==================== design 1
design_1/cell_classes.png
(2 px per um) Fill, decap, tap and diode cells in grey.
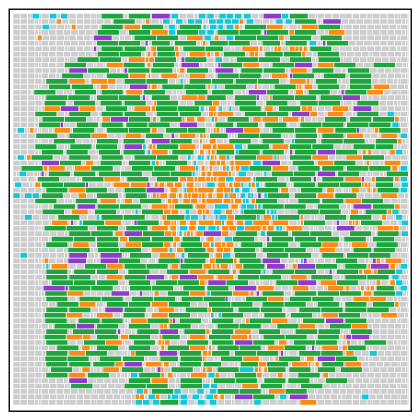
design_1/zoom.png
Region (88, 88) to (113, 113) um. Cells in grey, sequential cells in the stronger grey; small squares are vias.
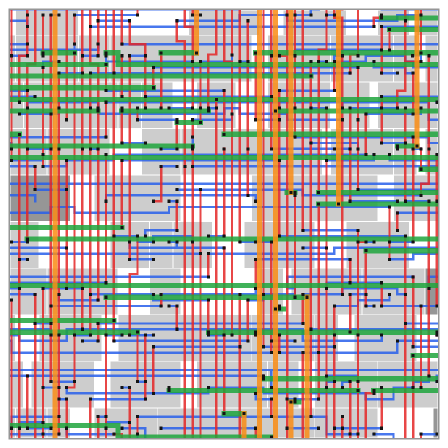
design_1/density.png
(1.5 px per um) The die is cut into 20 by 20 equal tiles; black is low, pale yellow is high, 0 to 100% covered.
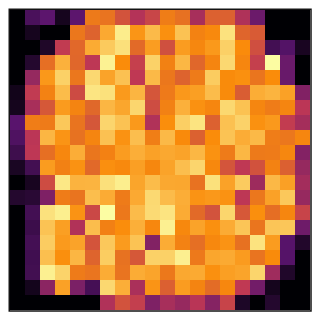
`config.mk`:
```
export PLATFORM = sky130hd
export DESIGN_NAME = mem_array_sdp
export DESIGN_NICKNAME = d
export VERILOG_FILES = /design/src/rtl/mem_array_sdp.sv
export SDC_FILE = /design/constraint.sdc
export NUM_CORES = 1
export LEC_CHECK = 0
export CORE_MARGIN = 1
export CORE_UTILIZATION = 55
export CTS_BUF_LIST = sky130_fd_sc_hd__clkbuf_16
export DETAILED_ROUTE_END_ITERATION = 7
export GPL_TIMING_DRIVEN = 0
export PLACE_DENSITY = 0.73
export SYNTH_ARGS = -nofsm -noshare
export SYNTH_HDL_FRONTEND = slang
export SYNTH_SLANG_ARGS = --single-unit
```
`constraint.sdc`:
```
create_clock -name clk -period 4.2 [get_ports clk]
set_input_delay 1.26 -clock clk [delete_from_list [all_inputs] [get_ports clk]]
set_output_delay 1.26 -clock clk [all_outputs]
set_load 0.005 [all_outputs]
```
`src/rtl/mem_array_sdp.sv`:
```
// Simple dual-port memory: one write port with per-lane enables, one read port with 1 or 2
// cycle latency, and a clear sweep that rewrites every word with INIT_VALUE.
module mem_array_sdp #(
  parameter string                   MEM_TYPE     = "REG",
  parameter int                      DATA_WIDTH   = 32,
  parameter int                      LANE_WIDTH   = 8,
  parameter int                      ADDR_WIDTH   = 4,
  parameter int                      READ_LATENCY = 1,
  parameter string                   RDW_MODE     = "OLD",
  parameter logic [DATA_WIDTH-1:0]   INIT_VALUE   = '0,
  localparam int                     NUM_LANES    = DATA_WIDTH / LANE_WIDTH
) (
  input  logic                  clk,
  input  logic                  rst_n,
  input  logic                  wr_en,
  input  logic [ADDR_WIDTH-1:0] wr_addr,
  input  logic [DATA_WIDTH-1:0] wr_data,
  input  logic [NUM_LANES-1:0]  wr_be,
  input  logic                  rd_en,
  input  logic [ADDR_WIDTH-1:0] rd_addr,
  output logic [DATA_WIDTH-1:0] rd_data,
  output logic                  rd_valid,
  input  logic                  init_req,
  output logic                  busy,
  output logic                  dbg_state,
  output logic [ADDR_WIDTH-1:0] dbg_sweep_addr
);

  localparam int                    DEPTH     = 2 ** ADDR_WIDTH;
  localparam logic [ADDR_WIDTH-1:0] LAST_ADDR = '1;
  localparam bit                    RDW_NEW   = (RDW_MODE == "NEW");

  if (!(MEM_TYPE == "REG" || MEM_TYPE == "LUT" || MEM_TYPE == "BRAM")) begin : g_bad_mem_type
    $fatal(1, "mem_array_sdp: illegal MEM_TYPE %s", MEM_TYPE);
  end
  if (!(READ_LATENCY == 1 || READ_LATENCY == 2)) begin : g_bad_latency
    $fatal(1, "mem_array_sdp: illegal READ_LATENCY %0d", READ_LATENCY);
  end
  if (!(RDW_MODE == "OLD" || RDW_MODE == "NEW")) begin : g_bad_rdw
    $fatal(1, "mem_array_sdp: illegal RDW_MODE %s", RDW_MODE);
  end
  if ((DATA_WIDTH % LANE_WIDTH) != 0) begin : g_bad_lanes
    $fatal(1, "mem_array_sdp: DATA_WIDTH %0d not a multiple of LANE_WIDTH %0d",
           DATA_WIDTH, LANE_WIDTH);
  end

  typedef enum logic {IDLE = 1'b0, CLEAR = 1'b1} state_e;

  state_e                  state, state_nxt;
  logic                    init_pend;
  logic                    start_clear;
  logic [ADDR_WIDTH-1:0]   sweep_addr;
  logic                    wr_acc, rd_acc;
  logic [DATA_WIDTH-1:0]   rd_word;
  // MEM_TYPE only steers how a synthesis flow maps this array; behaviour is identical.
  logic [DATA_WIDTH-1:0]   mem [DEPTH];

  // Handshake: rd_en has no backpressure; it is accepted whenever the block is idle and no
  // sweep is being started, and each accepted read yields exactly one in-order rd_valid pulse.
  always_comb begin
    state_nxt   = state;
    start_clear = 1'b0;
    case (state)
      IDLE: begin
        if (init_req || init_pend) begin
          state_nxt   = CLEAR;
          start_clear = 1'b1;
        end
      end
      CLEAR: begin
        if (sweep_addr == LAST_ADDR) state_nxt = IDLE;
      end
      default: state_nxt = IDLE;
    endcase
  end

  assign wr_acc         = (state == IDLE) && !start_clear && wr_en;
  assign rd_acc         = (state == IDLE) && !start_clear && rd_en;
  assign busy           = (state == CLEAR);
  assign dbg_state      = state;
  assign dbg_sweep_addr = sweep_addr;

  // init_pend makes the first edge after reset behave like an init_req.
  always_ff @(posedge clk or negedge rst_n) begin
    if (!rst_n) begin
      state      <= IDLE;
      init_pend  <= 1'b1;
      sweep_addr <= '0;
    end else begin
      state <= state_nxt;
      if (start_clear) begin
        init_pend  <= 1'b0;
        sweep_addr <= '0;
      end else if (state == CLEAR) begin
        sweep_addr <= sweep_addr + 1'b1;
      end
    end
  end

  always_ff @(posedge clk) begin
    if (state == CLEAR) begin
      mem[sweep_addr] <= INIT_VALUE;
    end else if (wr_acc) begin
      for (int i = 0; i < NUM_LANES; i++) begin
        if (wr_be[i]) mem[wr_addr][i*LANE_WIDTH +: LANE_WIDTH] <= wr_data[i*LANE_WIDTH +: LANE_WIDTH];
      end
    end
  end

  // NEW mode forwards the enabled lanes of a same-cycle write into the read word.
  always_comb begin
    rd_word = mem[rd_addr];
    if (RDW_NEW && wr_acc && (wr_addr == rd_addr)) begin
      for (int i = 0; i < NUM_LANES; i++) begin
        if (wr_be[i]) rd_word[i*LANE_WIDTH +: LANE_WIDTH] = wr_data[i*LANE_WIDTH +: LANE_WIDTH];
      end
    end
  end

  if (READ_LATENCY == 1) begin : g_lat1
    always_ff @(posedge clk or negedge rst_n) begin
      if (!rst_n) begin
        rd_valid <= 1'b0;
        rd_data  <= '0;
      end else begin
        rd_valid <= rd_acc;
        if (rd_acc) rd_data <= rd_word;
      end
    end
  end else begin : g_lat2
    logic                  p1_valid;
    logic [DATA_WIDTH-1:0] p1_data;

    // Data is captured at acceptance, so a sweep starting behind it cannot alter it.
    always_ff @(posedge clk or negedge rst_n) begin
      if (!rst_n) begin
        p1_valid <= 1'b0;
        p1_data  <= '0;
        rd_valid <= 1'b0;
        rd_data  <= '0;
      end else begin
        p1_valid <= rd_acc;
        if (rd_acc) p1_data <= rd_word;
        rd_valid <= p1_valid;
        if (p1_valid) rd_data <= p1_data;
      end
    end
  end

endmodule

```
==> flow_summary.json <==
{
  "status": "finished, violations left",
  "violations": "negative setup slack",
  "cts_sinks": 551,
  "hold_path_class": "flip-flop to flip-flop",
  "end_kind": "flip-flop",
  "numSynthFlops": 551,
  "ys_top_cells_by_area": "edfxtp_1 (71%), mux4_2 (13%), dfrtp_1 (4.4%)",
  "reg2reg_to": "mem[6][18]",
  "synthAdderAreaFrac_pct": 0.0579,
  "wl_per_cell_um": 29.1,
  "fin_worst_skew_ns": 0.0241,
  "grt_max_degree": 26,
  "preCtsSetupSlack_ns": -0.641,
  "antenna_left": 0,
  "ys_sh_simple_pct": 5.32,
  "crit_slowest_cell": "nor3_1",
  "rsz0062_at_grt": "false",
  "r2r_cells": 7,
  "fmax_mhz": 238,
  "drtPass1Iterations": 5,
  "ys_area_sq_um": 21600,
  "fin_ws_ns": -0.0101,
  "top_register": "mem",
  "yosysSeqAreaShare_pct": 75.7,
  "min_from": "rd_data[15]",
  "ys_cells": 1057,
  "crit_chain": "clkdlybuf4s50_1 > or4_4 > and3_1 > buf_6 > buf_12 > mux2i_4 > buf_6 > nor3_1",
  "die_h_um": 200,
  "crit_path_frequent_cell": "buf_6",
  "endpoint": "mem[6][18]",
  "final_cell_count_no_fill": 1778,
  "cp-start-kind": "input port",
  "min_delay_worst_endpoint": "rd_data[15]",
  "die_w_um": 200,
  "place_inst": 1679,
  "setup_viol": 8
}
Notes on design_1/cell_classes.png above:
- orange: all other logic (cells 438)
- green: flops (cells 551)
- cyan: other buffers and delay cells (cells 173)
- purple: clock drivers and dummy loads (cells 95)
Seq/total area: 65.1%
core area: 38700 sq um
# rows: 72

Notes on design_1/zoom.png above:
- blue: met1
- red: met2
- green: met3
- orange: met4
- most frequent: nor3_2 (22), buf_6 (6)
- sequential cells in the window: 0
- cells with their middle in the window: 55

Notes on design_1/density.png above:
- densest ninth of the die: middle
- mean over tiles: 61%
- tiles over 75% full: 42%
- fullest tile: 100%
- nearly empty tiles: 9.0%
fin util: 64.9%
fp_density: 55.8%

==> worst register-to-register path: cells and delay by family (launching register included) <==
| kind | cells | cell delay, ns |
|---|---|---|
| AND/OR/NAND/NOR | 3 | 1.71 |
| buffers and inverters | 3 | 0.54 |
| flip-flops | 1 | 0.50 |
| multiplexers | 1 | 0.15 |
==> layer usage <==
metal | track usage (%) | part of all wire (%) | vias to the layer above
li1 | - | - | 4652
met1 | 36.4 | 39 | 5988
met2 | 40.9 | 48 | 596
met3 | 5.79 | 8.7 | 113
met4 | 12.2 | 4.1 | 0
met5 | 0 | 0 | -
==> final cells by class <==
type	count	area [sq um]
antenna	3	7.51
buffer	68	359
clock buffer	53	1330
clock inverter	42	249
fill	2566	13600
inverter	1	3.75
multi-input combinational	437	5150
sequential	551	16400
tap	518	648
timing repair buffer	105	1040
==> cells in the final DEF, fill, tap and decap left out, types with 7 or more instances in the layout <==
master             n
clkbuf_1          31
and2_1            32
nand2_1           42
buf_2             29
a22oi_1           28
mux2_2            32
clkbuf_16         53
dfrtp_1           38
inv_1             15
nor2b_1           10
nand3_1           56
clkdlybuf4s50_1   83
nor3_2            54
edfxtp_1         512
buf_6             18
nor3_1            12
clkinv_2           7
clkinv_1          16
mux4_2           128

==================== design 2
design_2/zoom.png
Region (13, 13) to (38, 38) um. Cells in grey, sequential cells in the stronger grey; small squares are vias.
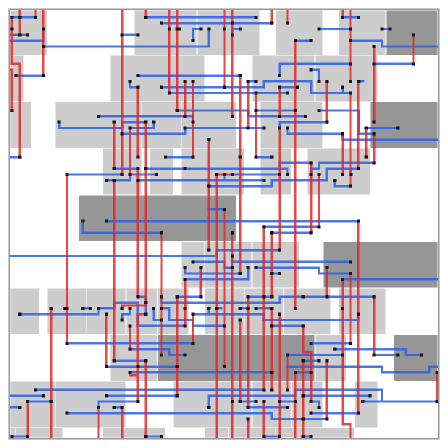
design_2/cell_classes.png
(8 px per um) Fill, decap, tap and diode cells in grey.
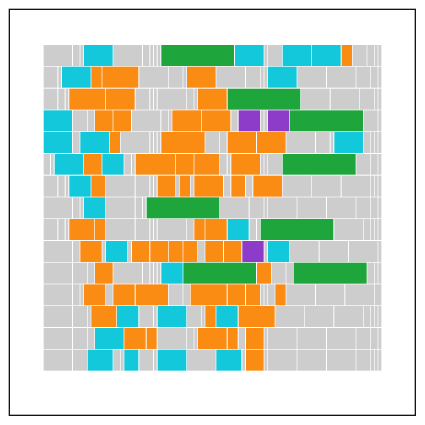
$ cat src/rtl/alu_pkg.sv
// alu_pkg: shared sizes, ALU_OPcode class and ALU_CTRL code constants,
// the sequencer FSM state type and a beat-counter width helper.
package alu_pkg;

    localparam int OP_CODE_SIZE_D  = 4;
    localparam int ALU_OP_SIZE_D   = 2;
    localparam int ALU_CTRL_SIZE_D = 3;
    localparam int MC_BASE_D       = 6;
    localparam int MC_CYCLES_D     = 4;

    // Operation classes (ALU_OPcode)
    localparam int CLS_RTYPE  = 0;
    localparam int CLS_BRANCH = 1;
    localparam int CLS_MEM    = 2;
    localparam int CLS_RSVD   = 3;

    // ALU_CTRL codes
    localparam int CTRL_MEM    = 0;
    localparam int CTRL_BRANCH = 1;
    localparam int CTRL_ILL    = 0;

    // R-type opcodes RTYPE_LO..RTYPE_HI map to codes 0..7
    localparam int RTYPE_LO = 2;
    localparam int RTYPE_HI = 9;

    typedef enum logic [1:0] {
        ST_IDLE,
        ST_SINGLE,
        ST_MULTI
    } state_e;

    function automatic int cnt_width(input int n);
        return (n > 1) ? $clog2(n) : 1;
    endfunction

endpackage

$ cat src/rtl/alu_ctrl_seq_if.sv
// alu_ctrl_seq_if: decode-side and execute-side handshakes of the sequencer.
// master = decode/execute environment, slave = alu_ctrl_seq.
interface alu_ctrl_seq_if #(
    parameter int OP_CODE_SIZE  = alu_pkg::OP_CODE_SIZE_D,
    parameter int ALU_OP_SIZE   = alu_pkg::ALU_OP_SIZE_D,
    parameter int ALU_CTRL_SIZE = alu_pkg::ALU_CTRL_SIZE_D
);

    logic                     in_valid;
    logic                     in_ready;
    logic [OP_CODE_SIZE-1:0]  OPcode;
    logic [ALU_OP_SIZE-1:0]   ALU_OPcode;
    logic                     out_valid;
    logic                     out_ready;
    logic [ALU_CTRL_SIZE-1:0] ALU_CTRL;
    logic                     out_first;
    logic                     out_last;
    logic                     illegal;

    modport master (
        output in_valid, OPcode, ALU_OPcode, out_ready,
        input  in_ready, out_valid, ALU_CTRL, out_first, out_last, illegal
    );

    modport slave (
        input  in_valid, OPcode, ALU_OPcode, out_ready,
        output in_ready, out_valid, ALU_CTRL, out_first, out_last, illegal
    );

endinterface

$ cat src/rtl/alu_ctrl_decode.sv
// alu_ctrl_decode: combinational {ALU_OPcode, OPcode} -> ALU_CTRL table.
// Ports: alu_op_i, opcode_i in; code_o, illegal_o, is_multi_o out.
module alu_ctrl_decode
    import alu_pkg::*;
#(
    parameter int OP_CODE_SIZE  = OP_CODE_SIZE_D,
    parameter int ALU_OP_SIZE   = ALU_OP_SIZE_D,
    parameter int ALU_CTRL_SIZE = ALU_CTRL_SIZE_D,
    parameter int MC_BASE       = MC_BASE_D,
    parameter int MC_CYCLES     = MC_CYCLES_D
) (
    input  logic [ALU_OP_SIZE-1:0]   alu_op_i,
    input  logic [OP_CODE_SIZE-1:0]  opcode_i,
    output logic [ALU_CTRL_SIZE-1:0] code_o,
    output logic                     illegal_o,
    output logic                     is_multi_o
);

    logic [OP_CODE_SIZE-1:0] rel;
    logic                    in_rng;

    assign rel    = opcode_i - OP_CODE_SIZE'(RTYPE_LO);
    assign in_rng = (opcode_i >= OP_CODE_SIZE'(RTYPE_LO)) &&
                    (opcode_i <= OP_CODE_SIZE'(RTYPE_HI));

    always_comb begin
        code_o    = ALU_CTRL_SIZE'(CTRL_ILL);
        illegal_o = 1'b0;
        case (alu_op_i)
            ALU_OP_SIZE'(CLS_MEM): begin
                code_o = ALU_CTRL_SIZE'(CTRL_MEM);
            end
            ALU_OP_SIZE'(CLS_BRANCH): begin
                code_o = ALU_CTRL_SIZE'(CTRL_BRANCH);
            end
            ALU_OP_SIZE'(CLS_RTYPE): begin
                if (in_rng) begin
                    code_o = ALU_CTRL_SIZE'(rel);
                end else begin
                    illegal_o = 1'b1;
                end
            end
            default: begin
                illegal_o = 1'b1;
            end
        endcase
    end

    // Illegal ops never iterate, even when their code reaches MC_BASE
    assign is_multi_o = (MC_CYCLES > 1) && !illegal_o &&
                        (int'(code_o) >= MC_BASE);

endmodule

$ cat src/rtl/alu_ctrl_seq.sv
// alu_ctrl_seq: registered, handshaked ALU control with multi-cycle beats.
// Ports: clk, rst (async, active-high); bus (slave) carries both handshakes.
module alu_ctrl_seq
    import alu_pkg::*;
#(
    parameter int OP_CODE_SIZE  = OP_CODE_SIZE_D,
    parameter int ALU_OP_SIZE   = ALU_OP_SIZE_D,
    parameter int ALU_CTRL_SIZE = ALU_CTRL_SIZE_D,
    parameter int MC_BASE       = MC_BASE_D,
    parameter int MC_CYCLES     = MC_CYCLES_D
) (
    input  logic          clk,
    input  logic          rst,
    alu_ctrl_seq_if.slave bus
);

    localparam int            CW       = cnt_width(MC_CYCLES);
    localparam logic [CW-1:0] CNT_LAST = CW'(MC_CYCLES - 1);

    state_e                   state_q, state_d;
    logic [CW-1:0]            cnt_q, cnt_d;
    logic [ALU_CTRL_SIZE-1:0] code_q, code_d;
    logic                     ill_q, ill_d;

    logic [ALU_CTRL_SIZE-1:0] dec_code;
    logic                     dec_ill;
    logic                     dec_multi;

    logic valid, first, last, ready, accept;

    alu_ctrl_decode #(
        .OP_CODE_SIZE  (OP_CODE_SIZE),
        .ALU_OP_SIZE   (ALU_OP_SIZE),
        .ALU_CTRL_SIZE (ALU_CTRL_SIZE),
        .MC_BASE       (MC_BASE),
        .MC_CYCLES     (MC_CYCLES)
    ) u_dec (
        .alu_op_i   (bus.ALU_OPcode),
        .opcode_i   (bus.OPcode),
        .code_o     (dec_code),
        .illegal_o  (dec_ill),
        .is_multi_o (dec_multi)
    );

    assign valid  = (state_q != ST_IDLE);
    assign first  = valid && (cnt_q == '0);
    assign last   = (state_q == ST_SINGLE) ||
                    ((state_q == ST_MULTI) && (cnt_q == CNT_LAST));
    // A new op may enter on the same edge the final beat leaves
    assign ready  = !valid || (bus.out_ready && last);
    assign accept = bus.in_valid && ready;

    always_comb begin
        state_d = state_q;
        cnt_d   = cnt_q;
        code_d  = code_q;
        ill_d   = ill_q;
        if (accept) begin
            state_d = dec_multi ? ST_MULTI : ST_SINGLE;
            cnt_d   = '0;
            code_d  = dec_code;
            ill_d   = dec_ill;
        end else if (valid && bus.out_ready) begin
            if (last) begin
                state_d = ST_IDLE;
                cnt_d   = '0;
                code_d  = '0;
                ill_d   = 1'b0;
            end else begin
                cnt_d = cnt_q + CW'(1);
            end
        end
    end

    always_ff @(posedge clk or posedge rst) begin
        if (rst) begin
            state_q <= ST_IDLE;
            cnt_q   <= '0;
            code_q  <= '0;
            ill_q   <= 1'b0;
        end else begin
            state_q <= state_d;
            cnt_q   <= cnt_d;
            code_q  <= code_d;
            ill_q   <= ill_d;
        end
    end

    assign bus.in_ready  = ready;
    assign bus.out_valid = valid;
    assign bus.ALU_CTRL  = code_q;
    assign bus.out_first = first;
    assign bus.out_last  = last;
    assign bus.illegal   = ill_q;

endmodule
$ cat src/flat_wrapper.sv
// flat-port wrapper written by rule: the top's interface ports become plain ports
module alu_ctrl_seq_flat import alu_pkg::*;
#(
    parameter int OP_CODE_SIZE  = OP_CODE_SIZE_D,
    parameter int ALU_OP_SIZE   = ALU_OP_SIZE_D,
    parameter int ALU_CTRL_SIZE = ALU_CTRL_SIZE_D,
    parameter int MC_BASE       = MC_BASE_D,
    parameter int MC_CYCLES     = MC_CYCLES_D
)
  (clk, rst, bus_in_valid, bus_OPcode, bus_ALU_OPcode, bus_out_ready, bus_in_ready, bus_out_valid, bus_ALU_CTRL, bus_out_first, bus_out_last, bus_illegal);
  alu_ctrl_seq_if #(.OP_CODE_SIZE(OP_CODE_SIZE), .ALU_OP_SIZE(ALU_OP_SIZE), .ALU_CTRL_SIZE(ALU_CTRL_SIZE)) bus_i ();
  input  logic clk;
  input  logic rst;
  input wire logic [$bits(bus_i.in_valid)-1:0] bus_in_valid;
  input wire logic [$bits(bus_i.OPcode)-1:0] bus_OPcode;
  input wire logic [$bits(bus_i.ALU_OPcode)-1:0] bus_ALU_OPcode;
  input wire logic [$bits(bus_i.out_ready)-1:0] bus_out_ready;
  output wire logic [$bits(bus_i.in_ready)-1:0] bus_in_ready;
  output wire logic [$bits(bus_i.out_valid)-1:0] bus_out_valid;
  output wire logic [$bits(bus_i.ALU_CTRL)-1:0] bus_ALU_CTRL;
  output wire logic [$bits(bus_i.out_first)-1:0] bus_out_first;
  output wire logic [$bits(bus_i.out_last)-1:0] bus_out_last;
  output wire logic [$bits(bus_i.illegal)-1:0] bus_illegal;
  assign bus_i.in_valid = bus_in_valid;
  assign bus_i.OPcode = bus_OPcode;
  assign bus_i.ALU_OPcode = bus_ALU_OPcode;
  assign bus_i.out_ready = bus_out_ready;
  assign bus_in_ready = bus_i.in_ready;
  assign bus_out_valid = bus_i.out_valid;
  assign bus_ALU_CTRL = bus_i.ALU_CTRL;
  assign bus_out_first = bus_i.out_first;
  assign bus_out_last = bus_i.out_last;
  assign bus_illegal = bus_i.illegal;
  alu_ctrl_seq #(.OP_CODE_SIZE(OP_CODE_SIZE), .ALU_OP_SIZE(ALU_OP_SIZE), .ALU_CTRL_SIZE(ALU_CTRL_SIZE), .MC_BASE(MC_BASE), .MC_CYCLES(MC_CYCLES)) u_core (.clk(clk), .rst(rst), .bus(bus_i));
endmodule
$ cat config.mk
export PLATFORM = sky130hd
export DESIGN_NAME = alu_ctrl_seq_flat
export DESIGN_NICKNAME = d
export VERILOG_FILES = /design/src/rtl/alu_pkg.sv /design/src/rtl/alu_ctrl_seq_if.sv /design/src/rtl/alu_ctrl_decode.sv /design/src/rtl/alu_ctrl_seq.sv /design/src/flat_wrapper.sv
export SDC_FILE = /design/constraint.sdc
export NUM_CORES = 1
export LEC_CHECK = 0
export CORE_MARGIN = 4
export CORE_UTILIZATION = 35
export DETAILED_ROUTE_END_ITERATION = 16
export GPL_ROUTABILITY_DRIVEN = 0
export HOLD_SLACK_MARGIN = 0.08
export PLACE_DENSITY = 0.64
export SYNTH_ARGS = -nofsm -noshare
export SYNTH_HDL_FRONTEND = slang
export SYNTH_HIERARCHICAL = 1
export SYNTH_SLANG_ARGS = --single-unit
$ cat constraint.sdc
create_clock -name clk -period 1.7 [get_ports clk]
set_input_delay 0.17 -clock clk [delete_from_list [all_inputs] [get_ports clk]]
set_output_delay 0.17 -clock clk [all_outputs]
set_load 0.02 [all_outputs]
==> flow_summary.json <==
{
  "preCtsSetupSlack_ns": 0.0287,
  "inverters": 7,
  "synth.top_cell.area_share_pct": 31.6,
  "flop_cell": "dfrtp_1",
  "signal_buffers": 26,
  "cp.required_ns": 1.53,
  "fin_hold_ws_ns": 0.168,
  "status": "complete, no violations",
  "p_leak_nw": 0.426,
  "slew_viol_final": 0,
  "vias": 577,
  "grt_max_degree": 9,
  "hold_buffers": 0,
  "ys_top_cells_by_area": "dfrtp_1 (32%), ha_1 (7.9%), a221o_1 (6.3%)",
  "die_w_um": 50.6,
  "ys_area_sq_um": 634,
  "relSlewSlack_pct": 79.2,
  "grt_use_total_pct": 12.0,
  "tightest_slew_ns": 0.311,
  "cts_sinks": 8,
  "clkTransAtPathRegs_ns": 0.05,
  "grt_pass1_vias": 539,
  "post-dp-hpwl_um": 1210,
  "finalHoldViolCount": 0,
  "dieArea_sq_um": 2560,
  "clk_path_buf_depth": 2,
  "layout.nets": 108,
  "syn-cell-area_sq_um": 634,
  "post-route-period-util_pct": 95.4,
  "vdd_ir_drop_max_mv": 0.672,
  "rsz0062_at_grt": "false",
  "synth_nets": 80,
  "drt-initial-drc-count": 13,
  "crit_slowest_cell": "clkdlybuf4s50_1",
  "edf_count": 0,
  "yosysSeqAreaShare_pct": 31.6,
  "nFillCells": 181,
  "area_growth_pct": 41.4,
  "ys_sh_simple_pct": 26.6,
  "synthArstFlopShare_pct": 100,
  "layout.area.comb_sq_um": 387,
  "netlist_instances": 66,
  "ys_top_cells_by_count": "dfrtp_1 (8), inv_1 (7)",
  "utilization_pct": 52.0
}
## Picture notes: design_2/zoom.png
- blue: met1
- red: met2
- cells with their middle in the window: 41
- most frequent: buf_4 (4)
- netlist names of flops here include: u_core/state_q (2), u_core/cnt_q (1)
- sequential cells in the window: 3

## Picture notes: design_2/cell_classes.png
- green: flops (cells 8)
- purple: cells driving clock nets (cells 3)
- orange: all other logic (cells 55)
- cyan: other buffers and delay cells (cells 26)
final instance area: 897 sq um
Seq/total area: 22.3%
# rows: 15

metal layers:
metal	routed length, um	part of all wire (%)	GRT usage (%)	vias up
li1	-	-	-	299
met1	688	48	16.6	274
met2	731	51	19.3	4
met3	10	0.70	0	0
met4	0	0	5.38	0
met5	0	0	0	-
per-stage QoR:
stage               area, sq um  cells
global placement            880    114
CTS                         901    117
floorplan                   634     66
global route                897    117
detailed placement          880    114
finish                      897    117
registers in the layout, indices dropped and copies added, names as in the netlist:
name and flops:
u_core/state_q 2, u_core/bus.ALU_CTRL 3, u_core/bus.illegal 1, u_core/cnt_q 2
final timing paths:
kind / start / to
max: u_core/state_q[0] / bus_out_valid
min: rst / u_core/state_q[0]
max reg2reg: u_core/cnt_q[0] / u_core/bus.illegal
min reg2reg: u_core/bus.ALU_CTRL[0] / u_core/bus.ALU_CTRL[0]
max in group asynchronous: rst / u_core/bus.ALU_CTRL[2]
min in group clk: u_core/bus.ALU_CTRL[0] / u_core/bus.ALU_CTRL[0]
report_power, final:
group,internal (W),switching (W)
clock,0.0000804,0.0000582
combinational,0.000335,0.000335
sequential,0.000262,0.0000618
total,0.000677,0.000455

==================== design 3
--- src/rtl/btn_conditioner_if.sv ---
// Button conditioner port bundle: raw buttons and frame tick in, clean levels and pulses out.
interface btn_conditioner_if #(
  parameter int unsigned N_BTN = 4
);
  logic [N_BTN-1:0] btn_raw;
  logic             frame_end;
  logic [N_BTN-1:0] btn_level;
  logic [N_BTN-1:0] press_pulse;
  logic [N_BTN-1:0] release_pulse;
  logic [N_BTN-1:0] repeat_pulse;
  logic [N_BTN-1:0] step_pulse;

  // Stimulus / consumer side
  modport master (
    output btn_raw,
    output frame_end,
    input  btn_level,
    input  press_pulse,
    input  release_pulse,
    input  repeat_pulse,
    input  step_pulse
  );

  // Conditioner side
  modport slave (
    input  btn_raw,
    input  frame_end,
    output btn_level,
    output press_pulse,
    output release_pulse,
    output repeat_pulse,
    output step_pulse
  );
endinterface

--- src/rtl/btn_conditioner.sv ---
// Per-button synchronizer, debouncer, edge detector and frame-locked auto-repeat.
// Every output is a flop; downstream logic sees one-cycle pulses only.
module btn_conditioner #(
  parameter int unsigned N_BTN               = 4,
  parameter int unsigned SYNC_STAGES         = 2,
  parameter int unsigned DEBOUNCE_CYCLES     = 250000,
  parameter int unsigned REPEAT_DELAY_FRAMES = 30,
  parameter int unsigned REPEAT_RATE_FRAMES  = 8
) (
  input  logic             clock,
  input  logic             reset_n,
  btn_conditioner_if.slave bus
);

  localparam int unsigned DB_W       = $clog2(DEBOUNCE_CYCLES + 1);
  localparam int unsigned MAX_FRAMES = (REPEAT_DELAY_FRAMES > REPEAT_RATE_FRAMES) ?
                                       REPEAT_DELAY_FRAMES : REPEAT_RATE_FRAMES;
  localparam int unsigned FR_W       = $clog2(MAX_FRAMES + 1);

  // Terminal values: the cycle/frame that reaches the target count is the one that fires.
  localparam logic [DB_W-1:0] DB_LAST    = DB_W'(DEBOUNCE_CYCLES - 1);
  localparam logic [FR_W-1:0] DELAY_LAST = FR_W'(REPEAT_DELAY_FRAMES - 1);
  localparam logic [FR_W-1:0] RATE_LAST  = FR_W'(REPEAT_RATE_FRAMES - 1);

  typedef enum logic [1:0] {
    ST_IDLE   = 2'd0,
    ST_HOLD   = 2'd1,
    ST_REPEAT = 2'd2
  } rpt_state_t;

  logic [N_BTN-1:0]            sync_q [SYNC_STAGES];
  logic [N_BTN-1:0][DB_W-1:0]  db_cnt_q;
  logic [N_BTN-1:0][FR_W-1:0]  fr_cnt_q;
  rpt_state_t                  state_q [N_BTN];

  logic [N_BTN-1:0] level_q;
  logic [N_BTN-1:0] press_q;
  logic [N_BTN-1:0] release_q;
  logic [N_BTN-1:0] repeat_q;
  logic [N_BTN-1:0] step_q;

  logic [N_BTN-1:0] sync_c;
  logic [N_BTN-1:0] accept_c;
  logic [N_BTN-1:0] press_c;
  logic [N_BTN-1:0] release_c;
  logic [N_BTN-1:0] fire_c;

  // Metastability chain: raw pins shift through SYNC_STAGES flops.
  always_ff @(posedge clock or negedge reset_n) begin
    if (!reset_n) begin
      for (int unsigned k = 0; k < SYNC_STAGES; k++) begin
        sync_q[k] <= '0;
      end
    end else begin
      sync_q[0] <= bus.btn_raw;
      for (int unsigned k = 1; k < SYNC_STAGES; k++) begin
        sync_q[k] <= sync_q[k-1];
      end
    end
  end

  // Decode acceptance, edge direction and repeat firing for every channel.
  always_comb begin
    sync_c    = sync_q[SYNC_STAGES-1];
    accept_c  = '0;
    press_c   = '0;
    release_c = '0;
    fire_c    = '0;
    for (int unsigned i = 0; i < N_BTN; i++) begin
      accept_c[i]  = (sync_c[i] != level_q[i]) && (db_cnt_q[i] == DB_LAST);
      press_c[i]   = accept_c[i] & ~level_q[i];
      release_c[i] = accept_c[i] &  level_q[i];
      // A release always wins over a coinciding qualifying frame.
      unique case (state_q[i])
        ST_HOLD:   fire_c[i] = bus.frame_end && !release_c[i] && (fr_cnt_q[i] == DELAY_LAST);
        ST_REPEAT: fire_c[i] = bus.frame_end && !release_c[i] && (fr_cnt_q[i] == RATE_LAST);
        default:   fire_c[i] = 1'b0;
      endcase
    end
  end

  // Debounce counters, accepted level and all registered pulse outputs.
  always_ff @(posedge clock or negedge reset_n) begin
    if (!reset_n) begin
      db_cnt_q  <= '0;
      level_q   <= '0;
      press_q   <= '0;
      release_q <= '0;
      repeat_q  <= '0;
      step_q    <= '0;
    end else begin
      for (int unsigned i = 0; i < N_BTN; i++) begin
        if ((sync_c[i] == level_q[i]) || accept_c[i]) begin
          db_cnt_q[i] <= '0;
        end else begin
          db_cnt_q[i] <= db_cnt_q[i] + DB_W'(1);
        end
      end
      level_q   <= level_q ^ accept_c;
      press_q   <= press_c;
      release_q <= release_c;
      repeat_q  <= fire_c;
      step_q    <= press_c | fire_c;
    end
  end

  // Per-channel repeat FSM; frame_end in the press cycle is ignored because IDLE does not count.
  always_ff @(posedge clock or negedge reset_n) begin
    if (!reset_n) begin
      fr_cnt_q <= '0;
      for (int unsigned i = 0; i < N_BTN; i++) begin
        state_q[i] <= ST_IDLE;
      end
    end else begin
      for (int unsigned i = 0; i < N_BTN; i++) begin
        unique case (state_q[i])
          ST_IDLE: begin
            if (press_c[i]) begin
              state_q[i]  <= ST_HOLD;
              fr_cnt_q[i] <= '0;
            end
          end
          ST_HOLD, ST_REPEAT: begin
            if (release_c[i]) begin
              state_q[i]  <= ST_IDLE;
              fr_cnt_q[i] <= '0;
            end else if (fire_c[i]) begin
              state_q[i]  <= ST_REPEAT;
              fr_cnt_q[i] <= '0;
            end else if (bus.frame_end) begin
              fr_cnt_q[i] <= fr_cnt_q[i] + FR_W'(1);
            end
          end
          default: begin
            state_q[i]  <= ST_IDLE;
            fr_cnt_q[i] <= '0;
          end
        endcase
      end
    end
  end

  assign bus.btn_level     = level_q;
  assign bus.press_pulse   = press_q;
  assign bus.release_pulse = release_q;
  assign bus.repeat_pulse  = repeat_q;
  assign bus.step_pulse    = step_q;

endmodule

--- src/flat_wrapper.sv ---
// flat-port wrapper written by rule: the top's interface ports become plain ports
module btn_conditioner_flat 
#(
  parameter int unsigned N_BTN               = 4,
  parameter int unsigned SYNC_STAGES         = 2,
  parameter int unsigned DEBOUNCE_CYCLES     = 250000,
  parameter int unsigned REPEAT_DELAY_FRAMES = 30,
  parameter int unsigned REPEAT_RATE_FRAMES  = 8
)
  (clock, reset_n, bus_btn_raw, bus_frame_end, bus_btn_level, bus_press_pulse, bus_release_pulse, bus_repeat_pulse, bus_step_pulse);
  btn_conditioner_if #(.N_BTN(N_BTN)) bus_i ();
  input  logic clock;
  input  logic reset_n;
  input wire logic [$bits(bus_i.btn_raw)-1:0] bus_btn_raw;
  input wire logic [$bits(bus_i.frame_end)-1:0] bus_frame_end;
  output wire logic [$bits(bus_i.btn_level)-1:0] bus_btn_level;
  output wire logic [$bits(bus_i.press_pulse)-1:0] bus_press_pulse;
  output wire logic [$bits(bus_i.release_pulse)-1:0] bus_release_pulse;
  output wire logic [$bits(bus_i.repeat_pulse)-1:0] bus_repeat_pulse;
  output wire logic [$bits(bus_i.step_pulse)-1:0] bus_step_pulse;
  assign bus_i.btn_raw = bus_btn_raw;
  assign bus_i.frame_end = bus_frame_end;
  assign bus_btn_level = bus_i.btn_level;
  assign bus_press_pulse = bus_i.press_pulse;
  assign bus_release_pulse = bus_i.release_pulse;
  assign bus_repeat_pulse = bus_i.repeat_pulse;
  assign bus_step_pulse = bus_i.step_pulse;
  btn_conditioner #(.N_BTN(N_BTN), .SYNC_STAGES(SYNC_STAGES), .DEBOUNCE_CYCLES(DEBOUNCE_CYCLES), .REPEAT_DELAY_FRAMES(REPEAT_DELAY_FRAMES), .REPEAT_RATE_FRAMES(REPEAT_RATE_FRAMES)) u_core (.clock(clock), .reset_n(reset_n), .bus(bus_i));
endmodule
--- config.mk ---
export PLATFORM = sky130hd
export DESIGN_NAME = btn_conditioner_flat
export DESIGN_NICKNAME = d
export VERILOG_FILES = /design/src/rtl/btn_conditioner_if.sv /design/src/rtl/btn_conditioner.sv /design/src/flat_wrapper.sv
export SDC_FILE = /design/constraint.sdc
export NUM_CORES = 1
export LEC_CHECK = 0
export ABC_AREA = 0
export CAP_MARGIN = 0
export CORE_ASPECT_RATIO = 0.7
export CORE_MARGIN = 5
export CORE_UTILIZATION = 51
export DETAILED_ROUTE_END_ITERATION = 10
export PLACE_DENSITY_LB_ADDON = 0.05
export RECOVER_POWER = 100
export SLEW_MARGIN = 0
export SYNTH_ARGS = -nofsm -noshare
export SYNTH_HDL_FRONTEND = slang
export SYNTH_SLANG_ARGS = --single-unit
export TNS_END_PERCENT = 20
--- constraint.sdc ---
create_clock -name clock -period 2.92 [get_ports clock]
set_clock_uncertainty 0.1 [all_clocks]
set_input_delay 0.584 -clock clock [delete_from_list [all_inputs] [get_ports clock]]
set_output_delay 0.584 -clock clock [all_outputs]
set_load 0.01 [all_outputs]
==> flow_summary.json <==
{
  "status": "complete, no violations",
  "min_from": "u_core.sync_q[6]",
  "worstSetupPathDepth": 7,
  "avgSynthCellArea_sq_um": 10.3,
  "fmax_mhz": 408,
  "regArea_sq_um": 3200,
  "crit_slowest_cell": "dfrtp_1",
  "n_clock_buffer": 19,
  "largest_cell_class": "sequential cells",
  "grt_max_degree": 53,
  "path_class": "flip-flop to flip-flop",
  "sh_comb_area_pct": 40.3,
  "power_density_nw_per_um2": 570,
  "reg2reg_to": "u_core.fr_cnt_q[19]",
  "rsz0062_at_grt": "false",
  "ys_area_sq_um": 6300,
  "flops": 128,
  "ctsResizeCount": 0,
  "post-route-period-util_pct": 84.0,
  "drc": 0,
  "end_kind": "flip-flop",
  "signal_buffers": 31,
  "clk_path_buf_depth": 2,
  "antenna_found_initial": 0,
  "syn-cell-area_sq_um": 6300,
  "ys_top_cells_by_area": "dfrtp_1 (51%), nor2_1 (5.7%), xor2_1 (5.1%)",
  "layout_top_cells": "dfrtp_1 (128), nor2_1 (95), nand2_1 (45), xor2_1 (37), nand3_1 (35)",
  "p_leak_nw": 3.32,
  "cp.required_ns": 3.14
}
[how the worst max path moves through the flow]
stage | slack (ns) | start | to
2_1_floorplan | 0.89 | u_core.db_cnt_q[54] | u_core.fr_cnt_q[18]
3_3_place_gp | 0.33 | bus_frame_end | u_core.fr_cnt_q[10]
3_5_place_dp | 0.30 | bus_frame_end | u_core.fr_cnt_q[10]
4_1_cts | 0.55 | u_core.db_cnt_q[40] | u_core.state_q[2]
5_1_grt | 0.21 | u_core.db_cnt_q[54] | u_core.db_cnt_q[64]
6_report | 0.47 | u_core.db_cnt_q[54] | u_core.fr_cnt_q[19]
[power breakdown]
| part | total, W | internal [W] | switching (W) |
|---|---|---|---|
| Combinational | 0.000264 | 0.0000978 | 0.000166 |
| Clock | 0.00205 | 0.00128 | 0.000773 |
| Sequential | 0.00185 | 0.00182 | 0.0000388 |
| Total | 0.00417 | 0.00319 | 0.000978 |
[kinds of logic after synthesis]
logic type	share of synthesized area [%]
flops	50.8
compound gates	7.31
simple gates	24.3
fa+ha+maj	4.37
buf+inv	2.01
xor+xnor	9.59
mux	1.61
[layer usage]
layer	GRT usage (%)	wire [um]
met2	27.1	5320
met5	0	0
met4	6.21	113
met3	4.64	480
met1	24.3	5900
design_3/cell_classes.png
(2 px per um) Fill, decap, tap and diode cells in grey.
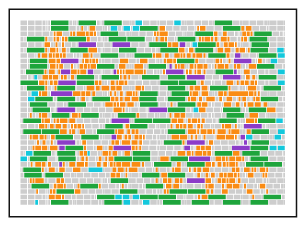
- cyan: other buffers and delay cells (cells 31)
- purple: clock drivers and dummy loads (cells 32)
- green: flops (cells 128)
- orange: all other logic (cells 477)
final instance area: 7320 sq um
Seq/total area: 43.8%

design_3/density.png
(2 px per um) The die is cut into 14 by 10 equal tiles; black is low, pale yellow is high, 0 to 100% covered.
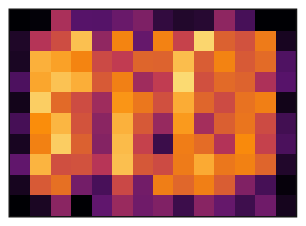
- nearly empty tiles: 5.0%
- mean over tiles: 48%
- fullest tile: 92%
fin util: 59.7%
core area: 12300 sq um
fp_density: 51.4%

design_3/zoom.png
Region (59, 39) to (84, 64) um. Cells in grey, sequential cells in the stronger grey; small squares are vias.
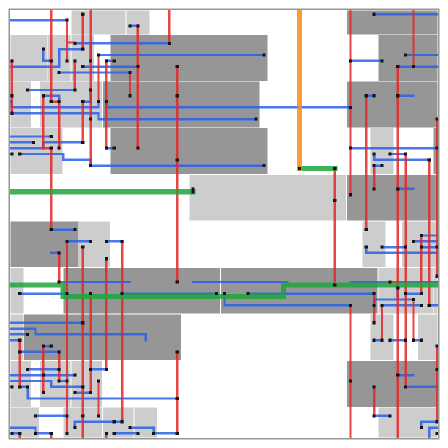
- blue: met1
- green: met3
- orange: met4
- red: met2
- sequential cells in the window: 10
- netlist names of flops here include: u_core.fr_cnt_q (10)
- cells with their middle in the window: 33
- most frequent: dfrtp_1 (10), nor2_1 (6), xnor2_1 (4)


==================== design 4
`src/rtl/dmem_arbiter_if.sv`:
```
`default_nettype none
// ============================================================================
// Module   : dmem_arbiter_if
// Purpose  : Request/response bundle for the two-port data-memory arbiter:
//            port A, port B and the shared memory-side port.
// Revision : 1.0 - initial release
// ============================================================================
interface dmem_arbiter_if;
    logic        a_req;
    logic        a_we;
    logic [31:0] a_addr;
    logic [31:0] a_wdata;
    logic [3:0]  a_wstrb;
    logic        a_gnt;
    logic        a_rvalid;
    logic [31:0] a_rdata;

    logic        b_req;
    logic        b_we;
    logic [31:0] b_addr;
    logic [31:0] b_wdata;
    logic [3:0]  b_wstrb;
    logic        b_gnt;
    logic        b_rvalid;
    logic [31:0] b_rdata;

    logic        m_req;
    logic        m_we;
    logic [31:0] m_addr;
    logic [31:0] m_wdata;
    logic [3:0]  m_wstrb;
    logic        m_ready;
    logic        m_rvalid;
    logic [31:0] m_rdata;

    // The arbiter masters the memory port and serves both requesters.
    modport master (
        input  a_req, a_we, a_addr, a_wdata, a_wstrb,
        output a_gnt, a_rvalid, a_rdata,
        input  b_req, b_we, b_addr, b_wdata, b_wstrb,
        output b_gnt, b_rvalid, b_rdata,
        output m_req, m_we, m_addr, m_wdata, m_wstrb,
        input  m_ready, m_rvalid, m_rdata
    );

    modport slave (
        output a_req, a_we, a_addr, a_wdata, a_wstrb,
        input  a_gnt, a_rvalid, a_rdata,
        output b_req, b_we, b_addr, b_wdata, b_wstrb,
        input  b_gnt, b_rvalid, b_rdata,
        input  m_req, m_we, m_addr, m_wdata, m_wstrb,
        output m_ready, m_rvalid, m_rdata
    );
endinterface
`default_nettype wire

```
`src/rtl/dmem_arbiter.sv`:
```
`default_nettype none
// ============================================================================
// Module   : dmem_arbiter
// Purpose  : Two-port data-memory arbiter, A fixed priority with a starvation
//            override for B. Optional DMEM_ARB_STATS_EN adds grant counters.
// Revision : 1.0 - initial release
// ============================================================================
module dmem_arbiter #(
    parameter int MAX_WAIT = 4
) (
    input  wire logic      clk,
    input  wire logic      reset,
`ifdef DMEM_ARB_STATS_EN
    output logic [31:0]    a_grant_cnt,
    output logic [31:0]    b_grant_cnt,
`endif
    dmem_arbiter_if.master bus
);
    localparam logic [3:0] c_max_wait = 4'(MAX_WAIT);

    typedef enum logic [1:0] {
        S_IDLE  = 2'd0,
        S_ISSUE = 2'd1,
        S_WAIT  = 2'd2
    } state_t;

    state_t     r_state;
    state_t     w_state_nxt;
    logic       r_owner_b;
    logic       w_owner_b_nxt;
    logic [3:0] r_starve;
    logic       w_sel_b;
    logic       w_req_any;
    logic       w_m_req;
    logic       w_accept;
    logic       w_done;
    logic [3:0] w_wstrb;

    always_ff @(posedge clk or posedge reset) begin
        if (reset) begin
            r_state   <= S_IDLE;
            r_owner_b <= 1'b0;
        end else begin
            r_state   <= w_state_nxt;
            r_owner_b <= w_owner_b_nxt;
        end
    end

    assign w_req_any = bus.a_req | bus.b_req;

    // Outside IDLE the latched owner drives the bus, whatever the requesters do.
    always_comb begin
        w_state_nxt   = r_state;
        w_owner_b_nxt = r_owner_b;
        w_sel_b       = r_owner_b;
        w_m_req       = 1'b0;
        case (r_state)
            S_IDLE: begin
                w_sel_b = bus.b_req & (~bus.a_req | (r_starve == c_max_wait));
                w_m_req = w_req_any;
                if (w_req_any) begin
                    w_owner_b_nxt = w_sel_b;
                    w_state_nxt   = bus.m_ready ? S_WAIT : S_ISSUE;
                end
            end
            S_ISSUE: begin
                w_m_req = 1'b1;
                if (bus.m_ready) begin
                    w_state_nxt = S_WAIT;
                end
            end
            S_WAIT: begin
                if (bus.m_rvalid) begin
                    w_state_nxt = S_IDLE;
                end
            end
            default: begin
                w_state_nxt = S_IDLE;
            end
        endcase
    end

    assign w_accept = w_m_req & bus.m_ready & ~reset;
    assign w_done   = (r_state == S_WAIT) & bus.m_rvalid & ~reset;

    assign bus.m_req   = w_m_req & ~reset;
    assign bus.m_we    = w_sel_b ? bus.b_we    : bus.a_we;
    assign bus.m_addr  = w_sel_b ? bus.b_addr  : bus.a_addr;
    assign bus.m_wdata = w_sel_b ? bus.b_wdata : bus.a_wdata;
    assign w_wstrb     = w_sel_b ? bus.b_wstrb : bus.a_wstrb;
    assign bus.m_wstrb = bus.m_we ? w_wstrb : 4'b0000;

    assign bus.a_gnt    = w_accept & ~w_sel_b;
    assign bus.b_gnt    = w_accept &  w_sel_b;
    assign bus.a_rvalid = w_done & ~r_owner_b;
    assign bus.b_rvalid = w_done &  r_owner_b;
    assign bus.a_rdata  = bus.m_rdata;
    assign bus.b_rdata  = bus.m_rdata;

    // Counts cycles B has been kept waiting; saturates so the override sticks.
    always_ff @(posedge clk or posedge reset) begin
        if (reset) begin
            r_starve <= 4'd0;
        end else if (!bus.b_req || bus.b_gnt) begin
            r_starve <= 4'd0;
        end else if (r_starve != c_max_wait) begin
            r_starve <= r_starve + 4'd1;
        end
    end

`ifdef DMEM_ARB_STATS_EN
    logic [31:0] r_a_grant_cnt;
    logic [31:0] r_b_grant_cnt;

    always_ff @(posedge clk or posedge reset) begin
        if (reset) begin
            r_a_grant_cnt <= 32'd0;
            r_b_grant_cnt <= 32'd0;
        end else begin
            if (bus.a_gnt) r_a_grant_cnt <= r_a_grant_cnt + 32'd1;
            if (bus.b_gnt) r_b_grant_cnt <= r_b_grant_cnt + 32'd1;
        end
    end

    assign a_grant_cnt = r_a_grant_cnt;
    assign b_grant_cnt = r_b_grant_cnt;
`else
    // Statistics disabled: no counter state in this build.
`endif

endmodule
`default_nettype wire
```
`src/flat_wrapper.sv`:
```
// flat-port wrapper written by rule: the top's interface ports become plain ports
module dmem_arbiter_flat 
#(
    parameter int MAX_WAIT = 4
)
  (clk, reset, bus_a_req, bus_a_we, bus_a_addr, bus_a_wdata, bus_a_wstrb, bus_a_gnt, bus_a_rvalid, bus_a_rdata, bus_b_req, bus_b_we, bus_b_addr, bus_b_wdata, bus_b_wstrb, bus_b_gnt, bus_b_rvalid, bus_b_rdata, bus_m_req, bus_m_we, bus_m_addr, bus_m_wdata, bus_m_wstrb, bus_m_ready, bus_m_rvalid, bus_m_rdata);
  dmem_arbiter_if bus_i ();
  input  wire logic clk;
  input  wire logic reset;
  input wire logic [$bits(bus_i.a_req)-1:0] bus_a_req;
  input wire logic [$bits(bus_i.a_we)-1:0] bus_a_we;
  input wire logic [$bits(bus_i.a_addr)-1:0] bus_a_addr;
  input wire logic [$bits(bus_i.a_wdata)-1:0] bus_a_wdata;
  input wire logic [$bits(bus_i.a_wstrb)-1:0] bus_a_wstrb;
  output wire logic [$bits(bus_i.a_gnt)-1:0] bus_a_gnt;
  output wire logic [$bits(bus_i.a_rvalid)-1:0] bus_a_rvalid;
  output wire logic [$bits(bus_i.a_rdata)-1:0] bus_a_rdata;
  input wire logic [$bits(bus_i.b_req)-1:0] bus_b_req;
  input wire logic [$bits(bus_i.b_we)-1:0] bus_b_we;
  input wire logic [$bits(bus_i.b_addr)-1:0] bus_b_addr;
  input wire logic [$bits(bus_i.b_wdata)-1:0] bus_b_wdata;
  input wire logic [$bits(bus_i.b_wstrb)-1:0] bus_b_wstrb;
  output wire logic [$bits(bus_i.b_gnt)-1:0] bus_b_gnt;
  output wire logic [$bits(bus_i.b_rvalid)-1:0] bus_b_rvalid;
  output wire logic [$bits(bus_i.b_rdata)-1:0] bus_b_rdata;
  output wire logic [$bits(bus_i.m_req)-1:0] bus_m_req;
  output wire logic [$bits(bus_i.m_we)-1:0] bus_m_we;
  output wire logic [$bits(bus_i.m_addr)-1:0] bus_m_addr;
  output wire logic [$bits(bus_i.m_wdata)-1:0] bus_m_wdata;
  output wire logic [$bits(bus_i.m_wstrb)-1:0] bus_m_wstrb;
  input wire logic [$bits(bus_i.m_ready)-1:0] bus_m_ready;
  input wire logic [$bits(bus_i.m_rvalid)-1:0] bus_m_rvalid;
  input wire logic [$bits(bus_i.m_rdata)-1:0] bus_m_rdata;
  assign bus_i.a_req = bus_a_req;
  assign bus_i.a_we = bus_a_we;
  assign bus_i.a_addr = bus_a_addr;
  assign bus_i.a_wdata = bus_a_wdata;
  assign bus_i.a_wstrb = bus_a_wstrb;
  assign bus_a_gnt = bus_i.a_gnt;
  assign bus_a_rvalid = bus_i.a_rvalid;
  assign bus_a_rdata = bus_i.a_rdata;
  assign bus_i.b_req = bus_b_req;
  assign bus_i.b_we = bus_b_we;
  assign bus_i.b_addr = bus_b_addr;
  assign bus_i.b_wdata = bus_b_wdata;
  assign bus_i.b_wstrb = bus_b_wstrb;
  assign bus_b_gnt = bus_i.b_gnt;
  assign bus_b_rvalid = bus_i.b_rvalid;
  assign bus_b_rdata = bus_i.b_rdata;
  assign bus_m_req = bus_i.m_req;
  assign bus_m_we = bus_i.m_we;
  assign bus_m_addr = bus_i.m_addr;
  assign bus_m_wdata = bus_i.m_wdata;
  assign bus_m_wstrb = bus_i.m_wstrb;
  assign bus_i.m_ready = bus_m_ready;
  assign bus_i.m_rvalid = bus_m_rvalid;
  assign bus_i.m_rdata = bus_m_rdata;
  dmem_arbiter #(.MAX_WAIT(MAX_WAIT)) u_core (.clk(clk), .reset(reset), .bus(bus_i));
endmodule
```
`config.mk`:
```
export PLATFORM = sky130hd
export DESIGN_NAME = dmem_arbiter_flat
export DESIGN_NICKNAME = d
export VERILOG_FILES = /design/src/rtl/dmem_arbiter_if.sv /design/src/rtl/dmem_arbiter.sv /design/src/flat_wrapper.sv
export SDC_FILE = /design/constraint.sdc
export NUM_CORES = 1
export LEC_CHECK = 0
export CORE_AREA = 2 2 121 123
export DETAILED_ROUTE_END_ITERATION = 7
export DIE_AREA = 0 0 123 125
export GPL_TIMING_DRIVEN = 1
export PLACE_DENSITY = 0.59
export SYNTH_ARGS = -nofsm -noshare
export SYNTH_HDL_FRONTEND = slang
export SYNTH_SLANG_ARGS = --single-unit
```
`constraint.sdc`:
```
create_clock -name clk -period 3.3 [get_ports clk]
set_clock_uncertainty 0.05 [all_clocks]
set_input_delay 0.66 -clock clk [delete_from_list [all_inputs] [get_ports clk]]
set_output_delay 0.66 -clock clk [all_outputs]
set_load 0.02 [all_outputs]
```
design_4/cell_classes.png
(3 px per um) Fill, decap, tap and diode cells in grey.
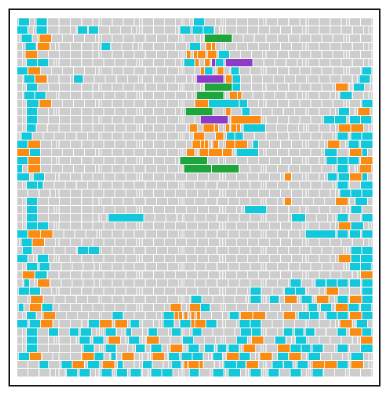
- purple: clock drivers and dummy loads (cells 4)
- green: flops (cells 7)
- cyan: other buffers and delay cells (cells 232)
- orange: all other logic (cells 113)
final instance area: 3850 sq um
core area: 14200 sq um

==> flow_summary.json <==
{
  "largest_register_ffs": 4,
  "yosys_warnings": 0,
  "cts_buffers": 3,
  "io_buffers": 217,
  "hold_depth": 1,
  "grt_use_total_pct": 9.39,
  "fin_ws_ns": 0.163,
  "status": "complete, no violations",
  "drtPass1Iterations": 3,
  "avgSynthCellArea_sq_um": 9.14,
  "drt-initial-drc-count": 20,
  "critPathMaxFanout": 15,
  "slew_viol_final": 0,
  "num_tap_cells": 184,
  "reg_top3": "u_core.r_starve (4), u_core.r_state (2), u_core.r_owner_b (1)",
  "p_leak_nw": 1.58,
  "crit_slowest_cell": "clkdlybuf4s50_1",
  "flops": 7,
  "fp_util_pct": 12.4,
  "synth.top_cell.area_share_pct": 28.2,
  "endpoint": "bus_m_wdata[19]",
  "tightest_slew_ns": 0.319,
  "finalSetupTns_ns": 0
}
design_4/clock_map.png
(4 px per um)
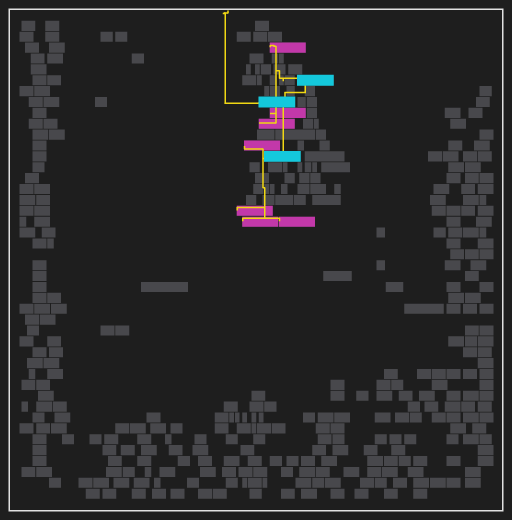
- magenta: flip-flops (count 7)
- cyan: cells driving clock nets (count 3)
- yellow: clock wires (length 154 um)
- routed clock nets: 4
Clk network pwr share: 13.5%
clock-net power: 0.000210 W
insertion delay to the later sink of the worst-skew pair: 0.23 ns

placed cells by master, fill, tap and decap left out, types with 4 or more instances in the layout:
master,netlist,final
nor2_1,5,5
dlygate4sd2_1,0,40
clkdlybuf4s15_1,0,4
mux2_2,36,36
nand2_1,8,8
inv_1,6,6
clkdlybuf4s50_1,0,145
clkdlybuf4s15_2,0,17
clkbuf_2,0,8
buf_4,66,9
mux2_1,29,29
dfrtp_1,7,7
mux2i_1,6,6
report_power, final:
part	switching (W)	leakage, nW	internal (W)
Sequential	0.0000247	0.0910	0.000110
Clock	0.0000490	0.0382	0.000161
Combinational	0.000554	1.46	0.000654
Total	0.000628	1.58	0.000925
cells by family after synthesis:
family	count (synthesis)	share of synthesized area, %
buffers and inverters	78	32.3
multiplexers	71	45.1
AND/OR/NAND/NOR	24	6.70
AND-OR/OR-AND	8	3.49
flip-flops	7	9.98
XOR/XNOR	2	0.998
adder cells (fa/ha/maj)	2	1.43
timing repair:
action / CTS / global route
gates resized: 126 / 9
setup endpoints to repair: 71 / 33
setup buffers: 2 / 0
pin swaps: 1 / 0
cloned: 2 / 0

==================== design 5
--- config.mk ---
export PLATFORM = sky130hd
export DESIGN_NAME = fix_checksum_engine
export DESIGN_NICKNAME = d
export VERILOG_FILES = /design/src/rtl/fix_checksum_engine.sv
export SDC_FILE = /design/constraint.sdc
export NUM_CORES = 1
export LEC_CHECK = 0
export CAP_MARGIN = 10
export CORE_MARGIN = 2
export CORE_UTILIZATION = 52
export CTS_CLUSTER_DIAMETER = 200
export CTS_CLUSTER_SIZE = 40
export DETAILED_ROUTE_END_ITERATION = 16
export PLACE_DENSITY_LB_ADDON = 0.08
export SYNTH_ARGS = -nofsm -noshare
export SYNTH_HDL_FRONTEND = slang
export SYNTH_SLANG_ARGS = --single-unit
--- constraint.sdc ---
create_clock -name clk -period 3.4 [get_ports clk]
set_input_delay 0.34 -clock clk [delete_from_list [all_inputs] [get_ports clk]]
set_output_delay 0.34 -clock clk [all_outputs]
set_load 0.02 [all_outputs]
--- src/rtl/fix_checksum_engine.sv ---
// fix_checksum_engine
// FIX tag-10 checksum engine. Sums message bytes (from "8=" through the SOH
// before "10=") modulo 256, LANES bytes per beat, then emits the checksum as
// three ASCII digits (hundreds, tens, units) over a valid/ready stream.
//
// Optional feature: define CHECKSUM_VERIFY_EN to capture exp_i on the end beat
// and compare it with the computed digits (match_o / match_valid_o). Without
// it, match_o and match_valid_o are tied low and exp_i is ignored.
//
// Ports:
//   clk, rst        clock; synchronous active-high reset
//   data_i, keep_i  message bytes (lane 0 earliest) and per-lane enables
//   valid_i/ready_o input beat handshake; start_i/end_i frame the message
//   exp_i           expected ASCII digits {h, t, u}, sampled on the end beat
//   cs_digit_o/cs_valid_o/cs_ready_i/cs_last_o  digit stream, last = units
//   cs_bin_o        binary checksum, held until the next message converts
//   match_o/match_valid_o  comparison result and its one-cycle qualifier
//   busy_o          engine is not idle
//
// States:
//   IDLE  | waiting for a start beat; non-start beats are dropped
//   ACCUM | summing beats until the end beat; a start beat restarts
//   CONV  | one cycle: latch binary result, split into decimal digits
//   EMIT  | present h, t, u; return to IDLE on the units handshake
module fix_checksum_engine #(
  parameter int LANES = 1,
  parameter int SUM_W = 8
) (
  input  logic                 clk,
  input  logic                 rst,
  input  logic [8*LANES-1:0]   data_i,
  input  logic [LANES-1:0]     keep_i,
  input  logic                 valid_i,
  output logic                 ready_o,
  input  logic                 start_i,
  input  logic                 end_i,
  input  logic [23:0]          exp_i,
  output logic [7:0]           cs_digit_o,
  output logic                 cs_valid_o,
  input  logic                 cs_ready_i,
  output logic                 cs_last_o,
  output logic [7:0]           cs_bin_o,
  output logic                 match_o,
  output logic                 match_valid_o,
  output logic                 busy_o
);

  localparam logic [1:0] S_IDLE  = 2'd0;
  localparam logic [1:0] S_ACCUM = 2'd1;
  localparam logic [1:0] S_CONV  = 2'd2;
  localparam logic [1:0] S_EMIT  = 2'd3;

  logic [1:0]       state;
  logic [SUM_W-1:0] acc;
  logic [1:0]       idx;
  logic [7:0]       dig_h, dig_t, dig_u;
  logic [7:0]       next_h, next_t, next_u;
  logic [7:0]       beat_sum;
  logic             accept;

  assign ready_o    = (state == S_IDLE) || (state == S_ACCUM);
  assign accept     = valid_i && ready_o;
  assign busy_o     = (state != S_IDLE);
  assign cs_valid_o = (state == S_EMIT);
  assign cs_last_o  = (state == S_EMIT) && (idx == 2'd2);

  // Masked lanes add zero; the carry out of bit 7 is discarded.
  always_comb begin
    beat_sum = 8'h00;
    for (int i = 0; i < LANES; i++) begin
      if (keep_i[i]) beat_sum = beat_sum + data_i[8*i +: 8];
    end
  end

  always_comb begin
    next_h = (acc / 8'd100) + 8'h30;
    next_t = ((acc % 8'd100) / 8'd10) + 8'h30;
    next_u = (acc % 8'd10) + 8'h30;
  end

  always_comb begin
    cs_digit_o = 8'h00;
    if (state == S_EMIT) begin
      case (idx)
        2'd0:    cs_digit_o = dig_h;
        2'd1:    cs_digit_o = dig_t;
        default: cs_digit_o = dig_u;
      endcase
    end
  end

  always_ff @(posedge clk) begin
    if (rst) begin
      state    <= S_IDLE;
      acc      <= '0;
      idx      <= 2'd0;
      cs_bin_o <= 8'h00;
      dig_h    <= 8'h00;
      dig_t    <= 8'h00;
      dig_u    <= 8'h00;
    end else begin
      case (state)
        S_IDLE: begin
          if (accept && start_i) begin
            acc   <= beat_sum;
            state <= end_i ? S_CONV : S_ACCUM;
          end
        end
        S_ACCUM: begin
          if (accept) begin
            // A start beat abandons the message in progress.
            acc <= start_i ? beat_sum : acc + beat_sum;
            if (end_i) state <= S_CONV;
          end
        end
        S_CONV: begin
          cs_bin_o <= acc;
          dig_h    <= next_h;
          dig_t    <= next_t;
          dig_u    <= next_u;
          idx      <= 2'd0;
          state    <= S_EMIT;
        end
        S_EMIT: begin
          if (cs_ready_i) begin
            if (idx == 2'd2) begin
              idx   <= 2'd0;
              acc   <= '0;
              state <= S_IDLE;
            end else begin
              idx <= idx + 2'd1;
            end
          end
        end
        default: state <= S_IDLE;
      endcase
    end
  end

`ifdef CHECKSUM_VERIFY_EN
  logic [23:0] exp_reg;
  logic        match_r;
  logic        match_valid_r;
  logic        capture;

  assign capture = accept && end_i &&
                   (((state == S_IDLE) && start_i) || (state == S_ACCUM));

  always_ff @(posedge clk) begin
    if (rst) begin
      exp_reg       <= 24'h0;
      match_r       <= 1'b0;
      match_valid_r <= 1'b0;
    end else begin
      match_valid_r <= 1'b0;
      if (capture) exp_reg <= exp_i;
      if (state == S_CONV) begin
        match_r       <= ({next_h, next_t, next_u} == exp_reg);
        match_valid_r <= 1'b1;
      end
    end
  end

  assign match_o       = match_r;
  assign match_valid_o = match_valid_r;
`else
  logic unused_exp;
  assign unused_exp    = ^exp_i;
  assign match_o       = 1'b0;
  assign match_valid_o = 1'b0;
`endif

endmodule

==> flow_summary.json <==
{
  "status": "complete, no violations",
  "p_total_w": 0.00282,
  "numSynthFlops": 36,
  "ctsResizeCount": 0,
  "min_delay_worst_endpoint": "dig_h[5]",
  "drt_wl_total_um": 7710,
  "hold_depth": 2,
  "antenna_found_initial": 0,
  "crit_slowest_cell": "dfxtp_1",
  "p_leak_nw": 1.34,
  "place_congestion": 0.895,
  "diodes": 0,
  "ys_cells": 417,
  "path_class": "flip-flop to flip-flop",
  "ys_top_cells_by_count": "nor2_1 (47), nand2_1 (38), dfxtp_1 (36), o21ai_0 (36), a21oi_1 (33)",
  "die_w_um": 80.3,
  "flop_cell": "dfxtp_1",
  "cts_setup_buffers": 0,
  "drtPass1Iterations": 5,
  "p_sw_share_pct": 49.5,
  "dieArea_sq_um": 6450,
  "layout.nets": 489,
  "slew_viol_final": 0,
  "r2r_start": "acc[5]",
  "netlist_instances": 417,
  "crit_chain": "or3b_1 > a21oi_1 > o31ai_4 > and4_1 > a21oi_1 > ha_1 > nor4_1 > o311ai_1 > o32ai_1",
  "max_stage_delay_ns": 0.75,
  "area_growth_pct": 14.9,
  "routed_via_density": 5.94,
  "postLayoutCellArea_sq_um": 3480,
  "preCtsSetupSlack_ns": 0.439,
  "grt_max_degree": 31,
  "cts_buffers": 5,
  "cts_sinks": 36,
  "min_period_ns": 3.02,
  "drc": 0
}
==> cell families after synthesis <==
family | synth area share [%]
buffers and inverters | 8.76
AOI/OAI and AO/OA | 28.7
DFF | 23.8
other | 0.248
and+or+nand+nor | 23.9
muxes | 5.33
adders and majority gates | 6.44
xor gates and xnor gates | 2.85
==> cell type report <==
type                    instances  area, sq um
repair buffers                 50          460
fillers                       542         2090
clock inverters                 3         21.3
multi-input cells             323         2050
inverters                      19         71.3
flip-flops and latches         36          721
clock buffers                   5         68.8
well taps                      72         90.1
==> layer usage <==
layer  global-route usage (%)  routed length [um]
met4                     8.81                 178
met1                     32.0                3510
met5                        0                   0
met2                     44.6                3660
met3                     3.37                 362
==> worst max-delay path: cells and delay by family, from the launching register on <==
family / cells / cell delay, ns
and+or+nand+nor: 3 / 0.74
AOI/OAI and AO/OA: 5 / 1.10
adders and majority gates: 1 / 0.29
DFF: 1 / 0.75
==> flip-flops by register name, summed over array words and instances (netlist names) <==
| name | flops |
|---|---|
| idx | 2 |
| acc | 8 |
| dig_u | 7 |
| state | 2 |
| cs_bin_o | 8 |
| dig_t | 6 |
| dig_h | 3 |
design_5/clock_map.png
(8 px per um)
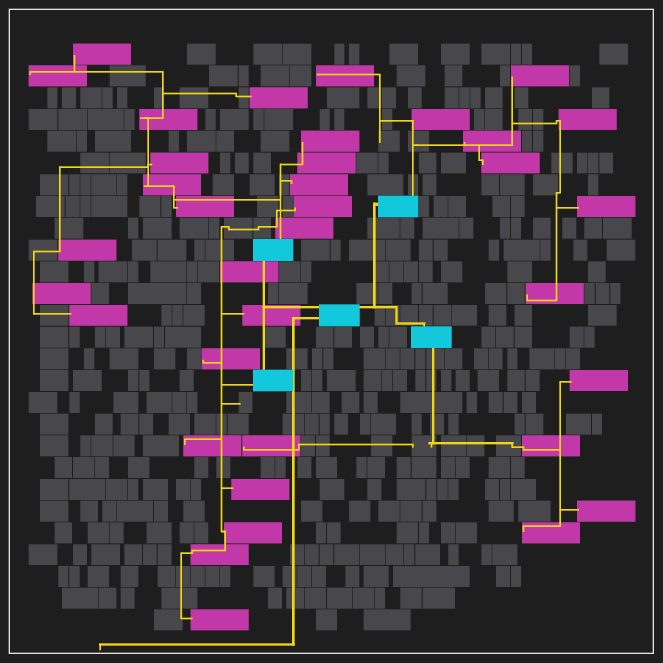
- cyan: cells driving clock nets (count 5)
- yellow: clock wires (length 517 um)
- magenta: flip-flops (count 36)
- flops lie: widely spread
- routed clock nets: 6
clock-net power: 0.000318 W
Clk network pwr share: 11.3%
clock skew: 0.00971 ns

design_5/density.png
(3 px per um) The die is cut into 8 by 8 equal tiles; black is low, pale yellow is high, 0 to 100% covered.
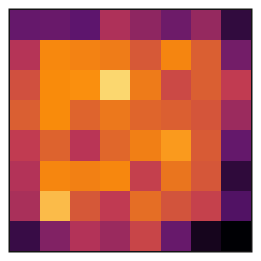
- nearly empty tiles: 1.6%
- tiles over 75% full: 6.2%
- fullest tile: 91%
- mean over tiles: 53%
- emptiest ninth of the die: bottom right
- densest ninth of the die: middle
fin util: 62.4%
fp_density: 54.3%
core area: 5570 sq um


==================== design 6
design_6/clock_map.png
(6 px per um)
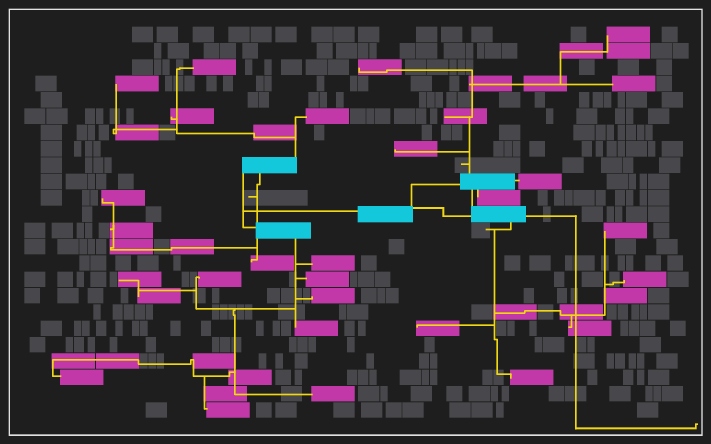
<file path="config.mk">
export PLATFORM = sky130hd
export DESIGN_NAME = mc_pipe_ctrl
export DESIGN_NICKNAME = d
export VERILOG_FILES = /design/src/rtl/mc_pkg.sv /design/src/rtl/mc_sticky_all.sv /design/src/rtl/mc_pipe_ctrl.sv
export SDC_FILE = /design/constraint.sdc
export NUM_CORES = 1
export LEC_CHECK = 0
export ABC_AREA = 1
export CAP_MARGIN = 20
export CORE_ASPECT_RATIO = 0.6
export CORE_MARGIN = 2
export CORE_UTILIZATION = 25
export CTS_CLUSTER_DIAMETER = 40
export DETAILED_ROUTE_END_ITERATION = 8
export GPL_ROUTABILITY_DRIVEN = 0
export PLACE_DENSITY = 0.65
export SYNTH_ARGS = -nofsm -noshare
export SYNTH_HDL_FRONTEND = slang
export SYNTH_SLANG_ARGS = --single-unit
</file>
<file path="constraint.sdc">
create_clock -name CLK -period 1.6 [get_ports CLK]
set_input_delay 0.24 -clock CLK [delete_from_list [all_inputs] [get_ports CLK]]
set_output_delay 0.24 -clock CLK [all_outputs]
set_load 0.05 [all_outputs]
</file>
<file path="src/rtl/mc_pkg.sv">
// ---------------------------------------------------------------------------
// mc_pkg -- shared definitions for the MC pipeline controller.
//   * default width/count constants for mc_pipe_ctrl parameters
//   * calc and core FSM state encodings
//   * small helpers (select width, saturating 8-bit increment)
// ---------------------------------------------------------------------------
package mc_pkg;

    localparam int DEF_EXP_N  = 3;
    localparam int DEF_CORE_N = 2;
    localparam int DEF_ADDR_W = 10;
    localparam int DEF_DATA_W = 18;

    typedef enum logic [1:0] {
        C_IDLE  = 2'd0,
        C_RUN   = 2'd1,
        C_READY = 2'd2
    } calc_state_e;

    typedef enum logic {
        K_IDLE = 1'b0,
        K_RUN  = 1'b1
    } core_state_e;

    // Width of the lane select counter; a single lane still needs one bit.
    function automatic int sel_width(input int n);
        return (n > 1) ? $clog2(n) : 1;
    endfunction

    // Increment that sticks at 255 instead of wrapping.
    function automatic logic [7:0] sat_inc8(input logic [7:0] v);
        if (v == 8'hFF) begin
            return v;
        end else begin
            return v + 8'd1;
        end
    endfunction

endpackage

</file>
<file path="src/rtl/mc_sticky_all.sv">
// ---------------------------------------------------------------------------
// mc_sticky_all -- collects one-cycle done pulses from N sources into a
// sticky vector and flags when every source has reported.
//   CLK      : clock, rising edge
//   iRst_n   : synchronous active-low reset
//   iClr     : synchronous clear of the collected vector (wins over iEn)
//   iEn      : collection window; pulses outside it are ignored
//   iDone    : per-source done pulses
//   oAllDone : combinational, 1 when (collected | iDone) is all-ones while
//              iEn is high, so the last pulse is recognised on its own cycle
// ---------------------------------------------------------------------------
module mc_sticky_all #(
    parameter int N = 1
) (
    input  logic         CLK,
    input  logic         iRst_n,
    input  logic         iClr,
    input  logic         iEn,
    input  logic [N-1:0] iDone,
    output logic         oAllDone
);

    logic [N-1:0] sticky_r;
    logic [N-1:0] merged_s;

    // Merge history with this cycle's pulses and test for completion.
    always_comb begin
        merged_s = sticky_r | iDone;
        if (iEn) begin
            oAllDone = &merged_s;
        end else begin
            oAllDone = 1'b0;
        end
    end

    // Sticky collection register; clear has priority over collection.
    always_ff @(posedge CLK) begin
        if (!iRst_n) begin
            sticky_r <= {N{1'b0}};
        end else if (iClr) begin
            sticky_r <= {N{1'b0}};
        end else if (iEn) begin
            sticky_r <= merged_s;
        end else begin
            sticky_r <= sticky_r;
        end
    end

endmodule

</file>
<file path="src/rtl/mc_pipe_ctrl.sv">
// ---------------------------------------------------------------------------
// mc_pipe_ctrl -- two-stage pipeline controller: an exponent-calc stage
// (EXP_N lanes) feeding a bank of CORE_N MC cores through a double buffer.
//   CLK, iRst_n          : clock / synchronous active-low reset
//   iOptValid            : new option request (pulse)
//   iLaneAddr/Data/Valid : packed per-lane outputs of the exponent lanes
//   iLaneDone, iCoreDone : per-lane / per-core done pulses
//   oStartCalc/oStartCores : one-cycle start pulses
//   oBank                : double-buffer select, toggles at each core launch
//   oBusyCalc/oBusyCores : stage busy flags
//   oAddr/oData/oValid   : registered round-robin lane mux
//   oOverrun             : request arrived while one was already pending
// Optional: define MC_PIPE_STATS_EN to add oOptCount (core launches, wraps)
// and oOverrunCount (overruns, saturates at 255).
// ---------------------------------------------------------------------------
module mc_pipe_ctrl
    import mc_pkg::*;
#(
    parameter int EXP_N  = DEF_EXP_N,
    parameter int CORE_N = DEF_CORE_N,
    parameter int ADDR_W = DEF_ADDR_W,
    parameter int DATA_W = DEF_DATA_W
) (
    input  logic                    CLK,
    input  logic                    iRst_n,
    input  logic                    iOptValid,
    input  logic [EXP_N*ADDR_W-1:0] iLaneAddr,
    input  logic [EXP_N*DATA_W-1:0] iLaneData,
    input  logic [EXP_N-1:0]        iLaneValid,
    input  logic [EXP_N-1:0]        iLaneDone,
    input  logic [CORE_N-1:0]       iCoreDone,
    output logic                    oStartCalc,
    output logic                    oStartCores,
    output logic                    oBank,
    output logic                    oBusyCalc,
    output logic                    oBusyCores,
    output logic [ADDR_W-1:0]       oAddr,
    output logic [DATA_W-1:0]       oData,
    output logic                    oValid,
    output logic                    oOverrun
`ifdef MC_PIPE_STATS_EN
    ,
    output logic [15:0]             oOptCount,
    output logic [7:0]              oOverrunCount
`endif
);

    localparam int SEL_W = sel_width(EXP_N);
    localparam logic [SEL_W-1:0] SEL_LAST = SEL_W'(EXP_N - 1);

    calc_state_e       calcState_r, calcNext_s;
    core_state_e       coreState_r, coreNext_s;
    logic              pending_r, pendingNext_s;
    logic [SEL_W-1:0]  sel_r, selNext_s;
    logic              calcRun_s, coreRun_s, coreClr_s;
    logic              laneAll_s, coreAll_s;
    logic              calcGo_s, launch_s;
    int                laneIdx_s;
    logic              bankNext_s, busyCalcNext_s, busyCoresNext_s;
    logic              validNext_s, overrunNext_s;
    logic [ADDR_W-1:0] addrNext_s;
    logic [DATA_W-1:0] dataNext_s;

    // Handoff conditions. A core group finishing on this very edge counts as
    // free, so a waiting result launches on the cycle right after the last
    // core done instead of idling one cycle in K_IDLE.
    always_comb begin
        calcRun_s = (calcState_r == C_RUN);
        coreRun_s = (coreState_r == K_RUN);
        calcGo_s  = (calcState_r == C_IDLE) && pending_r;
        launch_s  = (calcState_r == C_READY) && ((coreState_r == K_IDLE) || coreAll_s);
        coreClr_s = !coreRun_s || launch_s;
    end

    mc_sticky_all #(.N(EXP_N)) u_lane_done (
        .CLK      (CLK),
        .iRst_n   (iRst_n),
        .iClr     (!calcRun_s),
        .iEn      (calcRun_s),
        .iDone    (iLaneDone),
        .oAllDone (laneAll_s)
    );

    mc_sticky_all #(.N(CORE_N)) u_core_done (
        .CLK      (CLK),
        .iRst_n   (iRst_n),
        .iClr     (coreClr_s),
        .iEn      (coreRun_s),
        .iDone    (iCoreDone),
        .oAllDone (coreAll_s)
    );

    // State, pending flag and lane-select registers.
    always_ff @(posedge CLK) begin
        if (!iRst_n) begin
            calcState_r <= C_IDLE;
            coreState_r <= K_IDLE;
            pending_r   <= 1'b0;
            sel_r       <= {SEL_W{1'b0}};
        end else begin
            calcState_r <= calcNext_s;
            coreState_r <= coreNext_s;
            pending_r   <= pendingNext_s;
            sel_r       <= selNext_s;
        end
    end

    // Next-state logic for both FSMs, the pending flag and the lane select.
    always_comb begin
        calcNext_s = calcState_r;
        case (calcState_r)
            C_IDLE:  if (calcGo_s)  calcNext_s = C_RUN;   else calcNext_s = C_IDLE;
            C_RUN:   if (laneAll_s) calcNext_s = C_READY; else calcNext_s = C_RUN;
            C_READY: if (launch_s)  calcNext_s = C_IDLE;  else calcNext_s = C_READY;
            default: calcNext_s = C_IDLE;
        endcase

        coreNext_s = coreState_r;
        case (coreState_r)
            K_IDLE:  if (launch_s) coreNext_s = K_RUN; else coreNext_s = K_IDLE;
            K_RUN: begin
                if (launch_s) begin
                    coreNext_s = K_RUN;
                end else if (coreAll_s) begin
                    coreNext_s = K_IDLE;
                end else begin
                    coreNext_s = K_RUN;
                end
            end
            default: coreNext_s = K_IDLE;
        endcase

        // A request arriving on the start edge keeps the flag set.
        if (iOptValid) begin
            pendingNext_s = 1'b1;
        end else if (calcGo_s) begin
            pendingNext_s = 1'b0;
        end else begin
            pendingNext_s = pending_r;
        end

        // Select only advances while staying in C_RUN, so every run starts at lane 0.
        if (calcRun_s && (calcNext_s == C_RUN)) begin
            if (sel_r == SEL_LAST) begin
                selNext_s = {SEL_W{1'b0}};
            end else begin
                selNext_s = sel_r + SEL_W'(1);
            end
        end else begin
            selNext_s = {SEL_W{1'b0}};
        end
    end

    // Next values of the registered outputs, including the lane mux.
    always_comb begin
        laneIdx_s       = int'(sel_r);
        addrNext_s      = iLaneAddr[laneIdx_s*ADDR_W +: ADDR_W];
        dataNext_s      = iLaneData[laneIdx_s*DATA_W +: DATA_W];
        validNext_s     = iLaneValid[laneIdx_s] && calcRun_s;
        busyCalcNext_s  = (calcNext_s == C_RUN);
        busyCoresNext_s = (coreNext_s == K_RUN);
        overrunNext_s   = iOptValid && pending_r;
        if (launch_s) begin
            bankNext_s = ~oBank;
        end else begin
            bankNext_s = oBank;
        end
    end

    // Output registers.
    always_ff @(posedge CLK) begin
        if (!iRst_n) begin
            oStartCalc  <= 1'b0;
            oStartCores <= 1'b0;
            oBank       <= 1'b0;
            oBusyCalc   <= 1'b0;
            oBusyCores  <= 1'b0;
            oAddr       <= {ADDR_W{1'b0}};
            oData       <= {DATA_W{1'b0}};
            oValid      <= 1'b0;
            oOverrun    <= 1'b0;
        end else begin
            oStartCalc  <= calcGo_s;
            oStartCores <= launch_s;
            oBank       <= bankNext_s;
            oBusyCalc   <= busyCalcNext_s;
            oBusyCores  <= busyCoresNext_s;
            oAddr       <= addrNext_s;
            oData       <= dataNext_s;
            oValid      <= validNext_s;
            oOverrun    <= overrunNext_s;
        end
    end

`ifdef MC_PIPE_STATS_EN
    // Statistics: launches wrap, overruns saturate.
    always_ff @(posedge CLK) begin
        if (!iRst_n) begin
            oOptCount     <= 16'd0;
            oOverrunCount <= 8'd0;
        end else begin
            if (launch_s) begin
                oOptCount <= oOptCount + 16'd1;
            end else begin
                oOptCount <= oOptCount;
            end
            if (overrunNext_s) begin
                oOverrunCount <= sat_inc8(oOverrunCount);
            end else begin
                oOverrunCount <= oOverrunCount;
            end
        end
    end
`endif

endmodule

</file>
==> flow_summary.json <==
{
  "status": "complete, no violations",
  "drc": 0,
  "met3_usage_pct": 5.23,
  "core_sq_um": 7240,
  "fin_hold_ws_ns": 0.460,
  "ys_sh_mux_pct": 0,
  "cpLargestDelayFamily": "buffers and inverters",
  "post-route-period-util_pct": 86.7,
  "ys_area_sq_um": 1860,
  "fp_util_pct": 25.6,
  "synth.top_cell.area_share_pct": 48.6,
  "regArea_sq_um": 901,
  "yosysTopAreaCell": "dfxtp_1",
  "xor_area_share_pct": 0,
  "post-dp-hpwl_um": 4790,
  "min_from": "u_lane_done.sticky_r[0]",
  "hold_buffers": 0,
  "die_h_um": 70.7,
  "ys_top_cells_by_area": "dfxtp_1 (49%), nor2_1 (14%), a21oi_1 (10%)",
  "layout.area.comb_sq_um": 816,
  "top_register": "oData",
  "yosysSeqAreaShare_pct": 48.6,
  "rsz0062_at_grt": "false",
  "cts_setup_buffers": 0,
  "hold_path_class": "flip-flop to flip-flop",
  "p_total_w": 0.00325,
  "cp.required_ns": 1.81,
  "synthArstFlopShare_pct": 0,
  "diodes": 0,
  "met2_length_um": 2540,
  "synth-compound-area-share_pct": 18.4,
  "max_stage_delay_ns": 0.50,
  "io_buffers": 129,
  "met3_length_um": 661,
  "crit_slowest_cell": "inv_1",
  "top_layer": "met4",
  "dieArea_sq_um": 8150,
  "warnings": 26,
  "grt_use_met1_pct": 21.8,
  "reg2reg_to": "oData[0]",
  "edf_count": 0,
  "critPathMaxFanout": 23,
  "slew_viol_final": 0,
  "finalSetupTns_ns": 0
}
About design_6/clock_map.png:
- cyan: cells driving clock nets (count 5)
- yellow: clock wires (length 602 um)
- magenta: flip-flops (count 45)
- flops lie: widely spread
- routed clock nets: 6
clock skew: 0.00430 ns
insertion delay to the later sink of the worst-skew pair: 0.28 ns
clock-net power: 0.00133 W
Clk network pwr share: 41.0%

==> power breakdown <==
part	switching [W]	total (W)	internal [W]
clock network	0.000430	0.00133	0.000900
logic	0.000373	0.000710	0.000338
registers	0.0000204	0.00121	0.00119
==> worst register-to-register path: stages, from the launching register on <==
cell	delay, ns
dfxtp_1	0.32
inv_1	0.50
buf_4	0.27
o21ai_0	0.10
a21oi_1	0.14
==> area by class of cell <==
| type | count | share of cell area (%) |
|---|---|---|
| Clock buffer | 5 | 3.70 |
| Sequential cell | 45 | 26.6 |
| Timing Repair Buffer | 139 | 37.8 |
| Inverter | 17 | 1.89 |
| Clock inverter | 3 | 2.03 |
| Tap cell | 104 | 3.85 |
| Multi-Input combinational cell | 188 | 24.1 |
==> metrics by stage <==
step	cells	setup WS, ns	util (%)	area, sq um
3_3_place_gp	493	0.222	44.1	3190
3_5_place_dp	493	0.154	44.1	3190
5_1_grt	501	0.0240	46.7	3380
2_1_floorplan	265	0.395	-	1860
6_report	501	0.212	46.7	3380
4_1_cts	501	0.131	46.7	3380
==> logic make-up (layout without fill, tap and decap cells) <==
family	count (synthesis)	in the layout
compound gates	68	68
fa+ha+maj	1	1
simple gates	119	119
flops	45	45
buf+inv	32	164

==================== design 7
design_7/density.png
(2 px per um) The die is cut into 14 by 14 equal tiles; black is low, pale yellow is high, 0 to 100% covered.
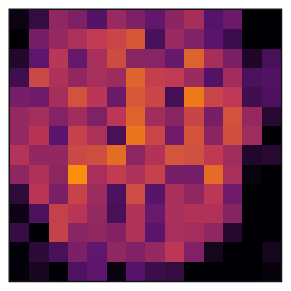
design_7/clock_map.png
(4 px per um)
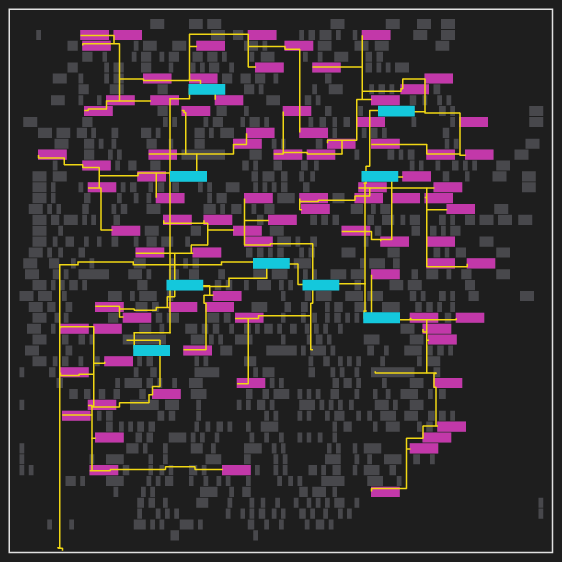
design_7/zoom.png
Region (55, 55) to (80, 80) um. Cells in grey, sequential cells in the stronger grey; small squares are vias.
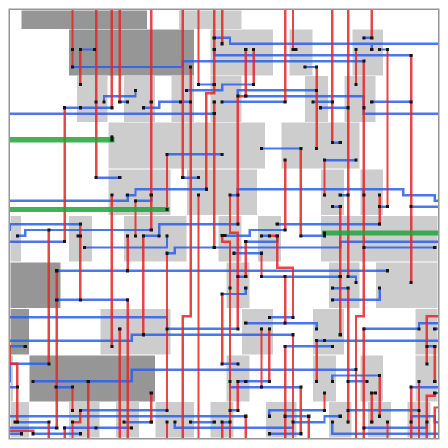
<file path="config.mk">
export PLATFORM = sky130hd
export DESIGN_NAME = rng_address_gen_flat
export DESIGN_NICKNAME = d
export VERILOG_FILES = /design/src/rtl/rng_address_gen_if.sv /design/src/rtl/rng_address_gen.sv /design/src/flat_wrapper.sv
export SDC_FILE = /design/constraint.sdc
export NUM_CORES = 1
export LEC_CHECK = 0
export ABC_AREA = 1
export CAP_MARGIN = 0
export CELL_PAD_IN_SITES_DETAIL_PLACEMENT = 1
export CELL_PAD_IN_SITES_GLOBAL_PLACEMENT = 1
export CORE_MARGIN = 1.5
export CORE_UTILIZATION = 30
export DETAILED_ROUTE_END_ITERATION = 10
export GPL_ROUTABILITY_DRIVEN = 0
export PLACE_DENSITY = 0.63
export RECOVER_POWER = 50
export REMOVE_ABC_BUFFERS = 1
export SETUP_SLACK_MARGIN = 0.02
export SKIP_CTS_REPAIR_TIMING = 1
export SLEW_MARGIN = 10
export SYNTH_ARGS = -nofsm -noshare
export SYNTH_HDL_FRONTEND = slang
export SYNTH_SLANG_ARGS = --single-unit
</file>
<file path="constraint.sdc">
create_clock -name clock -period 4.6 [get_ports clock]
set_input_delay 0.92 -clock clock [delete_from_list [all_inputs] [get_ports clock]]
set_output_delay 0.92 -clock clock [all_outputs]
set_load 0.02 [all_outputs]
</file>
<file path="src/rtl/rng_address_gen_if.sv">
// rng_address_gen_if
//   Bundles the request/response signals between the winner-policy FSM
//   (master) and the rng_address_gen responder (slave).
//   Ports carried:
//     en_rng              master -> slave  advance the LFSR
//     start_rngAddress    master -> slave  level request for an index
//     which               master -> slave  random value to reduce
//     betterNeighborCount master -> slave  number of valid table entries
//     rng_out             slave -> master  current LFSR state
//     rng_out_4bit        slave -> master  low nibble of the LFSR, zero-extended
//     rng_address         slave -> master  computed table index
//     done_rng_address    slave -> master  index valid (level)
//     busy                slave -> master  divider running
interface rng_address_gen_if #(
    parameter int WORD_WIDTH = 16
);
    logic                  en_rng;
    logic                  start_rngAddress;
    logic [WORD_WIDTH-1:0] which;
    logic [WORD_WIDTH-1:0] betterNeighborCount;
    logic [WORD_WIDTH-1:0] rng_out;
    logic [WORD_WIDTH-1:0] rng_out_4bit;
    logic [WORD_WIDTH-1:0] rng_address;
    logic                  done_rng_address;
    logic                  busy;

    modport master (
        output en_rng, start_rngAddress, which, betterNeighborCount,
        input  rng_out, rng_out_4bit, rng_address, done_rng_address, busy
    );

    modport slave (
        input  en_rng, start_rngAddress, which, betterNeighborCount,
        output rng_out, rng_out_4bit, rng_address, done_rng_address, busy
    );
endinterface

</file>
<file path="src/rtl/rng_address_gen.sv">
// rng_address_gen
//   Responder for the winner-policy random requests. Owns a Galois LFSR
//   that supplies random numbers and a fixed-latency restoring divider that
//   reduces a random value modulo the (clamped) betterNeighbor count. The
//   returned index is later turned into the table address 0x668 + 2*index.
//   Ports:
//     clock  system clock, rising edge
//     nrst   synchronous active-high reset
//     bus    rng_address_gen_if slave modport (request/response signals)
module rng_address_gen #(
    parameter int                  WORD_WIDTH    = 16,
    parameter logic [WORD_WIDTH-1:0] LFSR_SEED   = 16'hACE1,
    parameter logic [WORD_WIDTH-1:0] LFSR_TAPS   = 16'hB400,
    parameter int                  MAX_NEIGHBORS = 18
) (
    input  logic             clock,
    input  logic             nrst,
    rng_address_gen_if.slave bus
);

    localparam int CNT_W = $clog2(WORD_WIDTH);

    // An all-zero seed would lock the LFSR at zero forever, so it is forced to 1.
    localparam logic [WORD_WIDTH-1:0] SEED_SAFE =
        (LFSR_SEED == '0) ? {{(WORD_WIDTH-1){1'b0}}, 1'b1} : LFSR_SEED;

    localparam logic [WORD_WIDTH-1:0] MAX_DIVISOR = WORD_WIDTH'(MAX_NEIGHBORS);

    typedef enum logic [1:0] {
        IDLE,
        DIV,
        DONE
    } state_t;

    state_t                state_q, state_next;
    logic [WORD_WIDTH-1:0] lfsr_q;
    logic [WORD_WIDTH-1:0] dividend_q, dividend_next;
    logic [WORD_WIDTH-1:0] divisor_q, divisor_next;
    logic [WORD_WIDTH-1:0] remainder_q, remainder_next;
    logic [CNT_W-1:0]      bit_cnt_q, bit_cnt_next;
    logic [WORD_WIDTH-1:0] addr_q, addr_next;
    logic                  done_q, done_next;
    logic                  busy_q, busy_next;

    logic [WORD_WIDTH-1:0] clamped_count;
    logic [WORD_WIDTH:0]   trial;
    logic [WORD_WIDTH-1:0] trial_low;
    logic                  trial_ge;
    logic [WORD_WIDTH-1:0] step_rem;

    // The LFSR advances only on en_rng and is completely independent of the
    // address FSM, so a random request and an index request can overlap.
    always_ff @(posedge clock) begin
        if (nrst) begin
            lfsr_q <= SEED_SAFE;
        end else if (bus.en_rng) begin
            lfsr_q <= (lfsr_q >> 1) ^ (lfsr_q[0] ? LFSR_TAPS : '0);
        end
    end

    // One restoring-division step. The trial value is one bit wider than the
    // word so the shifted remainder can never wrap before the compare. When
    // the trial is >= divisor the true difference is below the divisor, so
    // subtracting on the low word alone gives the exact result.
    always_comb begin
        clamped_count = (bus.betterNeighborCount > MAX_DIVISOR) ? MAX_DIVISOR
                                                                 : bus.betterNeighborCount;
        trial     = {remainder_q, dividend_q[WORD_WIDTH-1]};
        trial_low = trial[WORD_WIDTH-1:0];
        trial_ge  = (trial >= {1'b0, divisor_q});
        step_rem  = trial_ge ? (trial_low - divisor_q) : trial_low;
    end

    // Next-state and datapath decisions. Operands are latched on the accepting
    // edge so later changes on which/count do not disturb a running division.
    // done and busy are derived from the next state so they are registered
    // together with it and never glitch from inputs.
    always_comb begin
        state_next     = state_q;
        dividend_next  = dividend_q;
        divisor_next   = divisor_q;
        remainder_next = remainder_q;
        bit_cnt_next   = bit_cnt_q;
        addr_next      = addr_q;

        case (state_q)
            IDLE: begin
                if (bus.start_rngAddress) begin
                    dividend_next = bus.which;
                    divisor_next  = clamped_count;
                    if (clamped_count == '0) begin
                        addr_next  = '0;
                        state_next = DONE;
                    end else begin
                        remainder_next = '0;
                        bit_cnt_next   = CNT_W'(WORD_WIDTH - 1);
                        state_next     = DIV;
                    end
                end
            end
            DIV: begin
                remainder_next = step_rem;
                dividend_next  = dividend_q << 1;
                bit_cnt_next   = bit_cnt_q - 1'b1;
                if (bit_cnt_q == '0) begin
                    addr_next  = step_rem;
                    state_next = DONE;
                end
            end
            DONE: begin
                if (!bus.start_rngAddress) begin
                    state_next = IDLE;
                end
            end
            default: begin
                state_next = IDLE;
            end
        endcase

        done_next = (state_next == DONE);
        busy_next = (state_next == DIV);
    end

    // State and datapath registers; reset aborts any division in flight.
    always_ff @(posedge clock) begin
        if (nrst) begin
            state_q     <= IDLE;
            dividend_q  <= '0;
            divisor_q   <= '0;
            remainder_q <= '0;
            bit_cnt_q   <= '0;
            addr_q      <= '0;
            done_q      <= 1'b0;
            busy_q      <= 1'b0;
        end else begin
            state_q     <= state_next;
            dividend_q  <= dividend_next;
            divisor_q   <= divisor_next;
            remainder_q <= remainder_next;
            bit_cnt_q   <= bit_cnt_next;
            addr_q      <= addr_next;
            done_q      <= done_next;
            busy_q      <= busy_next;
        end
    end

    assign bus.rng_out          = lfsr_q;
    assign bus.rng_out_4bit     = {{(WORD_WIDTH-4){1'b0}}, lfsr_q[3:0]};
    assign bus.rng_address      = addr_q;
    assign bus.done_rng_address = done_q;
    assign bus.busy             = busy_q;

endmodule

</file>
<file path="src/flat_wrapper.sv">
// flat-port wrapper written by rule: the top's interface ports become plain ports
module rng_address_gen_flat 
#(
    parameter int                  WORD_WIDTH    = 16,
    parameter logic [WORD_WIDTH-1:0] LFSR_SEED   = 16'hACE1,
    parameter logic [WORD_WIDTH-1:0] LFSR_TAPS   = 16'hB400,
    parameter int                  MAX_NEIGHBORS = 18
)
  (clock, nrst, bus_en_rng, bus_start_rngAddress, bus_which, bus_betterNeighborCount, bus_rng_out, bus_rng_out_4bit, bus_rng_address, bus_done_rng_address, bus_busy);
  rng_address_gen_if #(.WORD_WIDTH(WORD_WIDTH)) bus_i ();
  input  logic clock;
  input  logic nrst;
  input wire logic [$bits(bus_i.en_rng)-1:0] bus_en_rng;
  input wire logic [$bits(bus_i.start_rngAddress)-1:0] bus_start_rngAddress;
  input wire logic [$bits(bus_i.which)-1:0] bus_which;
  input wire logic [$bits(bus_i.betterNeighborCount)-1:0] bus_betterNeighborCount;
  output wire logic [$bits(bus_i.rng_out)-1:0] bus_rng_out;
  output wire logic [$bits(bus_i.rng_out_4bit)-1:0] bus_rng_out_4bit;
  output wire logic [$bits(bus_i.rng_address)-1:0] bus_rng_address;
  output wire logic [$bits(bus_i.done_rng_address)-1:0] bus_done_rng_address;
  output wire logic [$bits(bus_i.busy)-1:0] bus_busy;
  assign bus_i.en_rng = bus_en_rng;
  assign bus_i.start_rngAddress = bus_start_rngAddress;
  assign bus_i.which = bus_which;
  assign bus_i.betterNeighborCount = bus_betterNeighborCount;
  assign bus_rng_out = bus_i.rng_out;
  assign bus_rng_out_4bit = bus_i.rng_out_4bit;
  assign bus_rng_address = bus_i.rng_address;
  assign bus_done_rng_address = bus_i.done_rng_address;
  assign bus_busy = bus_i.busy;
  rng_address_gen #(.WORD_WIDTH(WORD_WIDTH), .LFSR_SEED(LFSR_SEED), .LFSR_TAPS(LFSR_TAPS), .MAX_NEIGHBORS(MAX_NEIGHBORS)) u_core (.clock(clock), .nrst(nrst), .bus(bus_i));
endmodule
</file>
==> flow_summary.json <==
{
  "regArea_sq_um": 1760,
  "numSynthFlops": 88,
  "synth_cell_type_count": 42,
  "placed_area_sq_um": 6020,
  "tightest_slew_ns": 1.11,
  "antenna_left": 0,
  "layout_top_cell": "nand2_1",
  "r2r_start": "u_core.divisor_q[4]",
  "ys_top_cells_by_area": "dfxtp_1 (33%), nand2_1 (9.6%), inv_1 (7.3%)",
  "power-top-group": "combinational cells",
  "slew_viol_final": 0,
  "largest_cell_class": "multi-input combinational cells",
  "antenna_found_initial": 0,
  "status": "complete, no violations",
  "yosysTopAreaCell": "dfxtp_1",
  "die_h_um": 135,
  "vias": 4626,
  "cp.required_ns": 4.80,
  "final_cell_count_no_fill": 990,
  "drt_wl_total_um": 14400,
  "finalSetupTns_ns": 0,
  "ys_cells": 710,
  "crit_buf_inv": 1,
  "grt_max_degree": 55,
  "drt-initial-drc-count": 163,
  "yosysMostFrequentCell": "nand2_1",
  "edf_count": 0,
  "post-route-period-util_pct": 70.8,
  "layout.nets": 816,
  "diodes": 0,
  "sh_comb_area_pct": 43.9,
  "power.switching_w": 0.00223,
  "xor_area_share_pct": 1.66,
  "critPathArrivalTime_ns": 3.46,
  "drc": 0,
  "clkTransAtPathRegs_ns": 0.06,
  "fin_ws_ns": 1.34,
  "synthArstFlopShare_pct": 0,
  "io_buffers": 73
}
Notes on design_7/density.png above:
- nearly empty tiles: 12%
- mean over tiles: 33%
- tiles over 75% full: 0.50%
fin util: 36.6%
fp_density: 30.5%
core area: 17200 sq um

Notes on design_7/clock_map.png above:
- magenta: flip-flops (count 88)
- cyan: cells driving clock nets (count 9)
- yellow: clock wires (length 1330 um)
- routed clock nets: 10
insertion delay to the later sink of the worst-skew pair: 0.34 ns
clock skew: 0.00751 ns

Notes on design_7/zoom.png above:
- blue: met1
- green: met3
- red: met2
- sequential cells in the window: 2
- most frequent: nand2_1 (10), inv_1 (8), nand3_1 (4)
- cells with their middle in the window: 42
- netlist names of flops here include: u_core.divisor_q (1), u_core.remainder_q (1)

==> worst min path at each step <==
stage                         start                   end  depth (start not counted)  slack [ns]
6_report        u_core.divisor_q[6]   u_core.divisor_q[6]                          2        0.45
5_1_grt         u_core.divisor_q[9]   u_core.divisor_q[9]                          2        0.48
4_1_cts         u_core.divisor_q[6]   u_core.divisor_q[6]                          2        0.45
3_5_place_dp    u_core.divisor_q[6]   u_core.divisor_q[6]                          2        0.44
3_3_place_gp    u_core.divisor_q[6]   u_core.divisor_q[6]                          2        0.44
2_1_floorplan  u_core.divisor_q[10]  u_core.divisor_q[10]                          2        0.43
==> flip-flops by register name, indices dropped and copies added (netlist names) <==
name and count:
u_core.bus.rng_out 16, u_core.bus.rng_address 16, u_core.bus.busy 1, u_core.remainder_q 16, u_core.state_q 2, u_core.divisor_q 16
u_core.dividend_q 16, u_core.bit_cnt_q 4, u_core.bus.done_rng_address 1
==> metal layers <==
layer	global-route usage [%]	part of all wire [%]
met1	19.5	45
met2	29.7	50
met3	3.03	3.9
met4	5.38	1.6
met5	0	0

==================== design 8
## config.mk

```make
export PLATFORM = sky130hd
export DESIGN_NAME = mat_operand_loader
export DESIGN_NICKNAME = d
export VERILOG_FILES = /design/src/rtl/mat_pkg.sv /design/src/rtl/mat_operand_bank.sv /design/src/rtl/mat_operand_loader.sv
export SDC_FILE = /design/constraint.sdc
export NUM_CORES = 1
export LEC_CHECK = 0
export CORE_AREA = 3 3 408 410
export DETAILED_ROUTE_END_ITERATION = 8
export DIE_AREA = 0 0 411 413
export MAX_ROUTING_LAYER = met4
export PLACE_DENSITY = 0.58
export SYNTH_ARGS = -nofsm -noshare
export SYNTH_HDL_FRONTEND = slang
export SYNTH_SLANG_ARGS = --single-unit
```

## constraint.sdc

```tcl
create_clock -name clk -period 6.06 [get_ports clk]
set_input_delay 1.515 -clock clk [delete_from_list [all_inputs] [get_ports clk]]
set_output_delay 1.515 -clock clk [all_outputs]
set_load 0.005 [all_outputs]
```

## src/rtl/mat_pkg.sv

```systemverilog
// Shared sizing, FSM state type and element type for the matrix operand loader.
package mat_pkg;
  localparam int unsigned N  = 8;
  localparam int unsigned EW = 8;
  localparam int unsigned CW = $clog2(2 * N * N) + 1;

  typedef enum logic [1:0] {LOAD_A, LOAD_B, HOLD} ldr_state_t;

  typedef logic [EW-1:0] elem_t;
endpackage

```

## src/rtl/mat_operand_bank.sv

```systemverilog
// N*N element register bank with a single indexed write port and a flat read bus.
module mat_operand_bank
  import mat_pkg::*;
#(
  parameter int unsigned N  = mat_pkg::N,
  parameter int unsigned EW = mat_pkg::EW
) (
  input  logic                     clk,
  input  logic                     rst_n,
  input  logic                     wr_en,
  input  logic [$clog2(N*N)-1:0]   wr_idx,
  input  logic [EW-1:0]            wr_data,
  output logic [N*N*EW-1:0]        flat
);

  logic [N*N-1:0][EW-1:0] mem_q, mem_d;

  always_comb begin
    mem_d = mem_q;
    if (wr_en) mem_d[wr_idx] = wr_data;
  end

  always_ff @(posedge clk or negedge rst_n) begin
    if (!rst_n) mem_q <= '0;
    else        mem_q <= mem_d;
  end

  assign flat = mem_q;

endmodule

```

## src/rtl/mat_operand_loader.sv

```systemverilog
// Streams mat1 then mat2 (row-major) into two operand banks and hands them off.
// Define TRANSPOSE_B_EN to store mat2 transposed (columns of B contiguous).
module mat_operand_loader #(
  parameter int unsigned N  = mat_pkg::N,
  parameter int unsigned EW = mat_pkg::EW,
  parameter int unsigned CW = $clog2(2 * N * N) + 1
) (
  input  logic              clk,
  input  logic              rst_n,
  input  logic              flush,
  input  logic              in_valid,
  input  logic [EW-1:0]     in_data,
  output logic              in_ready,
  output logic              mat_valid,
  input  logic              mat_ready,
  output logic [N*N*EW-1:0] mat1_flat,
  output logic [N*N*EW-1:0] mat2_flat,
  output logic [CW-1:0]     elem_count
);
  import mat_pkg::*;

  localparam int unsigned NN = N * N;
  localparam int unsigned IW = $clog2(NN);
  localparam logic [CW-1:0] NN_C   = CW'(NN);
  localparam logic [CW-1:0] LAST_A = CW'(NN - 1);
  localparam logic [CW-1:0] LAST_B = CW'(2 * NN - 1);
  localparam logic [CW-1:0] N_C    = CW'(N);

  ldr_state_t    state_q, state_d;
  logic [CW-1:0] cnt_q, cnt_d;
  logic          in_ready_q, in_ready_d;

  logic          accept;
  logic          wr1, wr2;
  logic [CW-1:0] k2;
  logic [IW-1:0] idx1, idx2;

  // flush wins over every other event, including an accept in the same cycle
  always_comb begin
    accept  = in_valid & in_ready_q & ~flush;
    state_d = state_q;
    cnt_d   = cnt_q;
    if (flush) begin
      state_d = LOAD_A;
      cnt_d   = '0;
    end else begin
      unique case (state_q)
        LOAD_A: if (accept) begin
          cnt_d = cnt_q + CW'(1);
          if (cnt_q == LAST_A) state_d = LOAD_B;
        end
        LOAD_B: if (accept) begin
          cnt_d = cnt_q + CW'(1);
          if (cnt_q == LAST_B) state_d = HOLD;
        end
        HOLD: if (mat_ready) begin
          state_d = LOAD_A;
          cnt_d   = '0;
        end
        default: begin
          state_d = LOAD_A;
          cnt_d   = '0;
        end
      endcase
    end
    in_ready_d = (state_d != HOLD);
  end

  always_comb begin
    wr1  = accept & (cnt_q < NN_C);
    wr2  = accept & ~(cnt_q < NN_C);
    idx1 = IW'(cnt_q);
    k2   = cnt_q - NN_C;
`ifdef TRANSPOSE_B_EN
    idx2 = IW'((k2 % N_C) * N_C + k2 / N_C);
`else
    idx2 = IW'(k2);
`endif
  end

  always_ff @(posedge clk or negedge rst_n) begin
    if (!rst_n) begin
      state_q    <= LOAD_A;
      cnt_q      <= '0;
      in_ready_q <= 1'b0;
    end else begin
      state_q    <= state_d;
      cnt_q      <= cnt_d;
      in_ready_q <= in_ready_d;
    end
  end

  assign in_ready   = in_ready_q;
  assign mat_valid  = (state_q == HOLD);
  assign elem_count = cnt_q;

  mat_operand_bank #(.N(N), .EW(EW)) u_mat1 (
    .clk     (clk),
    .rst_n   (rst_n),
    .wr_en   (wr1),
    .wr_idx  (idx1),
    .wr_data (in_data),
    .flat    (mat1_flat)
  );

  mat_operand_bank #(.N(N), .EW(EW)) u_mat2 (
    .clk     (clk),
    .rst_n   (rst_n),
    .wr_en   (wr2),
    .wr_idx  (idx2),
    .wr_data (in_data),
    .flat    (mat2_flat)
  );

endmodule

```

design_8/met1.png
(1 px per um) Cells faint in the background.
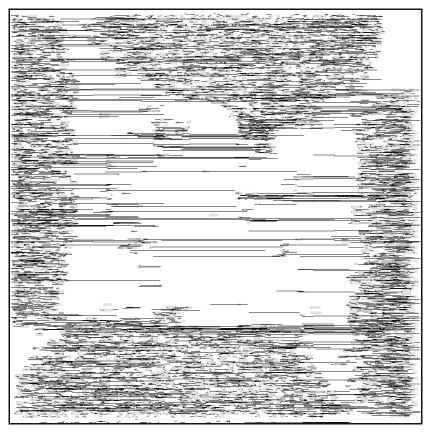
- main direction: horizontal
- longest straight run: 295 um
met1 usage: 21.9%
vias post-DR: 25408
Post-Route WL: 157000 um

==> flow_summary.json <==
{
  "grt_busiest_layer": "met2",
  "critPathArrivalTime_ns": 2.56,
  "cts_buffers": 113,
  "flops": 1035,
  "status": "complete, no violations",
  "inverters": 1,
  "io_buffers": 1046,
  "top_layer": "met4",
  "pg_seq_w": 0.00702,
  "clockNetworkAreaShare_pct": 6.62,
  "postLayoutCellArea_sq_um": 57000,
  "critPathMaxFanout": 21,
  "fmax_mhz": 245,
  "die_h_um": 413,
  "finalSetupTns_ns": 0,
  "hold_depth": 1,
  "max_cap_viol_count": 0,
  "num_tap_cells": 2175,
  "cpLargestDelayFamily": "buffers and inverters",
  "critPathLaunch": "elem_count[2]",
  "die_w_um": 411,
  "io_pins": 1047,
  "sh_comb_area_pct": 23.8,
  "yosys_warnings": 0,
  "drive_gt1_share_pct": 37.7,
  "flop_cell": "dfrtp_1",
  "netlist_instances": 2444,
  "ys_cells": 2444,
  "drt-initial-drc-count": 1451
}
design_8/density.png
The die is cut into 21 by 21 equal tiles; black is low, pale yellow is high, 0 to 100% covered.
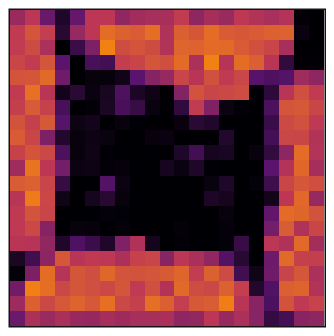
- nearly empty tiles: 23%
- mean over tiles: 32%
- emptiest ninth of the die: middle
fp_density: 24.7%
core area: 163000 sq um
fin util: 35.0%

[cell families after synthesis]
logic type,Yosys count
mux,1027
simple gates,184
buf+inv,179
flops,1035
fa+ha+maj,1
compound gates,18
[flip-flops by register name, summed over array words and instances, names as in the netlist]
name	flops
in_ready	1
u_mat2.flat	512
elem_count	8
u_mat1.flat	512
state_q	2
[cell usage in the layout, fill, tap and decap left out, types with 13 or more instances in the layout]
cell / n
nor4_4: 26
clkbuf_8: 31
mux2_2: 1024
nand4_1: 21
clkinv_2: 16
clkbuf_16: 113
clkbuf_1: 28
buf_4: 43
and3_1: 13
clkdlybuf4s50_1: 1037
nand3_2: 20
nand3_1: 36
dfrtp_1: 1035
[metrics by stage]
step | cells | utilization, % | hold slack, ns | power [W] | worst slack [ns]
floorplan | 2444 | - | 0.504 | 0.00732 | 3.06
global placement | 5538 | 32.7 | 0.487 | 0.00780 | 1.32
detailed placement | 5538 | 32.7 | 0.491 | 0.00780 | 1.28
CTS | 5744 | 35.0 | 0.505 | 0.0148 | 1.89
global route | 5747 | 35.0 | 0.509 | 0.0151 | 1.87
finish | 5753 | 35.0 | 0.501 | 0.0146 | 1.98

==================== design 9
design_9/cell_classes.png
(2 px per um) Fill, decap, tap and diode cells in grey.
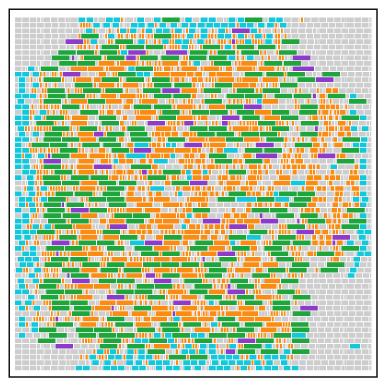
design_9/clock_map.png
(3 px per um)
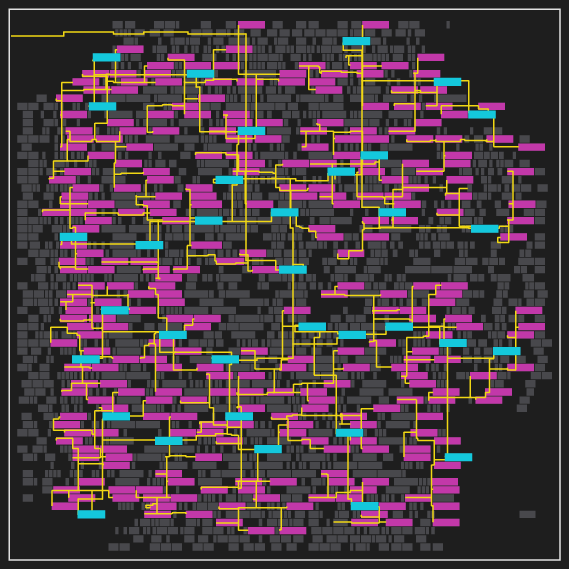
===== src/rtl/lcd_hd44780_writer.sv =====
// HD44780 character LCD writer: power-on wait, 4-command init, then endless
// refresh of a 2x16 frame from a snapshot of msg.
module lcd_hd44780_writer #(
  parameter int unsigned POWERUP_CYC = 750000,
  parameter int unsigned SETUP_CYC   = 2,
  parameter int unsigned EN_CYC      = 12,
  parameter int unsigned CMD_CYC     = 2500,
  parameter int unsigned CLEAR_CYC   = 82000
) (
  input  logic         clk,
  input  logic         rst,
  input  logic [255:0] msg,
  output logic         disp_rs,
  output logic         disp_rw,
  output logic         disp_en,
  output logic [7:0]   disp_data,
  output logic         init_done,
  output logic         frame_done
);

  localparam int unsigned MAX_A   = (POWERUP_CYC > CLEAR_CYC) ? POWERUP_CYC : CLEAR_CYC;
  localparam int unsigned MAX_B   = (CMD_CYC > EN_CYC) ? CMD_CYC : EN_CYC;
  localparam int unsigned MAX_C   = (MAX_B > SETUP_CYC) ? MAX_B : SETUP_CYC;
  localparam int unsigned CNT_MAX = (MAX_A > MAX_C) ? MAX_A : MAX_C;
  localparam int unsigned CW      = $clog2(CNT_MAX + 1);

  localparam logic [CW-1:0] POWERUP_LAST = CW'(POWERUP_CYC - 1);
  localparam logic [CW-1:0] SETUP_LAST   = CW'(SETUP_CYC - 1);
  localparam logic [CW-1:0] EN_LAST      = CW'(EN_CYC - 1);
  localparam logic [CW-1:0] CMD_LAST     = CW'(CMD_CYC - 1);
  localparam logic [CW-1:0] CLEAR_LAST   = CW'(CLEAR_CYC - 1);

  // INIT, FRAME_START and NEXT each occupy the first setup cycle of the
  // transaction they launch, so consecutive transactions have no gap.
  localparam logic [2:0] PWR_WAIT    = 3'd0;
  localparam logic [2:0] INIT        = 3'd1;
  localparam logic [2:0] FRAME_START = 3'd2;
  localparam logic [2:0] XFER_SETUP  = 3'd3;
  localparam logic [2:0] XFER_EN     = 3'd4;
  localparam logic [2:0] XFER_WAIT   = 3'd5;
  localparam logic [2:0] NEXT        = 3'd6;

  logic [2:0]    state_q, state_d;
  logic [CW-1:0] cnt_q, cnt_d;
  logic [4:0]    idx_q, idx_d;
  logic [1:0]    init_step_q, init_step_d;
  logic          line_cmd_q, line_cmd_d;
  logic [255:0]  snap_q, snap_d;
  logic          rs_q, rs_d;
  logic [7:0]    data_q, data_d;
  logic          en_q, en_d;
  logic          init_done_q, init_done_d;
  logic          frame_done_q, frame_done_d;

  logic [4:0]    idx_inc;
  logic [7:0]    char_cur;
  logic [7:0]    char_inc;
  logic [CW-1:0] wait_last;
  logic          start_frame;

  function automatic logic [7:0] init_cmd(input logic [1:0] step);
    case (step)
      2'd0:    init_cmd = 8'h38;
      2'd1:    init_cmd = 8'h0C;
      2'd2:    init_cmd = 8'h01;
      default: init_cmd = 8'h06;
    endcase
  endfunction

  // Character i lives at msg[255-8i -: 8], i.e. bit offset (31-i)*8 = {~i,3'b0}.
  assign idx_inc   = idx_q + 5'd1;
  assign char_cur  = snap_q[{~idx_q, 3'b000} +: 8];
  assign char_inc  = snap_q[{~idx_inc, 3'b000} +: 8];
  assign wait_last = (!rs_q && data_q == 8'h01) ? CLEAR_LAST : CMD_LAST;

  // Next-state, transaction sequencing and next-output computation.
  always_comb begin
    state_d      = state_q;
    cnt_d        = cnt_q;
    idx_d        = idx_q;
    init_step_d  = init_step_q;
    line_cmd_d   = line_cmd_q;
    snap_d       = snap_q;
    rs_d         = rs_q;
    data_d       = data_q;
    init_done_d  = init_done_q;
    start_frame  = 1'b0;

    case (state_q)
      PWR_WAIT: begin
        if (cnt_q == POWERUP_LAST) begin
          state_d     = INIT;
          cnt_d       = '0;
          init_step_d = 2'd0;
          rs_d        = 1'b0;
          data_d      = init_cmd(2'd0);
        end else begin
          cnt_d = cnt_q + CW'(1);
        end
      end

      INIT, FRAME_START, NEXT, XFER_SETUP: begin
        if (cnt_q == SETUP_LAST) begin
          state_d = XFER_EN;
          cnt_d   = '0;
        end else begin
          state_d = XFER_SETUP;
          cnt_d   = cnt_q + CW'(1);
        end
      end

      XFER_EN: begin
        if (cnt_q == EN_LAST) begin
          state_d = XFER_WAIT;
          cnt_d   = '0;
        end else begin
          cnt_d = cnt_q + CW'(1);
        end
      end

      XFER_WAIT: begin
        if (cnt_q == wait_last) begin
          cnt_d = '0;
          if (!init_done_q) begin
            if (init_step_q == 2'd3) begin
              start_frame = 1'b1;
            end else begin
              state_d     = INIT;
              init_step_d = init_step_q + 2'd1;
              rs_d        = 1'b0;
              data_d      = init_cmd(init_step_q + 2'd1);
            end
          end else if (line_cmd_q) begin
            state_d    = NEXT;
            line_cmd_d = 1'b0;
            rs_d       = 1'b1;
            data_d     = char_cur;
          end else if (idx_q == 5'd31) begin
            start_frame = 1'b1;
          end else if (idx_q == 5'd15) begin
            state_d    = NEXT;
            line_cmd_d = 1'b1;
            idx_d      = 5'd16;
            rs_d       = 1'b0;
            data_d     = 8'hC0;
          end else begin
            state_d = NEXT;
            idx_d   = idx_inc;
            rs_d    = 1'b1;
            data_d  = char_inc;
          end
        end else begin
          cnt_d = cnt_q + CW'(1);
        end
      end

      default: begin
        state_d = PWR_WAIT;
        cnt_d   = '0;
      end
    endcase

    // Frame start: snapshot msg and launch the line-1 address command.
    if (start_frame) begin
      state_d     = FRAME_START;
      snap_d      = msg;
      idx_d       = 5'd0;
      line_cmd_d  = 1'b1;
      rs_d        = 1'b0;
      data_d      = 8'h80;
      init_done_d = 1'b1;
    end

    en_d         = (state_d == XFER_EN);
    frame_done_d = init_done_q && !line_cmd_q && (idx_q == 5'd31) &&
                   (state_d == XFER_WAIT) && (cnt_d == CMD_LAST);
  end

  // State and output registers; reset clears EN asynchronously.
  always_ff @(posedge clk or negedge rst) begin
    if (!rst) begin
      state_q      <= PWR_WAIT;
      cnt_q        <= '0;
      idx_q        <= 5'd0;
      init_step_q  <= 2'd0;
      line_cmd_q   <= 1'b0;
      snap_q       <= '0;
      rs_q         <= 1'b0;
      data_q       <= 8'h00;
      en_q         <= 1'b0;
      init_done_q  <= 1'b0;
      frame_done_q <= 1'b0;
    end else begin
      state_q      <= state_d;
      cnt_q        <= cnt_d;
      idx_q        <= idx_d;
      init_step_q  <= init_step_d;
      line_cmd_q   <= line_cmd_d;
      snap_q       <= snap_d;
      rs_q         <= rs_d;
      data_q       <= data_d;
      en_q         <= en_d;
      init_done_q  <= init_done_d;
      frame_done_q <= frame_done_d;
    end
  end

  assign disp_rs    = rs_q;
  assign disp_rw    = 1'b0;
  assign disp_en    = en_q;
  assign disp_data  = data_q;
  assign init_done  = init_done_q;
  assign frame_done = frame_done_q;

endmodule


===== config.mk =====
export PLATFORM = sky130hd
export DESIGN_NAME = lcd_hd44780_writer
export DESIGN_NICKNAME = d
export VERILOG_FILES = /design/src/rtl/lcd_hd44780_writer.sv
export SDC_FILE = /design/constraint.sdc
export NUM_CORES = 1
export LEC_CHECK = 0
export CAP_MARGIN = 30
export CORE_MARGIN = 2
export CORE_UTILIZATION = 52
export DETAILED_ROUTE_END_ITERATION = 12
export PLACE_DENSITY = 0.78
export SETUP_SLACK_MARGIN = 0.5
export SLEW_MARGIN = 40
export SYNTH_ARGS = -nofsm -noshare
export SYNTH_HDL_FRONTEND = slang
export SYNTH_SLANG_ARGS = --single-unit

===== constraint.sdc =====
create_clock -name clk -period 3.9 [get_ports clk]
set_input_delay 0.78 -clock clk [delete_from_list [all_inputs] [get_ports clk]]
set_output_delay 0.78 -clock clk [all_outputs]
set_load 0.005 [all_outputs]

==> flow_summary.json <==
{
  "worstSetupPathDepth": 10,
  "status": "complete, no violations",
  "signal_buffers": 295,
  "grt_busiest_layer": "met2",
  "drc": 0,
  "yosysSeqAreaShare_pct": 44.9,
  "critPathMaxFanout": 91,
  "synthArstFlopShare_pct": 100,
  "grt_first_pass_wirelength_um": 77400,
  "netlist_instances": 1729,
  "cpLargestDelayFamily": "buffers and inverters",
  "synth_cell_type_count": 66,
  "crit_slowest_cell": "buf_16",
  "power_density_nw_per_um2": 322,
  "min_period_ns": 3.19,
  "r2r_cells": 10,
  "met2_length_um": 23100,
  "reg2reg_to": "disp_data[4]",
  "grt_overflow_total": 0,
  "largest_cell_class": "multi-input combinational cells",
  "yosys_warnings": 0,
  "cts_setup_buffers": 0,
  "relSlewSlack_pct": 47.5
}
About design_9/cell_classes.png:
- orange: all other logic (cells 1304)
- green: flops (cells 299)
- purple: clock drivers and dummy loads (cells 61)
- cyan: other buffers and delay cells (cells 295)
Seq/total area: 36.2%
fin util: 65.5%
final instance area: 20700 sq um
# rows: 65
core area: 31600 sq um

About design_9/clock_map.png:
- cyan: cells driving clock nets (count 34)
- magenta: flip-flops (count 299)
- yellow: clock wires (length 3690 um)
- flops lie: widely spread
insertion delay to the later sink of the worst-skew pair: 0.52 ns
clock-net power: 0.00321 W
Clk network pwr share: 48.2%
clock skew: 0.0214 ns

-- power groups by stage --
stage | registers, W | clock network (W) | logic, W
after detailed placement | 0.00316 | 0 | 0.000348
after global routing | 0.00310 | 0.00339 | 0.000375
after floorplan | 0.00316 | 0 | 0.00000385
after CTS | 0.00310 | 0.00324 | 0.000350
final | 0.00310 | 0.00321 | 0.000349
after global placement | 0.00316 | 0 | 0.000349
-- state kept, by name, summed over array words and instances (netlist names) --
name,cells
disp_rs,1
init_step_q,2
disp_data,8
idx_q,5
line_cmd_q,1
init_done,1
snap_q,256
cnt_q,20
state_q,3
frame_done,1
disp_en,1
-- cell families after synthesis --
| kind of cell | synth area share [%] |
|---|---|
| XOR/XNOR | 1.47 |
| buffers and inverters | 4.49 |
| AND-OR/OR-AND | 3.92 |
| multiplexers | 20.1 |
| other | 0.0225 |
| flip-flops | 44.9 |
| AND/OR/NAND/NOR | 24.2 |
| adder cells (fa/ha/maj) | 0.945 |
-- metrics by stage --
step	hold slack, ns	total power [W]	setup WS (ns)
after global routing	0.103	0.00686	0.561
after CTS	0.313	0.00670	0.731
after detailed placement	0.483	0.00351	0.755
after global placement	0.472	0.00351	0.899
final	0.106	0.00667	0.712
after floorplan	0.455	0.00316	0.880

==================== design 10
design_10/clock_map.png
(6 px per um)
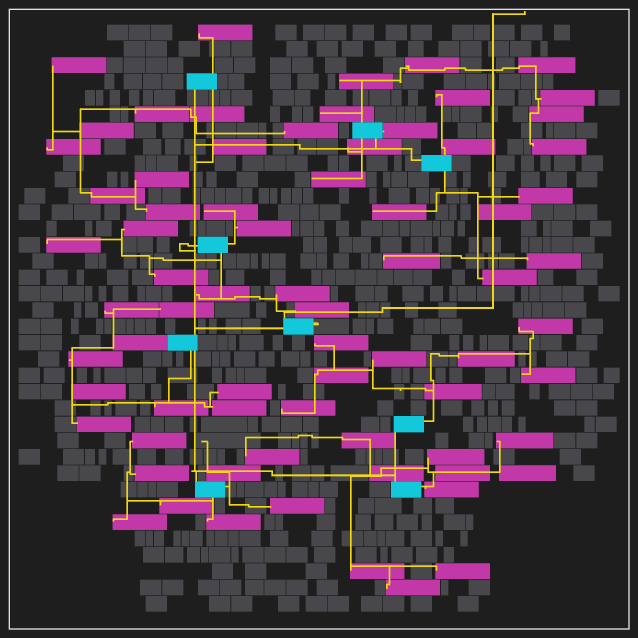
design_10/zoom.png
Region (39, 39) to (64, 64) um. Cells in grey, sequential cells in the stronger grey; small squares are vias.
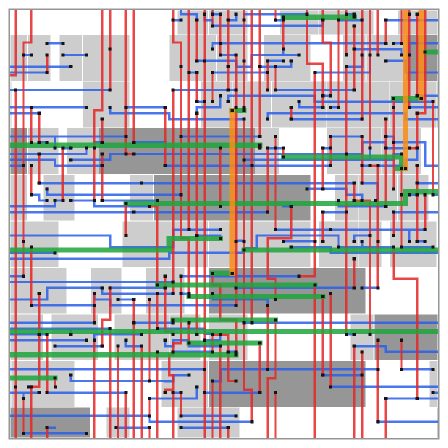
design_10/final_clocks.png
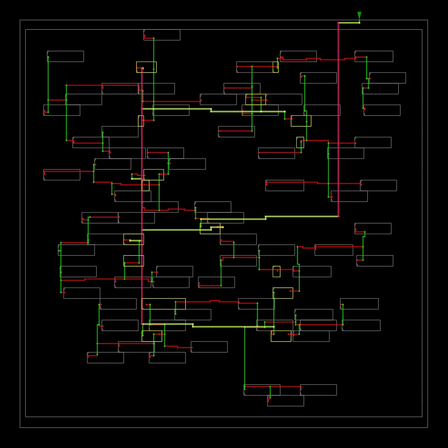
`src/rtl/next_pc_arbiter.sv`:
```
// Next-PC arbiter: picks the fetch PC from redirect, stall buffer, predecode, BTB/RAS or sequential source.
// Optional: define NPC_RAS_OVERRIDE_EN to let the RAS top replace the BTB target of return branches.
module next_pc_arbiter (
    input  logic        Clk,
    input  logic        Rest,
    input  logic        PcStop,
    input  logic        IcacheStop,
    input  logic        PcFlash,
    input  logic        ReDirectAble,
    input  logic [31:0] ReDirEctPc,
    input  logic        PreNextAble,
    input  logic [31:0] PreNextPc,
    input  logic        BtbAble,
    input  logic [2:0]  BtbType,
    input  logic [31:0] BtbPc,
    input  logic        RasAble,
    input  logic [31:0] RasAddr,
    input  logic        TageAble,
    input  logic        TageMode,
    output logic [31:0] OutPc,
    output logic        PcValid,
    output logic [2:0]  PcSrc,
    output logic        PendValid
);
    localparam logic [31:0] RESET_PC  = 32'h1C00_0000;
    localparam logic [2:0]  SRC_SEQ   = 3'd0;
    localparam logic [2:0]  SRC_BTB   = 3'd1;
`ifdef NPC_RAS_OVERRIDE_EN
    localparam logic [2:0]  SRC_RAS   = 3'd2;
`endif
    localparam logic [2:0]  SRC_PRE   = 3'd3;
    localparam logic [2:0]  SRC_REDIR = 3'd4;
    localparam logic [2:0]  SRC_PEND  = 3'd5;
    localparam logic [2:0]  SRC_RESET = 3'd7;

    typedef enum logic [1:0] {RUN, STALL, STALL_PEND} state_e;

    state_e      state_q, state_d;
    logic [31:0] outPc_q, outPc_d;
    logic        pcValid_q, pcValid_d;
    logic [2:0]  pcSrc_q, pcSrc_d;
    logic [31:0] pendPc_q, pendPc_d;
    logic        pendIsRedir_q, pendIsRedir_d;
    logic        boot_q, boot_d;

    logic        stall;
    logic        pendValid;
    logic [31:0] seqPc;
    logic [2:0]  seqSrc;
    logic [31:0] predPc;
    logic [2:0]  predSrc;

`ifndef NPC_RAS_OVERRIDE_EN
    logic unusedRas;
    assign unusedRas = ^{RasAble, RasAddr};
`endif

    assign stall     = PcStop | IcacheStop;
    assign pendValid = (state_q == STALL_PEND);

    // Until the first fetch leaves, the "sequential" PC is the reset vector itself.
    assign seqPc  = boot_q ? RESET_PC : ({outPc_q[31:4], 4'b0000} + 32'd16);
    assign seqSrc = boot_q ? SRC_RESET : SRC_SEQ;

    always_comb begin
        predPc  = seqPc;
        predSrc = seqSrc;
        if (BtbAble) begin
            case (BtbType)
                3'b001: begin
                    if (TageAble && TageMode) begin
                        predPc  = BtbPc;
                        predSrc = SRC_BTB;
                    end
                end
                3'b010, 3'b011: begin
                    predPc  = BtbPc;
                    predSrc = SRC_BTB;
                end
                3'b100: begin
`ifdef NPC_RAS_OVERRIDE_EN
                    if (RasAble) begin
                        predPc  = RasAddr;
                        predSrc = SRC_RAS;
                    end else begin
                        predPc  = BtbPc;
                        predSrc = SRC_BTB;
                    end
`else
                    predPc  = BtbPc;
                    predSrc = SRC_BTB;
`endif
                end
                default: ;
            endcase
        end
    end

    // A flush alone only kills the fetch; a flush carrying a redirect is treated as a plain redirect.
    always_comb begin
        state_d       = state_q;
        outPc_d       = outPc_q;
        pcValid_d     = 1'b0;
        pcSrc_d       = pcSrc_q;
        pendPc_d      = pendPc_q;
        pendIsRedir_d = pendIsRedir_q;
        boot_d        = boot_q;
        if (PcFlash && !ReDirectAble) begin
            pendIsRedir_d = 1'b0;
            state_d       = stall ? STALL : RUN;
        end else if (stall) begin
            if (ReDirectAble) begin
                pendPc_d      = ReDirEctPc;
                pendIsRedir_d = 1'b1;
                state_d       = STALL_PEND;
            end else if (PreNextAble && !(pendValid && pendIsRedir_q)) begin
                pendPc_d      = PreNextPc;
                pendIsRedir_d = 1'b0;
                state_d       = STALL_PEND;
            end else if (state_q == RUN) begin
                state_d = STALL;
            end
        end else begin
            pcValid_d     = 1'b1;
            pendIsRedir_d = 1'b0;
            boot_d        = 1'b0;
            state_d       = RUN;
            if (ReDirectAble) begin
                outPc_d = ReDirEctPc;
                pcSrc_d = SRC_REDIR;
            end else if (pendValid) begin
                outPc_d = pendPc_q;
                pcSrc_d = SRC_PEND;
            end else if (PreNextAble) begin
                outPc_d = PreNextPc;
                pcSrc_d = SRC_PRE;
            end else begin
                outPc_d = predPc;
                pcSrc_d = predSrc;
            end
        end
    end

    always_ff @(posedge Clk or negedge Rest) begin
        if (!Rest) begin
            state_q       <= RUN;
            outPc_q       <= RESET_PC;
            pcValid_q     <= 1'b0;
            pcSrc_q       <= SRC_RESET;
            pendPc_q      <= 32'd0;
            pendIsRedir_q <= 1'b0;
            boot_q        <= 1'b1;
        end else begin
            state_q       <= state_d;
            outPc_q       <= outPc_d;
            pcValid_q     <= pcValid_d;
            pcSrc_q       <= pcSrc_d;
            pendPc_q      <= pendPc_d;
            pendIsRedir_q <= pendIsRedir_d;
            boot_q        <= boot_d;
        end
    end

    assign OutPc     = outPc_q;
    assign PcValid   = pcValid_q;
    assign PcSrc     = pcSrc_q;
    assign PendValid = pendValid;

endmodule

```
`config.mk`:
```
export PLATFORM = sky130hd
export DESIGN_NAME = next_pc_arbiter
export DESIGN_NICKNAME = d
export VERILOG_FILES = /design/src/rtl/next_pc_arbiter.sv
export SDC_FILE = /design/constraint.sdc
export NUM_CORES = 1
export LEC_CHECK = 0
export CAP_MARGIN = 20
export CORE_UTILIZATION = 45
export DETAILED_ROUTE_END_ITERATION = 8
export PLACE_DENSITY = 0.82
export SYNTH_ARGS = -nofsm -noshare
export SYNTH_HDL_FRONTEND = slang
export SYNTH_SLANG_ARGS = --single-unit
```
`constraint.sdc`:
```
create_clock -name Clk -period 6.95 [get_ports Clk]
set_clock_uncertainty 0.15 [all_clocks]
set_input_delay 2.085 -clock Clk [delete_from_list [all_inputs] [get_ports Clk]]
set_output_delay 2.085 -clock Clk [all_outputs]
set_load 0.01 [all_outputs]
```
==> flow_summary.json <==
{
  "hold_buffers": 0,
  "core_sq_um": 9820,
  "avgSynthCellArea_sq_um": 8.80,
  "fin_hold_ws_ns": 0.326,
  "comb_power_share_pct": 32.4,
  "post-route-period-util_pct": 69.4,
  "antenna_left": 0,
  "min_period_ns": 4.82,
  "crit_slowest_cell": "a21oi_4",
  "vias": 4944,
  "synthAdderAreaFrac_pct": 0.272,
  "pg_seq_w": 0.000577,
  "max_stage_delay_ns": 0.51,
  "crit_buf_inv": 4,
  "grt_busiest_layer": "met2",
  "grt_pass1_vias": 4839,
  "reg2reg_slack_ns": 4.20,
  "warnings": 59,
  "synth_cell_type_count": 60,
  "grt_first_pass_wirelength_um": 24100,
  "cp.required_ns": 7.08,
  "setup_viol": 0,
  "io_buffers": 145,
  "finalHoldViolCount": 0,
  "post-dp-hpwl_um": 10600,
  "crit_path_frequent_cell": "buf_4",
  "numSynthFlops": 72,
  "status": "complete, no violations",
  "dieArea_sq_um": 10600,
  "worstSetupPathDepth": 8,
  "cts_root_buffer": "clkbuf_8",
  "hold_depth": 2,
  "layout_top_cell": "clkdlybuf4s50_1",
  "placed_area_sq_um": 6150
}
Notes on design_10/clock_map.png above:
- magenta: flip-flops (count 72)
- cyan: cells driving clock nets (count 9)
- yellow: clock wires (length 1000 um)
- routed clock nets: 10
- flops lie: widely spread
Clk network pwr share: 25.0%
insertion delay to the later sink of the worst-skew pair: 0.36 ns

Notes on design_10/zoom.png above:
- green: met3
- red: met2
- blue: met1
- orange: met4
- cells with their middle in the window: 53
- most frequent: dfrtp_1 (5), nand2_1 (5)
- netlist names of flops here include: pendPc_q (2), state_q (2)
- sequential cells in the window: 5

Notes on design_10/final_clocks.png above:
clock-net power: 0.000339 W
Clock Buffer Count: 12

[worst min-delay path, cell delays in order, from the launching register on]
cell and delay (ns):
dfstp_2 0.37, nand2_1 0.05, o31ai_1 0.06
[synthesized netlist by cell type, types with 11 or more instances]
| cell type | n | area (sq um) |
|---|---|---|
| dfrtp_1 | 65 | 1630 |
| a21oi_1 | 49 | 245 |
| a22oi_1 | 11 | 82.6 |
| a221oi_1 | 14 | 123 |
| a221o_1 | 16 | 160 |
| mux2i_1 | 29 | 290 |
| o21ai_0 | 38 | 190 |
| nand2_1 | 43 | 161 |
| nor2_1 | 49 | 184 |
| clkbuf_1 | 28 | 105 |
| a31oi_1 | 11 | 68.8 |
| nor3_1 | 11 | 55.1 |
[final cells by class]
cell class,count,area [sq um],share of cell area [%]
inverter,8,30.0,0.474
multi-input combinational,403,2620,41.3
timing repair buffer,155,1520,24.0
clock inverter,4,45.0,0.711
clock buffer,12,145,2.29
sequential,72,1810,28.6
tap,133,166,2.63
[flip-flops by register name (all words and copies together) (netlist names)]
signal,cells
OutPc,32
PcSrc,3
PcValid,1
boot_q,1
pendIsRedir_q,1
pendPc_q,32
state_q,2

==================== design 11
`src/rtl/bsg_manycore_host_arb_pkg.sv`:
```
// bsg_manycore_host_arb_pkg: shared state enums and reg_id helper for the host request arbiter
package bsg_manycore_host_arb_pkg;
  typedef enum logic {eEMPTY, eFULL} obuf_state_e;
  typedef enum logic [1:0] {eRUN, eDRAIN, eQUIESCED} mode_e;
  function automatic int host_arb_src_id(input logic [31:0] reg_id, input int reg_id_width, input int lg_num);
    return int'(reg_id >> (reg_id_width - lg_num)) & ((1 << lg_num) - 1);
  endfunction
endpackage

```
`src/rtl/bsg_arb_round_robin.sv`:
```
// bsg_arb_round_robin: round-robin grant picker; search starts after the last accepted grant
module bsg_arb_round_robin #(
  parameter int width_p = 4
) (
  input  logic                       clk_i,
  input  logic                       reset_i,
  input  logic                       grants_en_i,
  input  logic [width_p-1:0]         reqs_i,
  output logic [width_p-1:0]         grants_o,
  output logic [$clog2(width_p)-1:0] tag_o,
  input  logic                       yumi_i
);
  localparam int lg_lp = $clog2(width_p);
  logic [lg_lp-1:0] last_q, last_d, idx;
  logic [width_p-1:0] sel;
  logic found;
  always_comb begin
    sel = '0;
    tag_o = '0;
    found = 1'b0;
    idx = '0;
    for (int j = 1; j <= width_p; j++) begin
      idx = last_q + lg_lp'(j);
      if (!found && reqs_i[idx]) begin
        found = 1'b1;
        sel[idx] = 1'b1;
        tag_o = idx;
      end
    end
  end
  assign grants_o = grants_en_i ? sel : '0;
  assign last_d = yumi_i ? tag_o : last_q;
  always_ff @(posedge clk_i or posedge reset_i)
    if (reset_i) last_q <= lg_lp'(width_p - 1);
    else last_q <= last_d;
endmodule

```
`src/rtl/bsg_manycore_host_req_arbiter.sv`:
```
// bsg_manycore_host_req_arbiter: credit-aware round-robin sharing of the host endpoint,
// with reg_id source stamping, response routing and quiesce/drain control
module bsg_manycore_host_req_arbiter
  import bsg_manycore_host_arb_pkg::*;
#(
  parameter int num_req_p         = 4,
  parameter int payload_width_p   = 96,
  parameter int data_width_p      = 32,
  parameter int reg_id_width_p    = 5,
  parameter int max_out_credits_p = 16,
  parameter int per_req_credits_p = 8,
  localparam int lg_n_lp = $clog2(num_req_p),
  localparam int lw_lp   = reg_id_width_p - lg_n_lp
) (
  input  logic                                      clk_i,
  input  logic                                      reset_i,
  input  logic [num_req_p-1:0]                      req_v_i,
  input  logic [num_req_p-1:0][payload_width_p-1:0] req_payload_i,
  input  logic [num_req_p-1:0][lw_lp-1:0]           req_reg_id_i,
  output logic [num_req_p-1:0]                      req_ready_o,
  output logic                                      out_v_o,
  output logic [payload_width_p-1:0]                out_payload_o,
  output logic [reg_id_width_p-1:0]                 out_reg_id_o,
  input  logic                                      out_ready_i,
  input  logic                                      ret_v_i,
  input  logic [reg_id_width_p-1:0]                 ret_reg_id_i,
  input  logic [data_width_p-1:0]                   ret_data_i,
  output logic [num_req_p-1:0]                      ret_v_o,
  output logic [lw_lp-1:0]                          ret_reg_id_o,
  output logic [data_width_p-1:0]                   ret_data_o,
  input  logic                                      quiesce_i,
  output logic                                      idle_o,
  output logic                                      ret_err_o
);
  localparam int ocw_lp = $clog2(per_req_credits_p + 1);
  localparam int tcw_lp = $clog2(max_out_credits_p + 1);
  obuf_state_e obuf_q, obuf_d;
  mode_e mode_q, mode_d;
  logic [payload_width_p-1:0] pay_q, pay_d;
  logic [reg_id_width_p-1:0] rid_q, rid_d;
  logic [num_req_p-1:0][ocw_lp-1:0] out_cnt_q, out_cnt_d, out_post;
  logic [tcw_lp-1:0] tot_q, tot_d, tot_post;
  logic ret_err_q, ret_err_d;
  logic [lg_n_lp-1:0] ret_src, gnt_tag;
  logic [num_req_p-1:0] elig, ret_dec;
  logic drain, can_load, accept, ret_bad;
  assign ret_src = lg_n_lp'(host_arb_src_id(32'(ret_reg_id_i), reg_id_width_p, lg_n_lp));
  assign ret_bad = ret_v_i & (out_cnt_q[ret_src] == '0);
  assign drain = out_v_o & out_ready_i;
  assign can_load = (obuf_q == eEMPTY) | drain;
  assign accept = |req_ready_o;
  // eligibility uses post-return counts so a freed credit is reusable in the same cycle
  always_comb begin
    ret_dec = '0;
    out_post = '0;
    elig = '0;
    out_cnt_d = '0;
    for (int i = 0; i < num_req_p; i++) begin
      ret_dec[i] = ret_v_i & (ret_src == lg_n_lp'(i)) & (out_cnt_q[i] != '0);
      out_post[i] = out_cnt_q[i] - ocw_lp'(ret_dec[i]);
    end
    tot_post = tot_q - tcw_lp'(|ret_dec);
    for (int i = 0; i < num_req_p; i++) begin
      elig[i] = req_v_i[i] & (out_post[i] < ocw_lp'(per_req_credits_p))
              & (tot_post < tcw_lp'(max_out_credits_p)) & (mode_q == eRUN);
      out_cnt_d[i] = out_post[i] + ocw_lp'(req_ready_o[i]);
    end
    tot_d = tot_post + tcw_lp'(accept);
    obuf_d = accept ? eFULL : (drain ? eEMPTY : obuf_q);
    pay_d = accept ? req_payload_i[gnt_tag] : pay_q;
    rid_d = accept ? {gnt_tag, req_reg_id_i[gnt_tag]} : rid_q;
    ret_err_d = ret_err_q | ret_bad;
    mode_d = !quiesce_i ? eRUN
           : (mode_q == eRUN) ? eDRAIN
           : ((obuf_d == eEMPTY) && (tot_d == '0)) ? eQUIESCED : mode_q;
  end
  bsg_arb_round_robin #(.width_p(num_req_p)) rr (
    .clk_i       (clk_i),
    .reset_i     (reset_i),
    .grants_en_i (can_load & ~reset_i),
    .reqs_i      (elig),
    .grants_o    (req_ready_o),
    .tag_o       (gnt_tag),
    .yumi_i      (accept)
  );
  always_ff @(posedge clk_i or posedge reset_i)
    if (reset_i) begin
      obuf_q <= eEMPTY;
      mode_q <= eRUN;
      pay_q <= '0;
      rid_q <= '0;
      out_cnt_q <= '0;
      tot_q <= '0;
      ret_err_q <= 1'b0;
    end else begin
      obuf_q <= obuf_d;
      mode_q <= mode_d;
      pay_q <= pay_d;
      rid_q <= rid_d;
      out_cnt_q <= out_cnt_d;
      tot_q <= tot_d;
      ret_err_q <= ret_err_d;
    end
  assign out_v_o = obuf_q == eFULL;
  assign out_payload_o = pay_q;
  assign out_reg_id_o = rid_q;
  assign ret_v_o = ret_v_i ? num_req_p'(1) << ret_src : '0;
  assign ret_reg_id_o = ret_reg_id_i[lw_lp-1:0];
  assign ret_data_o = ret_data_i;
  assign idle_o = mode_q == eQUIESCED;
  assign ret_err_o = ret_err_q;
endmodule

```
`config.mk`:
```
export PLATFORM = sky130hd
export DESIGN_NAME = bsg_manycore_host_req_arbiter
export DESIGN_NICKNAME = d
export VERILOG_FILES = /design/src/rtl/bsg_manycore_host_arb_pkg.sv /design/src/rtl/bsg_arb_round_robin.sv /design/src/rtl/bsg_manycore_host_req_arbiter.sv
export SDC_FILE = /design/constraint.sdc
export NUM_CORES = 1
export LEC_CHECK = 0
export ABC_AREA = 1
export CORE_AREA = 2 2 231 233
export CTS_BUF_LIST = sky130_fd_sc_hd__clkbuf_8
export DETAILED_ROUTE_END_ITERATION = 12
export DIE_AREA = 0 0 233 235
export HOLD_SLACK_MARGIN = 0.03
export PLACE_DENSITY_LB_ADDON = 0.05
export SLEW_MARGIN = 20
export SYNTH_ARGS = -nofsm -noshare
export SYNTH_HDL_FRONTEND = slang
export SYNTH_SLANG_ARGS = --single-unit
```
`constraint.sdc`:
```
create_clock -name clk_i -period 4.8 [get_ports clk_i]
set_input_delay 0.96 -clock clk_i [delete_from_list [all_inputs] [get_ports clk_i]]
set_output_delay 0.96 -clock clk_i [all_outputs]
set_load 0.02 [all_outputs]
```
==> flow_summary.json <==
{
  "yosysTopAreaCell": "nand2_1",
  "clkTransAtPathRegs_ns": 0.07,
  "ys_area_sq_um": 9950,
  "synth.top_cell.area_share_pct": 47.1,
  "synthArstFlopShare_pct": 100,
  "vias": 11679,
  "met3_length_um": 3870,
  "status": "complete, no violations",
  "drt-initial-drc-count": 469,
  "ys_cells": 1703,
  "top_layer": "met5",
  "edf_count": 0,
  "place_inst": 2840,
  "cpLargestDelayFamily": "simple AND/OR/NAND/NOR gates",
  "post-dp-hpwl_um": 37700,
  "pg_clk_w": 0.00116,
  "relSlewSlack_pct": 54.6,
  "ys_top_cells_by_area": "nand2_1 (47%), dfrtp_1 (32%), ha_1 (3.5%)",
  "syn-cell-area_sq_um": 9950,
  "place_congestion": 0.843,
  "pg_seq_w": 0.00192,
  "drtPass1Iterations": 5,
  "drt_wl_total_um": 48900,
  "p_total_w": 0.0147,
  "fin_ws_ns": 0.259,
  "flop_cell": "dfrtp_1",
  "critPathMaxFanout": 6,
  "p_int_w": 0.00628,
  "num_tap_cells": 688,
  "antenna_left": 0,
  "warnings": 33,
  "diodes": 5,
  "comb_power_share_pct": 79.0,
  "vdd_ir_drop_max_mv": 0.632,
  "grt_pass1_vias": 12130,
  "cts_setup_buffers": 0,
  "routed_via_density": 4.06,
  "h-tree-depth": 4,
  "avgSynthCellArea_sq_um": 5.84,
  "antenna_found_initial": 9,
  "nFillCells": 5795,
  "end_kind": "output pin"
}
-- layer usage --
layer  vias to the layer above  track usage, %
met5                         -               0
met4                         8            5.48
met3                        53            6.95
met2                       333            31.0
met1                      5273            20.0
li1                       6012               -
-- path summary, 6_finish.rpt --
kind / from / cells after the start / slack (ns) / end
max: ret_v_i / 18 / 0.26 / req_ready_o[0]
min: out_payload_o[1] / 2 / 0.48 / out_payload_o[1]
max reg2reg: out_cnt_q[2] / 29 / 0.53 / mode_q[0]
min reg2reg: out_payload_o[1] / 2 / 0.48 / out_payload_o[1]
max in group asynchronous: reset_i / 3 / 2.97 / out_payload_o[43]
min in group asynchronous: reset_i / 2 / 0.89 / out_v_o
-- cell families after synthesis --
kind of cell | synth area share, %
and+or+nand+nor | 52.2
adders and majority gates | 3.52
DFF | 32.2
AOI/OAI and AO/OA | 0.880
xor gates and xnor gates | 1.41
buffers and inverters | 9.80
-- worst reg2reg max path: cells and delay by family (launching register included) --
kind | cells | cell delay (ns)
flip-flops | 1 | 0.40
AND-OR/OR-AND | 1 | 0.11
AND/OR/NAND/NOR | 22 | 2.74
adder cells (fa/ha/maj) | 4 | 0.85
buffers and inverters | 2 | 0.08
design_11/zoom.png
Region (104, 105) to (129, 130) um. Cells in grey, sequential cells in the stronger grey; small squares are vias.
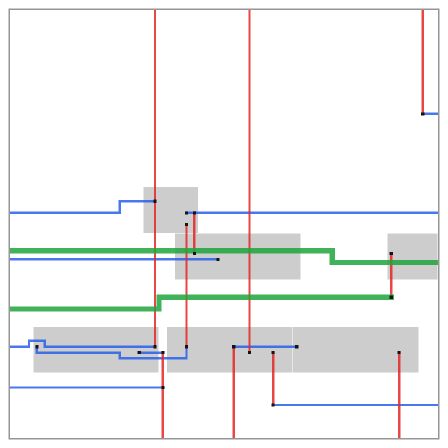
- red: met2
- green: met3
- blue: met1
- sequential cells in the window: 0
- most frequent: buf_12 (4), inv_6 (1), clkbuf_8 (1)
- cells with their middle in the window: 6

design_11/density.png
(1 px per um) The die is cut into 23 by 24 equal tiles; black is low, pale yellow is high, 0 to 100% covered.
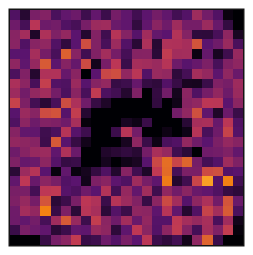
- tiles over 75% full: 0.20%
- fullest tile: 79%
- nearly empty tiles: 8.0%
fin util: 31.3%
core area: 52200 sq um
fp_density: 19.1%


==================== design 12
File: src/rtl/rf_wr_arbiter_pkg.sv
// Shared widths, write-record type and grant encoding for the RF write-port arbiter.
package rf_wr_arbiter_pkg;

   localparam int unsigned REG_AW = 5;
   localparam int unsigned DATA_W = 32;
   localparam logic [REG_AW-1:0] X0 = '0;

   typedef struct packed {
      logic [REG_AW-1:0] waddr;
      logic [DATA_W-1:0] wdata;
   } rf_wr_t;

   typedef enum logic [1:0] {
      GNT_IDLE,
      GNT_WB,
      GNT_LU
   } grant_e;

   function automatic logic is_x0(input logic [REG_AW-1:0] addr);
      return addr == X0;
   endfunction

endpackage

File: src/rtl/rf_wb_fifo.sv
// In-order FIFO of pending long-latency RF writes, exposing per-entry valid/waddr
// so decode can detect hazards against every queued destination.
module rf_wb_fifo
   import rf_wr_arbiter_pkg::*;
#(
   parameter int unsigned DEPTH = 2
) (
   input  logic                           clk,
   input  logic                           rst_n,
   input  logic                           push,
   input  rf_wr_t                         push_data,
   input  logic                           pop,
   output logic                           full,
   output logic                           empty,
   output rf_wr_t                         head,
   output logic [DEPTH-1:0]               ent_valid,
   output logic [DEPTH-1:0][REG_AW-1:0]   ent_waddr
);

   localparam int unsigned PW = $clog2(DEPTH);
   localparam int unsigned CW = PW + 1;

   rf_wr_t         mem [DEPTH];
   logic [PW-1:0]  wr_ptr;
   logic [PW-1:0]  rd_ptr;
   logic [CW-1:0]  count;

   assign full  = (count == CW'(DEPTH));
   assign empty = (count == '0);
   assign head  = mem[rd_ptr];

   always_ff @(posedge clk or negedge rst_n) begin
      if (!rst_n) begin
         wr_ptr    <= '0;
         rd_ptr    <= '0;
         count     <= '0;
         ent_valid <= '0;
      end else begin
         // Clear before set: a same-cycle push can never target the slot being popped
         // because push is blocked while full.
         if (pop) begin
            ent_valid[rd_ptr] <= 1'b0;
            rd_ptr            <= rd_ptr + 1'b1;
         end
         if (push) begin
            ent_valid[wr_ptr] <= 1'b1;
            wr_ptr            <= wr_ptr + 1'b1;
         end
         case ({push, pop})
            2'b10:   count <= count + 1'b1;
            2'b01:   count <= count - 1'b1;
            default: count <= count;
         endcase
      end
   end

   always_ff @(posedge clk) begin
      if (push) mem[wr_ptr] <= push_data;
   end

   always_comb begin
      ent_waddr = '0;
      for (int unsigned i = 0; i < DEPTH; i++) begin
         ent_waddr[i] = mem[i].waddr;
      end
   end

endmodule

File: src/rtl/rf_wr_arbiter.sv
// Register-file write-port arbiter: WB has priority, LU results queue in rf_wb_fifo.
// Define RF_ARB_AGE_EN to force the LU head through after AGE_MAX denied cycles.
module rf_wr_arbiter
   import rf_wr_arbiter_pkg::*;
#(
   parameter int unsigned DEPTH   = 2,
   parameter int unsigned AGE_MAX = 8
) (
   input  logic              clk,
   input  logic              rst_n,
   input  logic              wb_we_i,
   input  logic [REG_AW-1:0] wb_waddr_i,
   input  logic [DATA_W-1:0] wb_wdata_i,
   input  logic              lu_valid_i,
   output logic              lu_ready_o,
   input  logic [REG_AW-1:0] lu_waddr_i,
   input  logic [DATA_W-1:0] lu_wdata_i,
   input  logic [REG_AW-1:0] rs1_addr_i,
   input  logic [REG_AW-1:0] rs2_addr_i,
   output logic              rs1_pend_o,
   output logic              rs2_pend_o,
   output logic              wb_stall_o,
   output logic              rf_we_o,
   output logic [REG_AW-1:0] rf_waddr_o,
   output logic [DATA_W-1:0] rf_wdata_o
);

   logic                          full;
   logic                          empty;
   logic                          wb_req;
   logic                          lu_push;
   logic                          lu_pop;
   logic                          age_force;
   rf_wr_t                        head;
   logic [DEPTH-1:0]              ent_valid;
   logic [DEPTH-1:0][REG_AW-1:0]  ent_waddr;
   grant_e                        grant;

   assign lu_ready_o = !full;
   assign lu_push    = lu_valid_i && !full && !is_x0(lu_waddr_i);
   assign wb_req     = wb_we_i && !is_x0(wb_waddr_i);
   assign lu_pop     = (grant == GNT_LU);

   rf_wb_fifo #(
      .DEPTH (DEPTH)
   ) u_fifo (
      .clk       (clk),
      .rst_n     (rst_n),
      .push      (lu_push),
      .push_data ('{waddr: lu_waddr_i, wdata: lu_wdata_i}),
      .pop       (lu_pop),
      .full      (full),
      .empty     (empty),
      .head      (head),
      .ent_valid (ent_valid),
      .ent_waddr (ent_waddr)
   );

`ifdef RF_ARB_AGE_EN
   localparam int unsigned AW = $clog2(AGE_MAX + 1);
   logic [AW-1:0] age;

   assign age_force  = !empty && (age == AW'(AGE_MAX));
   assign wb_stall_o = age_force && wb_req;

   always_ff @(posedge clk or negedge rst_n) begin
      if (!rst_n)                age <= '0;
      else if (empty || lu_pop)  age <= '0;
      else                       age <= age + 1'b1;
   end
`else
   assign age_force  = 1'b0;
   assign wb_stall_o = 1'b0;
`endif

   always_comb begin
      grant = GNT_IDLE;
      if (age_force)    grant = GNT_LU;
      else if (wb_req)  grant = GNT_WB;
      else if (!empty)  grant = GNT_LU;
   end

   always_ff @(posedge clk or negedge rst_n) begin
      if (!rst_n) begin
         rf_we_o    <= 1'b0;
         rf_waddr_o <= '0;
         rf_wdata_o <= '0;
      end else begin
         case (grant)
            GNT_WB: begin
               rf_we_o    <= 1'b1;
               rf_waddr_o <= wb_waddr_i;
               rf_wdata_o <= wb_wdata_i;
            end
            GNT_LU: begin
               rf_we_o    <= 1'b1;
               rf_waddr_o <= head.waddr;
               rf_wdata_o <= head.wdata;
            end
            default: rf_we_o <= 1'b0;
         endcase
      end
   end

   // The entry popped this cycle is still valid here, so decode keeps stalling until it lands.
   always_comb begin
      rs1_pend_o = 1'b0;
      rs2_pend_o = 1'b0;
      for (int unsigned i = 0; i < DEPTH; i++) begin
         if (ent_valid[i] && !is_x0(rs1_addr_i) && ent_waddr[i] == rs1_addr_i) rs1_pend_o = 1'b1;
         if (ent_valid[i] && !is_x0(rs2_addr_i) && ent_waddr[i] == rs2_addr_i) rs2_pend_o = 1'b1;
      end
   end

endmodule

File: config.mk
export PLATFORM = sky130hd
export DESIGN_NAME = rf_wr_arbiter
export DESIGN_NICKNAME = d
export VERILOG_FILES = /design/src/rtl/rf_wr_arbiter_pkg.sv /design/src/rtl/rf_wb_fifo.sv /design/src/rtl/rf_wr_arbiter.sv
export SDC_FILE = /design/constraint.sdc
export NUM_CORES = 1
export LEC_CHECK = 0
export ABC_AREA = 1
export CAP_MARGIN = 40
export CELL_PAD_IN_SITES_DETAIL_PLACEMENT = 1
export CELL_PAD_IN_SITES_GLOBAL_PLACEMENT = 1
export CORE_MARGIN = 2
export CORE_UTILIZATION = 35
export DETAILED_ROUTE_END_ITERATION = 8
export PLACE_DENSITY_LB_ADDON = 0.2
export SYNTH_ARGS = -nofsm -noshare
export SYNTH_HDL_FRONTEND = slang
export SYNTH_SLANG_ARGS = --single-unit
File: constraint.sdc
create_clock -name clk -period 4.54 [get_ports clk]
set_clock_uncertainty 0.15 [all_clocks]
set_input_delay 0.908 -clock clk [delete_from_list [all_inputs] [get_ports clk]]
set_output_delay 0.908 -clock clk [all_outputs]
set_load 0.005 [all_outputs]
==> flow_summary.json <==
{
  "power-top-group": "registers",
  "r2r_start": "u_fifo.count[0]",
  "die_w_um": 126,
  "power.switching_w": 0.00137,
  "layout_top_cell": "nand2_1",
  "drc": 0,
  "placed_area_sq_um": 6650,
  "cpLargestDelayFamily": "buffers and inverters",
  "grt_busiest_layer": "met2",
  "status": "complete, no violations",
  "met2_length_um": 7380,
  "yosys_warnings": 0,
  "critPathLaunch": "rs2_addr_i[1]",
  "final_cell_count_no_fill": 851,
  "comb_power_share_pct": 30.9,
  "comb-power_w": 0.00133,
  "hold_buffers": 0,
  "drt-met1-wl_um": 6120,
  "flops": 118,
  "p_total_w": 0.00429,
  "cp-start-kind": "input port",
  "nFillCells": 1604
}
==> synth_stat cells <==
library cell  count  area (sq um)
buf_4             4          30.0
a21oi_1           1          5.00
nor2_1           12          45.0
nor2_2            1          6.26
or2_2            13          81.3
a21boi_2          1          11.3
xnor2_1          16           140
nand3b_1          2          15.0
nand3_1          80           400
buf_2            15          75.1
nand2_1         186           698
conb_1            1          3.75
o21ai_1           3          15.0
inv_2             1          3.75
o21ai_0          27           135
buf_6             5          56.3
nor2_4            1          11.3
dfrtp_1          44          1100
inv_1            34           128
edfxtp_1         74          2220
nor3_1            1          5.00
nand2_4           1          11.3
ha_1              1          12.5
clkbuf_1          2          7.51
==> logic make-up (layout without fill, tap and decap cells) <==
family          count (synthesis)  after routing  synth area share, %
compound gates                 32             32                 3.19
buf+inv                        61            202                 5.75
simple gates                  297            297                 24.4
other cells                     1              1               0.0718
xor+xnor                       16             16                 2.68
flops                         118            118                 63.7
fa+ha+maj                       1              1                0.240
==> flip-flops by register name, indices dropped and copies added, names as in the netlist <==
name              count
u_fifo.count          2
rf_wdata_o           32
rf_waddr_o            5
rf_we_o               1
u_fifo.wr_ptr         1
u_fifo.ent_valid      2
u_fifo.mem           74
u_fifo.rd_ptr         1
design_12/clock_map.png
(4 px per um)
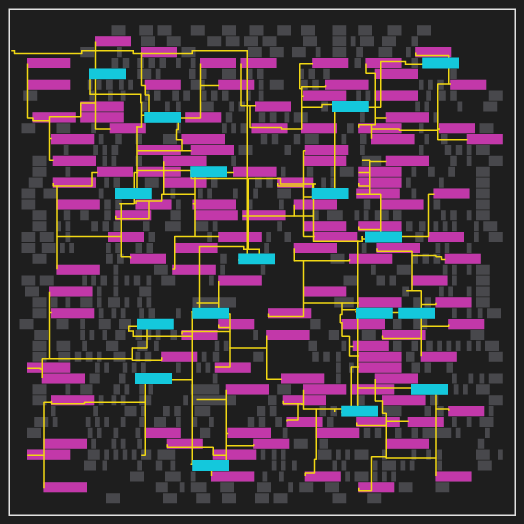
- cyan: cells driving clock nets (count 17)
- magenta: flip-flops (count 118)
- yellow: clock wires (length 1690 um)
- routed clock nets: 18
- flops lie: widely spread
insertion delay to the later sink of the worst-skew pair: 0.42 ns
clock-net power: 0.00131 W
Clk network pwr share: 30.6%

design_12/cell_classes.png
(3 px per um) Fill, decap, tap and diode cells in grey.
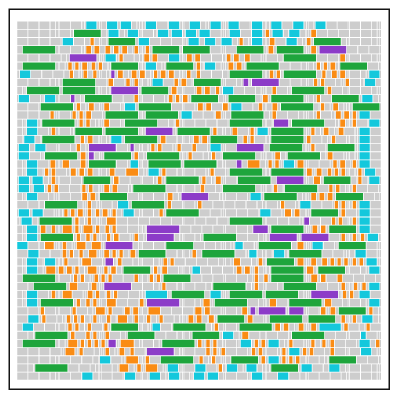
- orange: all other logic (cells 382)
- cyan: other buffers and delay cells (cells 135)
- green: flops (cells 118)
- purple: clock drivers and dummy loads (cells 32)
core area: 14500 sq um
final instance area: 7230 sq um
# rows: 44
Seq/total area: 46.0%
fin util: 49.7%


==================== design 13
design_13/density.png
(3 px per um) The die is cut into 10 by 10 equal tiles; black is low, pale yellow is high, 0 to 100% covered.
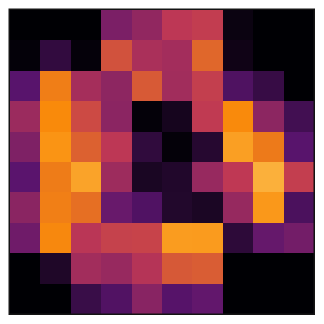
===== src/rtl/cpu_types_pkg.sv =====
// rtl/cpu_types_pkg.sv - shared word, state and alignment definitions for the memory stage
package cpu_types_pkg;

  typedef logic [31:0] word_t;

  typedef enum logic [1:0] {
    IDLE = 2'd0,
    BUSY = 2'd1,
    DONE = 2'd2
  } memstate_t;

  localparam logic [1:0] WORD_ALIGN_MASK = 2'b11;

  function automatic logic isMisaligned(input logic [1:0] lowBits);
    return (lowBits & WORD_ALIGN_MASK) != 2'b00;
  endfunction

endpackage


===== src/rtl/llsc_link.sv =====
// rtl/llsc_link.sv - load-linked reservation register with store and coherence clearing
module llsc_link #(
  parameter int WORD_W = 32
) (
  input  logic              CLK,
  input  logic              nRST,
  input  logic              setLink,
  input  logic [WORD_W-3:0] setWord,
  input  logic              storeDone,
  input  logic [WORD_W-3:0] storeWord,
  input  logic              clrReq,
  input  logic [WORD_W-3:0] clrWord,
  input  logic [WORD_W-3:0] checkWord,
  output logic              linkMatch
);

  logic              linkValid;
  logic [WORD_W-3:0] linkWord;

  // A new ll reservation wins over a clear arriving in the same cycle.
  always_ff @(posedge CLK) begin
    if (!nRST) begin
      linkValid <= 1'b0;
      linkWord  <= '0;
    end else if (setLink) begin
      linkValid <= 1'b1;
      linkWord  <= setWord;
    end else if ((storeDone && storeWord == linkWord) || (clrReq && clrWord == linkWord)) begin
      linkValid <= 1'b0;
    end
  end

  assign linkMatch = linkValid && (checkWord == linkWord);

endmodule


===== src/rtl/mem_access_stage.sv =====
// rtl/mem_access_stage.sv - held dcache request controller for the memory stage
// Optional load-linked/store-conditional support is enabled with LLSC_EN.
module mem_access_stage
  import cpu_types_pkg::*;
#(
  parameter int WORD_W = 32
) (
  input  logic              CLK,
  input  logic              nRST,
  input  logic              op_valid,
  input  logic              MemRead,
  input  logic              MemWrite,
  input  logic [WORD_W-1:0] addr,
  input  logic [WORD_W-1:0] store_data,
  input  logic              advance,
  input  logic              flush,
  input  logic              dhit,
  input  logic [WORD_W-1:0] dload,
`ifdef LLSC_EN
  input  logic              ll,
  input  logic              sc,
  input  logic              link_clr,
  input  logic [WORD_W-1:0] link_addr,
`endif
  output logic              dmemREN,
  output logic              dmemWEN,
  output logic [WORD_W-1:0] dmemaddr,
  output logic [WORD_W-1:0] dmemstore,
  output logic [WORD_W-1:0] dmemLoad,
  output logic              mem_stall,
  output logic              align_err
);

  localparam logic [WORD_W-1:0] SC_OK = {{(WORD_W-1){1'b0}}, 1'b1};

  memstate_t         state;
  logic              holdRen, holdWen, kill;
  logic              memInstr, memop, scFail, curSc;
  logic              idleRen, idleWen, reqActive, killNow;
  logic [WORD_W-1:0] load_q, loadNext;

  assign memInstr  = op_valid & (MemRead | MemWrite);
  assign align_err = memInstr & isMisaligned(addr[1:0]);

`ifdef LLSC_EN
  logic       holdSc, holdLl, curLl, linkMatch, setLink, storeDone;
  logic [1:0] unusedLinkBits;

  assign unusedLinkBits = link_addr[1:0];
  assign scFail    = memInstr & sc & ~align_err & ~linkMatch;
  assign curSc     = (state == BUSY) ? holdSc : sc;
  assign curLl     = (state == BUSY) ? holdLl : ll;
  // A squashed ll still finishes on the bus but must not leave a reservation.
  assign setLink   = dhit & dmemREN & curLl & ~((state == BUSY) & killNow);
  assign storeDone = dhit & dmemWEN;

  llsc_link #(.WORD_W(WORD_W)) u_link (
    .CLK       (CLK),
    .nRST      (nRST),
    .setLink   (setLink),
    .setWord   (addr[WORD_W-1:2]),
    .storeDone (storeDone),
    .storeWord (addr[WORD_W-1:2]),
    .clrReq    (link_clr),
    .clrWord   (link_addr[WORD_W-1:2]),
    .checkWord (addr[WORD_W-1:2]),
    .linkMatch (linkMatch)
  );
`else
  assign scFail = 1'b0;
  assign curSc  = 1'b0;
`endif

  assign memop   = memInstr & ~align_err & ~scFail;
  assign idleRen = nRST & memop & MemRead & ~flush;
  assign idleWen = nRST & memop & MemWrite & ~flush;

  always_comb begin
    dmemREN = 1'b0;
    dmemWEN = 1'b0;
    case (state)
      IDLE: begin
        dmemREN = idleRen;
        dmemWEN = idleWen;
      end
      BUSY: begin
        dmemREN = nRST & holdRen;
        dmemWEN = nRST & holdWen;
      end
      default: begin
        dmemREN = 1'b0;
        dmemWEN = 1'b0;
      end
    endcase
  end

  assign reqActive = dmemREN | dmemWEN;
  assign mem_stall = reqActive & ~dhit;
  assign killNow   = kill | flush;
  assign loadNext  = (curSc & dmemWEN) ? SC_OK : dload;
  assign dmemLoad  = dhit ? loadNext : ((scFail && state == IDLE) ? '0 : load_q);
  assign dmemaddr  = addr;
  assign dmemstore = store_data;

  // The request kind is latched on issue so a flush or input change cannot alter it mid-flight.
  always_ff @(posedge CLK) begin
    if (!nRST) begin
      state   <= IDLE;
      load_q  <= '0;
      kill    <= 1'b0;
      holdRen <= 1'b0;
      holdWen <= 1'b0;
`ifdef LLSC_EN
      holdSc  <= 1'b0;
      holdLl  <= 1'b0;
`endif
    end else begin
      if (dhit && (dmemREN || (curSc && dmemWEN))) begin
        load_q <= loadNext;
      end
      case (state)
        IDLE: begin
          if (reqActive) begin
            holdRen <= dmemREN;
            holdWen <= dmemWEN;
            kill    <= 1'b0;
`ifdef LLSC_EN
            holdSc  <= curSc;
            holdLl  <= curLl;
`endif
            if (!dhit) begin
              state <= BUSY;
            end else if (!advance) begin
              state <= DONE;
            end
          end
        end
        BUSY: begin
          if (dhit) begin
            state <= (advance || killNow) ? IDLE : DONE;
            kill  <= 1'b0;
          end else if (flush) begin
            kill <= 1'b1;
          end
        end
        DONE: begin
          if (advance || flush) begin
            state <= IDLE;
          end
        end
        default: state <= IDLE;
      endcase
    end
  end

endmodule

===== config.mk =====
export PLATFORM = sky130hd
export DESIGN_NAME = mem_access_stage
export DESIGN_NICKNAME = d
export VERILOG_FILES = /design/src/rtl/cpu_types_pkg.sv /design/src/rtl/llsc_link.sv /design/src/rtl/mem_access_stage.sv
export SDC_FILE = /design/constraint.sdc
export NUM_CORES = 1
export LEC_CHECK = 0
export ABC_AREA = 1
export CAP_MARGIN = 10
export CORE_MARGIN = 3
export CORE_UTILIZATION = 29
export DETAILED_ROUTE_END_ITERATION = 7
export PLACE_DENSITY = 0.7
export SYNTH_ARGS = -nofsm -noshare
export SYNTH_HDL_FRONTEND = slang
export SYNTH_HIERARCHICAL = 1
export SYNTH_SLANG_ARGS = --single-unit

===== constraint.sdc =====
create_clock -name CLK -period 1.3 [get_ports CLK]
set_clock_uncertainty 0.05 [all_clocks]
set_input_delay 0.13 -clock CLK [delete_from_list [all_inputs] [get_ports CLK]]
set_output_delay 0.13 -clock CLK [all_outputs]
set_load 0.02 [all_outputs]

==> flow_summary.json <==
{
  "status": "finished, violations left",
  "violations": "negative setup slack",
  "end_kind": "flip-flop",
  "place_congestion": 0.749,
  "setup_viol": 38,
  "fin_ws_ns": -0.256,
  "antenna_found_initial": 0,
  "layout_top_cells": "nand2_1 (103), clkdlybuf4s50_1 (40), dfxtp_1 (35), a21oi_2 (33), nand2_2 (32)",
  "p_leak_nw": 1.43,
  "vdd_ir_drop_max_mv": 0.409,
  "min_period_ns": 1.56,
  "cts_setup_buffers": 6,
  "critPathArrivalTime_ns": 1.73,
  "synth-compound-area-share_pct": 12.7,
  "grt_pass1_vias": 2429,
  "inverters": 11,
  "worstSkewPairLatency_ns": 0.29,
  "crit_slowest_cell": "clkdlybuf4s50_1",
  "layout.nets": 513,
  "num_tap_cells": 108,
  "crit_buf_inv": 4,
  "wl_per_cell_um": 12.3,
  "final_cell_count_no_fill": 518,
  "path_class": "input port to flip-flop",
  "ys_cells": 365,
  "power.switching_w": 0.000722,
  "ys_sh_simple_pct": 33.2,
  "h-tree-depth": 2,
  "ctsResizeCount": 90,
  "dieArea_sq_um": 10200,
  "warnings": 29,
  "n_clock_buffer": 5,
  "finalSetupTns_ns": -7.85
}
About design_13/density.png:
- emptiest ninth of the die: top right
- mean over tiles: 33%
- tiles over 75% full: 7.0%
- fullest tile: 83%
- nearly empty tiles: 21%
- densest ninth of the die: left middle
fin util: 40.2%
fp_density: 30.0%
core area: 8760 sq um

sequential cells by signal, indices dropped and copies added, names as in the netlist:
register  cells
kill          1
state         2
load_q       32
holdRen       1
holdWen       1
power groups by stage:
stage	Sequential (W)	Combinational, W	Clock (W)
2_1_floorplan	0.00117	0.000520	0
3_3_place_gp	0.00117	0.000572	0
3_5_place_dp	0.00117	0.000576	0
4_1_cts	0.00114	0.000559	0.00105
5_1_grt	0.00114	0.000596	0.00109
6_report	0.00114	0.000552	0.00100
routing by layer:
layer  vias to the layer above  part of all wire, %
li1                       1175                    -
met1                      1057                   43
met2                        67                   48
met3                        28                  6.5
met4                         0                  2.1
met5                         -                    0
cells by family (layout without fill, tap and decap cells):
kind of cell    count (synthesis)  after routing
compound gates                 44             44
buf+inv                        95            140
flops                          37             37
simple gates                  189            189
metrics by stage:
stage,hold slack [ns],utilization [%],worst slack [ns]
3_3_place_gp,0.210,36.9,-0.720
2_1_floorplan,0.201,-,-0.0573
3_5_place_dp,0.210,36.9,-0.827
5_1_grt,0.210,40.2,-0.324
4_1_cts,0.210,40.6,-0.288
6_report,0.210,40.2,-0.256

==================== design 14
--- config.mk ---
export PLATFORM = sky130hd
export DESIGN_NAME = ft245_device_emulator
export DESIGN_NICKNAME = d
export VERILOG_FILES = /design/src/rtl/ft245_device_emulator.sv
export SDC_FILE = /design/constraint.sdc
export NUM_CORES = 1
export LEC_CHECK = 0
export ABC_AREA = 1
export CAP_MARGIN = 0
export CELL_PAD_IN_SITES_DETAIL_PLACEMENT = 2
export CELL_PAD_IN_SITES_GLOBAL_PLACEMENT = 2
export CORE_MARGIN = 2
export CORE_UTILIZATION = 47
export CTS_BUF_LIST = sky130_fd_sc_hd__clkbuf_4
export CTS_CLUSTER_SIZE = 8
export DETAILED_ROUTE_END_ITERATION = 10
export PLACE_DENSITY_LB_ADDON = 0.1
export SLEW_MARGIN = 20
export SYNTH_ARGS = -nofsm -noshare
export SYNTH_HDL_FRONTEND = slang
export SYNTH_SLANG_ARGS = --single-unit
--- constraint.sdc ---
create_clock -name clk -period 4.2 [get_ports clk]
set_input_delay 0.84 -clock clk [delete_from_list [all_inputs] [get_ports clk]]
set_output_delay 0.84 -clock clk [all_outputs]
set_load 0.005 [all_outputs]
--- src/rtl/ft245_device_emulator.sv ---
// ft245_device_emulator
//   Device (FTDI-chip) side of an FT245 asynchronous FIFO bus. The host
//   strobes rd_n/wr_n against the rxf_n/txe_n flags. Bytes are buffered in
//   two FIFOs and exchanged with the fabric through valid/ready handshakes.
//
//   Ports
//     clk, rst            system clock, asynchronous active-low reset
//     data_in             host-driven pad byte during writes
//     data_out, data_oe   pad byte and its output enable for host reads
//     rxf_n, rd_n         read-available flag / host read strobe
//     txe_n, wr_n         write-room flag / host write strobe
//     h2d_data/valid/ready  host-to-device byte stream toward the fabric
//     d2h_data/valid/ready  device-to-host byte stream from the fabric
//     protocol_err        sticky: [0] read while rxf_n high,
//                                 [1] write while txe_n high
//
//   Build option
//     FT245_EMU_LOOPBACK_EN : bytes written by the host go into the d2h FIFO.
//                             The fabric ports are ignored, h2d_valid and
//                             d2h_ready are held low.
module ft245_device_emulator #(
  parameter int unsigned DEPTH_LOG2          = 4,
  parameter int unsigned RXF_INACTIVE_CYCLES = 8,
  parameter int unsigned TXE_INACTIVE_CYCLES = 8
) (
  input  logic       clk,
  input  logic       rst,
  input  logic [7:0] data_in,
  output logic [7:0] data_out,
  output logic       data_oe,
  output logic       rxf_n,
  input  logic       rd_n,
  output logic       txe_n,
  input  logic       wr_n,
  output logic [7:0] h2d_data,
  output logic       h2d_valid,
  input  logic       h2d_ready,
  input  logic [7:0] d2h_data,
  input  logic       d2h_valid,
  output logic       d2h_ready,
  output logic [1:0] protocol_err
);

  localparam int unsigned DEPTH = 1 << DEPTH_LOG2;
  localparam int unsigned PW    = DEPTH_LOG2 + 1;
  localparam int unsigned RD_CW = $clog2(RXF_INACTIVE_CYCLES + 2);
  localparam int unsigned WR_CW = $clog2(TXE_INACTIVE_CYCLES + 2);
  // A zero cycle count still spends one cycle in precharge.
  localparam logic [RD_CW-1:0] RD_TERM =
    RD_CW'((RXF_INACTIVE_CYCLES == 0) ? 0 : RXF_INACTIVE_CYCLES - 1);
  localparam logic [WR_CW-1:0] WR_TERM =
    WR_CW'((TXE_INACTIVE_CYCLES == 0) ? 0 : TXE_INACTIVE_CYCLES - 1);

  typedef enum logic [1:0] {RD_IDLE, RD_DRIVE, RD_PRECHARGE} rd_state_t;
  typedef enum logic [1:0] {WR_IDLE, WR_ACTIVE, WR_PRECHARGE} wr_state_t;

  function automatic logic ptr_full(input logic [PW-1:0] wp, input logic [PW-1:0] rp);
    return (wp[PW-1] != rp[PW-1]) && (wp[PW-2:0] == rp[PW-2:0]);
  endfunction

  // ---------------------------------------------------------------- sync
  logic [1:0] rd_sync, wr_sync;
  logic       rd_prev, wr_prev;
  logic [7:0] din_s1, din_s2;
  logic       rd_fall, rd_rise, wr_fall, wr_rise;

  always_ff @(posedge clk or negedge rst) begin
    if (!rst) begin
      rd_sync <= '1;
      wr_sync <= '1;
      rd_prev <= 1'b1;
      wr_prev <= 1'b1;
      din_s1  <= '0;
      din_s2  <= '0;
    end else begin
      rd_sync <= {rd_sync[0], rd_n};
      wr_sync <= {wr_sync[0], wr_n};
      rd_prev <= rd_sync[1];
      wr_prev <= wr_sync[1];
      din_s1  <= data_in;
      din_s2  <= din_s1;
    end
  end

  assign rd_fall =  rd_prev & ~rd_sync[1];
  assign rd_rise = ~rd_prev &  rd_sync[1];
  assign wr_fall =  wr_prev & ~wr_sync[1];
  assign wr_rise = ~wr_prev &  wr_sync[1];

  // --------------------------------------------------------------- FIFOs
  logic [7:0]    d2h_mem [DEPTH];
  logic [7:0]    h2d_mem [DEPTH];
  logic [PW-1:0] d2h_wp, d2h_rp, h2d_wp, h2d_rp;
  logic [PW-1:0] d2h_wp_nxt, d2h_rp_nxt, h2d_wp_nxt, h2d_rp_nxt;
  logic          d2h_push, d2h_pop, h2d_push, h2d_pop;
  logic [7:0]    d2h_wdata;
  logic          d2h_empty, h2d_empty;
  logic          d2h_empty_nxt, d2h_full_nxt, h2d_full_nxt;
  logic          wr_capture;
  logic          d2h_ready_nxt, txe_room_nxt;

  assign d2h_empty = (d2h_wp == d2h_rp);
  assign h2d_empty = (h2d_wp == h2d_rp);

`ifdef FT245_EMU_LOOPBACK_EN
  logic unused_fabric;
  assign unused_fabric = ^{h2d_ready, d2h_data, d2h_valid};
  assign d2h_push      = wr_capture;
  assign d2h_wdata     = din_s2;
  assign h2d_push      = 1'b0;
  assign h2d_pop       = 1'b0;
  assign h2d_valid     = 1'b0;
  assign d2h_ready_nxt = 1'b0;
  // Loopback bytes land in d2h, so host writes also need room there.
  assign txe_room_nxt  = !h2d_full_nxt && !d2h_full_nxt;
`else
  assign d2h_push      = d2h_valid && d2h_ready;
  assign d2h_wdata     = d2h_data;
  assign h2d_push      = wr_capture;
  assign h2d_pop       = h2d_valid && h2d_ready;
  assign h2d_valid     = !h2d_empty;
  assign d2h_ready_nxt = !d2h_full_nxt;
  assign txe_room_nxt  = !h2d_full_nxt;
`endif

  assign d2h_wp_nxt    = d2h_wp + PW'(d2h_push);
  assign d2h_rp_nxt    = d2h_rp + PW'(d2h_pop);
  assign h2d_wp_nxt    = h2d_wp + PW'(h2d_push);
  assign h2d_rp_nxt    = h2d_rp + PW'(h2d_pop);
  assign d2h_empty_nxt = (d2h_wp_nxt == d2h_rp_nxt);
  assign d2h_full_nxt  = ptr_full(d2h_wp_nxt, d2h_rp_nxt);
  assign h2d_full_nxt  = ptr_full(h2d_wp_nxt, h2d_rp_nxt);
  assign h2d_data      = h2d_mem[h2d_rp[PW-2:0]];

  always_ff @(posedge clk or negedge rst) begin
    if (!rst) begin
      d2h_wp <= '0;
      d2h_rp <= '0;
      h2d_wp <= '0;
      h2d_rp <= '0;
    end else begin
      d2h_wp <= d2h_wp_nxt;
      d2h_rp <= d2h_rp_nxt;
      h2d_wp <= h2d_wp_nxt;
      h2d_rp <= h2d_rp_nxt;
    end
  end

  always_ff @(posedge clk) begin
    if (d2h_push) d2h_mem[d2h_wp[PW-2:0]] <= d2h_wdata;
  end

  always_ff @(posedge clk) begin
    if (h2d_push) h2d_mem[h2d_wp[PW-2:0]] <= din_s2;
  end

  // ------------------------------------------------------------ read FSM
  rd_state_t        rd_state, rd_next;
  logic [RD_CW-1:0] rd_cnt;
  logic             rd_start, rd_err;

  always_comb begin
    rd_next  = rd_state;
    rd_start = 1'b0;
    d2h_pop  = 1'b0;
    rd_err   = rd_fall && rxf_n;
    case (rd_state)
      RD_IDLE:      if (rd_fall && !rxf_n) begin
                      rd_next  = RD_DRIVE;
                      rd_start = 1'b1;
                    end
      RD_DRIVE:     if (rd_rise) begin
                      rd_next = RD_PRECHARGE;
                      d2h_pop = 1'b1;
                    end
      RD_PRECHARGE: if (rd_cnt == RD_TERM) rd_next = RD_IDLE;
      default:      rd_next = RD_IDLE;
    endcase
  end

  always_ff @(posedge clk or negedge rst) begin
    if (!rst) begin
      rd_state <= RD_IDLE;
      rd_cnt   <= '0;
    end else begin
      rd_state <= rd_next;
      if (rd_state != RD_PRECHARGE) rd_cnt <= '0;
      else if (rd_cnt != RD_TERM)   rd_cnt <= rd_cnt + 1'b1;
    end
  end

  // ----------------------------------------------------------- write FSM
  wr_state_t        wr_state, wr_next;
  logic [WR_CW-1:0] wr_cnt;
  logic             wr_err;

  always_comb begin
    wr_next    = wr_state;
    wr_capture = 1'b0;
    wr_err     = wr_fall && txe_n;
    case (wr_state)
      WR_IDLE:      if (wr_fall && !txe_n) begin
                      wr_next    = WR_ACTIVE;
                      wr_capture = 1'b1;
                    end
      WR_ACTIVE:    if (wr_rise) wr_next = WR_PRECHARGE;
      WR_PRECHARGE: if (wr_cnt == WR_TERM) wr_next = WR_IDLE;
      default:      wr_next = WR_IDLE;
    endcase
  end

  always_ff @(posedge clk or negedge rst) begin
    if (!rst) begin
      wr_state <= WR_IDLE;
      wr_cnt   <= '0;
    end else begin
      wr_state <= wr_next;
      if (wr_state != WR_PRECHARGE) wr_cnt <= '0;
      else if (wr_cnt != WR_TERM)   wr_cnt <= wr_cnt + 1'b1;
    end
  end

  // ---------------------------------------------------- registered flags
  // Flags are computed from next-state values so that a low rxf_n/txe_n
  // always implies the matching FSM is idle with data/room available.
  always_ff @(posedge clk or negedge rst) begin
    if (!rst) begin
      rxf_n        <= 1'b1;
      txe_n        <= 1'b1;
      data_oe      <= 1'b0;
      data_out     <= '0;
      d2h_ready    <= 1'b0;
      protocol_err <= '0;
    end else begin
      rxf_n        <= !((rd_next == RD_IDLE) && !d2h_empty_nxt);
      txe_n        <= !((wr_next == WR_IDLE) && txe_room_nxt);
      data_oe      <= (rd_next == RD_DRIVE);
      d2h_ready    <= d2h_ready_nxt;
      protocol_err <= protocol_err | {wr_err, rd_err};
      if (rd_start && !d2h_empty) data_out <= d2h_mem[d2h_rp[PW-2:0]];
    end
  end

endmodule
design_14/clock_map.png
(3 px per um)
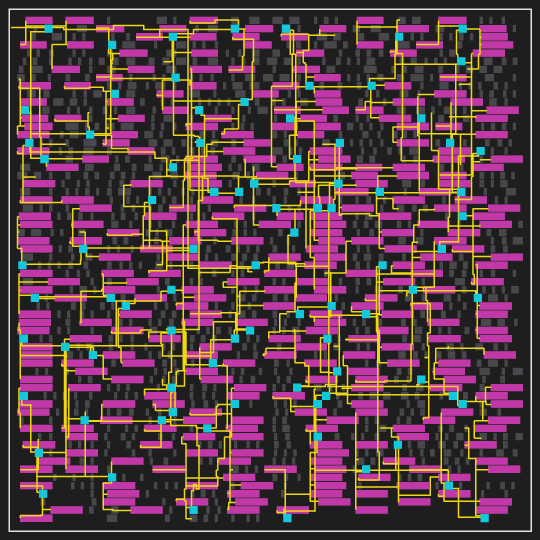
- yellow: clock wires (length 5600 um)
- cyan: cells driving clock nets (count 85)
- magenta: flip-flops (count 324)
- flops lie: widely spread
insertion delay to the later sink of the worst-skew pair: 0.73 ns
clock-net power: 0.00281 W

design_14/final_clocks.png
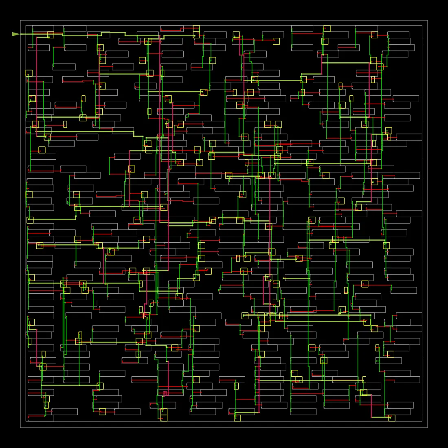
total CTS buffers: 85
clock skew: 0.0655 ns

## cells by family (layout without fill, tap and decap cells)
logic type,after synthesis,in the layout,synth area share [%]
XOR/XNOR,28,28,1.82
adder cells (fa/ha/maj),10,10,0.927
other,0,1,0
buffers and inverters,184,339,6.26
AND/OR/NAND/NOR,544,544,16.7
AND-OR/OR-AND,108,108,4.64
flip-flops,324,324,69.6
## power by group
part / total [W] / switching [W] / internal, W
Combinational: 0.00358 / 0.00248 / 0.00110
Clock: 0.00281 / 0.00145 / 0.00136
Sequential: 0.00417 / 0.000339 / 0.00383
Total: 0.0106 / 0.00426 / 0.00629
## worst max-delay path, stage by stage, from the launching register on
cell,delay [ns]
dfrtp_2,0.79
buf_4,0.38
o21ai_0,0.14
o211ai_1,0.27
nand3_1,0.17
nand2_1,0.11
clkdlybuf4s50_1,0.49
## final cells by class
cell class                 instances  area, sq um
inverter                         131          494
clock inverter                    30          129
timing repair buffer              54          510
clock buffer                     124          931
tap                              384          480
fill                            2849        13300
sequential                       324         9400
antenna                            1         2.50
multi-input combinational        690         3270
==> flow_summary.json <==
{
  "flop_cell": "edfxtp_1",
  "critPathArrivalTime_ns": 3.09,
  "r2r_cells": 14,
  "cp.required_ns": 3.36,
  "ys_cells": 1198,
  "io_buffers": 44,
  "finalHoldViolCount": 0,
  "drt-initial-drc-count": 652,
  "final_cell_count_no_fill": 1738,
  "antenna_left": 0,
  "met3_usage_pct": 5.07,
  "postLayoutCellArea_sq_um": 15200,
  "met2_length_um": 24700,
  "fin_ws_ns": 0.269,
  "hold_buffers": 0,
  "r2r_start": "h2d_rp[0]",
  "p_total_w": 0.0106,
  "status": "complete, no violations",
  "path_class": "flip-flop to output pin",
  "wl_per_cell_um": 25.7,
  "routed_via_density": 5.49,
  "tightest_slew_ns": 1.10,
  "warnings": 26,
  "yosysMostFrequentCell": "edfxtp_1",
  "cts_tree": "done",
  "critPathMaxFanout": 34,
  "utilization_pct": 53.4,
  "hold_path_class": "input port to async pin",
  "top_layer": "met4",
  "slew_viol_final": 0,
  "grt_max_degree": 67
}

==================== design 15
[config.mk]
export PLATFORM = sky130hd
export DESIGN_NAME = inst_prefetch_flat
export DESIGN_NICKNAME = d
export VERILOG_FILES = /design/src/rtl/inst_prefetch_if.sv /design/src/rtl/inst_prefetch.sv /design/src/flat_wrapper.sv
export SDC_FILE = /design/constraint.sdc
export NUM_CORES = 1
export LEC_CHECK = 0
export ABC_CLOCK_PERIOD_IN_PS = 3300
export CAP_MARGIN = 40
export CORE_ASPECT_RATIO = 1.4
export CORE_MARGIN = 5
export CORE_UTILIZATION = 44
export CTS_CLUSTER_SIZE = 40
export DETAILED_ROUTE_END_ITERATION = 8
export GPL_TIMING_DRIVEN = 0
export HOLD_SLACK_MARGIN = 0.08
export PLACE_DENSITY = 0.85
export SLEW_MARGIN = 30
export SYNTH_ARGS = -nofsm -noshare
export SYNTH_HDL_FRONTEND = slang
export SYNTH_SLANG_ARGS = --single-unit
export TNS_END_PERCENT = 100
[constraint.sdc]
create_clock -name clk -period 3.3 [get_ports clk]
set_input_delay 0.495 -clock clk [delete_from_list [all_inputs] [get_ports clk]]
set_output_delay 0.495 -clock clk [all_outputs]
set_load 0.005 [all_outputs]
[src/rtl/inst_prefetch_if.sv]
// Prefetch bus bundle: program-memory read port plus the push/flush side of the
// instruction byte queue. The prefetcher is the master, memory/queue the slave.
interface inst_prefetch_if #(
    parameter int unsigned ADDR_W = 16,
    parameter int unsigned FREE_W = 5
);
    logic              mem_req;
    logic [ADDR_W-1:0] mem_addr;
    logic              mem_ack;
    logic [7:0]        mem_data;
    logic [7:0]        queue_in;
    logic              queue_push;
    logic              queue_flush;
    logic [FREE_W-1:0] queue_free;

    modport master (
        output mem_req, mem_addr, queue_in, queue_push, queue_flush,
        input  mem_ack, mem_data, queue_free
    );

    modport slave (
        input  mem_req, mem_addr, queue_in, queue_push, queue_flush,
        output mem_ack, mem_data, queue_free
    );
endinterface

[src/rtl/inst_prefetch.sv]
// Instruction prefetch unit: fetches bytes at a sequential PC into the instruction queue.
// Optional INST_PREFETCH_HALT_EN adds a fetch_halt input (RDY) that blocks new requests.
module inst_prefetch #(
    parameter int unsigned       ADDR_W   = 16,
    parameter int unsigned       FREE_W   = 5,
    parameter logic [ADDR_W-1:0] RESET_PC = ADDR_W'(16'h0000)
) (
    input  logic              clk,
    input  logic              reset,
`ifdef INST_PREFETCH_HALT_EN
    input  logic              fetch_halt,
`endif
    input  logic              redirect_valid,
    input  logic [ADDR_W-1:0] redirect_pc,
    output logic [ADDR_W-1:0] fetch_pc,
    inst_prefetch_if.master   bus
);

    localparam int unsigned CW = FREE_W + 1;

    typedef enum logic [1:0] {
        IDLE  = 2'd0,
        REQ   = 2'd1,
        FLUSH = 2'd2
    } state_e;

    state_e            state_q, state_d;
    logic              mem_req_q, mem_req_d;
    logic [ADDR_W-1:0] fetch_pc_q, fetch_pc_d;
    logic [7:0]        queue_in_q, queue_in_d;
    logic              queue_push_q, queue_push_d;
    logic              queue_flush_q, queue_flush_d;

    logic              ack_c;
    logic              halt_c;
    logic              can_issue_c;
    logic signed [CW-1:0] credit_c;

`ifdef INST_PREFETCH_HALT_EN
    assign halt_c = fetch_halt;
`else
    assign halt_c = 1'b0;
`endif

    // Credit discounts the push in flight and the byte being acked this cycle.
    assign ack_c       = mem_req_q & bus.mem_ack;
    assign credit_c    = $signed({1'b0, bus.queue_free})
                       - $signed(CW'(queue_push_q))
                       - $signed(CW'(ack_c));
    assign can_issue_c = !credit_c[CW-1] && (credit_c != '0) && !halt_c;

    always_ff @(posedge clk) begin
        if (reset) begin
            state_q       <= IDLE;
            mem_req_q     <= 1'b0;
            fetch_pc_q    <= RESET_PC;
            queue_in_q    <= 8'h00;
            queue_push_q  <= 1'b0;
            queue_flush_q <= 1'b0;
        end else begin
            state_q       <= state_d;
            mem_req_q     <= mem_req_d;
            fetch_pc_q    <= fetch_pc_d;
            queue_in_q    <= queue_in_d;
            queue_push_q  <= queue_push_d;
            queue_flush_q <= queue_flush_d;
        end
    end

    always_comb begin
        state_d       = state_q;
        mem_req_d     = mem_req_q;
        fetch_pc_d    = fetch_pc_q;
        queue_in_d    = queue_in_q;
        queue_push_d  = 1'b0;
        queue_flush_d = 1'b0;

        if (redirect_valid) begin
            // Any same-cycle ack is dropped; memory forgets the abandoned request.
            state_d       = FLUSH;
            mem_req_d     = 1'b0;
            fetch_pc_d    = redirect_pc;
            queue_flush_d = 1'b1;
        end else begin
            unique case (state_q)
                IDLE: begin
                    if (can_issue_c) begin
                        state_d   = REQ;
                        mem_req_d = 1'b1;
                    end
                end
                REQ: begin
                    if (ack_c) begin
                        queue_in_d   = bus.mem_data;
                        queue_push_d = 1'b1;
                        fetch_pc_d   = fetch_pc_q + ADDR_W'(1);
                        if (can_issue_c) begin
                            mem_req_d = 1'b1;
                        end else begin
                            state_d   = IDLE;
                            mem_req_d = 1'b0;
                        end
                    end
                end
                FLUSH: begin
                    state_d   = IDLE;
                    mem_req_d = 1'b0;
                end
                default: begin
                    state_d   = IDLE;
                    mem_req_d = 1'b0;
                end
            endcase
        end
    end

    assign bus.mem_req     = mem_req_q;
    assign bus.mem_addr    = fetch_pc_q;
    assign bus.queue_in    = queue_in_q;
    assign bus.queue_push  = queue_push_q;
    assign bus.queue_flush = queue_flush_q;
    assign fetch_pc        = fetch_pc_q;

endmodule

[src/flat_wrapper.sv]
// flat-port wrapper written by rule: the top's interface ports become plain ports
module inst_prefetch_flat 
#(
    parameter int unsigned       ADDR_W   = 16,
    parameter int unsigned       FREE_W   = 5,
    parameter logic [ADDR_W-1:0] RESET_PC = ADDR_W'(16'h0000)
)
  (clk, reset, redirect_valid, redirect_pc, fetch_pc, bus_mem_req, bus_mem_addr, bus_queue_in, bus_queue_push, bus_queue_flush, bus_mem_ack, bus_mem_data, bus_queue_free);
  inst_prefetch_if #(.ADDR_W(ADDR_W), .FREE_W(FREE_W)) bus_i ();
  input  logic clk;
  input  logic reset;
  input  logic redirect_valid;
  input  logic [ADDR_W-1:0] redirect_pc;
  output logic [ADDR_W-1:0] fetch_pc;
  output wire logic [$bits(bus_i.mem_req)-1:0] bus_mem_req;
  output wire logic [$bits(bus_i.mem_addr)-1:0] bus_mem_addr;
  output wire logic [$bits(bus_i.queue_in)-1:0] bus_queue_in;
  output wire logic [$bits(bus_i.queue_push)-1:0] bus_queue_push;
  output wire logic [$bits(bus_i.queue_flush)-1:0] bus_queue_flush;
  input wire logic [$bits(bus_i.mem_ack)-1:0] bus_mem_ack;
  input wire logic [$bits(bus_i.mem_data)-1:0] bus_mem_data;
  input wire logic [$bits(bus_i.queue_free)-1:0] bus_queue_free;
  assign bus_mem_req = bus_i.mem_req;
  assign bus_mem_addr = bus_i.mem_addr;
  assign bus_queue_in = bus_i.queue_in;
  assign bus_queue_push = bus_i.queue_push;
  assign bus_queue_flush = bus_i.queue_flush;
  assign bus_i.mem_ack = bus_mem_ack;
  assign bus_i.mem_data = bus_mem_data;
  assign bus_i.queue_free = bus_queue_free;
  inst_prefetch #(.ADDR_W(ADDR_W), .FREE_W(FREE_W), .RESET_PC(RESET_PC)) u_core (.clk(clk), .reset(reset), .redirect_valid(redirect_valid), .redirect_pc(redirect_pc), .fetch_pc(fetch_pc), .bus(bus_i));
endmodule
==> flow_summary.json <==
{
  "seqPwrFrac_pct": 46.0,
  "place_inst": 313,
  "synth.top_cell.area_share_pct": 35.5,
  "grt_pass1_vias": 1702,
  "status": "complete, no violations",
  "ctsResizeCount": 0,
  "synth_nets": 232,
  "synthAdderAreaFrac_pct": 2.76,
  "layout.nets": 314,
  "post-dp-hpwl_um": 3450,
  "grt_use_total_pct": 19.5,
  "min_period_ns": 2.70,
  "synthArstFlopShare_pct": 0,
  "vdd_ir_drop_max_mv": 0.368,
  "ys_top_cells_by_count": "dfxtp_1 (29), nand2_1 (21), buf_4 (16), nor2_1 (15)",
  "diodes": 0
}
## routing by layer
| layer | GRT usage (%) | share of wire [%] | vias up |
|---|---|---|---|
| li1 | - | - | 859 |
| met1 | 21.8 | 39 | 796 |
| met2 | 32.2 | 50 | 66 |
| met3 | 6.22 | 8.3 | 7 |
| met4 | 10.2 | 1.9 | 0 |
| met5 | 0 | 0 | - |
## layout make-up
type | instances | area, sq um
inverters | 6 | 22.5
flip-flops and latches | 29 | 581
repair buffers | 75 | 751
well taps | 42 | 52.6
clock inverters | 2 | 10.0
clock buffers | 6 | 72.6
fillers | 283 | 1090
multi-input cells | 135 | 858
plain buffers | 26 | 173
## sequential cells by signal (all words and copies together), names as in the netlist
register                flops
u_core.bus.mem_addr        16
u_core.bus.mem_req          1
u_core.bus.queue_flush      1
u_core.bus.queue_in         8
u_core.bus.queue_push       1
u_core.state_q              2
## final timing paths
path,start,endpoint,slack (ns),cells past startpoint
setup / recovery,bus_mem_ack,u_core.bus.mem_req,0.60,9
hold / removal,u_core.bus.queue_in[0],u_core.bus.queue_in[0],0.47,2
setup reg to reg,u_core.bus.mem_req,u_core.bus.mem_req,0.96,8
hold reg to reg,u_core.bus.queue_in[0],u_core.bus.queue_in[0],0.47,2
design_15/clock_map.png
(6 px per um)
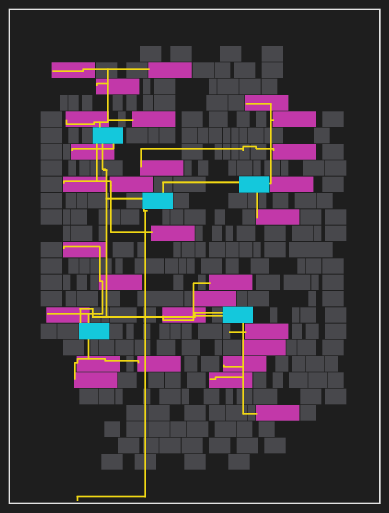
- magenta: flip-flops (count 29)
- yellow: clock wires (length 392 um)
- cyan: cells driving clock nets (count 5)
- routed clock nets: 6
Clk network pwr share: 32.5%
clock-net power: 0.000276 W
clock skew: 0.00527 ns
insertion delay to the later sink of the worst-skew pair: 0.28 ns

design_15/cell_classes.png
(4 px per um) Fill, decap, tap and diode cells in grey.
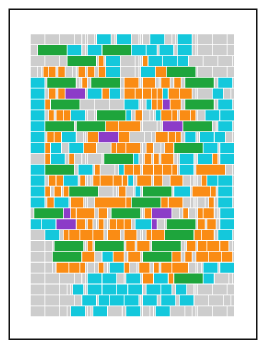
- green: flops (cells 29)
- orange: all other logic (cells 141)
- cyan: other buffers and delay cells (cells 101)
- purple: clock drivers and dummy loads (cells 8)
core area: 3610 sq um
Seq/total area: 23.0%
# rows: 26
fin util: 69.8%
final instance area: 2520 sq um


==================== design 16
design_16/met1.png
(3 px per um) Cells faint in the background.
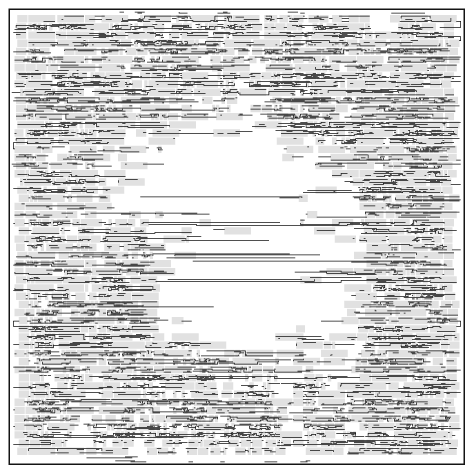
design_16/cell_classes.png
(2 px per um) Fill, decap, tap and diode cells in grey.
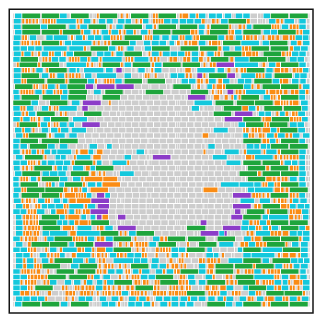
$ cat src/rtl/mem_arbiter.sv
// mem_arbiter: arbitrates the instruction-fetch (I) and data (D) ports onto
// one shared 64-bit memory port. Only one transaction is in flight at a time.
//
// D normally wins a conflict. A saturating streak counter limits how many
// D grants in a row can go by while I is waiting (STARVE_MAX, 1..7).
//
// Ports
//   clk, rst_n         : clock; asynchronous active-low reset
//   i_req/i_addr       : fetch request and word address [31:2]
//   i_ready/i_rdata    : one-cycle completion pulse and the selected 32-bit word
//   d_req/d_wen/d_addr/d_wdata : data request (1 = write)
//   d_ready/d_rdata    : one-cycle completion pulse and 64-bit read data
//   m_req/m_wen/m_addr/m_wdata : shared-memory request, driven from latched state only
//   m_rdata/m_ack      : shared-memory read data and one-cycle completion
//   stall              : a requester is waiting and has not been answered this cycle
module mem_arbiter #(
    parameter int unsigned STARVE_MAX = 2
) (
    input  logic        clk,
    input  logic        rst_n,
    input  logic        i_req,
    input  logic [31:2] i_addr,
    output logic        i_ready,
    output logic [31:0] i_rdata,
    input  logic        d_req,
    input  logic        d_wen,
    input  logic [31:2] d_addr,
    input  logic [63:0] d_wdata,
    output logic        d_ready,
    output logic [63:0] d_rdata,
    output logic        m_req,
    output logic        m_wen,
    output logic [31:2] m_addr,
    output logic [63:0] m_wdata,
    input  logic [63:0] m_rdata,
    input  logic        m_ack,
    output logic        stall
);

    localparam logic [2:0] STARVE_LIM = 3'(STARVE_MAX);

    typedef enum logic [1:0] {IDLE, BUSY_I, BUSY_D, RESP} state_t;

    state_t      state_q, state_d;
    logic [2:0]  streak_q, streak_d;
    logic        resp_is_d_q, resp_is_d_d;  // which port RESP answers
    logic [31:2] addr_q, addr_d;
    logic        wen_q, wen_d;
    logic [63:0] wdata_q, wdata_d;
    logic [31:0] i_rdata_q, i_rdata_d;
    logic [63:0] d_rdata_q, d_rdata_d;

    always_ff @(posedge clk or negedge rst_n) begin
        if (!rst_n) begin
            state_q     <= IDLE;
            streak_q    <= '0;
            resp_is_d_q <= 1'b0;
            addr_q      <= '0;
            wen_q       <= 1'b0;
            wdata_q     <= '0;
            i_rdata_q   <= '0;
            d_rdata_q   <= '0;
        end else begin
            state_q     <= state_d;
            streak_q    <= streak_d;
            resp_is_d_q <= resp_is_d_d;
            addr_q      <= addr_d;
            wen_q       <= wen_d;
            wdata_q     <= wdata_d;
            i_rdata_q   <= i_rdata_d;
            d_rdata_q   <= d_rdata_d;
        end
    end

    always_comb begin
        state_d     = state_q;
        streak_d    = streak_q;
        resp_is_d_d = resp_is_d_q;
        addr_d      = addr_q;
        wen_d       = wen_q;
        wdata_d     = wdata_q;
        i_rdata_d   = i_rdata_q;
        d_rdata_d   = d_rdata_q;
        case (state_q)
            IDLE: begin
                if (d_req && (!i_req || streak_q < STARVE_LIM)) begin
                    state_d = BUSY_D;
                    addr_d  = d_addr;
                    wen_d   = d_wen;
                    wdata_d = d_wdata;
                    // Count only D grants that actually made I wait.
                    if (i_req && streak_q != 3'd7)
                        streak_d = streak_q + 3'd1;
                end else if (i_req) begin
                    state_d  = BUSY_I;
                    addr_d   = i_addr;
                    streak_d = '0;
                end
            end
            BUSY_I: begin
                if (m_ack) begin
                    // addr_q[2] is byte-address bit 2: picks the 32-bit half.
                    i_rdata_d   = addr_q[2] ? m_rdata[63:32] : m_rdata[31:0];
                    resp_is_d_d = 1'b0;
                    state_d     = RESP;
                end
            end
            BUSY_D: begin
                if (m_ack) begin
                    if (!wen_q)
                        d_rdata_d = m_rdata;
                    resp_is_d_d = 1'b1;
                    state_d     = RESP;
                end
            end
            RESP:    state_d = IDLE;
            default: state_d = IDLE;
        endcase
    end

    assign m_req   = (state_q == BUSY_I) || (state_q == BUSY_D);
    assign m_wen   = (state_q == BUSY_D) && wen_q;
    assign m_addr  = addr_q;
    assign m_wdata = wdata_q;
    assign i_ready = (state_q == RESP) && !resp_is_d_q;
    assign d_ready = (state_q == RESP) && resp_is_d_q;
    assign i_rdata = i_rdata_q;
    assign d_rdata = d_rdata_q;
    assign stall   = (i_req && !i_ready) || (d_req && !d_ready);

endmodule

$ cat config.mk
export PLATFORM = sky130hd
export DESIGN_NAME = mem_arbiter
export DESIGN_NICKNAME = d
export VERILOG_FILES = /design/src/rtl/mem_arbiter.sv
export SDC_FILE = /design/constraint.sdc
export NUM_CORES = 1
export LEC_CHECK = 0
export ABC_AREA = 1
export CORE_UTILIZATION = 38
export CTS_CLUSTER_SIZE = 40
export DETAILED_ROUTE_END_ITERATION = 10
export GPL_TIMING_DRIVEN = 1
export PLACE_DENSITY = 0.86
export SLEW_MARGIN = 10
export SYNTH_ARGS = -nofsm -noshare
export SYNTH_HDL_FRONTEND = slang
export SYNTH_SLANG_ARGS = --single-unit
$ cat constraint.sdc
create_clock -name clk -period 1.4 [get_ports clk]
set_input_delay 0.28 -clock clk [delete_from_list [all_inputs] [get_ports clk]]
set_output_delay 0.28 -clock clk [all_outputs]
set_load 0.01 [all_outputs]
==> flow_summary.json <==
{
  "status": "finished, violations left",
  "violations": "negative setup slack",
  "drtPass1Iterations": 5,
  "rsz0062_at_grt": "true",
  "yosysTopAreaCell": "dfrtp_1",
  "cpLargestDelayFamily": "buffers and inverters",
  "fin_ws_ns": -0.376,
  "min_period_ns": 1.78,
  "ys_top_cells_by_area": "dfrtp_1 (58%), nand2_1 (18%), inv_1 (6.1%)",
  "netlist_instances": 1039,
  "setup_viol": 202,
  "area_growth_pct": 76.8,
  "regArea_sq_um": 4930,
  "numSynthFlops": 197,
  "nFillCells": 1552,
  "layout_top_cell": "nand2_1",
  "yosysMostFrequentCell": "nand2_1"
}
Notes on design_16/met1.png above:
- nets with wire on the layer: 1467
- wire length on this layer: 11900 um
vias post-DR: 8949
Post-Route WL: 32000 um
met1 usage: 29.2%

Notes on design_16/cell_classes.png above:
- green: flops (cells 197)
- purple: clock drivers and dummy loads (cells 31)
- orange: all other logic (cells 786)
- cyan: other buffers and delay cells (cells 501)
core area: 21800 sq um
fin util: 68.5%
# rows: 54
final instance area: 14900 sq um

-- report_power, final --
group	leakage (nW)	switching [W]	total, W	internal [W]
clock network	0.271	0.00246	0.00483	0.00237
logic	5.02	0.00791	0.0158	0.00793
registers	2.46	0.00159	0.00993	0.00834
total	7.75	0.0120	0.0306	0.0186
-- kinds of logic after synthesis --
group                    share of synthesized area (%)
adder cells (fa/ha/maj)                          0.888
AND-OR/OR-AND                                     7.87
AND/OR/NAND/NOR                                   23.7
buffers and inverters                             9.23
flip-flops                                        58.3
-- stage by stage --
step | hold slack [ns] | setup slack, ns | power (W)
after floorplan | -0.0156 | -0.0419 | 0.0154
after detailed placement | 0.261 | -0.522 | 0.0234
final | 0.365 | -0.376 | 0.0306
after global placement | 0.262 | -0.553 | 0.0229
after global routing | 0.379 | -0.404 | 0.0324
after CTS | 0.352 | -0.344 | 0.0289
-- area by class of cell --
cell class | count | share of cell area (%)
Clock buffer | 18 | 2.87
Clock inverter | 13 | 0.912
Inverter | 137 | 3.51
Multi-Input combinational cell | 649 | 20.5
Sequential cell | 197 | 33.0
Tap cell | 280 | 2.34
Timing Repair Buffer | 501 | 36.9

==================== design 17
--- src/rtl/bus_txn_sequencer.sv ---
// bus_txn_sequencer: round-robin two-master address/data phase sequencer with one-hot slave decode
module bus_txn_sequencer #(
  parameter int ADDR_W = 16,
  parameter int DATA_W = 32
) (
  input  logic              clk,
  input  logic              rst,
  input  logic [ADDR_W-1:0] data_in1,
  input  logic [ADDR_W-1:0] data_in2,
  input  logic [DATA_W-1:0] data_in3,
  input  logic [DATA_W-1:0] data_in4,
  output logic [ADDR_W-1:0] address,
  output logic [DATA_W-1:0] data_out,
  output logic              slave_0,
  output logic              slave_1,
  output logic              slave_2,
  output logic              aout,
  output logic              dvalid,
  output logic              master
);
  typedef enum logic [2:0] {IDLE, ADDR_M1, DATA_M1, ADDR_M2, DATA_M2} state_t;
  state_t state_q, state_d;
  logic [ADDR_W-1:0] address_q, address_d;
  logic [DATA_W-1:0] data_q, data_d;
  logic aout_q, aout_d, dvalid_q, dvalid_d, master_q, master_d;
  logic [2:0] region;
  always_comb begin
    state_d  = state_q == IDLE    ? ADDR_M1 :
               state_q == ADDR_M1 ? DATA_M1 :
               state_q == DATA_M1 ? ADDR_M2 :
               state_q == ADDR_M2 ? DATA_M2 : ADDR_M1;
    address_d = state_d == ADDR_M1 ? data_in1 : state_d == ADDR_M2 ? data_in2 : address_q;
    data_d    = state_d == DATA_M1 ? data_in3 : state_d == DATA_M2 ? data_in4 : data_q;
    master_d  = state_d == ADDR_M2 ? 1'b1 : state_d == ADDR_M1 ? 1'b0 : master_q;
    aout_d    = state_d == ADDR_M1 || state_d == ADDR_M2;
    dvalid_d  = state_d == DATA_M1 || state_d == DATA_M2;
  end
  always_ff @(posedge clk) begin
    if (!rst) begin
      state_q   <= IDLE;
      address_q <= '0;
      data_q    <= '0;
      aout_q    <= 1'b0;
      dvalid_q  <= 1'b0;
      master_q  <= 1'b0;
    end else begin
      state_q   <= state_d;
      address_q <= address_d;
      data_q    <= data_d;
      aout_q    <= aout_d;
      dvalid_q  <= dvalid_d;
      master_q  <= master_d;
    end
  end
  // Decode the top three address bits; regions 000 and 1xx map to no slave
  assign region   = address_q[ADDR_W-1 -: 3];
  assign slave_0  = state_q != IDLE && region == 3'b001;
  assign slave_1  = state_q != IDLE && region == 3'b010;
  assign slave_2  = state_q != IDLE && region == 3'b011;
  assign address  = address_q;
  assign data_out = data_q;
  assign aout     = aout_q;
  assign dvalid   = dvalid_q;
  assign master   = master_q;
endmodule

--- config.mk ---
export PLATFORM = sky130hd
export DESIGN_NAME = bus_txn_sequencer
export DESIGN_NICKNAME = d
export VERILOG_FILES = /design/src/rtl/bus_txn_sequencer.sv
export SDC_FILE = /design/constraint.sdc
export NUM_CORES = 1
export LEC_CHECK = 0
export ABC_AREA = 1
export CORE_AREA = 5 5 109 121
export CTS_CLUSTER_DIAMETER = 100
export DETAILED_ROUTE_END_ITERATION = 8
export DIE_AREA = 0 0 114 126
export MAX_ROUTING_LAYER = met4
export SLEW_MARGIN = 20
export SYNTH_ARGS = -nofsm -noshare
export SYNTH_HDL_FRONTEND = slang
export SYNTH_SLANG_ARGS = --single-unit
--- constraint.sdc ---
create_clock -name clk -period 1.1 [get_ports clk]
set_input_delay 0.11 -clock clk [delete_from_list [all_inputs] [get_ports clk]]
set_output_delay 0.11 -clock clk [all_outputs]
set_load 0.05 [all_outputs]
==> flow_summary.json <==
{
  "hold_path_class": "input port to flip-flop",
  "p_sw_share_pct": 33.3,
  "status": "finished, violations left",
  "setup_viol": 51,
  "fin_ws_ns": -0.210,
  "ys_top_cells_by_area": "dfxtp_1 (41%), nand2_1 (16%), nor2_1 (11%)",
  "violations": "negative setup slack",
  "fin_hold_ws_ns": 0.394,
  "layout.area.comb_sq_um": 1250,
  "syn-cell-area_sq_um": 2650,
  "n_clock_buffer": 5,
  "rsz0062_at_grt": "true",
  "grt_pass1_vias": 3220,
  "fin_worst_skew_ns": 0.0103,
  "clockNetworkAreaShare_pct": 2.66,
  "sh_comb_area_pct": 24.0,
  "tightest_slew_ns": 0.239,
  "critPathArrivalTime_ns": 1.20
}
[state kept, by name (all words and copies together) (netlist names)]
register,flops
data_out,32
address,16
state_q,3
aout,1
dvalid,1
master,1
[worst max path at each step]
| stage | start | endpoint | cells past startpoint | slack (ns) |
|---|---|---|---|---|
| global placement | rst | address[6] | 5 | -0.19 |
| floorplan | state_q[0] | slave_0 | 6 | -0.03 |
| detailed placement | rst | address[10] | 5 | -0.23 |
| CTS | state_q[2] | slave_1 | 5 | -0.22 |
| finish | state_q[2] | slave_1 | 5 | -0.21 |
| global route | state_q[2] | slave_0 | 6 | -0.25 |
[worst max-delay path: stages, from the launching register on]
cell     delay, ns
dfxtp_2       0.34
buf_6         0.12
nor2_4        0.08
nand2_4       0.06
and3_4        0.15
buf_12        0.14
[metal layers]
metal | global-route usage, % | part of all wire (%) | up-vias
li1 | - | - | 1591
met1 | 15.3 | 41 | 1403
met2 | 25.5 | 53 | 85
met3 | 2.30 | 4.5 | 10
met5 | - | 0 | -
met4 | 5.10 | 1.8 | 0
design_17/zoom.png
Region (44, 50) to (69, 75) um. Cells in grey, sequential cells in the stronger grey; small squares are vias.
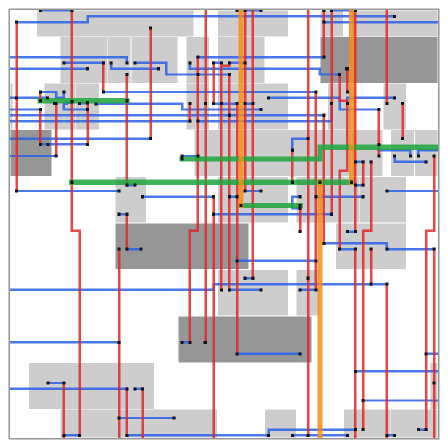
- blue: met1
- orange: met4
- green: met3
- red: met2
- most frequent: nand2_1 (7), buf_4 (7), inv_2 (4)
- sequential cells in the window: 3
- netlist names of flops here include: state_q (2), data_out (1)
- cells with their middle in the window: 35

design_17/density.png
(2 px per um) The die is cut into 11 by 13 equal tiles; black is low, pale yellow is high, 0 to 100% covered.
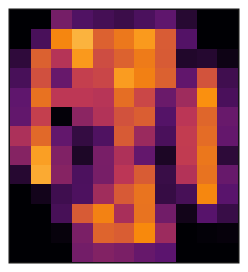
- fullest tile: 83%
- densest ninth of the die: top middle
- mean over tiles: 35%
- nearly empty tiles: 16%
core area: 11800 sq um
fin util: 44.2%
fp_density: 22.4%

design_17/cell_classes.png
(3 px per um) Fill, decap, tap and diode cells in grey.
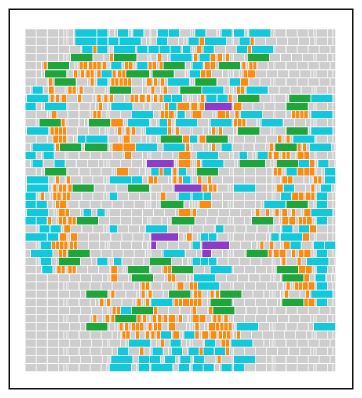
- purple: clock drivers and dummy loads (cells 7)
- orange: all other logic (cells 325)
- cyan: other buffers and delay cells (cells 183)
- green: flops (cells 54)
Seq/total area: 20.9%
# rows: 42
final instance area: 5230 sq um


==================== design 18
--- config.mk ---
export PLATFORM = sky130hd
export DESIGN_NAME = b_ch_rr
export DESIGN_NICKNAME = d
export VERILOG_FILES = /design/src/rtl/axi_b_pkg.sv /design/src/rtl/rr_arb.sv /design/src/rtl/b_ch_rr.sv
export SDC_FILE = /design/constraint.sdc
export NUM_CORES = 1
export LEC_CHECK = 0
export CAP_MARGIN = 20
export CORE_MARGIN = 2
export CORE_UTILIZATION = 25
export DETAILED_ROUTE_END_ITERATION = 6
export MAX_ROUTING_LAYER = met4
export PLACE_DENSITY_LB_ADDON = 0.1
export SYNTH_ARGS = -nofsm -noshare
export SYNTH_HDL_FRONTEND = slang
export SYNTH_HIERARCHICAL = 1
export SYNTH_SLANG_ARGS = --single-unit
--- constraint.sdc ---
create_clock -name clk -period 3.2 [get_ports clk]
set_clock_uncertainty 0.15 [all_clocks]
set_input_delay 0.48 -clock clk [delete_from_list [all_inputs] [get_ports clk]]
set_output_delay 0.48 -clock clk [all_outputs]
set_load 0.02 [all_outputs]
--- src/rtl/axi_b_pkg.sv ---
// rtl/axi_b_pkg.sv - shared AXI B-channel widths, BRESP codes and output-register state
`ifndef AXI_MASTER_BITS
`define AXI_MASTER_BITS 2
`endif
`ifndef AXI_ID_BITS
`define AXI_ID_BITS 4
`endif
`ifndef AXI_IDS_BITS
`define AXI_IDS_BITS (`AXI_MASTER_BITS + `AXI_ID_BITS)
`endif
`ifndef AXI_RESP_BITS
`define AXI_RESP_BITS 2
`endif

package axi_b_pkg;

  typedef enum logic [1:0] {
    RESP_OKAY   = 2'b00,
    RESP_EXOKAY = 2'b01,
    RESP_SLVERR = 2'b10,
    RESP_DECERR = 2'b11
  } bresp_e;

  typedef enum logic {
    ST_EMPTY = 1'b0,
    ST_FULL  = 1'b1
  } state_e;

endpackage

--- src/rtl/rr_arb.sv ---
// rtl/rr_arb.sv - round-robin arbiter, search starts one past the last grant
module rr_arb #(
  parameter int N  = 3,
  parameter int IW = (N > 1) ? $clog2(N) : 1
) (
  input  logic          clk,
  input  logic          rst,
  input  logic [N-1:0]  req,
  input  logic          en,
  output logic [N-1:0]  gnt,
  output logic [IW-1:0] gnt_idx,
  output logic          gnt_vld
);

  logic [IW-1:0] ptr_q;
  logic          found;

  always_comb begin
    int c;
    c       = 0;
    found   = 1'b0;
    gnt_idx = '0;
    for (int i = 1; i <= N; i++) begin
      c = int'(ptr_q) + i;
      if (c >= N) c = c - N;
      if (!found && req[c]) begin
        found   = 1'b1;
        gnt_idx = IW'(c);
      end
    end
  end

  assign gnt_vld = found && en;

  always_comb begin
    gnt = '0;
    for (int i = 0; i < N; i++) gnt[i] = gnt_vld && (gnt_idx == IW'(i));
  end

  // Pointer moves only on an actual grant so an idle cycle keeps fairness state.
  always_ff @(posedge clk) begin
    if (rst) ptr_q <= IW'(N - 1);
    else if (gnt_vld) ptr_q <= gnt_idx;
  end

endmodule

--- src/rtl/b_ch_rr.sv ---
// rtl/b_ch_rr.sv - write-response (B) channel N:M round-robin mux, one-entry output register
// Optional saturating error counter enabled by macro B_CH_ERRCNT_EN.
module b_ch_rr
  import axi_b_pkg::*;
#(
  parameter int NUM_SLAVES  = 3,
  parameter int NUM_MASTERS = 2
) (
  input  logic                                        clk,
  input  logic                                        rst,
  input  logic [NUM_SLAVES-1:0][`AXI_IDS_BITS-1:0]    ids_s_i,
  input  logic [NUM_SLAVES-1:0][`AXI_RESP_BITS-1:0]   resp_s_i,
  input  logic [NUM_SLAVES-1:0]                       valid_s_i,
  output logic [NUM_SLAVES-1:0]                       ready_s_o,
  output logic [`AXI_ID_BITS-1:0]                     id_m_o,
  output logic [`AXI_RESP_BITS-1:0]                   resp_m_o,
  output logic [NUM_MASTERS-1:0]                      valid_m_o,
  input  logic [NUM_MASTERS-1:0]                      ready_m_i,
  output logic [7:0]                                  err_cnt_o
);

  localparam int MB = `AXI_MASTER_BITS;
  localparam int IB = `AXI_ID_BITS;
  localparam int XB = `AXI_IDS_BITS;
  localparam int SW = (NUM_SLAVES > 1) ? $clog2(NUM_SLAVES) : 1;

  state_e                     state_q;
  logic [MB-1:0]              master_q;
  logic [IB-1:0]              id_q;
  logic [`AXI_RESP_BITS-1:0]  resp_q;

  logic                       master_rdy;
  logic                       free;
  logic                       arb_en;
  logic [SW-1:0]              gnt_idx;
  logic                       gnt_vld;
  logic [XB-1:0]              sel_ids;
  logic [MB-1:0]              sel_master;
  logic [`AXI_RESP_BITS-1:0]  sel_resp;
  logic                       sel_ok;
  logic [NUM_MASTERS-1:0]     sel_onehot;

  always_comb begin
    master_rdy = 1'b0;
    for (int m = 0; m < NUM_MASTERS; m++)
      if (master_q == MB'(m)) master_rdy = ready_m_i[m];
  end

  assign free   = (state_q == ST_EMPTY) || master_rdy;
  assign arb_en = free && !rst;

  rr_arb #(.N(NUM_SLAVES), .IW(SW)) u_arb (
    .clk     (clk),
    .rst     (rst),
    .req     (valid_s_i),
    .en      (arb_en),
    .gnt     (ready_s_o),
    .gnt_idx (gnt_idx),
    .gnt_vld (gnt_vld)
  );

  assign sel_ids    = ids_s_i[gnt_idx];
  assign sel_master = sel_ids[XB-1 -: MB];
  assign sel_resp   = resp_s_i[gnt_idx];
  // Responses routed to a nonexistent master are acknowledged but dropped.
  assign sel_ok     = int'(sel_master) < NUM_MASTERS;

  always_comb begin
    sel_onehot = '0;
    for (int m = 0; m < NUM_MASTERS; m++) sel_onehot[m] = (sel_master == MB'(m));
  end

  always_ff @(posedge clk) begin
    if (rst) begin
      state_q   <= ST_EMPTY;
      master_q  <= '0;
      id_q      <= '0;
      resp_q    <= '0;
      valid_m_o <= '0;
    end else if (free) begin
      if (gnt_vld && sel_ok) begin
        state_q   <= ST_FULL;
        master_q  <= sel_master;
        id_q      <= sel_ids[IB-1:0];
        resp_q    <= sel_resp;
        valid_m_o <= sel_onehot;
      end else begin
        state_q   <= ST_EMPTY;
        master_q  <= '0;
        id_q      <= '0;
        resp_q    <= '0;
        valid_m_o <= '0;
      end
    end
  end

  assign id_m_o   = id_q;
  assign resp_m_o = resp_q;

`ifdef B_CH_ERRCNT_EN
  logic [7:0] err_q;

  always_ff @(posedge clk) begin
    if (rst) err_q <= '0;
    else if (gnt_vld && (sel_resp != RESP_OKAY) && (err_q != 8'hff)) err_q <= err_q + 8'd1;
  end

  assign err_cnt_o = err_q;
`else
  assign err_cnt_o = 8'd0;
`endif

endmodule

design_18/clock_map.png
(8 px per um)
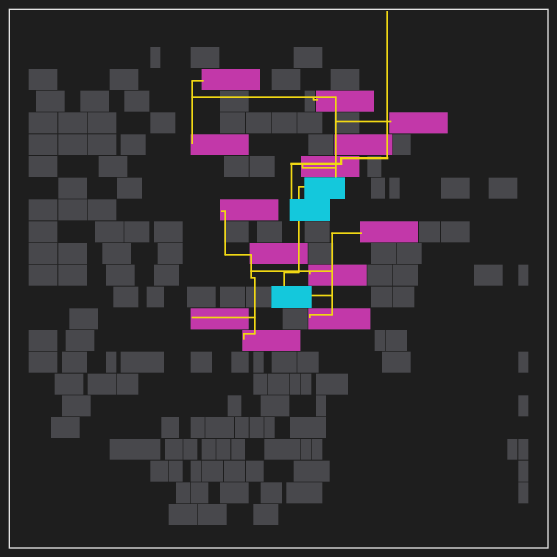
- cyan: cells driving clock nets (count 3)
- yellow: clock wires (length 168 um)
- magenta: flip-flops (count 13)
- routed clock nets: 4
insertion delay to the later sink of the worst-skew pair: 0.23 ns
Clk network pwr share: 24.0%
clock-net power: 0.000141 W

## metal layers
metal	track usage [%]	routed length, um
met1	17.7	1240
met5	-	0
met2	18.1	1070
met3	2.33	212
met4	3.06	0
## per-stage QoR
step	setup WS, ns	cells
final	0.317	202
after global routing	0.0844	202
after CTS	0.0583	202
after detailed placement	0.193	198
after global placement	0.191	198
after floorplan	0.630	119
## power by group
group | switching (W) | internal, W | leakage (nW)
clock | 0.0000533 | 0.0000876 | 0.0228
sequential | 0.0000129 | 0.000175 | 0.106
combinational | 0.000129 | 0.000130 | 0.455
## layout by cell type (no fill, tap or decap), types with 5 or more instances in the layout
master / count
dfxtp_1: 12
clkdlybuf4s50_1: 38
mux2i_1: 11
nand3_1: 5
nand2b_1: 5
conb_1: 8
o41ai_1: 9
a2bb2oi_1: 7
o2111ai_1: 9
buf_4: 7
## final cells by class
cell class / instances / area [sq um]
clock buffer: 4 / 45.0
fill: 380 / 2260
inverter: 4 / 15.0
multi-input combinational: 85 / 638
sequential: 13 / 262
tap: 48 / 60.1
timing repair buffer: 48 / 463
## flip-flops by register name (all words and copies together) (netlist names)
name / count
id_m_o: 4
master_q: 2
resp_m_o: 2
u_arb/ptr_q: 2
valid_m_o: 2
state_q: 1
==> flow_summary.json <==
{
  "worstSetupPathDepth": 8,
  "cp-start-kind": "flip-flop",
  "max_cap_viol_count": 0,
  "crit_buf_inv": 2,
  "cp.required_ns": 2.57,
  "cts_tree": "done",
  "antenna_left": 0,
  "drc": 0,
  "drtPass1Iterations": 4,
  "hold_path_class": "flip-flop to flip-flop",
  "ys_cells": 112,
  "hold_buffers": 0,
  "yosysMostFrequentCell": "dfxtp_1",
  "cts_setup_buffers": 0,
  "r2r_start": "u_arb/ptr_q[0]",
  "grt_max_degree": 15,
  "warnings": 29,
  "finalSetupTns_ns": 0,
  "clkTransAtPathRegs_ns": 0.05,
  "slew_viol_final": 0,
  "p_total_w": 0.000588,
  "fmax_mhz": 347,
  "synthAdderAreaFrac_pct": 3.76,
  "critPathArrivalTime_ns": 2.25,
  "numSynthFlops": 13,
  "yosys_warnings": 6,
  "status": "complete, no violations",
  "utilization_pct": 39.6,
  "post-dp-hpwl_um": 1980
}

==================== design 19
`src/rtl/etc2_seq_pkg.sv`:
```
// Shared constants and types for the ETC2 block sequencer and its block buffer.
package etc2_seq_pkg;

  typedef logic [1:0] seq_state_t;

  localparam seq_state_t ST_IDLE   = 2'd0;
  localparam seq_state_t ST_DECODE = 2'd1;
  localparam seq_state_t ST_GEN    = 2'd2;
  localparam seq_state_t ST_OUT    = 2'd3;

  localparam int PIX_PER_BLOCK = 16;
  localparam logic [3:0] LAST_IDX = 4'(PIX_PER_BLOCK - 1);

  // Generator result packing is {a, b, g, r}
  localparam int RGBA_R_LSB = 0;
  localparam int RGBA_G_LSB = 8;
  localparam int RGBA_B_LSB = 16;
  localparam int RGBA_A_LSB = 24;

  typedef struct packed {
    logic        punch;
    logic [63:0] data;
  } etc2_blk_t;

endpackage

```
`src/rtl/etc2_block_sequencer_skid.sv`:
```
// One-entry block buffer (64-bit block + punch-through flag) used for prefetch.
module etc2_blk_skid
  import etc2_seq_pkg::*;
(
  input  logic        sclk,
  input  logic        rst,
  input  logic        push,
  input  logic        pop,
  input  logic [63:0] din_data,
  input  logic        din_punch,
  output logic [63:0] dout_data,
  output logic        dout_punch,
  output logic        valid
);

  etc2_blk_t entry;

  always_ff @(posedge sclk) begin
    if (rst) begin
      valid <= 1'b0;
    end else if (push) begin
      valid <= 1'b1;
    end else if (pop) begin
      valid <= 1'b0;
    end
  end

  always_ff @(posedge sclk) begin
    if (push) begin
      entry.data  <= din_data;
      entry.punch <= din_punch;
    end
  end

  assign dout_data  = entry.data;
  assign dout_punch = entry.punch;

endmodule

```
`src/rtl/etc2_block_sequencer.sv`:
```
// Steps one ETC2 block at a time through mode detect, base-colour decode and 16 pixel
// requests, with a response watchdog. Define ETC2_SEQ_PREFETCH_EN for a one-block prefetch buffer.
//
// state  | meaning
// IDLE   | waiting for a block
// DECODE | mode/base-colour decode launched, waiting for dec_rts
// GEN    | pixel idx requested from generator, waiting for gen_rts
// OUT    | pixel idx presented downstream, waiting for pix_ready
module etc2_block_sequencer
  import etc2_seq_pkg::*;
#(
  parameter int CNT_W    = 16,
  parameter int WAIT_MAX = 15
) (
  input  logic             sclk,
  input  logic             rst,
  input  logic             blk_valid,
  input  logic [63:0]      blk_data,
  input  logic             blk_punch,
  output logic             blk_ready,
  output logic [63:0]      dec_block,
  output logic             dec_flags,
  output logic             dec_start,
  input  logic             dec_rts,
  output logic             gen_rtr,
  output logic [3:0]       gen_pix_idx,
  input  logic             gen_rts,
  input  logic [31:0]      gen_rgba,
  output logic             pix_valid,
  input  logic             pix_ready,
  output logic [31:0]      pix_rgba,
  output logic [3:0]       pix_idx,
  output logic             pix_last,
  output logic             busy,
  output logic             err,
  output logic [CNT_W-1:0] blk_count
);

  localparam int WD_W = (WAIT_MAX > 1) ? $clog2(WAIT_MAX) : 1;
  localparam logic [WD_W-1:0] WD_LIM = WD_W'(WAIT_MAX - 1);

  seq_state_t      state;
  logic [3:0]      idx;
  logic [WD_W-1:0] wd_cnt;

  logic        blk_hs;
  logic        nxt_avail;
  logic [63:0] nxt_data;
  logic        nxt_punch;
  logic        last_hs;
  logic        consume;
  logic        wd_expired;

  assign last_hs    = (state == ST_OUT) && pix_ready && (idx == LAST_IDX);
  assign consume    = nxt_avail && ((state == ST_IDLE) || last_hs);
  assign wd_expired = (wd_cnt == WD_LIM);
  assign busy       = (state != ST_IDLE);
  assign gen_pix_idx = idx;

`ifdef ETC2_SEQ_PREFETCH_EN
  logic        buf_valid;
  logic [63:0] buf_data;
  logic        buf_punch;
  logic        buf_push;
  logic        buf_pop;

  assign blk_ready = !buf_valid && !rst;
  assign blk_hs    = blk_valid && blk_ready;
  assign nxt_avail = buf_valid || blk_hs;
  assign nxt_data  = buf_valid ? buf_data : blk_data;
  assign nxt_punch = buf_valid ? buf_punch : blk_punch;
  // An incoming block consumed in its acceptance cycle bypasses the buffer
  assign buf_push  = blk_hs && !(consume && !buf_valid);
  assign buf_pop   = consume && buf_valid;

  etc2_blk_skid u_skid (
    .sclk       (sclk),
    .rst        (rst),
    .push       (buf_push),
    .pop        (buf_pop),
    .din_data   (blk_data),
    .din_punch  (blk_punch),
    .dout_data  (buf_data),
    .dout_punch (buf_punch),
    .valid      (buf_valid)
  );
`else
  assign blk_ready = (state == ST_IDLE) && !rst;
  assign blk_hs    = blk_valid && blk_ready;
  assign nxt_avail = blk_hs;
  assign nxt_data  = blk_data;
  assign nxt_punch = blk_punch;
`endif

  always_ff @(posedge sclk) begin
    if (rst) begin
      state     <= ST_IDLE;
      idx       <= 4'd0;
      wd_cnt    <= '0;
      dec_block <= 64'd0;
      dec_flags <= 1'b0;
      dec_start <= 1'b0;
      gen_rtr   <= 1'b0;
      pix_valid <= 1'b0;
      pix_rgba  <= 32'd0;
      pix_idx   <= 4'd0;
      pix_last  <= 1'b0;
      err       <= 1'b0;
      blk_count <= '0;
    end else begin
      dec_start <= 1'b0;
      err       <= 1'b0;
      case (state)
        ST_IDLE: begin
          if (consume) begin
            dec_block <= nxt_data;
            dec_flags <= nxt_punch;
            dec_start <= 1'b1;
            idx       <= 4'd0;
            wd_cnt    <= '0;
            state     <= ST_DECODE;
          end
        end
        ST_DECODE: begin
          if (dec_rts) begin
            gen_rtr <= 1'b1;
            wd_cnt  <= '0;
            state   <= ST_GEN;
          end else if (wd_expired) begin
            err   <= 1'b1;
            state <= ST_IDLE;
          end else begin
            wd_cnt <= wd_cnt + WD_W'(1);
          end
        end
        ST_GEN: begin
          if (gen_rts) begin
            pix_rgba  <= gen_rgba;
            pix_idx   <= idx;
            pix_last  <= (idx == LAST_IDX);
            pix_valid <= 1'b1;
            gen_rtr   <= 1'b0;
            state     <= ST_OUT;
          end else if (wd_expired) begin
            err     <= 1'b1;
            gen_rtr <= 1'b0;
            state   <= ST_IDLE;
          end else begin
            wd_cnt <= wd_cnt + WD_W'(1);
          end
        end
        default: begin
          if (pix_ready) begin
            pix_valid <= 1'b0;
            pix_last  <= 1'b0;
            if (idx == LAST_IDX) begin
              blk_count <= blk_count + CNT_W'(1);
              if (consume) begin
                dec_block <= nxt_data;
                dec_flags <= nxt_punch;
                dec_start <= 1'b1;
                idx       <= 4'd0;
                wd_cnt    <= '0;
                state     <= ST_DECODE;
              end else begin
                state <= ST_IDLE;
              end
            end else begin
              idx     <= idx + 4'd1;
              gen_rtr <= 1'b1;
              wd_cnt  <= '0;
              state   <= ST_GEN;
            end
          end
        end
      endcase
    end
  end

endmodule
```
`config.mk`:
```
export PLATFORM = sky130hd
export DESIGN_NAME = etc2_block_sequencer
export DESIGN_NICKNAME = d
export VERILOG_FILES = /design/src/rtl/etc2_seq_pkg.sv /design/src/rtl/etc2_block_sequencer_skid.sv /design/src/rtl/etc2_block_sequencer.sv
export SDC_FILE = /design/constraint.sdc
export NUM_CORES = 1
export LEC_CHECK = 0
export CAP_MARGIN = 5
export CORE_ASPECT_RATIO = 1.4
export CORE_MARGIN = 4
export CORE_UTILIZATION = 35
export DETAILED_ROUTE_END_ITERATION = 10
export DONT_BUFFER_PORTS = 1
export PLACE_DENSITY = 0.5
export REMOVE_ABC_BUFFERS = 1
export SETUP_SLACK_MARGIN = 0.5
export SYNTH_ARGS = -nofsm -noshare
export SYNTH_HDL_FRONTEND = slang
export SYNTH_SLANG_ARGS = --single-unit
```
`constraint.sdc`:
```
create_clock -name sclk -period 2.2 [get_ports sclk]
set_clock_uncertainty 0.1 [all_clocks]
set_input_delay 0.66 -clock sclk [delete_from_list [all_inputs] [get_ports sclk]]
set_output_delay 0.66 -clock sclk [all_outputs]
set_load 0.03 [all_outputs]
```
==> flow_summary.json <==
{
  "finalSetupTns_ns": 0,
  "placed_area_sq_um": 5470,
  "cts_buffers": 17,
  "nFillCells": 1319,
  "crit_buf_inv": 3,
  "rsz0062_at_grt": "true",
  "flops": 132,
  "comb_power_share_pct": 25.9,
  "p_leak_nw": 2.78,
  "yosysMostFrequentCell": "nand2_1",
  "utilization_pct": 52.4,
  "max_stage_delay_ns": 0.35,
  "critPathArrivalTime_ns": 1.23,
  "status": "complete, no violations",
  "drtPass1Iterations": 5,
  "ys_area_sq_um": 5200,
  "p_int_w": 0.00545,
  "clk_path_buf_depth": 2,
  "fp_util_pct": 35.8,
  "yosysTopAreaCell": "dfxtp_1",
  "slew_viol_final": 0,
  "num_tap_cells": 189,
  "syn-cell-area_sq_um": 5200,
  "die_h_um": 152,
  "ys_sh_simple_pct": 24.3,
  "cts_sinks": 132,
  "p_sw_share_pct": 32.8,
  "relSlewSlack_pct": 76.9,
  "vdd_ir_drop_max_mv": 0.484,
  "layout.comb_gates.multi_input": 471,
  "yosys_warnings": 0,
  "hold_buffers": 0,
  "finalHoldViolCount": 0,
  "crit_path_frequent_cell": "inv_4",
  "n_clock_buffer": 18
}
-- state kept, by name, summed over array words and instances, names as in the netlist --
register	count
dec_block	64
pix_rgba	32
wd_cnt	4
pix_idx	4
dec_flags	1
pix_last	1
pix_valid	1
blk_count	16
dec_start	1
err	1
state	2
gen_rtr	1
gen_pix_idx	4
-- final timing paths --
| path | slack (ns) | startpoint | end | depth (start not counted) |
|---|---|---|---|---|
| worst max-delay path | 0.21 | state[0] | blk_ready | 5 |
| worst min-delay path | 0.21 | rst | gen_pix_idx[3] | 1 |
| worst max register to register | 0.29 | state[0] | dec_block[38] | 11 |
| worst min register to register | 0.43 | dec_block[20] | dec_block[20] | 2 |
-- routing by layer --
metal | vias up | wire length (um) | track usage [%]
met5 | - | 0 | 0
met4 | 0 | 668 | 7.92
met3 | 45 | 1670 | 6.83
met2 | 242 | 9710 | 35.2
met1 | 2329 | 6570 | 20.4
li1 | 2300 | - | -
-- timing repair --
| action | in CTS | in global routing |
|---|---|---|
| setup endpoints to repair | 203 | 170 |
| pin swaps | 10 | 49 |
| setup buffers | 13 | 21 |
| hold endpoints to repair | 0 | 0 |
| gates cloned | 9 | 6 |
| gates resized | 129 | 184 |
design_19/met1.png
(3 px per um) Cells faint in the background.
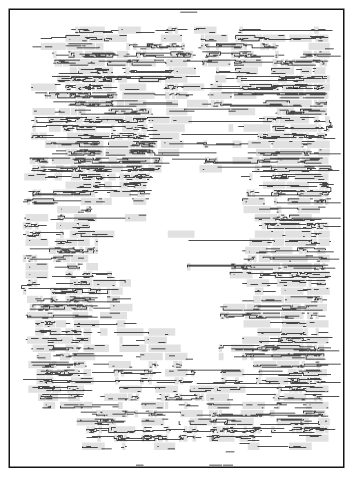
- wire length on this layer: 6570 um
- longest straight run: 30.8 um
- nets with wire on the layer: 742
- share of all routed wire: 35%
- main direction: horizontal
vias post-DR: 4916
Post-Route WL: 18600 um

design_19/clock_map.png
(4 px per um)
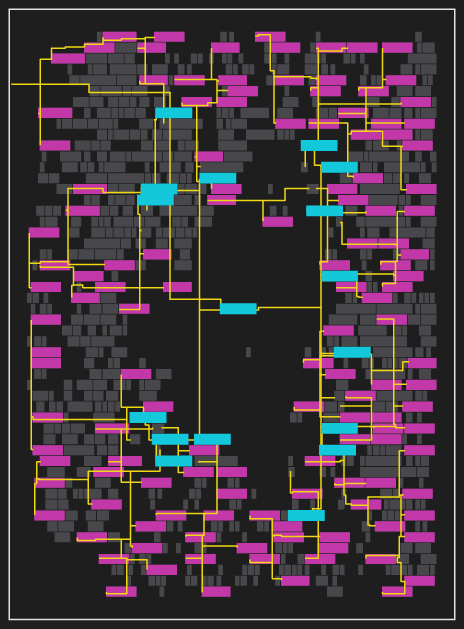
- yellow: clock wires (length 1760 um)
- cyan: cells driving clock nets (count 17)
- magenta: flip-flops (count 132)
- flops lie: widely spread
- routed clock nets: 18
insertion delay to the later sink of the worst-skew pair: 0.41 ns
Clk network pwr share: 35.0%
clock-net power: 0.00284 W


==================== design 20
===== config.mk =====
export PLATFORM = sky130hd
export DESIGN_NAME = mod_counter
export DESIGN_NICKNAME = d
export VERILOG_FILES = /design/src/rtl/mod_counter.sv
export SDC_FILE = /design/constraint.sdc
export NUM_CORES = 1
export LEC_CHECK = 0
export CAP_MARGIN = 10
export CORE_ASPECT_RATIO = 1.5
export CORE_MARGIN = 1.5
export CORE_UTILIZATION = 49
export CTS_CLUSTER_DIAMETER = 40
export DETAILED_ROUTE_END_ITERATION = 6
export GPL_ROUTABILITY_DRIVEN = 1
export GPL_TIMING_DRIVEN = 0
export PLACE_DENSITY = 0.81
export REMOVE_ABC_BUFFERS = 1
export SLEW_MARGIN = 20
export SYNTH_ARGS = -nofsm -noshare
export SYNTH_HDL_FRONTEND = slang
export SYNTH_SLANG_ARGS = --single-unit
export TNS_END_PERCENT = 10

===== constraint.sdc =====
create_clock -name clk -period 3 [get_ports clk]
set_input_delay 0.6 -clock clk [delete_from_list [all_inputs] [get_ports clk]]
set_output_delay 0.6 -clock clk [all_outputs]
set_load 0.1 [all_outputs]

===== src/rtl/mod_counter.sv =====
// mod_counter: parametrised up/down modulo counter.
//
// Counts over 0..io_limit (inclusive) in either direction, with a wrap or
// saturate policy at the bounds, a synchronous load, and an enable. A
// boundary event occurs when the count would leave the range:
//   - counting up from io_limit, or from any value above it;
//   - counting down from 0.
// Each boundary event gives a registered one-cycle io_tc pulse and sets
// the sticky io_ovf flag.
//
// Ports:
//   clk          rising-edge clock
//   reset        asynchronous, active-high reset
//   io_en        count enable
//   io_up        direction: 1 = up, 0 = down
//   io_sat       1 = saturate at the bounds, 0 = wrap
//   io_limit     inclusive upper bound of the counting range
//   io_load      synchronous load strobe; overrides io_en
//   io_load_val  value loaded on io_load
//   io_clr_ovf   clears io_ovf; a same-edge boundary event wins
//   io_out       current count (registered)
//   io_tc        terminal-count pulse (registered)
//   io_ovf       sticky boundary-event flag (registered)
module mod_counter #(
  parameter int unsigned            WIDTH     = 8,
  parameter logic [WIDTH-1:0]       RESET_VAL = '0
) (
  input  logic             clk,
  input  logic             reset,
  input  logic             io_en,
  input  logic             io_up,
  input  logic             io_sat,
  input  logic [WIDTH-1:0] io_limit,
  input  logic             io_load,
  input  logic [WIDTH-1:0] io_load_val,
  input  logic             io_clr_ovf,
  output logic [WIDTH-1:0] io_out,
  output logic             io_tc,
  output logic             io_ovf
);

  logic [WIDTH-1:0] cnt_q, cnt_d;
  logic             tc_q, ovf_q;
  logic             bnd;  // boundary event on this edge

  // Next count and boundary detection. The compare cnt_q < io_limit
  // covers both "in range, step up" and excludes the out-of-range case,
  // so the +1 can never carry out of WIDTH bits.
  always_comb begin
    cnt_d = cnt_q;
    bnd   = 1'b0;
    if (io_load) begin
      // Loaded verbatim, even above io_limit; never a boundary event.
      cnt_d = io_load_val;
    end else if (io_en) begin
      if (io_up) begin
        if (cnt_q < io_limit) begin
          cnt_d = cnt_q + 1'b1;
        end else begin
          // At or above the limit: both are boundary events.
          bnd   = 1'b1;
          cnt_d = io_sat ? io_limit : '0;
        end
      end else begin
        if (cnt_q > io_limit) begin
          // Out of range from above: snap to the limit, no event.
          cnt_d = io_limit;
        end else if (cnt_q == '0) begin
          bnd   = 1'b1;
          cnt_d = io_sat ? '0 : io_limit;
        end else begin
          cnt_d = cnt_q - 1'b1;
        end
      end
    end
  end

  always_ff @(posedge clk or posedge reset) begin
    if (reset) begin
      cnt_q <= RESET_VAL;
      tc_q  <= 1'b0;
      ovf_q <= 1'b0;
    end else begin
      cnt_q <= cnt_d;
      tc_q  <= bnd;
      // Set has priority over clear.
      if (bnd)             ovf_q <= 1'b1;
      else if (io_clr_ovf) ovf_q <= 1'b0;
    end
  end

  assign io_out = cnt_q;
  assign io_tc  = tc_q;
  assign io_ovf = ovf_q;

endmodule

==> flow_summary.json <==
{
  "cts_setup_buffers": 0,
  "grt_pass1_vias": 1346,
  "utilization_pct": 65.7,
  "post-route-period-util_pct": 96.1,
  "avgSynthCellArea_sq_um": 7.81,
  "syn-cell-area_sq_um": 1230,
  "fp_util_pct": 50.9,
  "clk_path_buf_depth": 2,
  "place_inst": 204,
  "yosys_warnings": 0,
  "ys_top_cells_by_count": "inv_1 (12), a21oi_1 (11), ha_1 (11), nor2_1 (11)",
  "top_layer": "met4",
  "cp.required_ns": 3.14,
  "crit_chain": "clkdlybuf4s50_1 > inv_1 > ha_1 > nand4_1 > a211o_1 > and2_2 > a221o_1 > a221o_1",
  "status": "complete, no violations",
  "cts_root_buffer": "clkbuf_4",
  "h-tree-depth": 1,
  "fin_ws_ns": 0.118,
  "met2_usage_pct": 43.9,
  "crit_slowest_cell": "clkdlybuf4s50_1",
  "preCtsSetupSlack_ns": -0.279,
  "crit_path_frequent_cell": "a221o_1",
  "finalHoldViolCount": 0,
  "nFillCells": 194,
  "grt_max_degree": 19,
  "layout.nets": 219,
  "critPathArrivalTime_ns": 3.03,
  "ys_sh_mux_pct": 0,
  "grt_use_total_pct": 26.5,
  "ys_cells": 158,
  "end_kind": "flip-flop",
  "finalSetupTns_ns": 0,
  "yosysTopAreaCell": "dfrtp_1",
  "synth_cell_type_count": 42,
  "slew_viol_final": 0,
  "area_growth_pct": 28.9,
  "cpLargestDelayFamily": "AND-OR/OR-AND gates"
}
state kept, by name, indices dropped and copies added, names as in the netlist:
name / cells
io_tc: 1
io_out: 8
io_ovf: 1
layout make-up:
type / count / area, sq um / share of cell area [%]
multi-input combinational: 125 / 905 / 56.9
tap: 24 / 30.0 / 1.89
sequential: 10 / 250 / 15.7
clock buffer: 4 / 36.3 / 2.28
timing repair buffer: 32 / 320 / 20.1
inverter: 13 / 48.8 / 3.07
worst paths after layout:
| check | startpoint | end | slack (ns) | depth (start not counted) |
|---|---|---|---|---|
| setup / recovery | io_limit[7] | io_out[1] | 0.12 | 8 |
| hold / removal | io_ovf | io_ovf | 0.55 | 2 |
| setup reg to reg | io_out[7] | io_out[1] | 0.47 | 6 |
| hold reg to reg | io_ovf | io_ovf | 0.55 | 2 |
| max in group asynchronous | reset | io_out[3] | 2.13 | 2 |
| min in group asynchronous | reset | io_out[6] | 0.61 | 2 |
power breakdown:
| part | internal [W] | switching (W) | total (W) |
|---|---|---|---|
| Sequential | 0.000150 | 0.0000441 | 0.000194 |
| Combinational | 0.000157 | 0.000275 | 0.000432 |
| Clock | 0.0000736 | 0.0000461 | 0.000120 |
design_20/clock_map.png
(10 px per um)
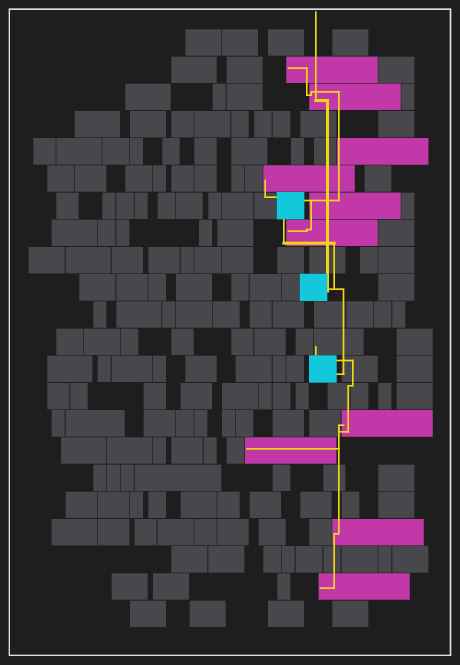
- magenta: flip-flops (count 10)
- cyan: cells driving clock nets (count 3)
- yellow: clock wires (length 132 um)
- routed clock nets: 4
clock skew: 0.00422 ns
Clk network pwr share: 16.1%
clock-net power: 0.000120 W
insertion delay to the later sink of the worst-skew pair: 0.26 ns

design_20/final_clocks.png
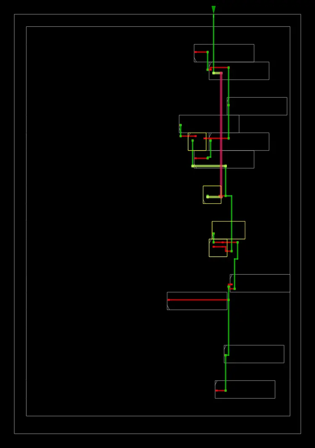
Clock Buffer Count: 4
total CTS buffers: 3
Seq Cell Count: 10
clk sinks: 10


==================== design 21
### src/rtl/sp_wb_narrow_bridge_if.sv
// Wishbone classic bus bundle, shared by the wide and narrow sides of the bridge.
// Vectors are big-endian (bit 0 is the most significant).
interface sp_wb_narrow_bridge_if #(
  parameter int AW = 32,
  parameter int DW = 32,
  parameter int SW = 4
);
  logic [0:AW-1] adr;
  logic [0:DW-1] dat_w;
  logic [0:DW-1] dat_r;
  logic          we;
  logic [0:SW-1] sel;
  logic          stb;
  logic          cyc;
  logic          ack;
  logic          err;

  modport master (
    output adr, dat_w, we, sel, stb, cyc,
    input  dat_r, ack, err
  );

  modport slave (
    input  adr, dat_w, we, sel, stb, cyc,
    output dat_r, ack, err
  );
endinterface

### src/rtl/sp_wb_narrow_bridge.sv
// Splits 32-bit Wishbone accesses in an 8-bit window into narrow beats,
// assembles read lanes, and reports slave errors or per-beat timeouts.
module sp_wb_narrow_bridge #(
  parameter int          NARROW_W   = 8,
  parameter int          ADDR_W     = 24,
  parameter logic [7:0]  WIN_BASE   = 8'h80,
  parameter bit          SKIP_UNSEL = 1'b1,
  parameter int          TIMEOUT    = 255
) (
  input  logic                 clk,
  input  logic                 reset,
  sp_wb_narrow_bridge_if.slave  s,
  sp_wb_narrow_bridge_if.master m
);
  localparam int BEATS = 32 / NARROW_W;
  localparam int NSEL  = NARROW_W / 8;
  localparam int CW    = (TIMEOUT > 0) ? $clog2(TIMEOUT + 1) : 1;

  typedef enum logic [1:0] {
    IDLE,
    BEAT,
    RESP
  } state_t;

  state_t        state_q, state_d;
  logic [1:0]    beat_q, beat_d;
  logic          err_q, err_d;
  logic [CW-1:0] cnt_q, cnt_d;
  logic [0:31]   rdata_q, rdata_d;

  logic             hit;
  logic             act;
  logic             tmo;
  logic             any_sel;
  logic [BEATS-1:0] beat_used;
  logic [1:0]       first_beat;
  logic [1:0]       next_beat;
  logic             has_next;
  int               beat_i;
  logic [ADDR_W-1:0] base;

  assign act     = s.cyc & s.stb;
  assign hit     = act & (s.adr[0:7] == WIN_BASE);
  assign any_sel = |s.sel;
  assign beat_i  = int'(beat_q);

  always_comb begin
    beat_used = '0;
    for (int b = 0; b < BEATS; b++) begin
      beat_used[b] = |s.sel[b*NSEL +: NSEL];
    end
  end

  // Lowest eligible beat, and the next eligible one after the current beat.
  always_comb begin
    first_beat = 2'd0;
    next_beat  = beat_q;
    has_next   = 1'b0;
    for (int b = BEATS - 1; b >= 0; b--) begin
      if (!SKIP_UNSEL || beat_used[b]) begin
        first_beat = 2'(b);
        if (b > beat_i) begin
          next_beat = 2'(b);
          has_next  = 1'b1;
        end
      end
    end
  end

  assign tmo = (TIMEOUT != 0) && (cnt_q == CW'(TIMEOUT - 1))
             && !m.ack && !m.err;

  always_comb begin
    state_d = state_q;
    beat_d  = beat_q;
    err_d   = err_q;
    cnt_d   = cnt_q;
    rdata_d = rdata_q;
    unique case (state_q)
      IDLE: begin
        if (hit) begin
          if (SKIP_UNSEL && !any_sel) begin
            state_d = RESP;
            err_d   = 1'b0;
          end else begin
            state_d = BEAT;
            beat_d  = first_beat;
            cnt_d   = '0;
            rdata_d = '0;
          end
        end
      end
      BEAT: begin
        if (!act) begin
          state_d = IDLE;
          beat_d  = 2'd0;
          cnt_d   = '0;
        end else if (m.err || tmo) begin
          state_d = RESP;
          err_d   = 1'b1;
        end else if (m.ack) begin
          if (!s.we) begin
            rdata_d[beat_i*NARROW_W +: NARROW_W] = m.dat_r;
          end
          if (has_next) begin
            beat_d = next_beat;
            cnt_d  = '0;
          end else begin
            state_d = RESP;
            err_d   = 1'b0;
          end
        end else if (cnt_q != CW'(TIMEOUT)) begin
          cnt_d = cnt_q + 1'b1;
        end
      end
      RESP: begin
        state_d = IDLE;
        beat_d  = 2'd0;
        cnt_d   = '0;
      end
      default: state_d = IDLE;
    endcase
  end

  always_ff @(posedge clk) begin
    if (reset) begin
      state_q <= IDLE;
      beat_q  <= 2'd0;
      err_q   <= 1'b0;
      cnt_q   <= '0;
      rdata_q <= '0;
    end else begin
      state_q <= state_d;
      beat_q  <= beat_d;
      err_q   <= err_d;
      cnt_q   <= cnt_d;
      rdata_q <= rdata_d;
    end
  end

  // Handshake outputs are gated by reset so they drop in the reset cycle.
  assign s.ack   = !reset && (state_q == RESP) && !err_q;
  assign s.err   = !reset && (state_q == RESP) && err_q;
  assign s.dat_r = rdata_q;

  assign base    = {s.adr[32-ADDR_W:29], 2'b00};
  assign m.adr   = base + ADDR_W'(beat_i * NSEL);
  assign m.dat_w = s.dat_w[beat_i*NARROW_W +: NARROW_W];
  assign m.we    = s.we;
  assign m.stb   = !reset && (state_q == BEAT) && act;
  assign m.cyc   = m.stb;
  assign m.sel   = (!reset && state_q == BEAT)
                 ? s.sel[beat_i*NSEL +: NSEL] : '0;
endmodule

### src/flat_wrapper.sv
// flat-port wrapper written by rule: the top's interface ports become plain ports
module sp_wb_narrow_bridge_flat 
#(
  parameter int          NARROW_W   = 8,
  parameter int          ADDR_W     = 24,
  parameter logic [7:0]  WIN_BASE   = 8'h80,
  parameter bit          SKIP_UNSEL = 1'b1,
  parameter int          TIMEOUT    = 255
)
  (clk, reset, s_adr, s_dat_w, s_we, s_sel, s_stb, s_cyc, s_dat_r, s_ack, s_err, m_adr, m_dat_w, m_we, m_sel, m_stb, m_cyc, m_dat_r, m_ack, m_err);
  sp_wb_narrow_bridge_if #(.AW(32), .DW(32), .SW(4)) s_i ();
  sp_wb_narrow_bridge_if #(.AW(24), .DW(8), .SW(1)) m_i ();
  input  logic clk;
  input  logic reset;
  input wire logic [$bits(s_i.adr)-1:0] s_adr;
  input wire logic [$bits(s_i.dat_w)-1:0] s_dat_w;
  input wire logic [$bits(s_i.we)-1:0] s_we;
  input wire logic [$bits(s_i.sel)-1:0] s_sel;
  input wire logic [$bits(s_i.stb)-1:0] s_stb;
  input wire logic [$bits(s_i.cyc)-1:0] s_cyc;
  output wire logic [$bits(s_i.dat_r)-1:0] s_dat_r;
  output wire logic [$bits(s_i.ack)-1:0] s_ack;
  output wire logic [$bits(s_i.err)-1:0] s_err;
  output wire logic [$bits(m_i.adr)-1:0] m_adr;
  output wire logic [$bits(m_i.dat_w)-1:0] m_dat_w;
  output wire logic [$bits(m_i.we)-1:0] m_we;
  output wire logic [$bits(m_i.sel)-1:0] m_sel;
  output wire logic [$bits(m_i.stb)-1:0] m_stb;
  output wire logic [$bits(m_i.cyc)-1:0] m_cyc;
  input wire logic [$bits(m_i.dat_r)-1:0] m_dat_r;
  input wire logic [$bits(m_i.ack)-1:0] m_ack;
  input wire logic [$bits(m_i.err)-1:0] m_err;
  assign s_i.adr = s_adr;
  assign s_i.dat_w = s_dat_w;
  assign s_i.we = s_we;
  assign s_i.sel = s_sel;
  assign s_i.stb = s_stb;
  assign s_i.cyc = s_cyc;
  assign s_dat_r = s_i.dat_r;
  assign s_ack = s_i.ack;
  assign s_err = s_i.err;
  assign m_adr = m_i.adr;
  assign m_dat_w = m_i.dat_w;
  assign m_we = m_i.we;
  assign m_sel = m_i.sel;
  assign m_stb = m_i.stb;
  assign m_cyc = m_i.cyc;
  assign m_i.dat_r = m_dat_r;
  assign m_i.ack = m_ack;
  assign m_i.err = m_err;
  sp_wb_narrow_bridge #(.NARROW_W(NARROW_W), .ADDR_W(ADDR_W), .WIN_BASE(WIN_BASE), .SKIP_UNSEL(SKIP_UNSEL), .TIMEOUT(TIMEOUT)) u_core (.clk(clk), .reset(reset), .s(s_i), .m(m_i));
endmodule
### config.mk
export PLATFORM = sky130hd
export DESIGN_NAME = sp_wb_narrow_bridge_flat
export DESIGN_NICKNAME = d
export VERILOG_FILES = /design/src/rtl/sp_wb_narrow_bridge_if.sv /design/src/rtl/sp_wb_narrow_bridge.sv /design/src/flat_wrapper.sv
export SDC_FILE = /design/constraint.sdc
export NUM_CORES = 1
export LEC_CHECK = 0
export ABC_AREA = 1
export ABC_CLOCK_PERIOD_IN_PS = 2050
export CAP_MARGIN = 25
export CORE_ASPECT_RATIO = 1.4
export CORE_MARGIN = 1
export CORE_UTILIZATION = 40
export CTS_BUF_LIST = sky130_fd_sc_hd__clkbuf_8
export CTS_CLUSTER_DIAMETER = 200
export DETAILED_ROUTE_END_ITERATION = 6
export GPL_TIMING_DRIVEN = 0
export HOLD_SLACK_MARGIN = 0.15
export MAX_ROUTING_LAYER = met4
export PLACE_DENSITY_LB_ADDON = 0.08
export SLEW_MARGIN = 25
export SYNTH_ARGS = -nofsm -noshare
export SYNTH_HDL_FRONTEND = slang
export SYNTH_SLANG_ARGS = --single-unit
export TNS_END_PERCENT = 50
### constraint.sdc
create_clock -name clk -period 2.05 [get_ports clk]
set_input_delay 0.5125 -clock clk [delete_from_list [all_inputs] [get_ports clk]]
set_output_delay 0.5125 -clock clk [all_outputs]
set_load 0.02 [all_outputs]
==> flow_summary.json <==
{
  "seqPwrFrac_pct": 41.3,
  "p_int_w": 0.00146,
  "preCtsSetupSlack_ns": -0.613,
  "worstSkewPairLatency_ns": 0.31,
  "yosys_warnings": 0,
  "r2r_cells": 14,
  "layout_top_cells": "clkdlybuf4s50_1 (108), nand2_1 (87), a21oi_1 (43), buf_4 (42)",
  "grt_use_met1_pct": 25.8,
  "p_leak_nw": 1.70,
  "tightest_slew_ns": 0.524,
  "min_delay_worst_endpoint": "u_core.s.dat_r[31]",
  "cts_setup_buffers": 16,
  "layout_top_cell": "clkdlybuf4s50_1",
  "drt_wl_total_um": 9090,
  "met3_usage_pct": 4.40,
  "max_cap_viol_count": 0,
  "crit_path_frequent_cell": "inv_2",
  "clkTransAtPathRegs_ns": 0.08,
  "ys_top_cells_by_area": "dfxtp_1 (32%), nand2_1 (12%), nand4_1 (9.0%)",
  "finalSetupTns_ns": 0,
  "cp.required_ns": 1.54,
  "power_density_nw_per_um2": 483,
  "clock_power_share_pct": 26.3,
  "vdd_ir_drop_max_mv": 0.274,
  "relSlewSlack_pct": 65.1,
  "ctsResizeCount": 77,
  "diodes": 0,
  "flop_cell": "dfxtp_1",
  "clk_path_buf_depth": 2,
  "status": "complete, no violations",
  "cp-start-kind": "flip-flop",
  "dieArea_sq_um": 7280,
  "synthArstFlopShare_pct": 0,
  "regArea_sq_um": 911,
  "edf_count": 0,
  "comb-power_w": 0.000701,
  "fp_util_pct": 41.7,
  "power-top-group": "registers",
  "ys_top_cells_by_count": "nand2_1 (88), dfxtp_1 (45), nand3_1 (45), a21oi_1 (43), nand4_1 (40)",
  "hold_path_class": "flip-flop to flip-flop",
  "critPathLaunch": "u_core.state_q[1]",
  "drc": 0
}
==> kinds of logic (layout without fill, tap and decap cells) <==
logic type | count (synthesis) | after routing | share of synthesized area, %
compound gates | 65 | 65 | 13.4
simple gates | 219 | 219 | 37.0
xor+xnor | 1 | 1 | 0.316
fa+ha+maj | 6 | 6 | 2.70
buf+inv | 71 | 225 | 14.1
flops | 45 | 45 | 32.4
==> registers in the layout, summed over array words and instances, names as in the netlist <==
name	cells
u_core.state_q	2
u_core.beat_q	2
u_core.cnt_q	8
u_core.err_q	1
u_core.s.dat_r	32
==> routing by layer <==
layer | vias to the layer above | wire [um]
li1 | 1679 | -
met1 | 1539 | 3480
met2 | 128 | 5020
met3 | 11 | 444
met4 | 0 | 144
met5 | - | 0
==> area by class of cell <==
type,instances,share of cell area (%)
sequential,45,20.3
buffer,40,6.70
clock inverter,3,0.475
inverter,30,2.51
clock buffer,5,1.54
timing repair buffer,147,31.2
multi-input combinational,291,34.7
tap,92,2.57
==> per-stage QoR <==
step	util [%]	power [W]
after global placement	62.5	0.00154
final	67.3	0.00216
after global routing	67.3	0.00226
after floorplan	-	0.00125
after detailed placement	62.5	0.00155
after CTS	66.7	0.00216
design_21/final_clocks.png
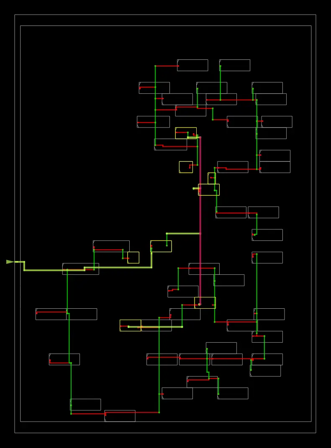
clk sinks: 45
total CTS buffers: 5

design_21/cell_classes.png
(4 px per um) Fill, decap, tap and diode cells in grey.
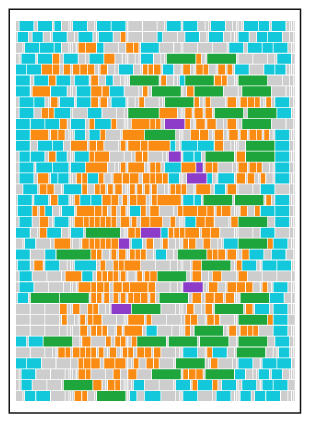
- purple: clock drivers and dummy loads (cells 8)
- orange: all other logic (cells 321)
- green: flops (cells 45)
- cyan: other buffers and delay cells (cells 187)
fin util: 67.3%
core area: 6660 sq um
# rows: 35
Seq/total area: 20.3%
final instance area: 4480 sq um


==================== design 22
$ cat src/rtl/cnn_pkg.sv
`default_nettype none
// +----------------------------------------------------------------------------+
// | cnn_pkg : pixel/window types and the X_rc packing rule for the CNN stages  |
// | Revision: 1.0                                                              |
// +----------------------------------------------------------------------------+
package cnn_pkg;
    localparam int PIX_W  = 8;
    localparam int KERNEL = 3;
    localparam int WIN_W  = PIX_W * KERNEL * KERNEL;

    typedef logic signed [PIX_W-1:0] pixel_t;
    typedef logic [WIN_W-1:0]        window_t;

    // LSB of X_rc (and W_rc in the convolution stage) inside a packed window.
    function automatic int win_lsb(input int r, input int c);
        return PIX_W * (KERNEL * r + c);
    endfunction
endpackage
`default_nettype wire

$ cat src/rtl/cnn_line_buffer_if.sv
`default_nettype none
// +----------------------------------------------------------------------------+
// | cnn_line_buffer_if : pixel stream in, 3x3 window stream out                |
// | Revision: 1.0                                                              |
// +----------------------------------------------------------------------------+
interface cnn_line_buffer_if;
    import cnn_pkg::*;

    logic    in_valid;
    pixel_t  in_pixel;
    logic    out_valid;
    window_t out_window;
    logic    out_frame_done;

    modport master (
        output in_valid, in_pixel,
        input  out_valid, out_window, out_frame_done
    );

    modport slave (
        input  in_valid, in_pixel,
        output out_valid, out_window, out_frame_done
    );
endinterface
`default_nettype wire

$ cat src/rtl/cnn_row_fifo.sv
`default_nettype none
// +----------------------------------------------------------------------------+
// | cnn_row_fifo : DEPTH-entry shift buffer, dout is the pixel DEPTH accepts ago|
// | Revision: 1.0                                                              |
// +----------------------------------------------------------------------------+
module cnn_row_fifo
    import cnn_pkg::*;
#(
    parameter int DEPTH = 8
) (
    input  wire logic   clk,
    input  wire logic   shift,
    input  wire pixel_t din,
    output pixel_t      dout
);
    // Storage is deliberately left unreset; the caller gates stale contents.
    pixel_t r_mem [DEPTH];

    always_ff @(posedge clk) begin
        if (shift) begin
            r_mem[0] <= din;
            for (int i = 1; i < DEPTH; i++) begin
                r_mem[i] <= r_mem[i-1];
            end
        end
    end

    assign dout = r_mem[DEPTH-1];
endmodule
`default_nettype wire

$ cat src/rtl/cnn_line_buffer.sv
`default_nettype none
// +----------------------------------------------------------------------------+
// | cnn_line_buffer : raster pixel stream to valid-only 3x3 sliding windows    |
// | Revision: 1.0                                                              |
// +----------------------------------------------------------------------------+
module cnn_line_buffer
    import cnn_pkg::*;
#(
    parameter int IMG_W = 8,
    parameter int IMG_H = 8
) (
    input wire logic          clk,
    input wire logic          rst,
    cnn_line_buffer_if.slave  bus
);
    localparam int CW = $clog2(IMG_W);
    localparam int RW = $clog2(IMG_H);
    localparam logic [CW-1:0] c_COL_LAST = CW'(IMG_W - 1);
    localparam logic [RW-1:0] c_ROW_LAST = RW'(IMG_H - 1);

    logic [CW-1:0] r_col;
    logic [RW-1:0] r_row;
    logic          r_out_valid;
    logic          r_frame_done;
    pixel_t        r_win [KERNEL][KERNEL];

    logic   w_accept;
    logic   w_qualify;
    pixel_t w_tap1;
    pixel_t w_tap2;

    assign w_accept  = bus.in_valid && !rst;
    // Column gate stops row straddling; row gate stops frame straddling.
    assign w_qualify = (r_row >= RW'(2)) && (r_col >= CW'(2));

    cnn_row_fifo #(.DEPTH(IMG_W)) u_fifo_row1 (
        .clk   (clk),
        .shift (w_accept),
        .din   (bus.in_pixel),
        .dout  (w_tap1)
    );

    cnn_row_fifo #(.DEPTH(IMG_W)) u_fifo_row2 (
        .clk   (clk),
        .shift (w_accept),
        .din   (w_tap1),
        .dout  (w_tap2)
    );

    always_ff @(posedge clk) begin
        if (rst) begin
            r_col        <= '0;
            r_row        <= '0;
            r_out_valid  <= 1'b0;
            r_frame_done <= 1'b0;
        end else begin
            r_out_valid  <= w_accept && w_qualify;
            r_frame_done <= w_accept && (r_col == c_COL_LAST) && (r_row == c_ROW_LAST);
            if (w_accept) begin
                if (r_col == c_COL_LAST) begin
                    r_col <= '0;
                    r_row <= (r_row == c_ROW_LAST) ? '0 : r_row + 1'b1;
                end else begin
                    r_col <= r_col + 1'b1;
                end
            end
        end
    end

    // Column 2 takes the new column (oldest row on top), older columns move left.
    always_ff @(posedge clk) begin
        if (rst) begin
            for (int r = 0; r < KERNEL; r++) begin
                for (int c = 0; c < KERNEL; c++) begin
                    r_win[r][c] <= '0;
                end
            end
        end else if (w_accept) begin
            for (int r = 0; r < KERNEL; r++) begin
                for (int c = 0; c < KERNEL - 1; c++) begin
                    r_win[r][c] <= r_win[r][c+1];
                end
            end
            r_win[0][2] <= w_tap2;
            r_win[1][2] <= w_tap1;
            r_win[2][2] <= bus.in_pixel;
        end
    end

    generate
        for (genvar gr = 0; gr < KERNEL; gr++) begin : g_win_row
            for (genvar gc = 0; gc < KERNEL; gc++) begin : g_win_col
                assign bus.out_window[win_lsb(gr, gc) +: PIX_W] = r_win[gr][gc];
            end
        end
    endgenerate

    assign bus.out_valid      = r_out_valid;
    assign bus.out_frame_done = r_frame_done;
endmodule
`default_nettype wire

$ cat src/flat_wrapper.sv
// flat-port wrapper written by rule: the top's interface ports become plain ports
module cnn_line_buffer_flat import cnn_pkg::*;
#(
    parameter int IMG_W = 8,
    parameter int IMG_H = 8
)
  (clk, rst, bus_in_valid, bus_in_pixel, bus_out_valid, bus_out_window, bus_out_frame_done);
  cnn_line_buffer_if bus_i ();
  input wire logic clk;
  input wire logic rst;
  input wire logic [$bits(bus_i.in_valid)-1:0] bus_in_valid;
  input wire logic [$bits(bus_i.in_pixel)-1:0] bus_in_pixel;
  output wire logic [$bits(bus_i.out_valid)-1:0] bus_out_valid;
  output wire logic [$bits(bus_i.out_window)-1:0] bus_out_window;
  output wire logic [$bits(bus_i.out_frame_done)-1:0] bus_out_frame_done;
  assign bus_i.in_valid = bus_in_valid;
  assign bus_i.in_pixel = bus_in_pixel;
  assign bus_out_valid = bus_i.out_valid;
  assign bus_out_window = bus_i.out_window;
  assign bus_out_frame_done = bus_i.out_frame_done;
  cnn_line_buffer #(.IMG_W(IMG_W), .IMG_H(IMG_H)) u_core (.clk(clk), .rst(rst), .bus(bus_i));
endmodule
$ cat config.mk
export PLATFORM = sky130hd
export DESIGN_NAME = cnn_line_buffer_flat
export DESIGN_NICKNAME = d
export VERILOG_FILES = /design/src/rtl/cnn_pkg.sv /design/src/rtl/cnn_line_buffer_if.sv /design/src/rtl/cnn_row_fifo.sv /design/src/rtl/cnn_line_buffer.sv /design/src/flat_wrapper.sv
export SDC_FILE = /design/constraint.sdc
export NUM_CORES = 1
export LEC_CHECK = 0
export CORE_MARGIN = 5
export CORE_UTILIZATION = 39
export CTS_BUF_LIST = sky130_fd_sc_hd__clkbuf_4 sky130_fd_sc_hd__clkbuf_8
export DETAILED_ROUTE_END_ITERATION = 6
export SLEW_MARGIN = 20
export SYNTH_ARGS = -nofsm -noshare
export SYNTH_HDL_FRONTEND = slang
export SYNTH_SLANG_ARGS = --single-unit
$ cat constraint.sdc
create_clock -name clk -period 3.3 [get_ports clk]
set_input_delay 0.66 -clock clk [delete_from_list [all_inputs] [get_ports clk]]
set_output_delay 0.66 -clock clk [all_outputs]
set_load 0.02 [all_outputs]
design_22/density.png
(2 px per um) The die is cut into 14 by 14 equal tiles; black is low, pale yellow is high, 0 to 100% covered.
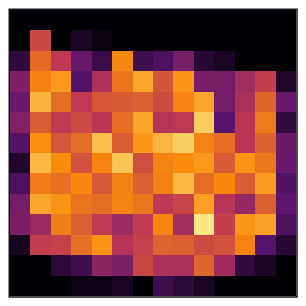
- tiles over 75% full: 13%
- densest ninth of the die: middle
- mean over tiles: 41%
fp_density: 39.9%
fin util: 50.2%
core area: 17400 sq um

==> flow_summary.json <==
{
  "cp.required_ns": 3.48,
  "setup_viol": 0,
  "power_density_nw_per_um2": 625,
  "dieArea_sq_um": 20500,
  "path_class": "input port to flip-flop",
  "clockNetworkAreaShare_pct": 7.35,
  "regArea_sq_um": 6170,
  "met2_length_um": 4290,
  "cts_buffers": 35,
  "drc": 0,
  "ys_area_sq_um": 6920,
  "inverters": 1,
  "p_total_w": 0.00544,
  "numSynthFlops": 208,
  "cts_root_buffer": "clkbuf_8",
  "grt_overflow_total": 0,
  "cts_sinks": 208,
  "grt_pass1_vias": 3174,
  "synth_cell_type_count": 23,
  "postLayoutCellArea_sq_um": 8710,
  "finalHoldViolCount": 0,
  "yosys_warnings": 0,
  "cp-start-kind": "input port",
  "min_delay_worst_endpoint": "u_core.u_fifo_row2.r_mem[1][3]",
  "cts_setup_buffers": 0,
  "status": "complete, no violations",
  "grt_busiest_layer": "met2",
  "top_layer": "met4",
  "max_cap_viol_count": 0,
  "p_leak_nw": 3.07,
  "num_tap_cells": 225,
  "clkTransAtPathRegs_ns": 0.06,
  "cts_tree": "done",
  "fmax_mhz": 459,
  "drtPass1Iterations": 4
}
==> cells by family after synthesis <==
family	count (synthesis)
fa+ha+maj	5
buf+inv	10
mux	1
flops	208
compound gates	8
simple gates	85
==> registers in the layout (all words and copies together), names as in the netlist <==
register,cells
u_core.bus.out_frame_done,1
u_core.r_win,72
u_core.r_row,3
u_core.bus.out_valid,1
u_core.u_fifo_row1.r_mem,64
u_core.u_fifo_row2.r_mem,64
u_core.r_col,3
==> cells in the mapped netlist <==
master	count
ha_1	5
nand3_1	1
nor2_1	3
buf_6	6
dfxtp_1	8
nand4b_1	1
nand4bb_1	1
nor3b_1	1
inv_1	1
edfxtp_1	200
and3_1	1
buf_2	2
mux2i_1	1
or3b_2	1
and2_1	72
a21bo_2	3
nand2b_1	1
a21oi_1	4
nor3_1	1
nor2b_2	1
a211oi_1	1
clkbuf_1	1
or2_2	1
==> critical path: stages <==
cell             delay (ns)
clkdlybuf4s50_1        0.74
nor2b_4                0.41
buf_12                 0.25
buf_4                  0.28
==> report_power, final <==
part | switching [W] | internal [W]
sequential | 0.0000444 | 0.00303
clock | 0.000954 | 0.00111
combinational | 0.000170 | 0.000136
total | 0.00117 | 0.00427


==> gallery <==
Zoomed window.
panel A
Region (28, 28) to (53, 53) um. Cells in grey, sequential cells in the stronger grey; small squares are vias.
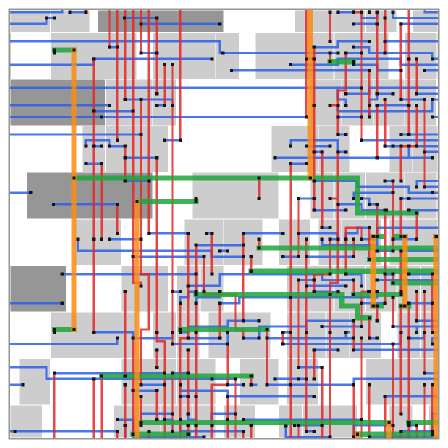
panel B
Region (18, 29) to (43, 54) um. Cells in grey, sequential cells in the stronger grey; small squares are vias.
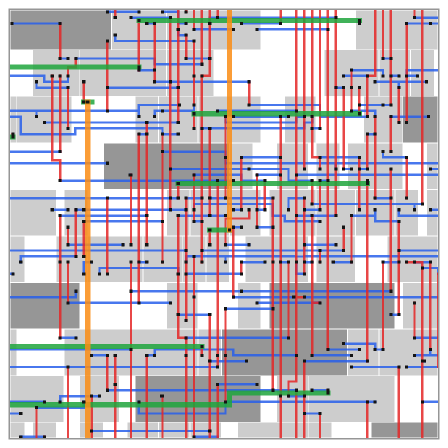
panel C
Region (24, 38) to (49, 63) um. Cells in grey, sequential cells in the stronger grey; small squares are vias.
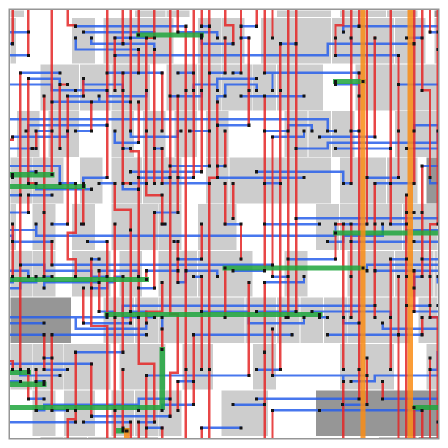
panel D
Region (38, 38) to (63, 63) um. Cells in grey, sequential cells in the stronger grey; small squares are vias.
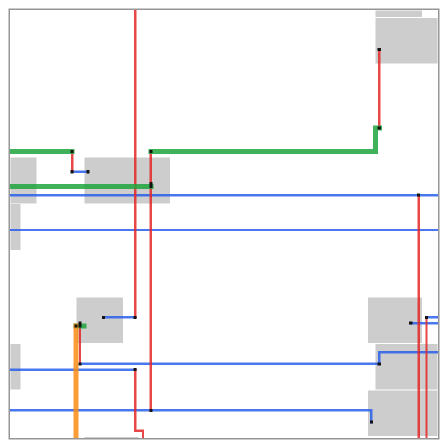
panel E
Region (21, 21) to (46, 46) um. Cells in grey, sequential cells in the stronger grey; small squares are vias.
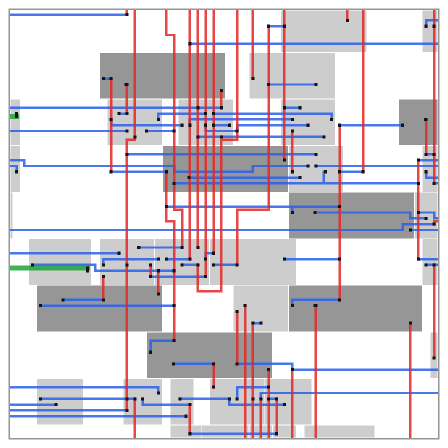
panel F
Region (59, 59) to (84, 84) um. Cells in grey, sequential cells in the stronger grey; small squares are vias.
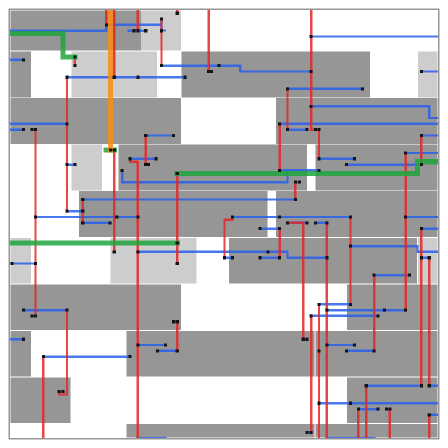
- design 21 = panel C
- design 18 = panel E
- design 22 = panel F
- design 15 = panel B
- design 13 = panel D
- design 5 = panel A


==> gallery <==
Local utilization.
Plate I
(6 px per um) The die is cut into 10 by 10 equal tiles; black is low, pale yellow is high, 0 to 100% covered.
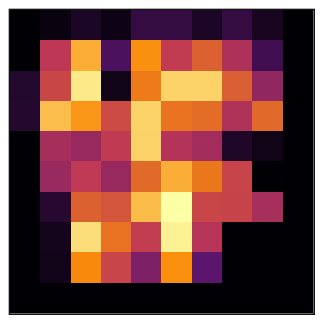
Plate II
(3 px per um) The die is cut into 10 by 10 equal tiles; black is low, pale yellow is high, 0 to 100% covered.
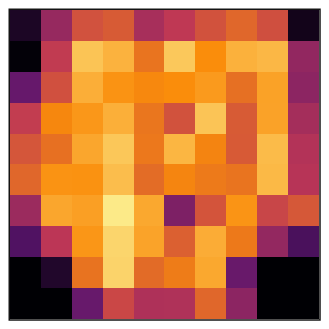
Plate III
(4 px per um) The die is cut into 7 by 7 equal tiles; black is low, pale yellow is high, 0 to 100% covered.
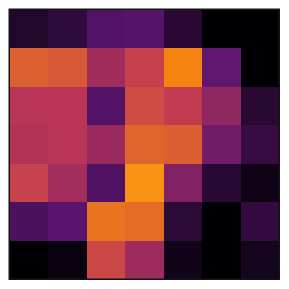
Plate IV
(2 px per um) The die is cut into 12 by 12 equal tiles; black is low, pale yellow is high, 0 to 100% covered.
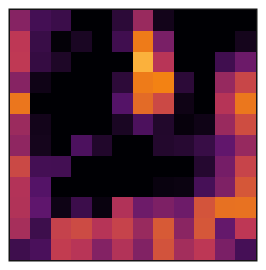
Plate V
(3 px per um) The die is cut into 7 by 10 equal tiles; black is low, pale yellow is high, 0 to 100% covered.
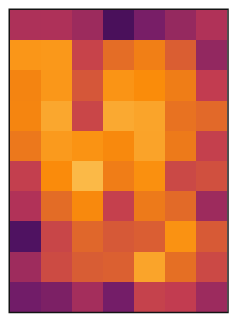
Plate VI
(1.5 px per um) The die is cut into 17 by 17 equal tiles; black is low, pale yellow is high, 0 to 100% covered.
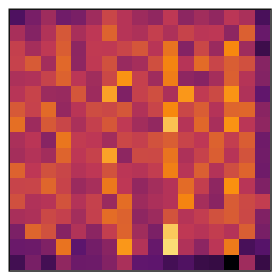
- largest die: Plate VI
design 14: Plate VI
design 18: Plate III
design 2: Plate I
design 21: Plate V
design 10: Plate II
design 4: Plate IV

Power is estimated from default activity; no workload was simulated.
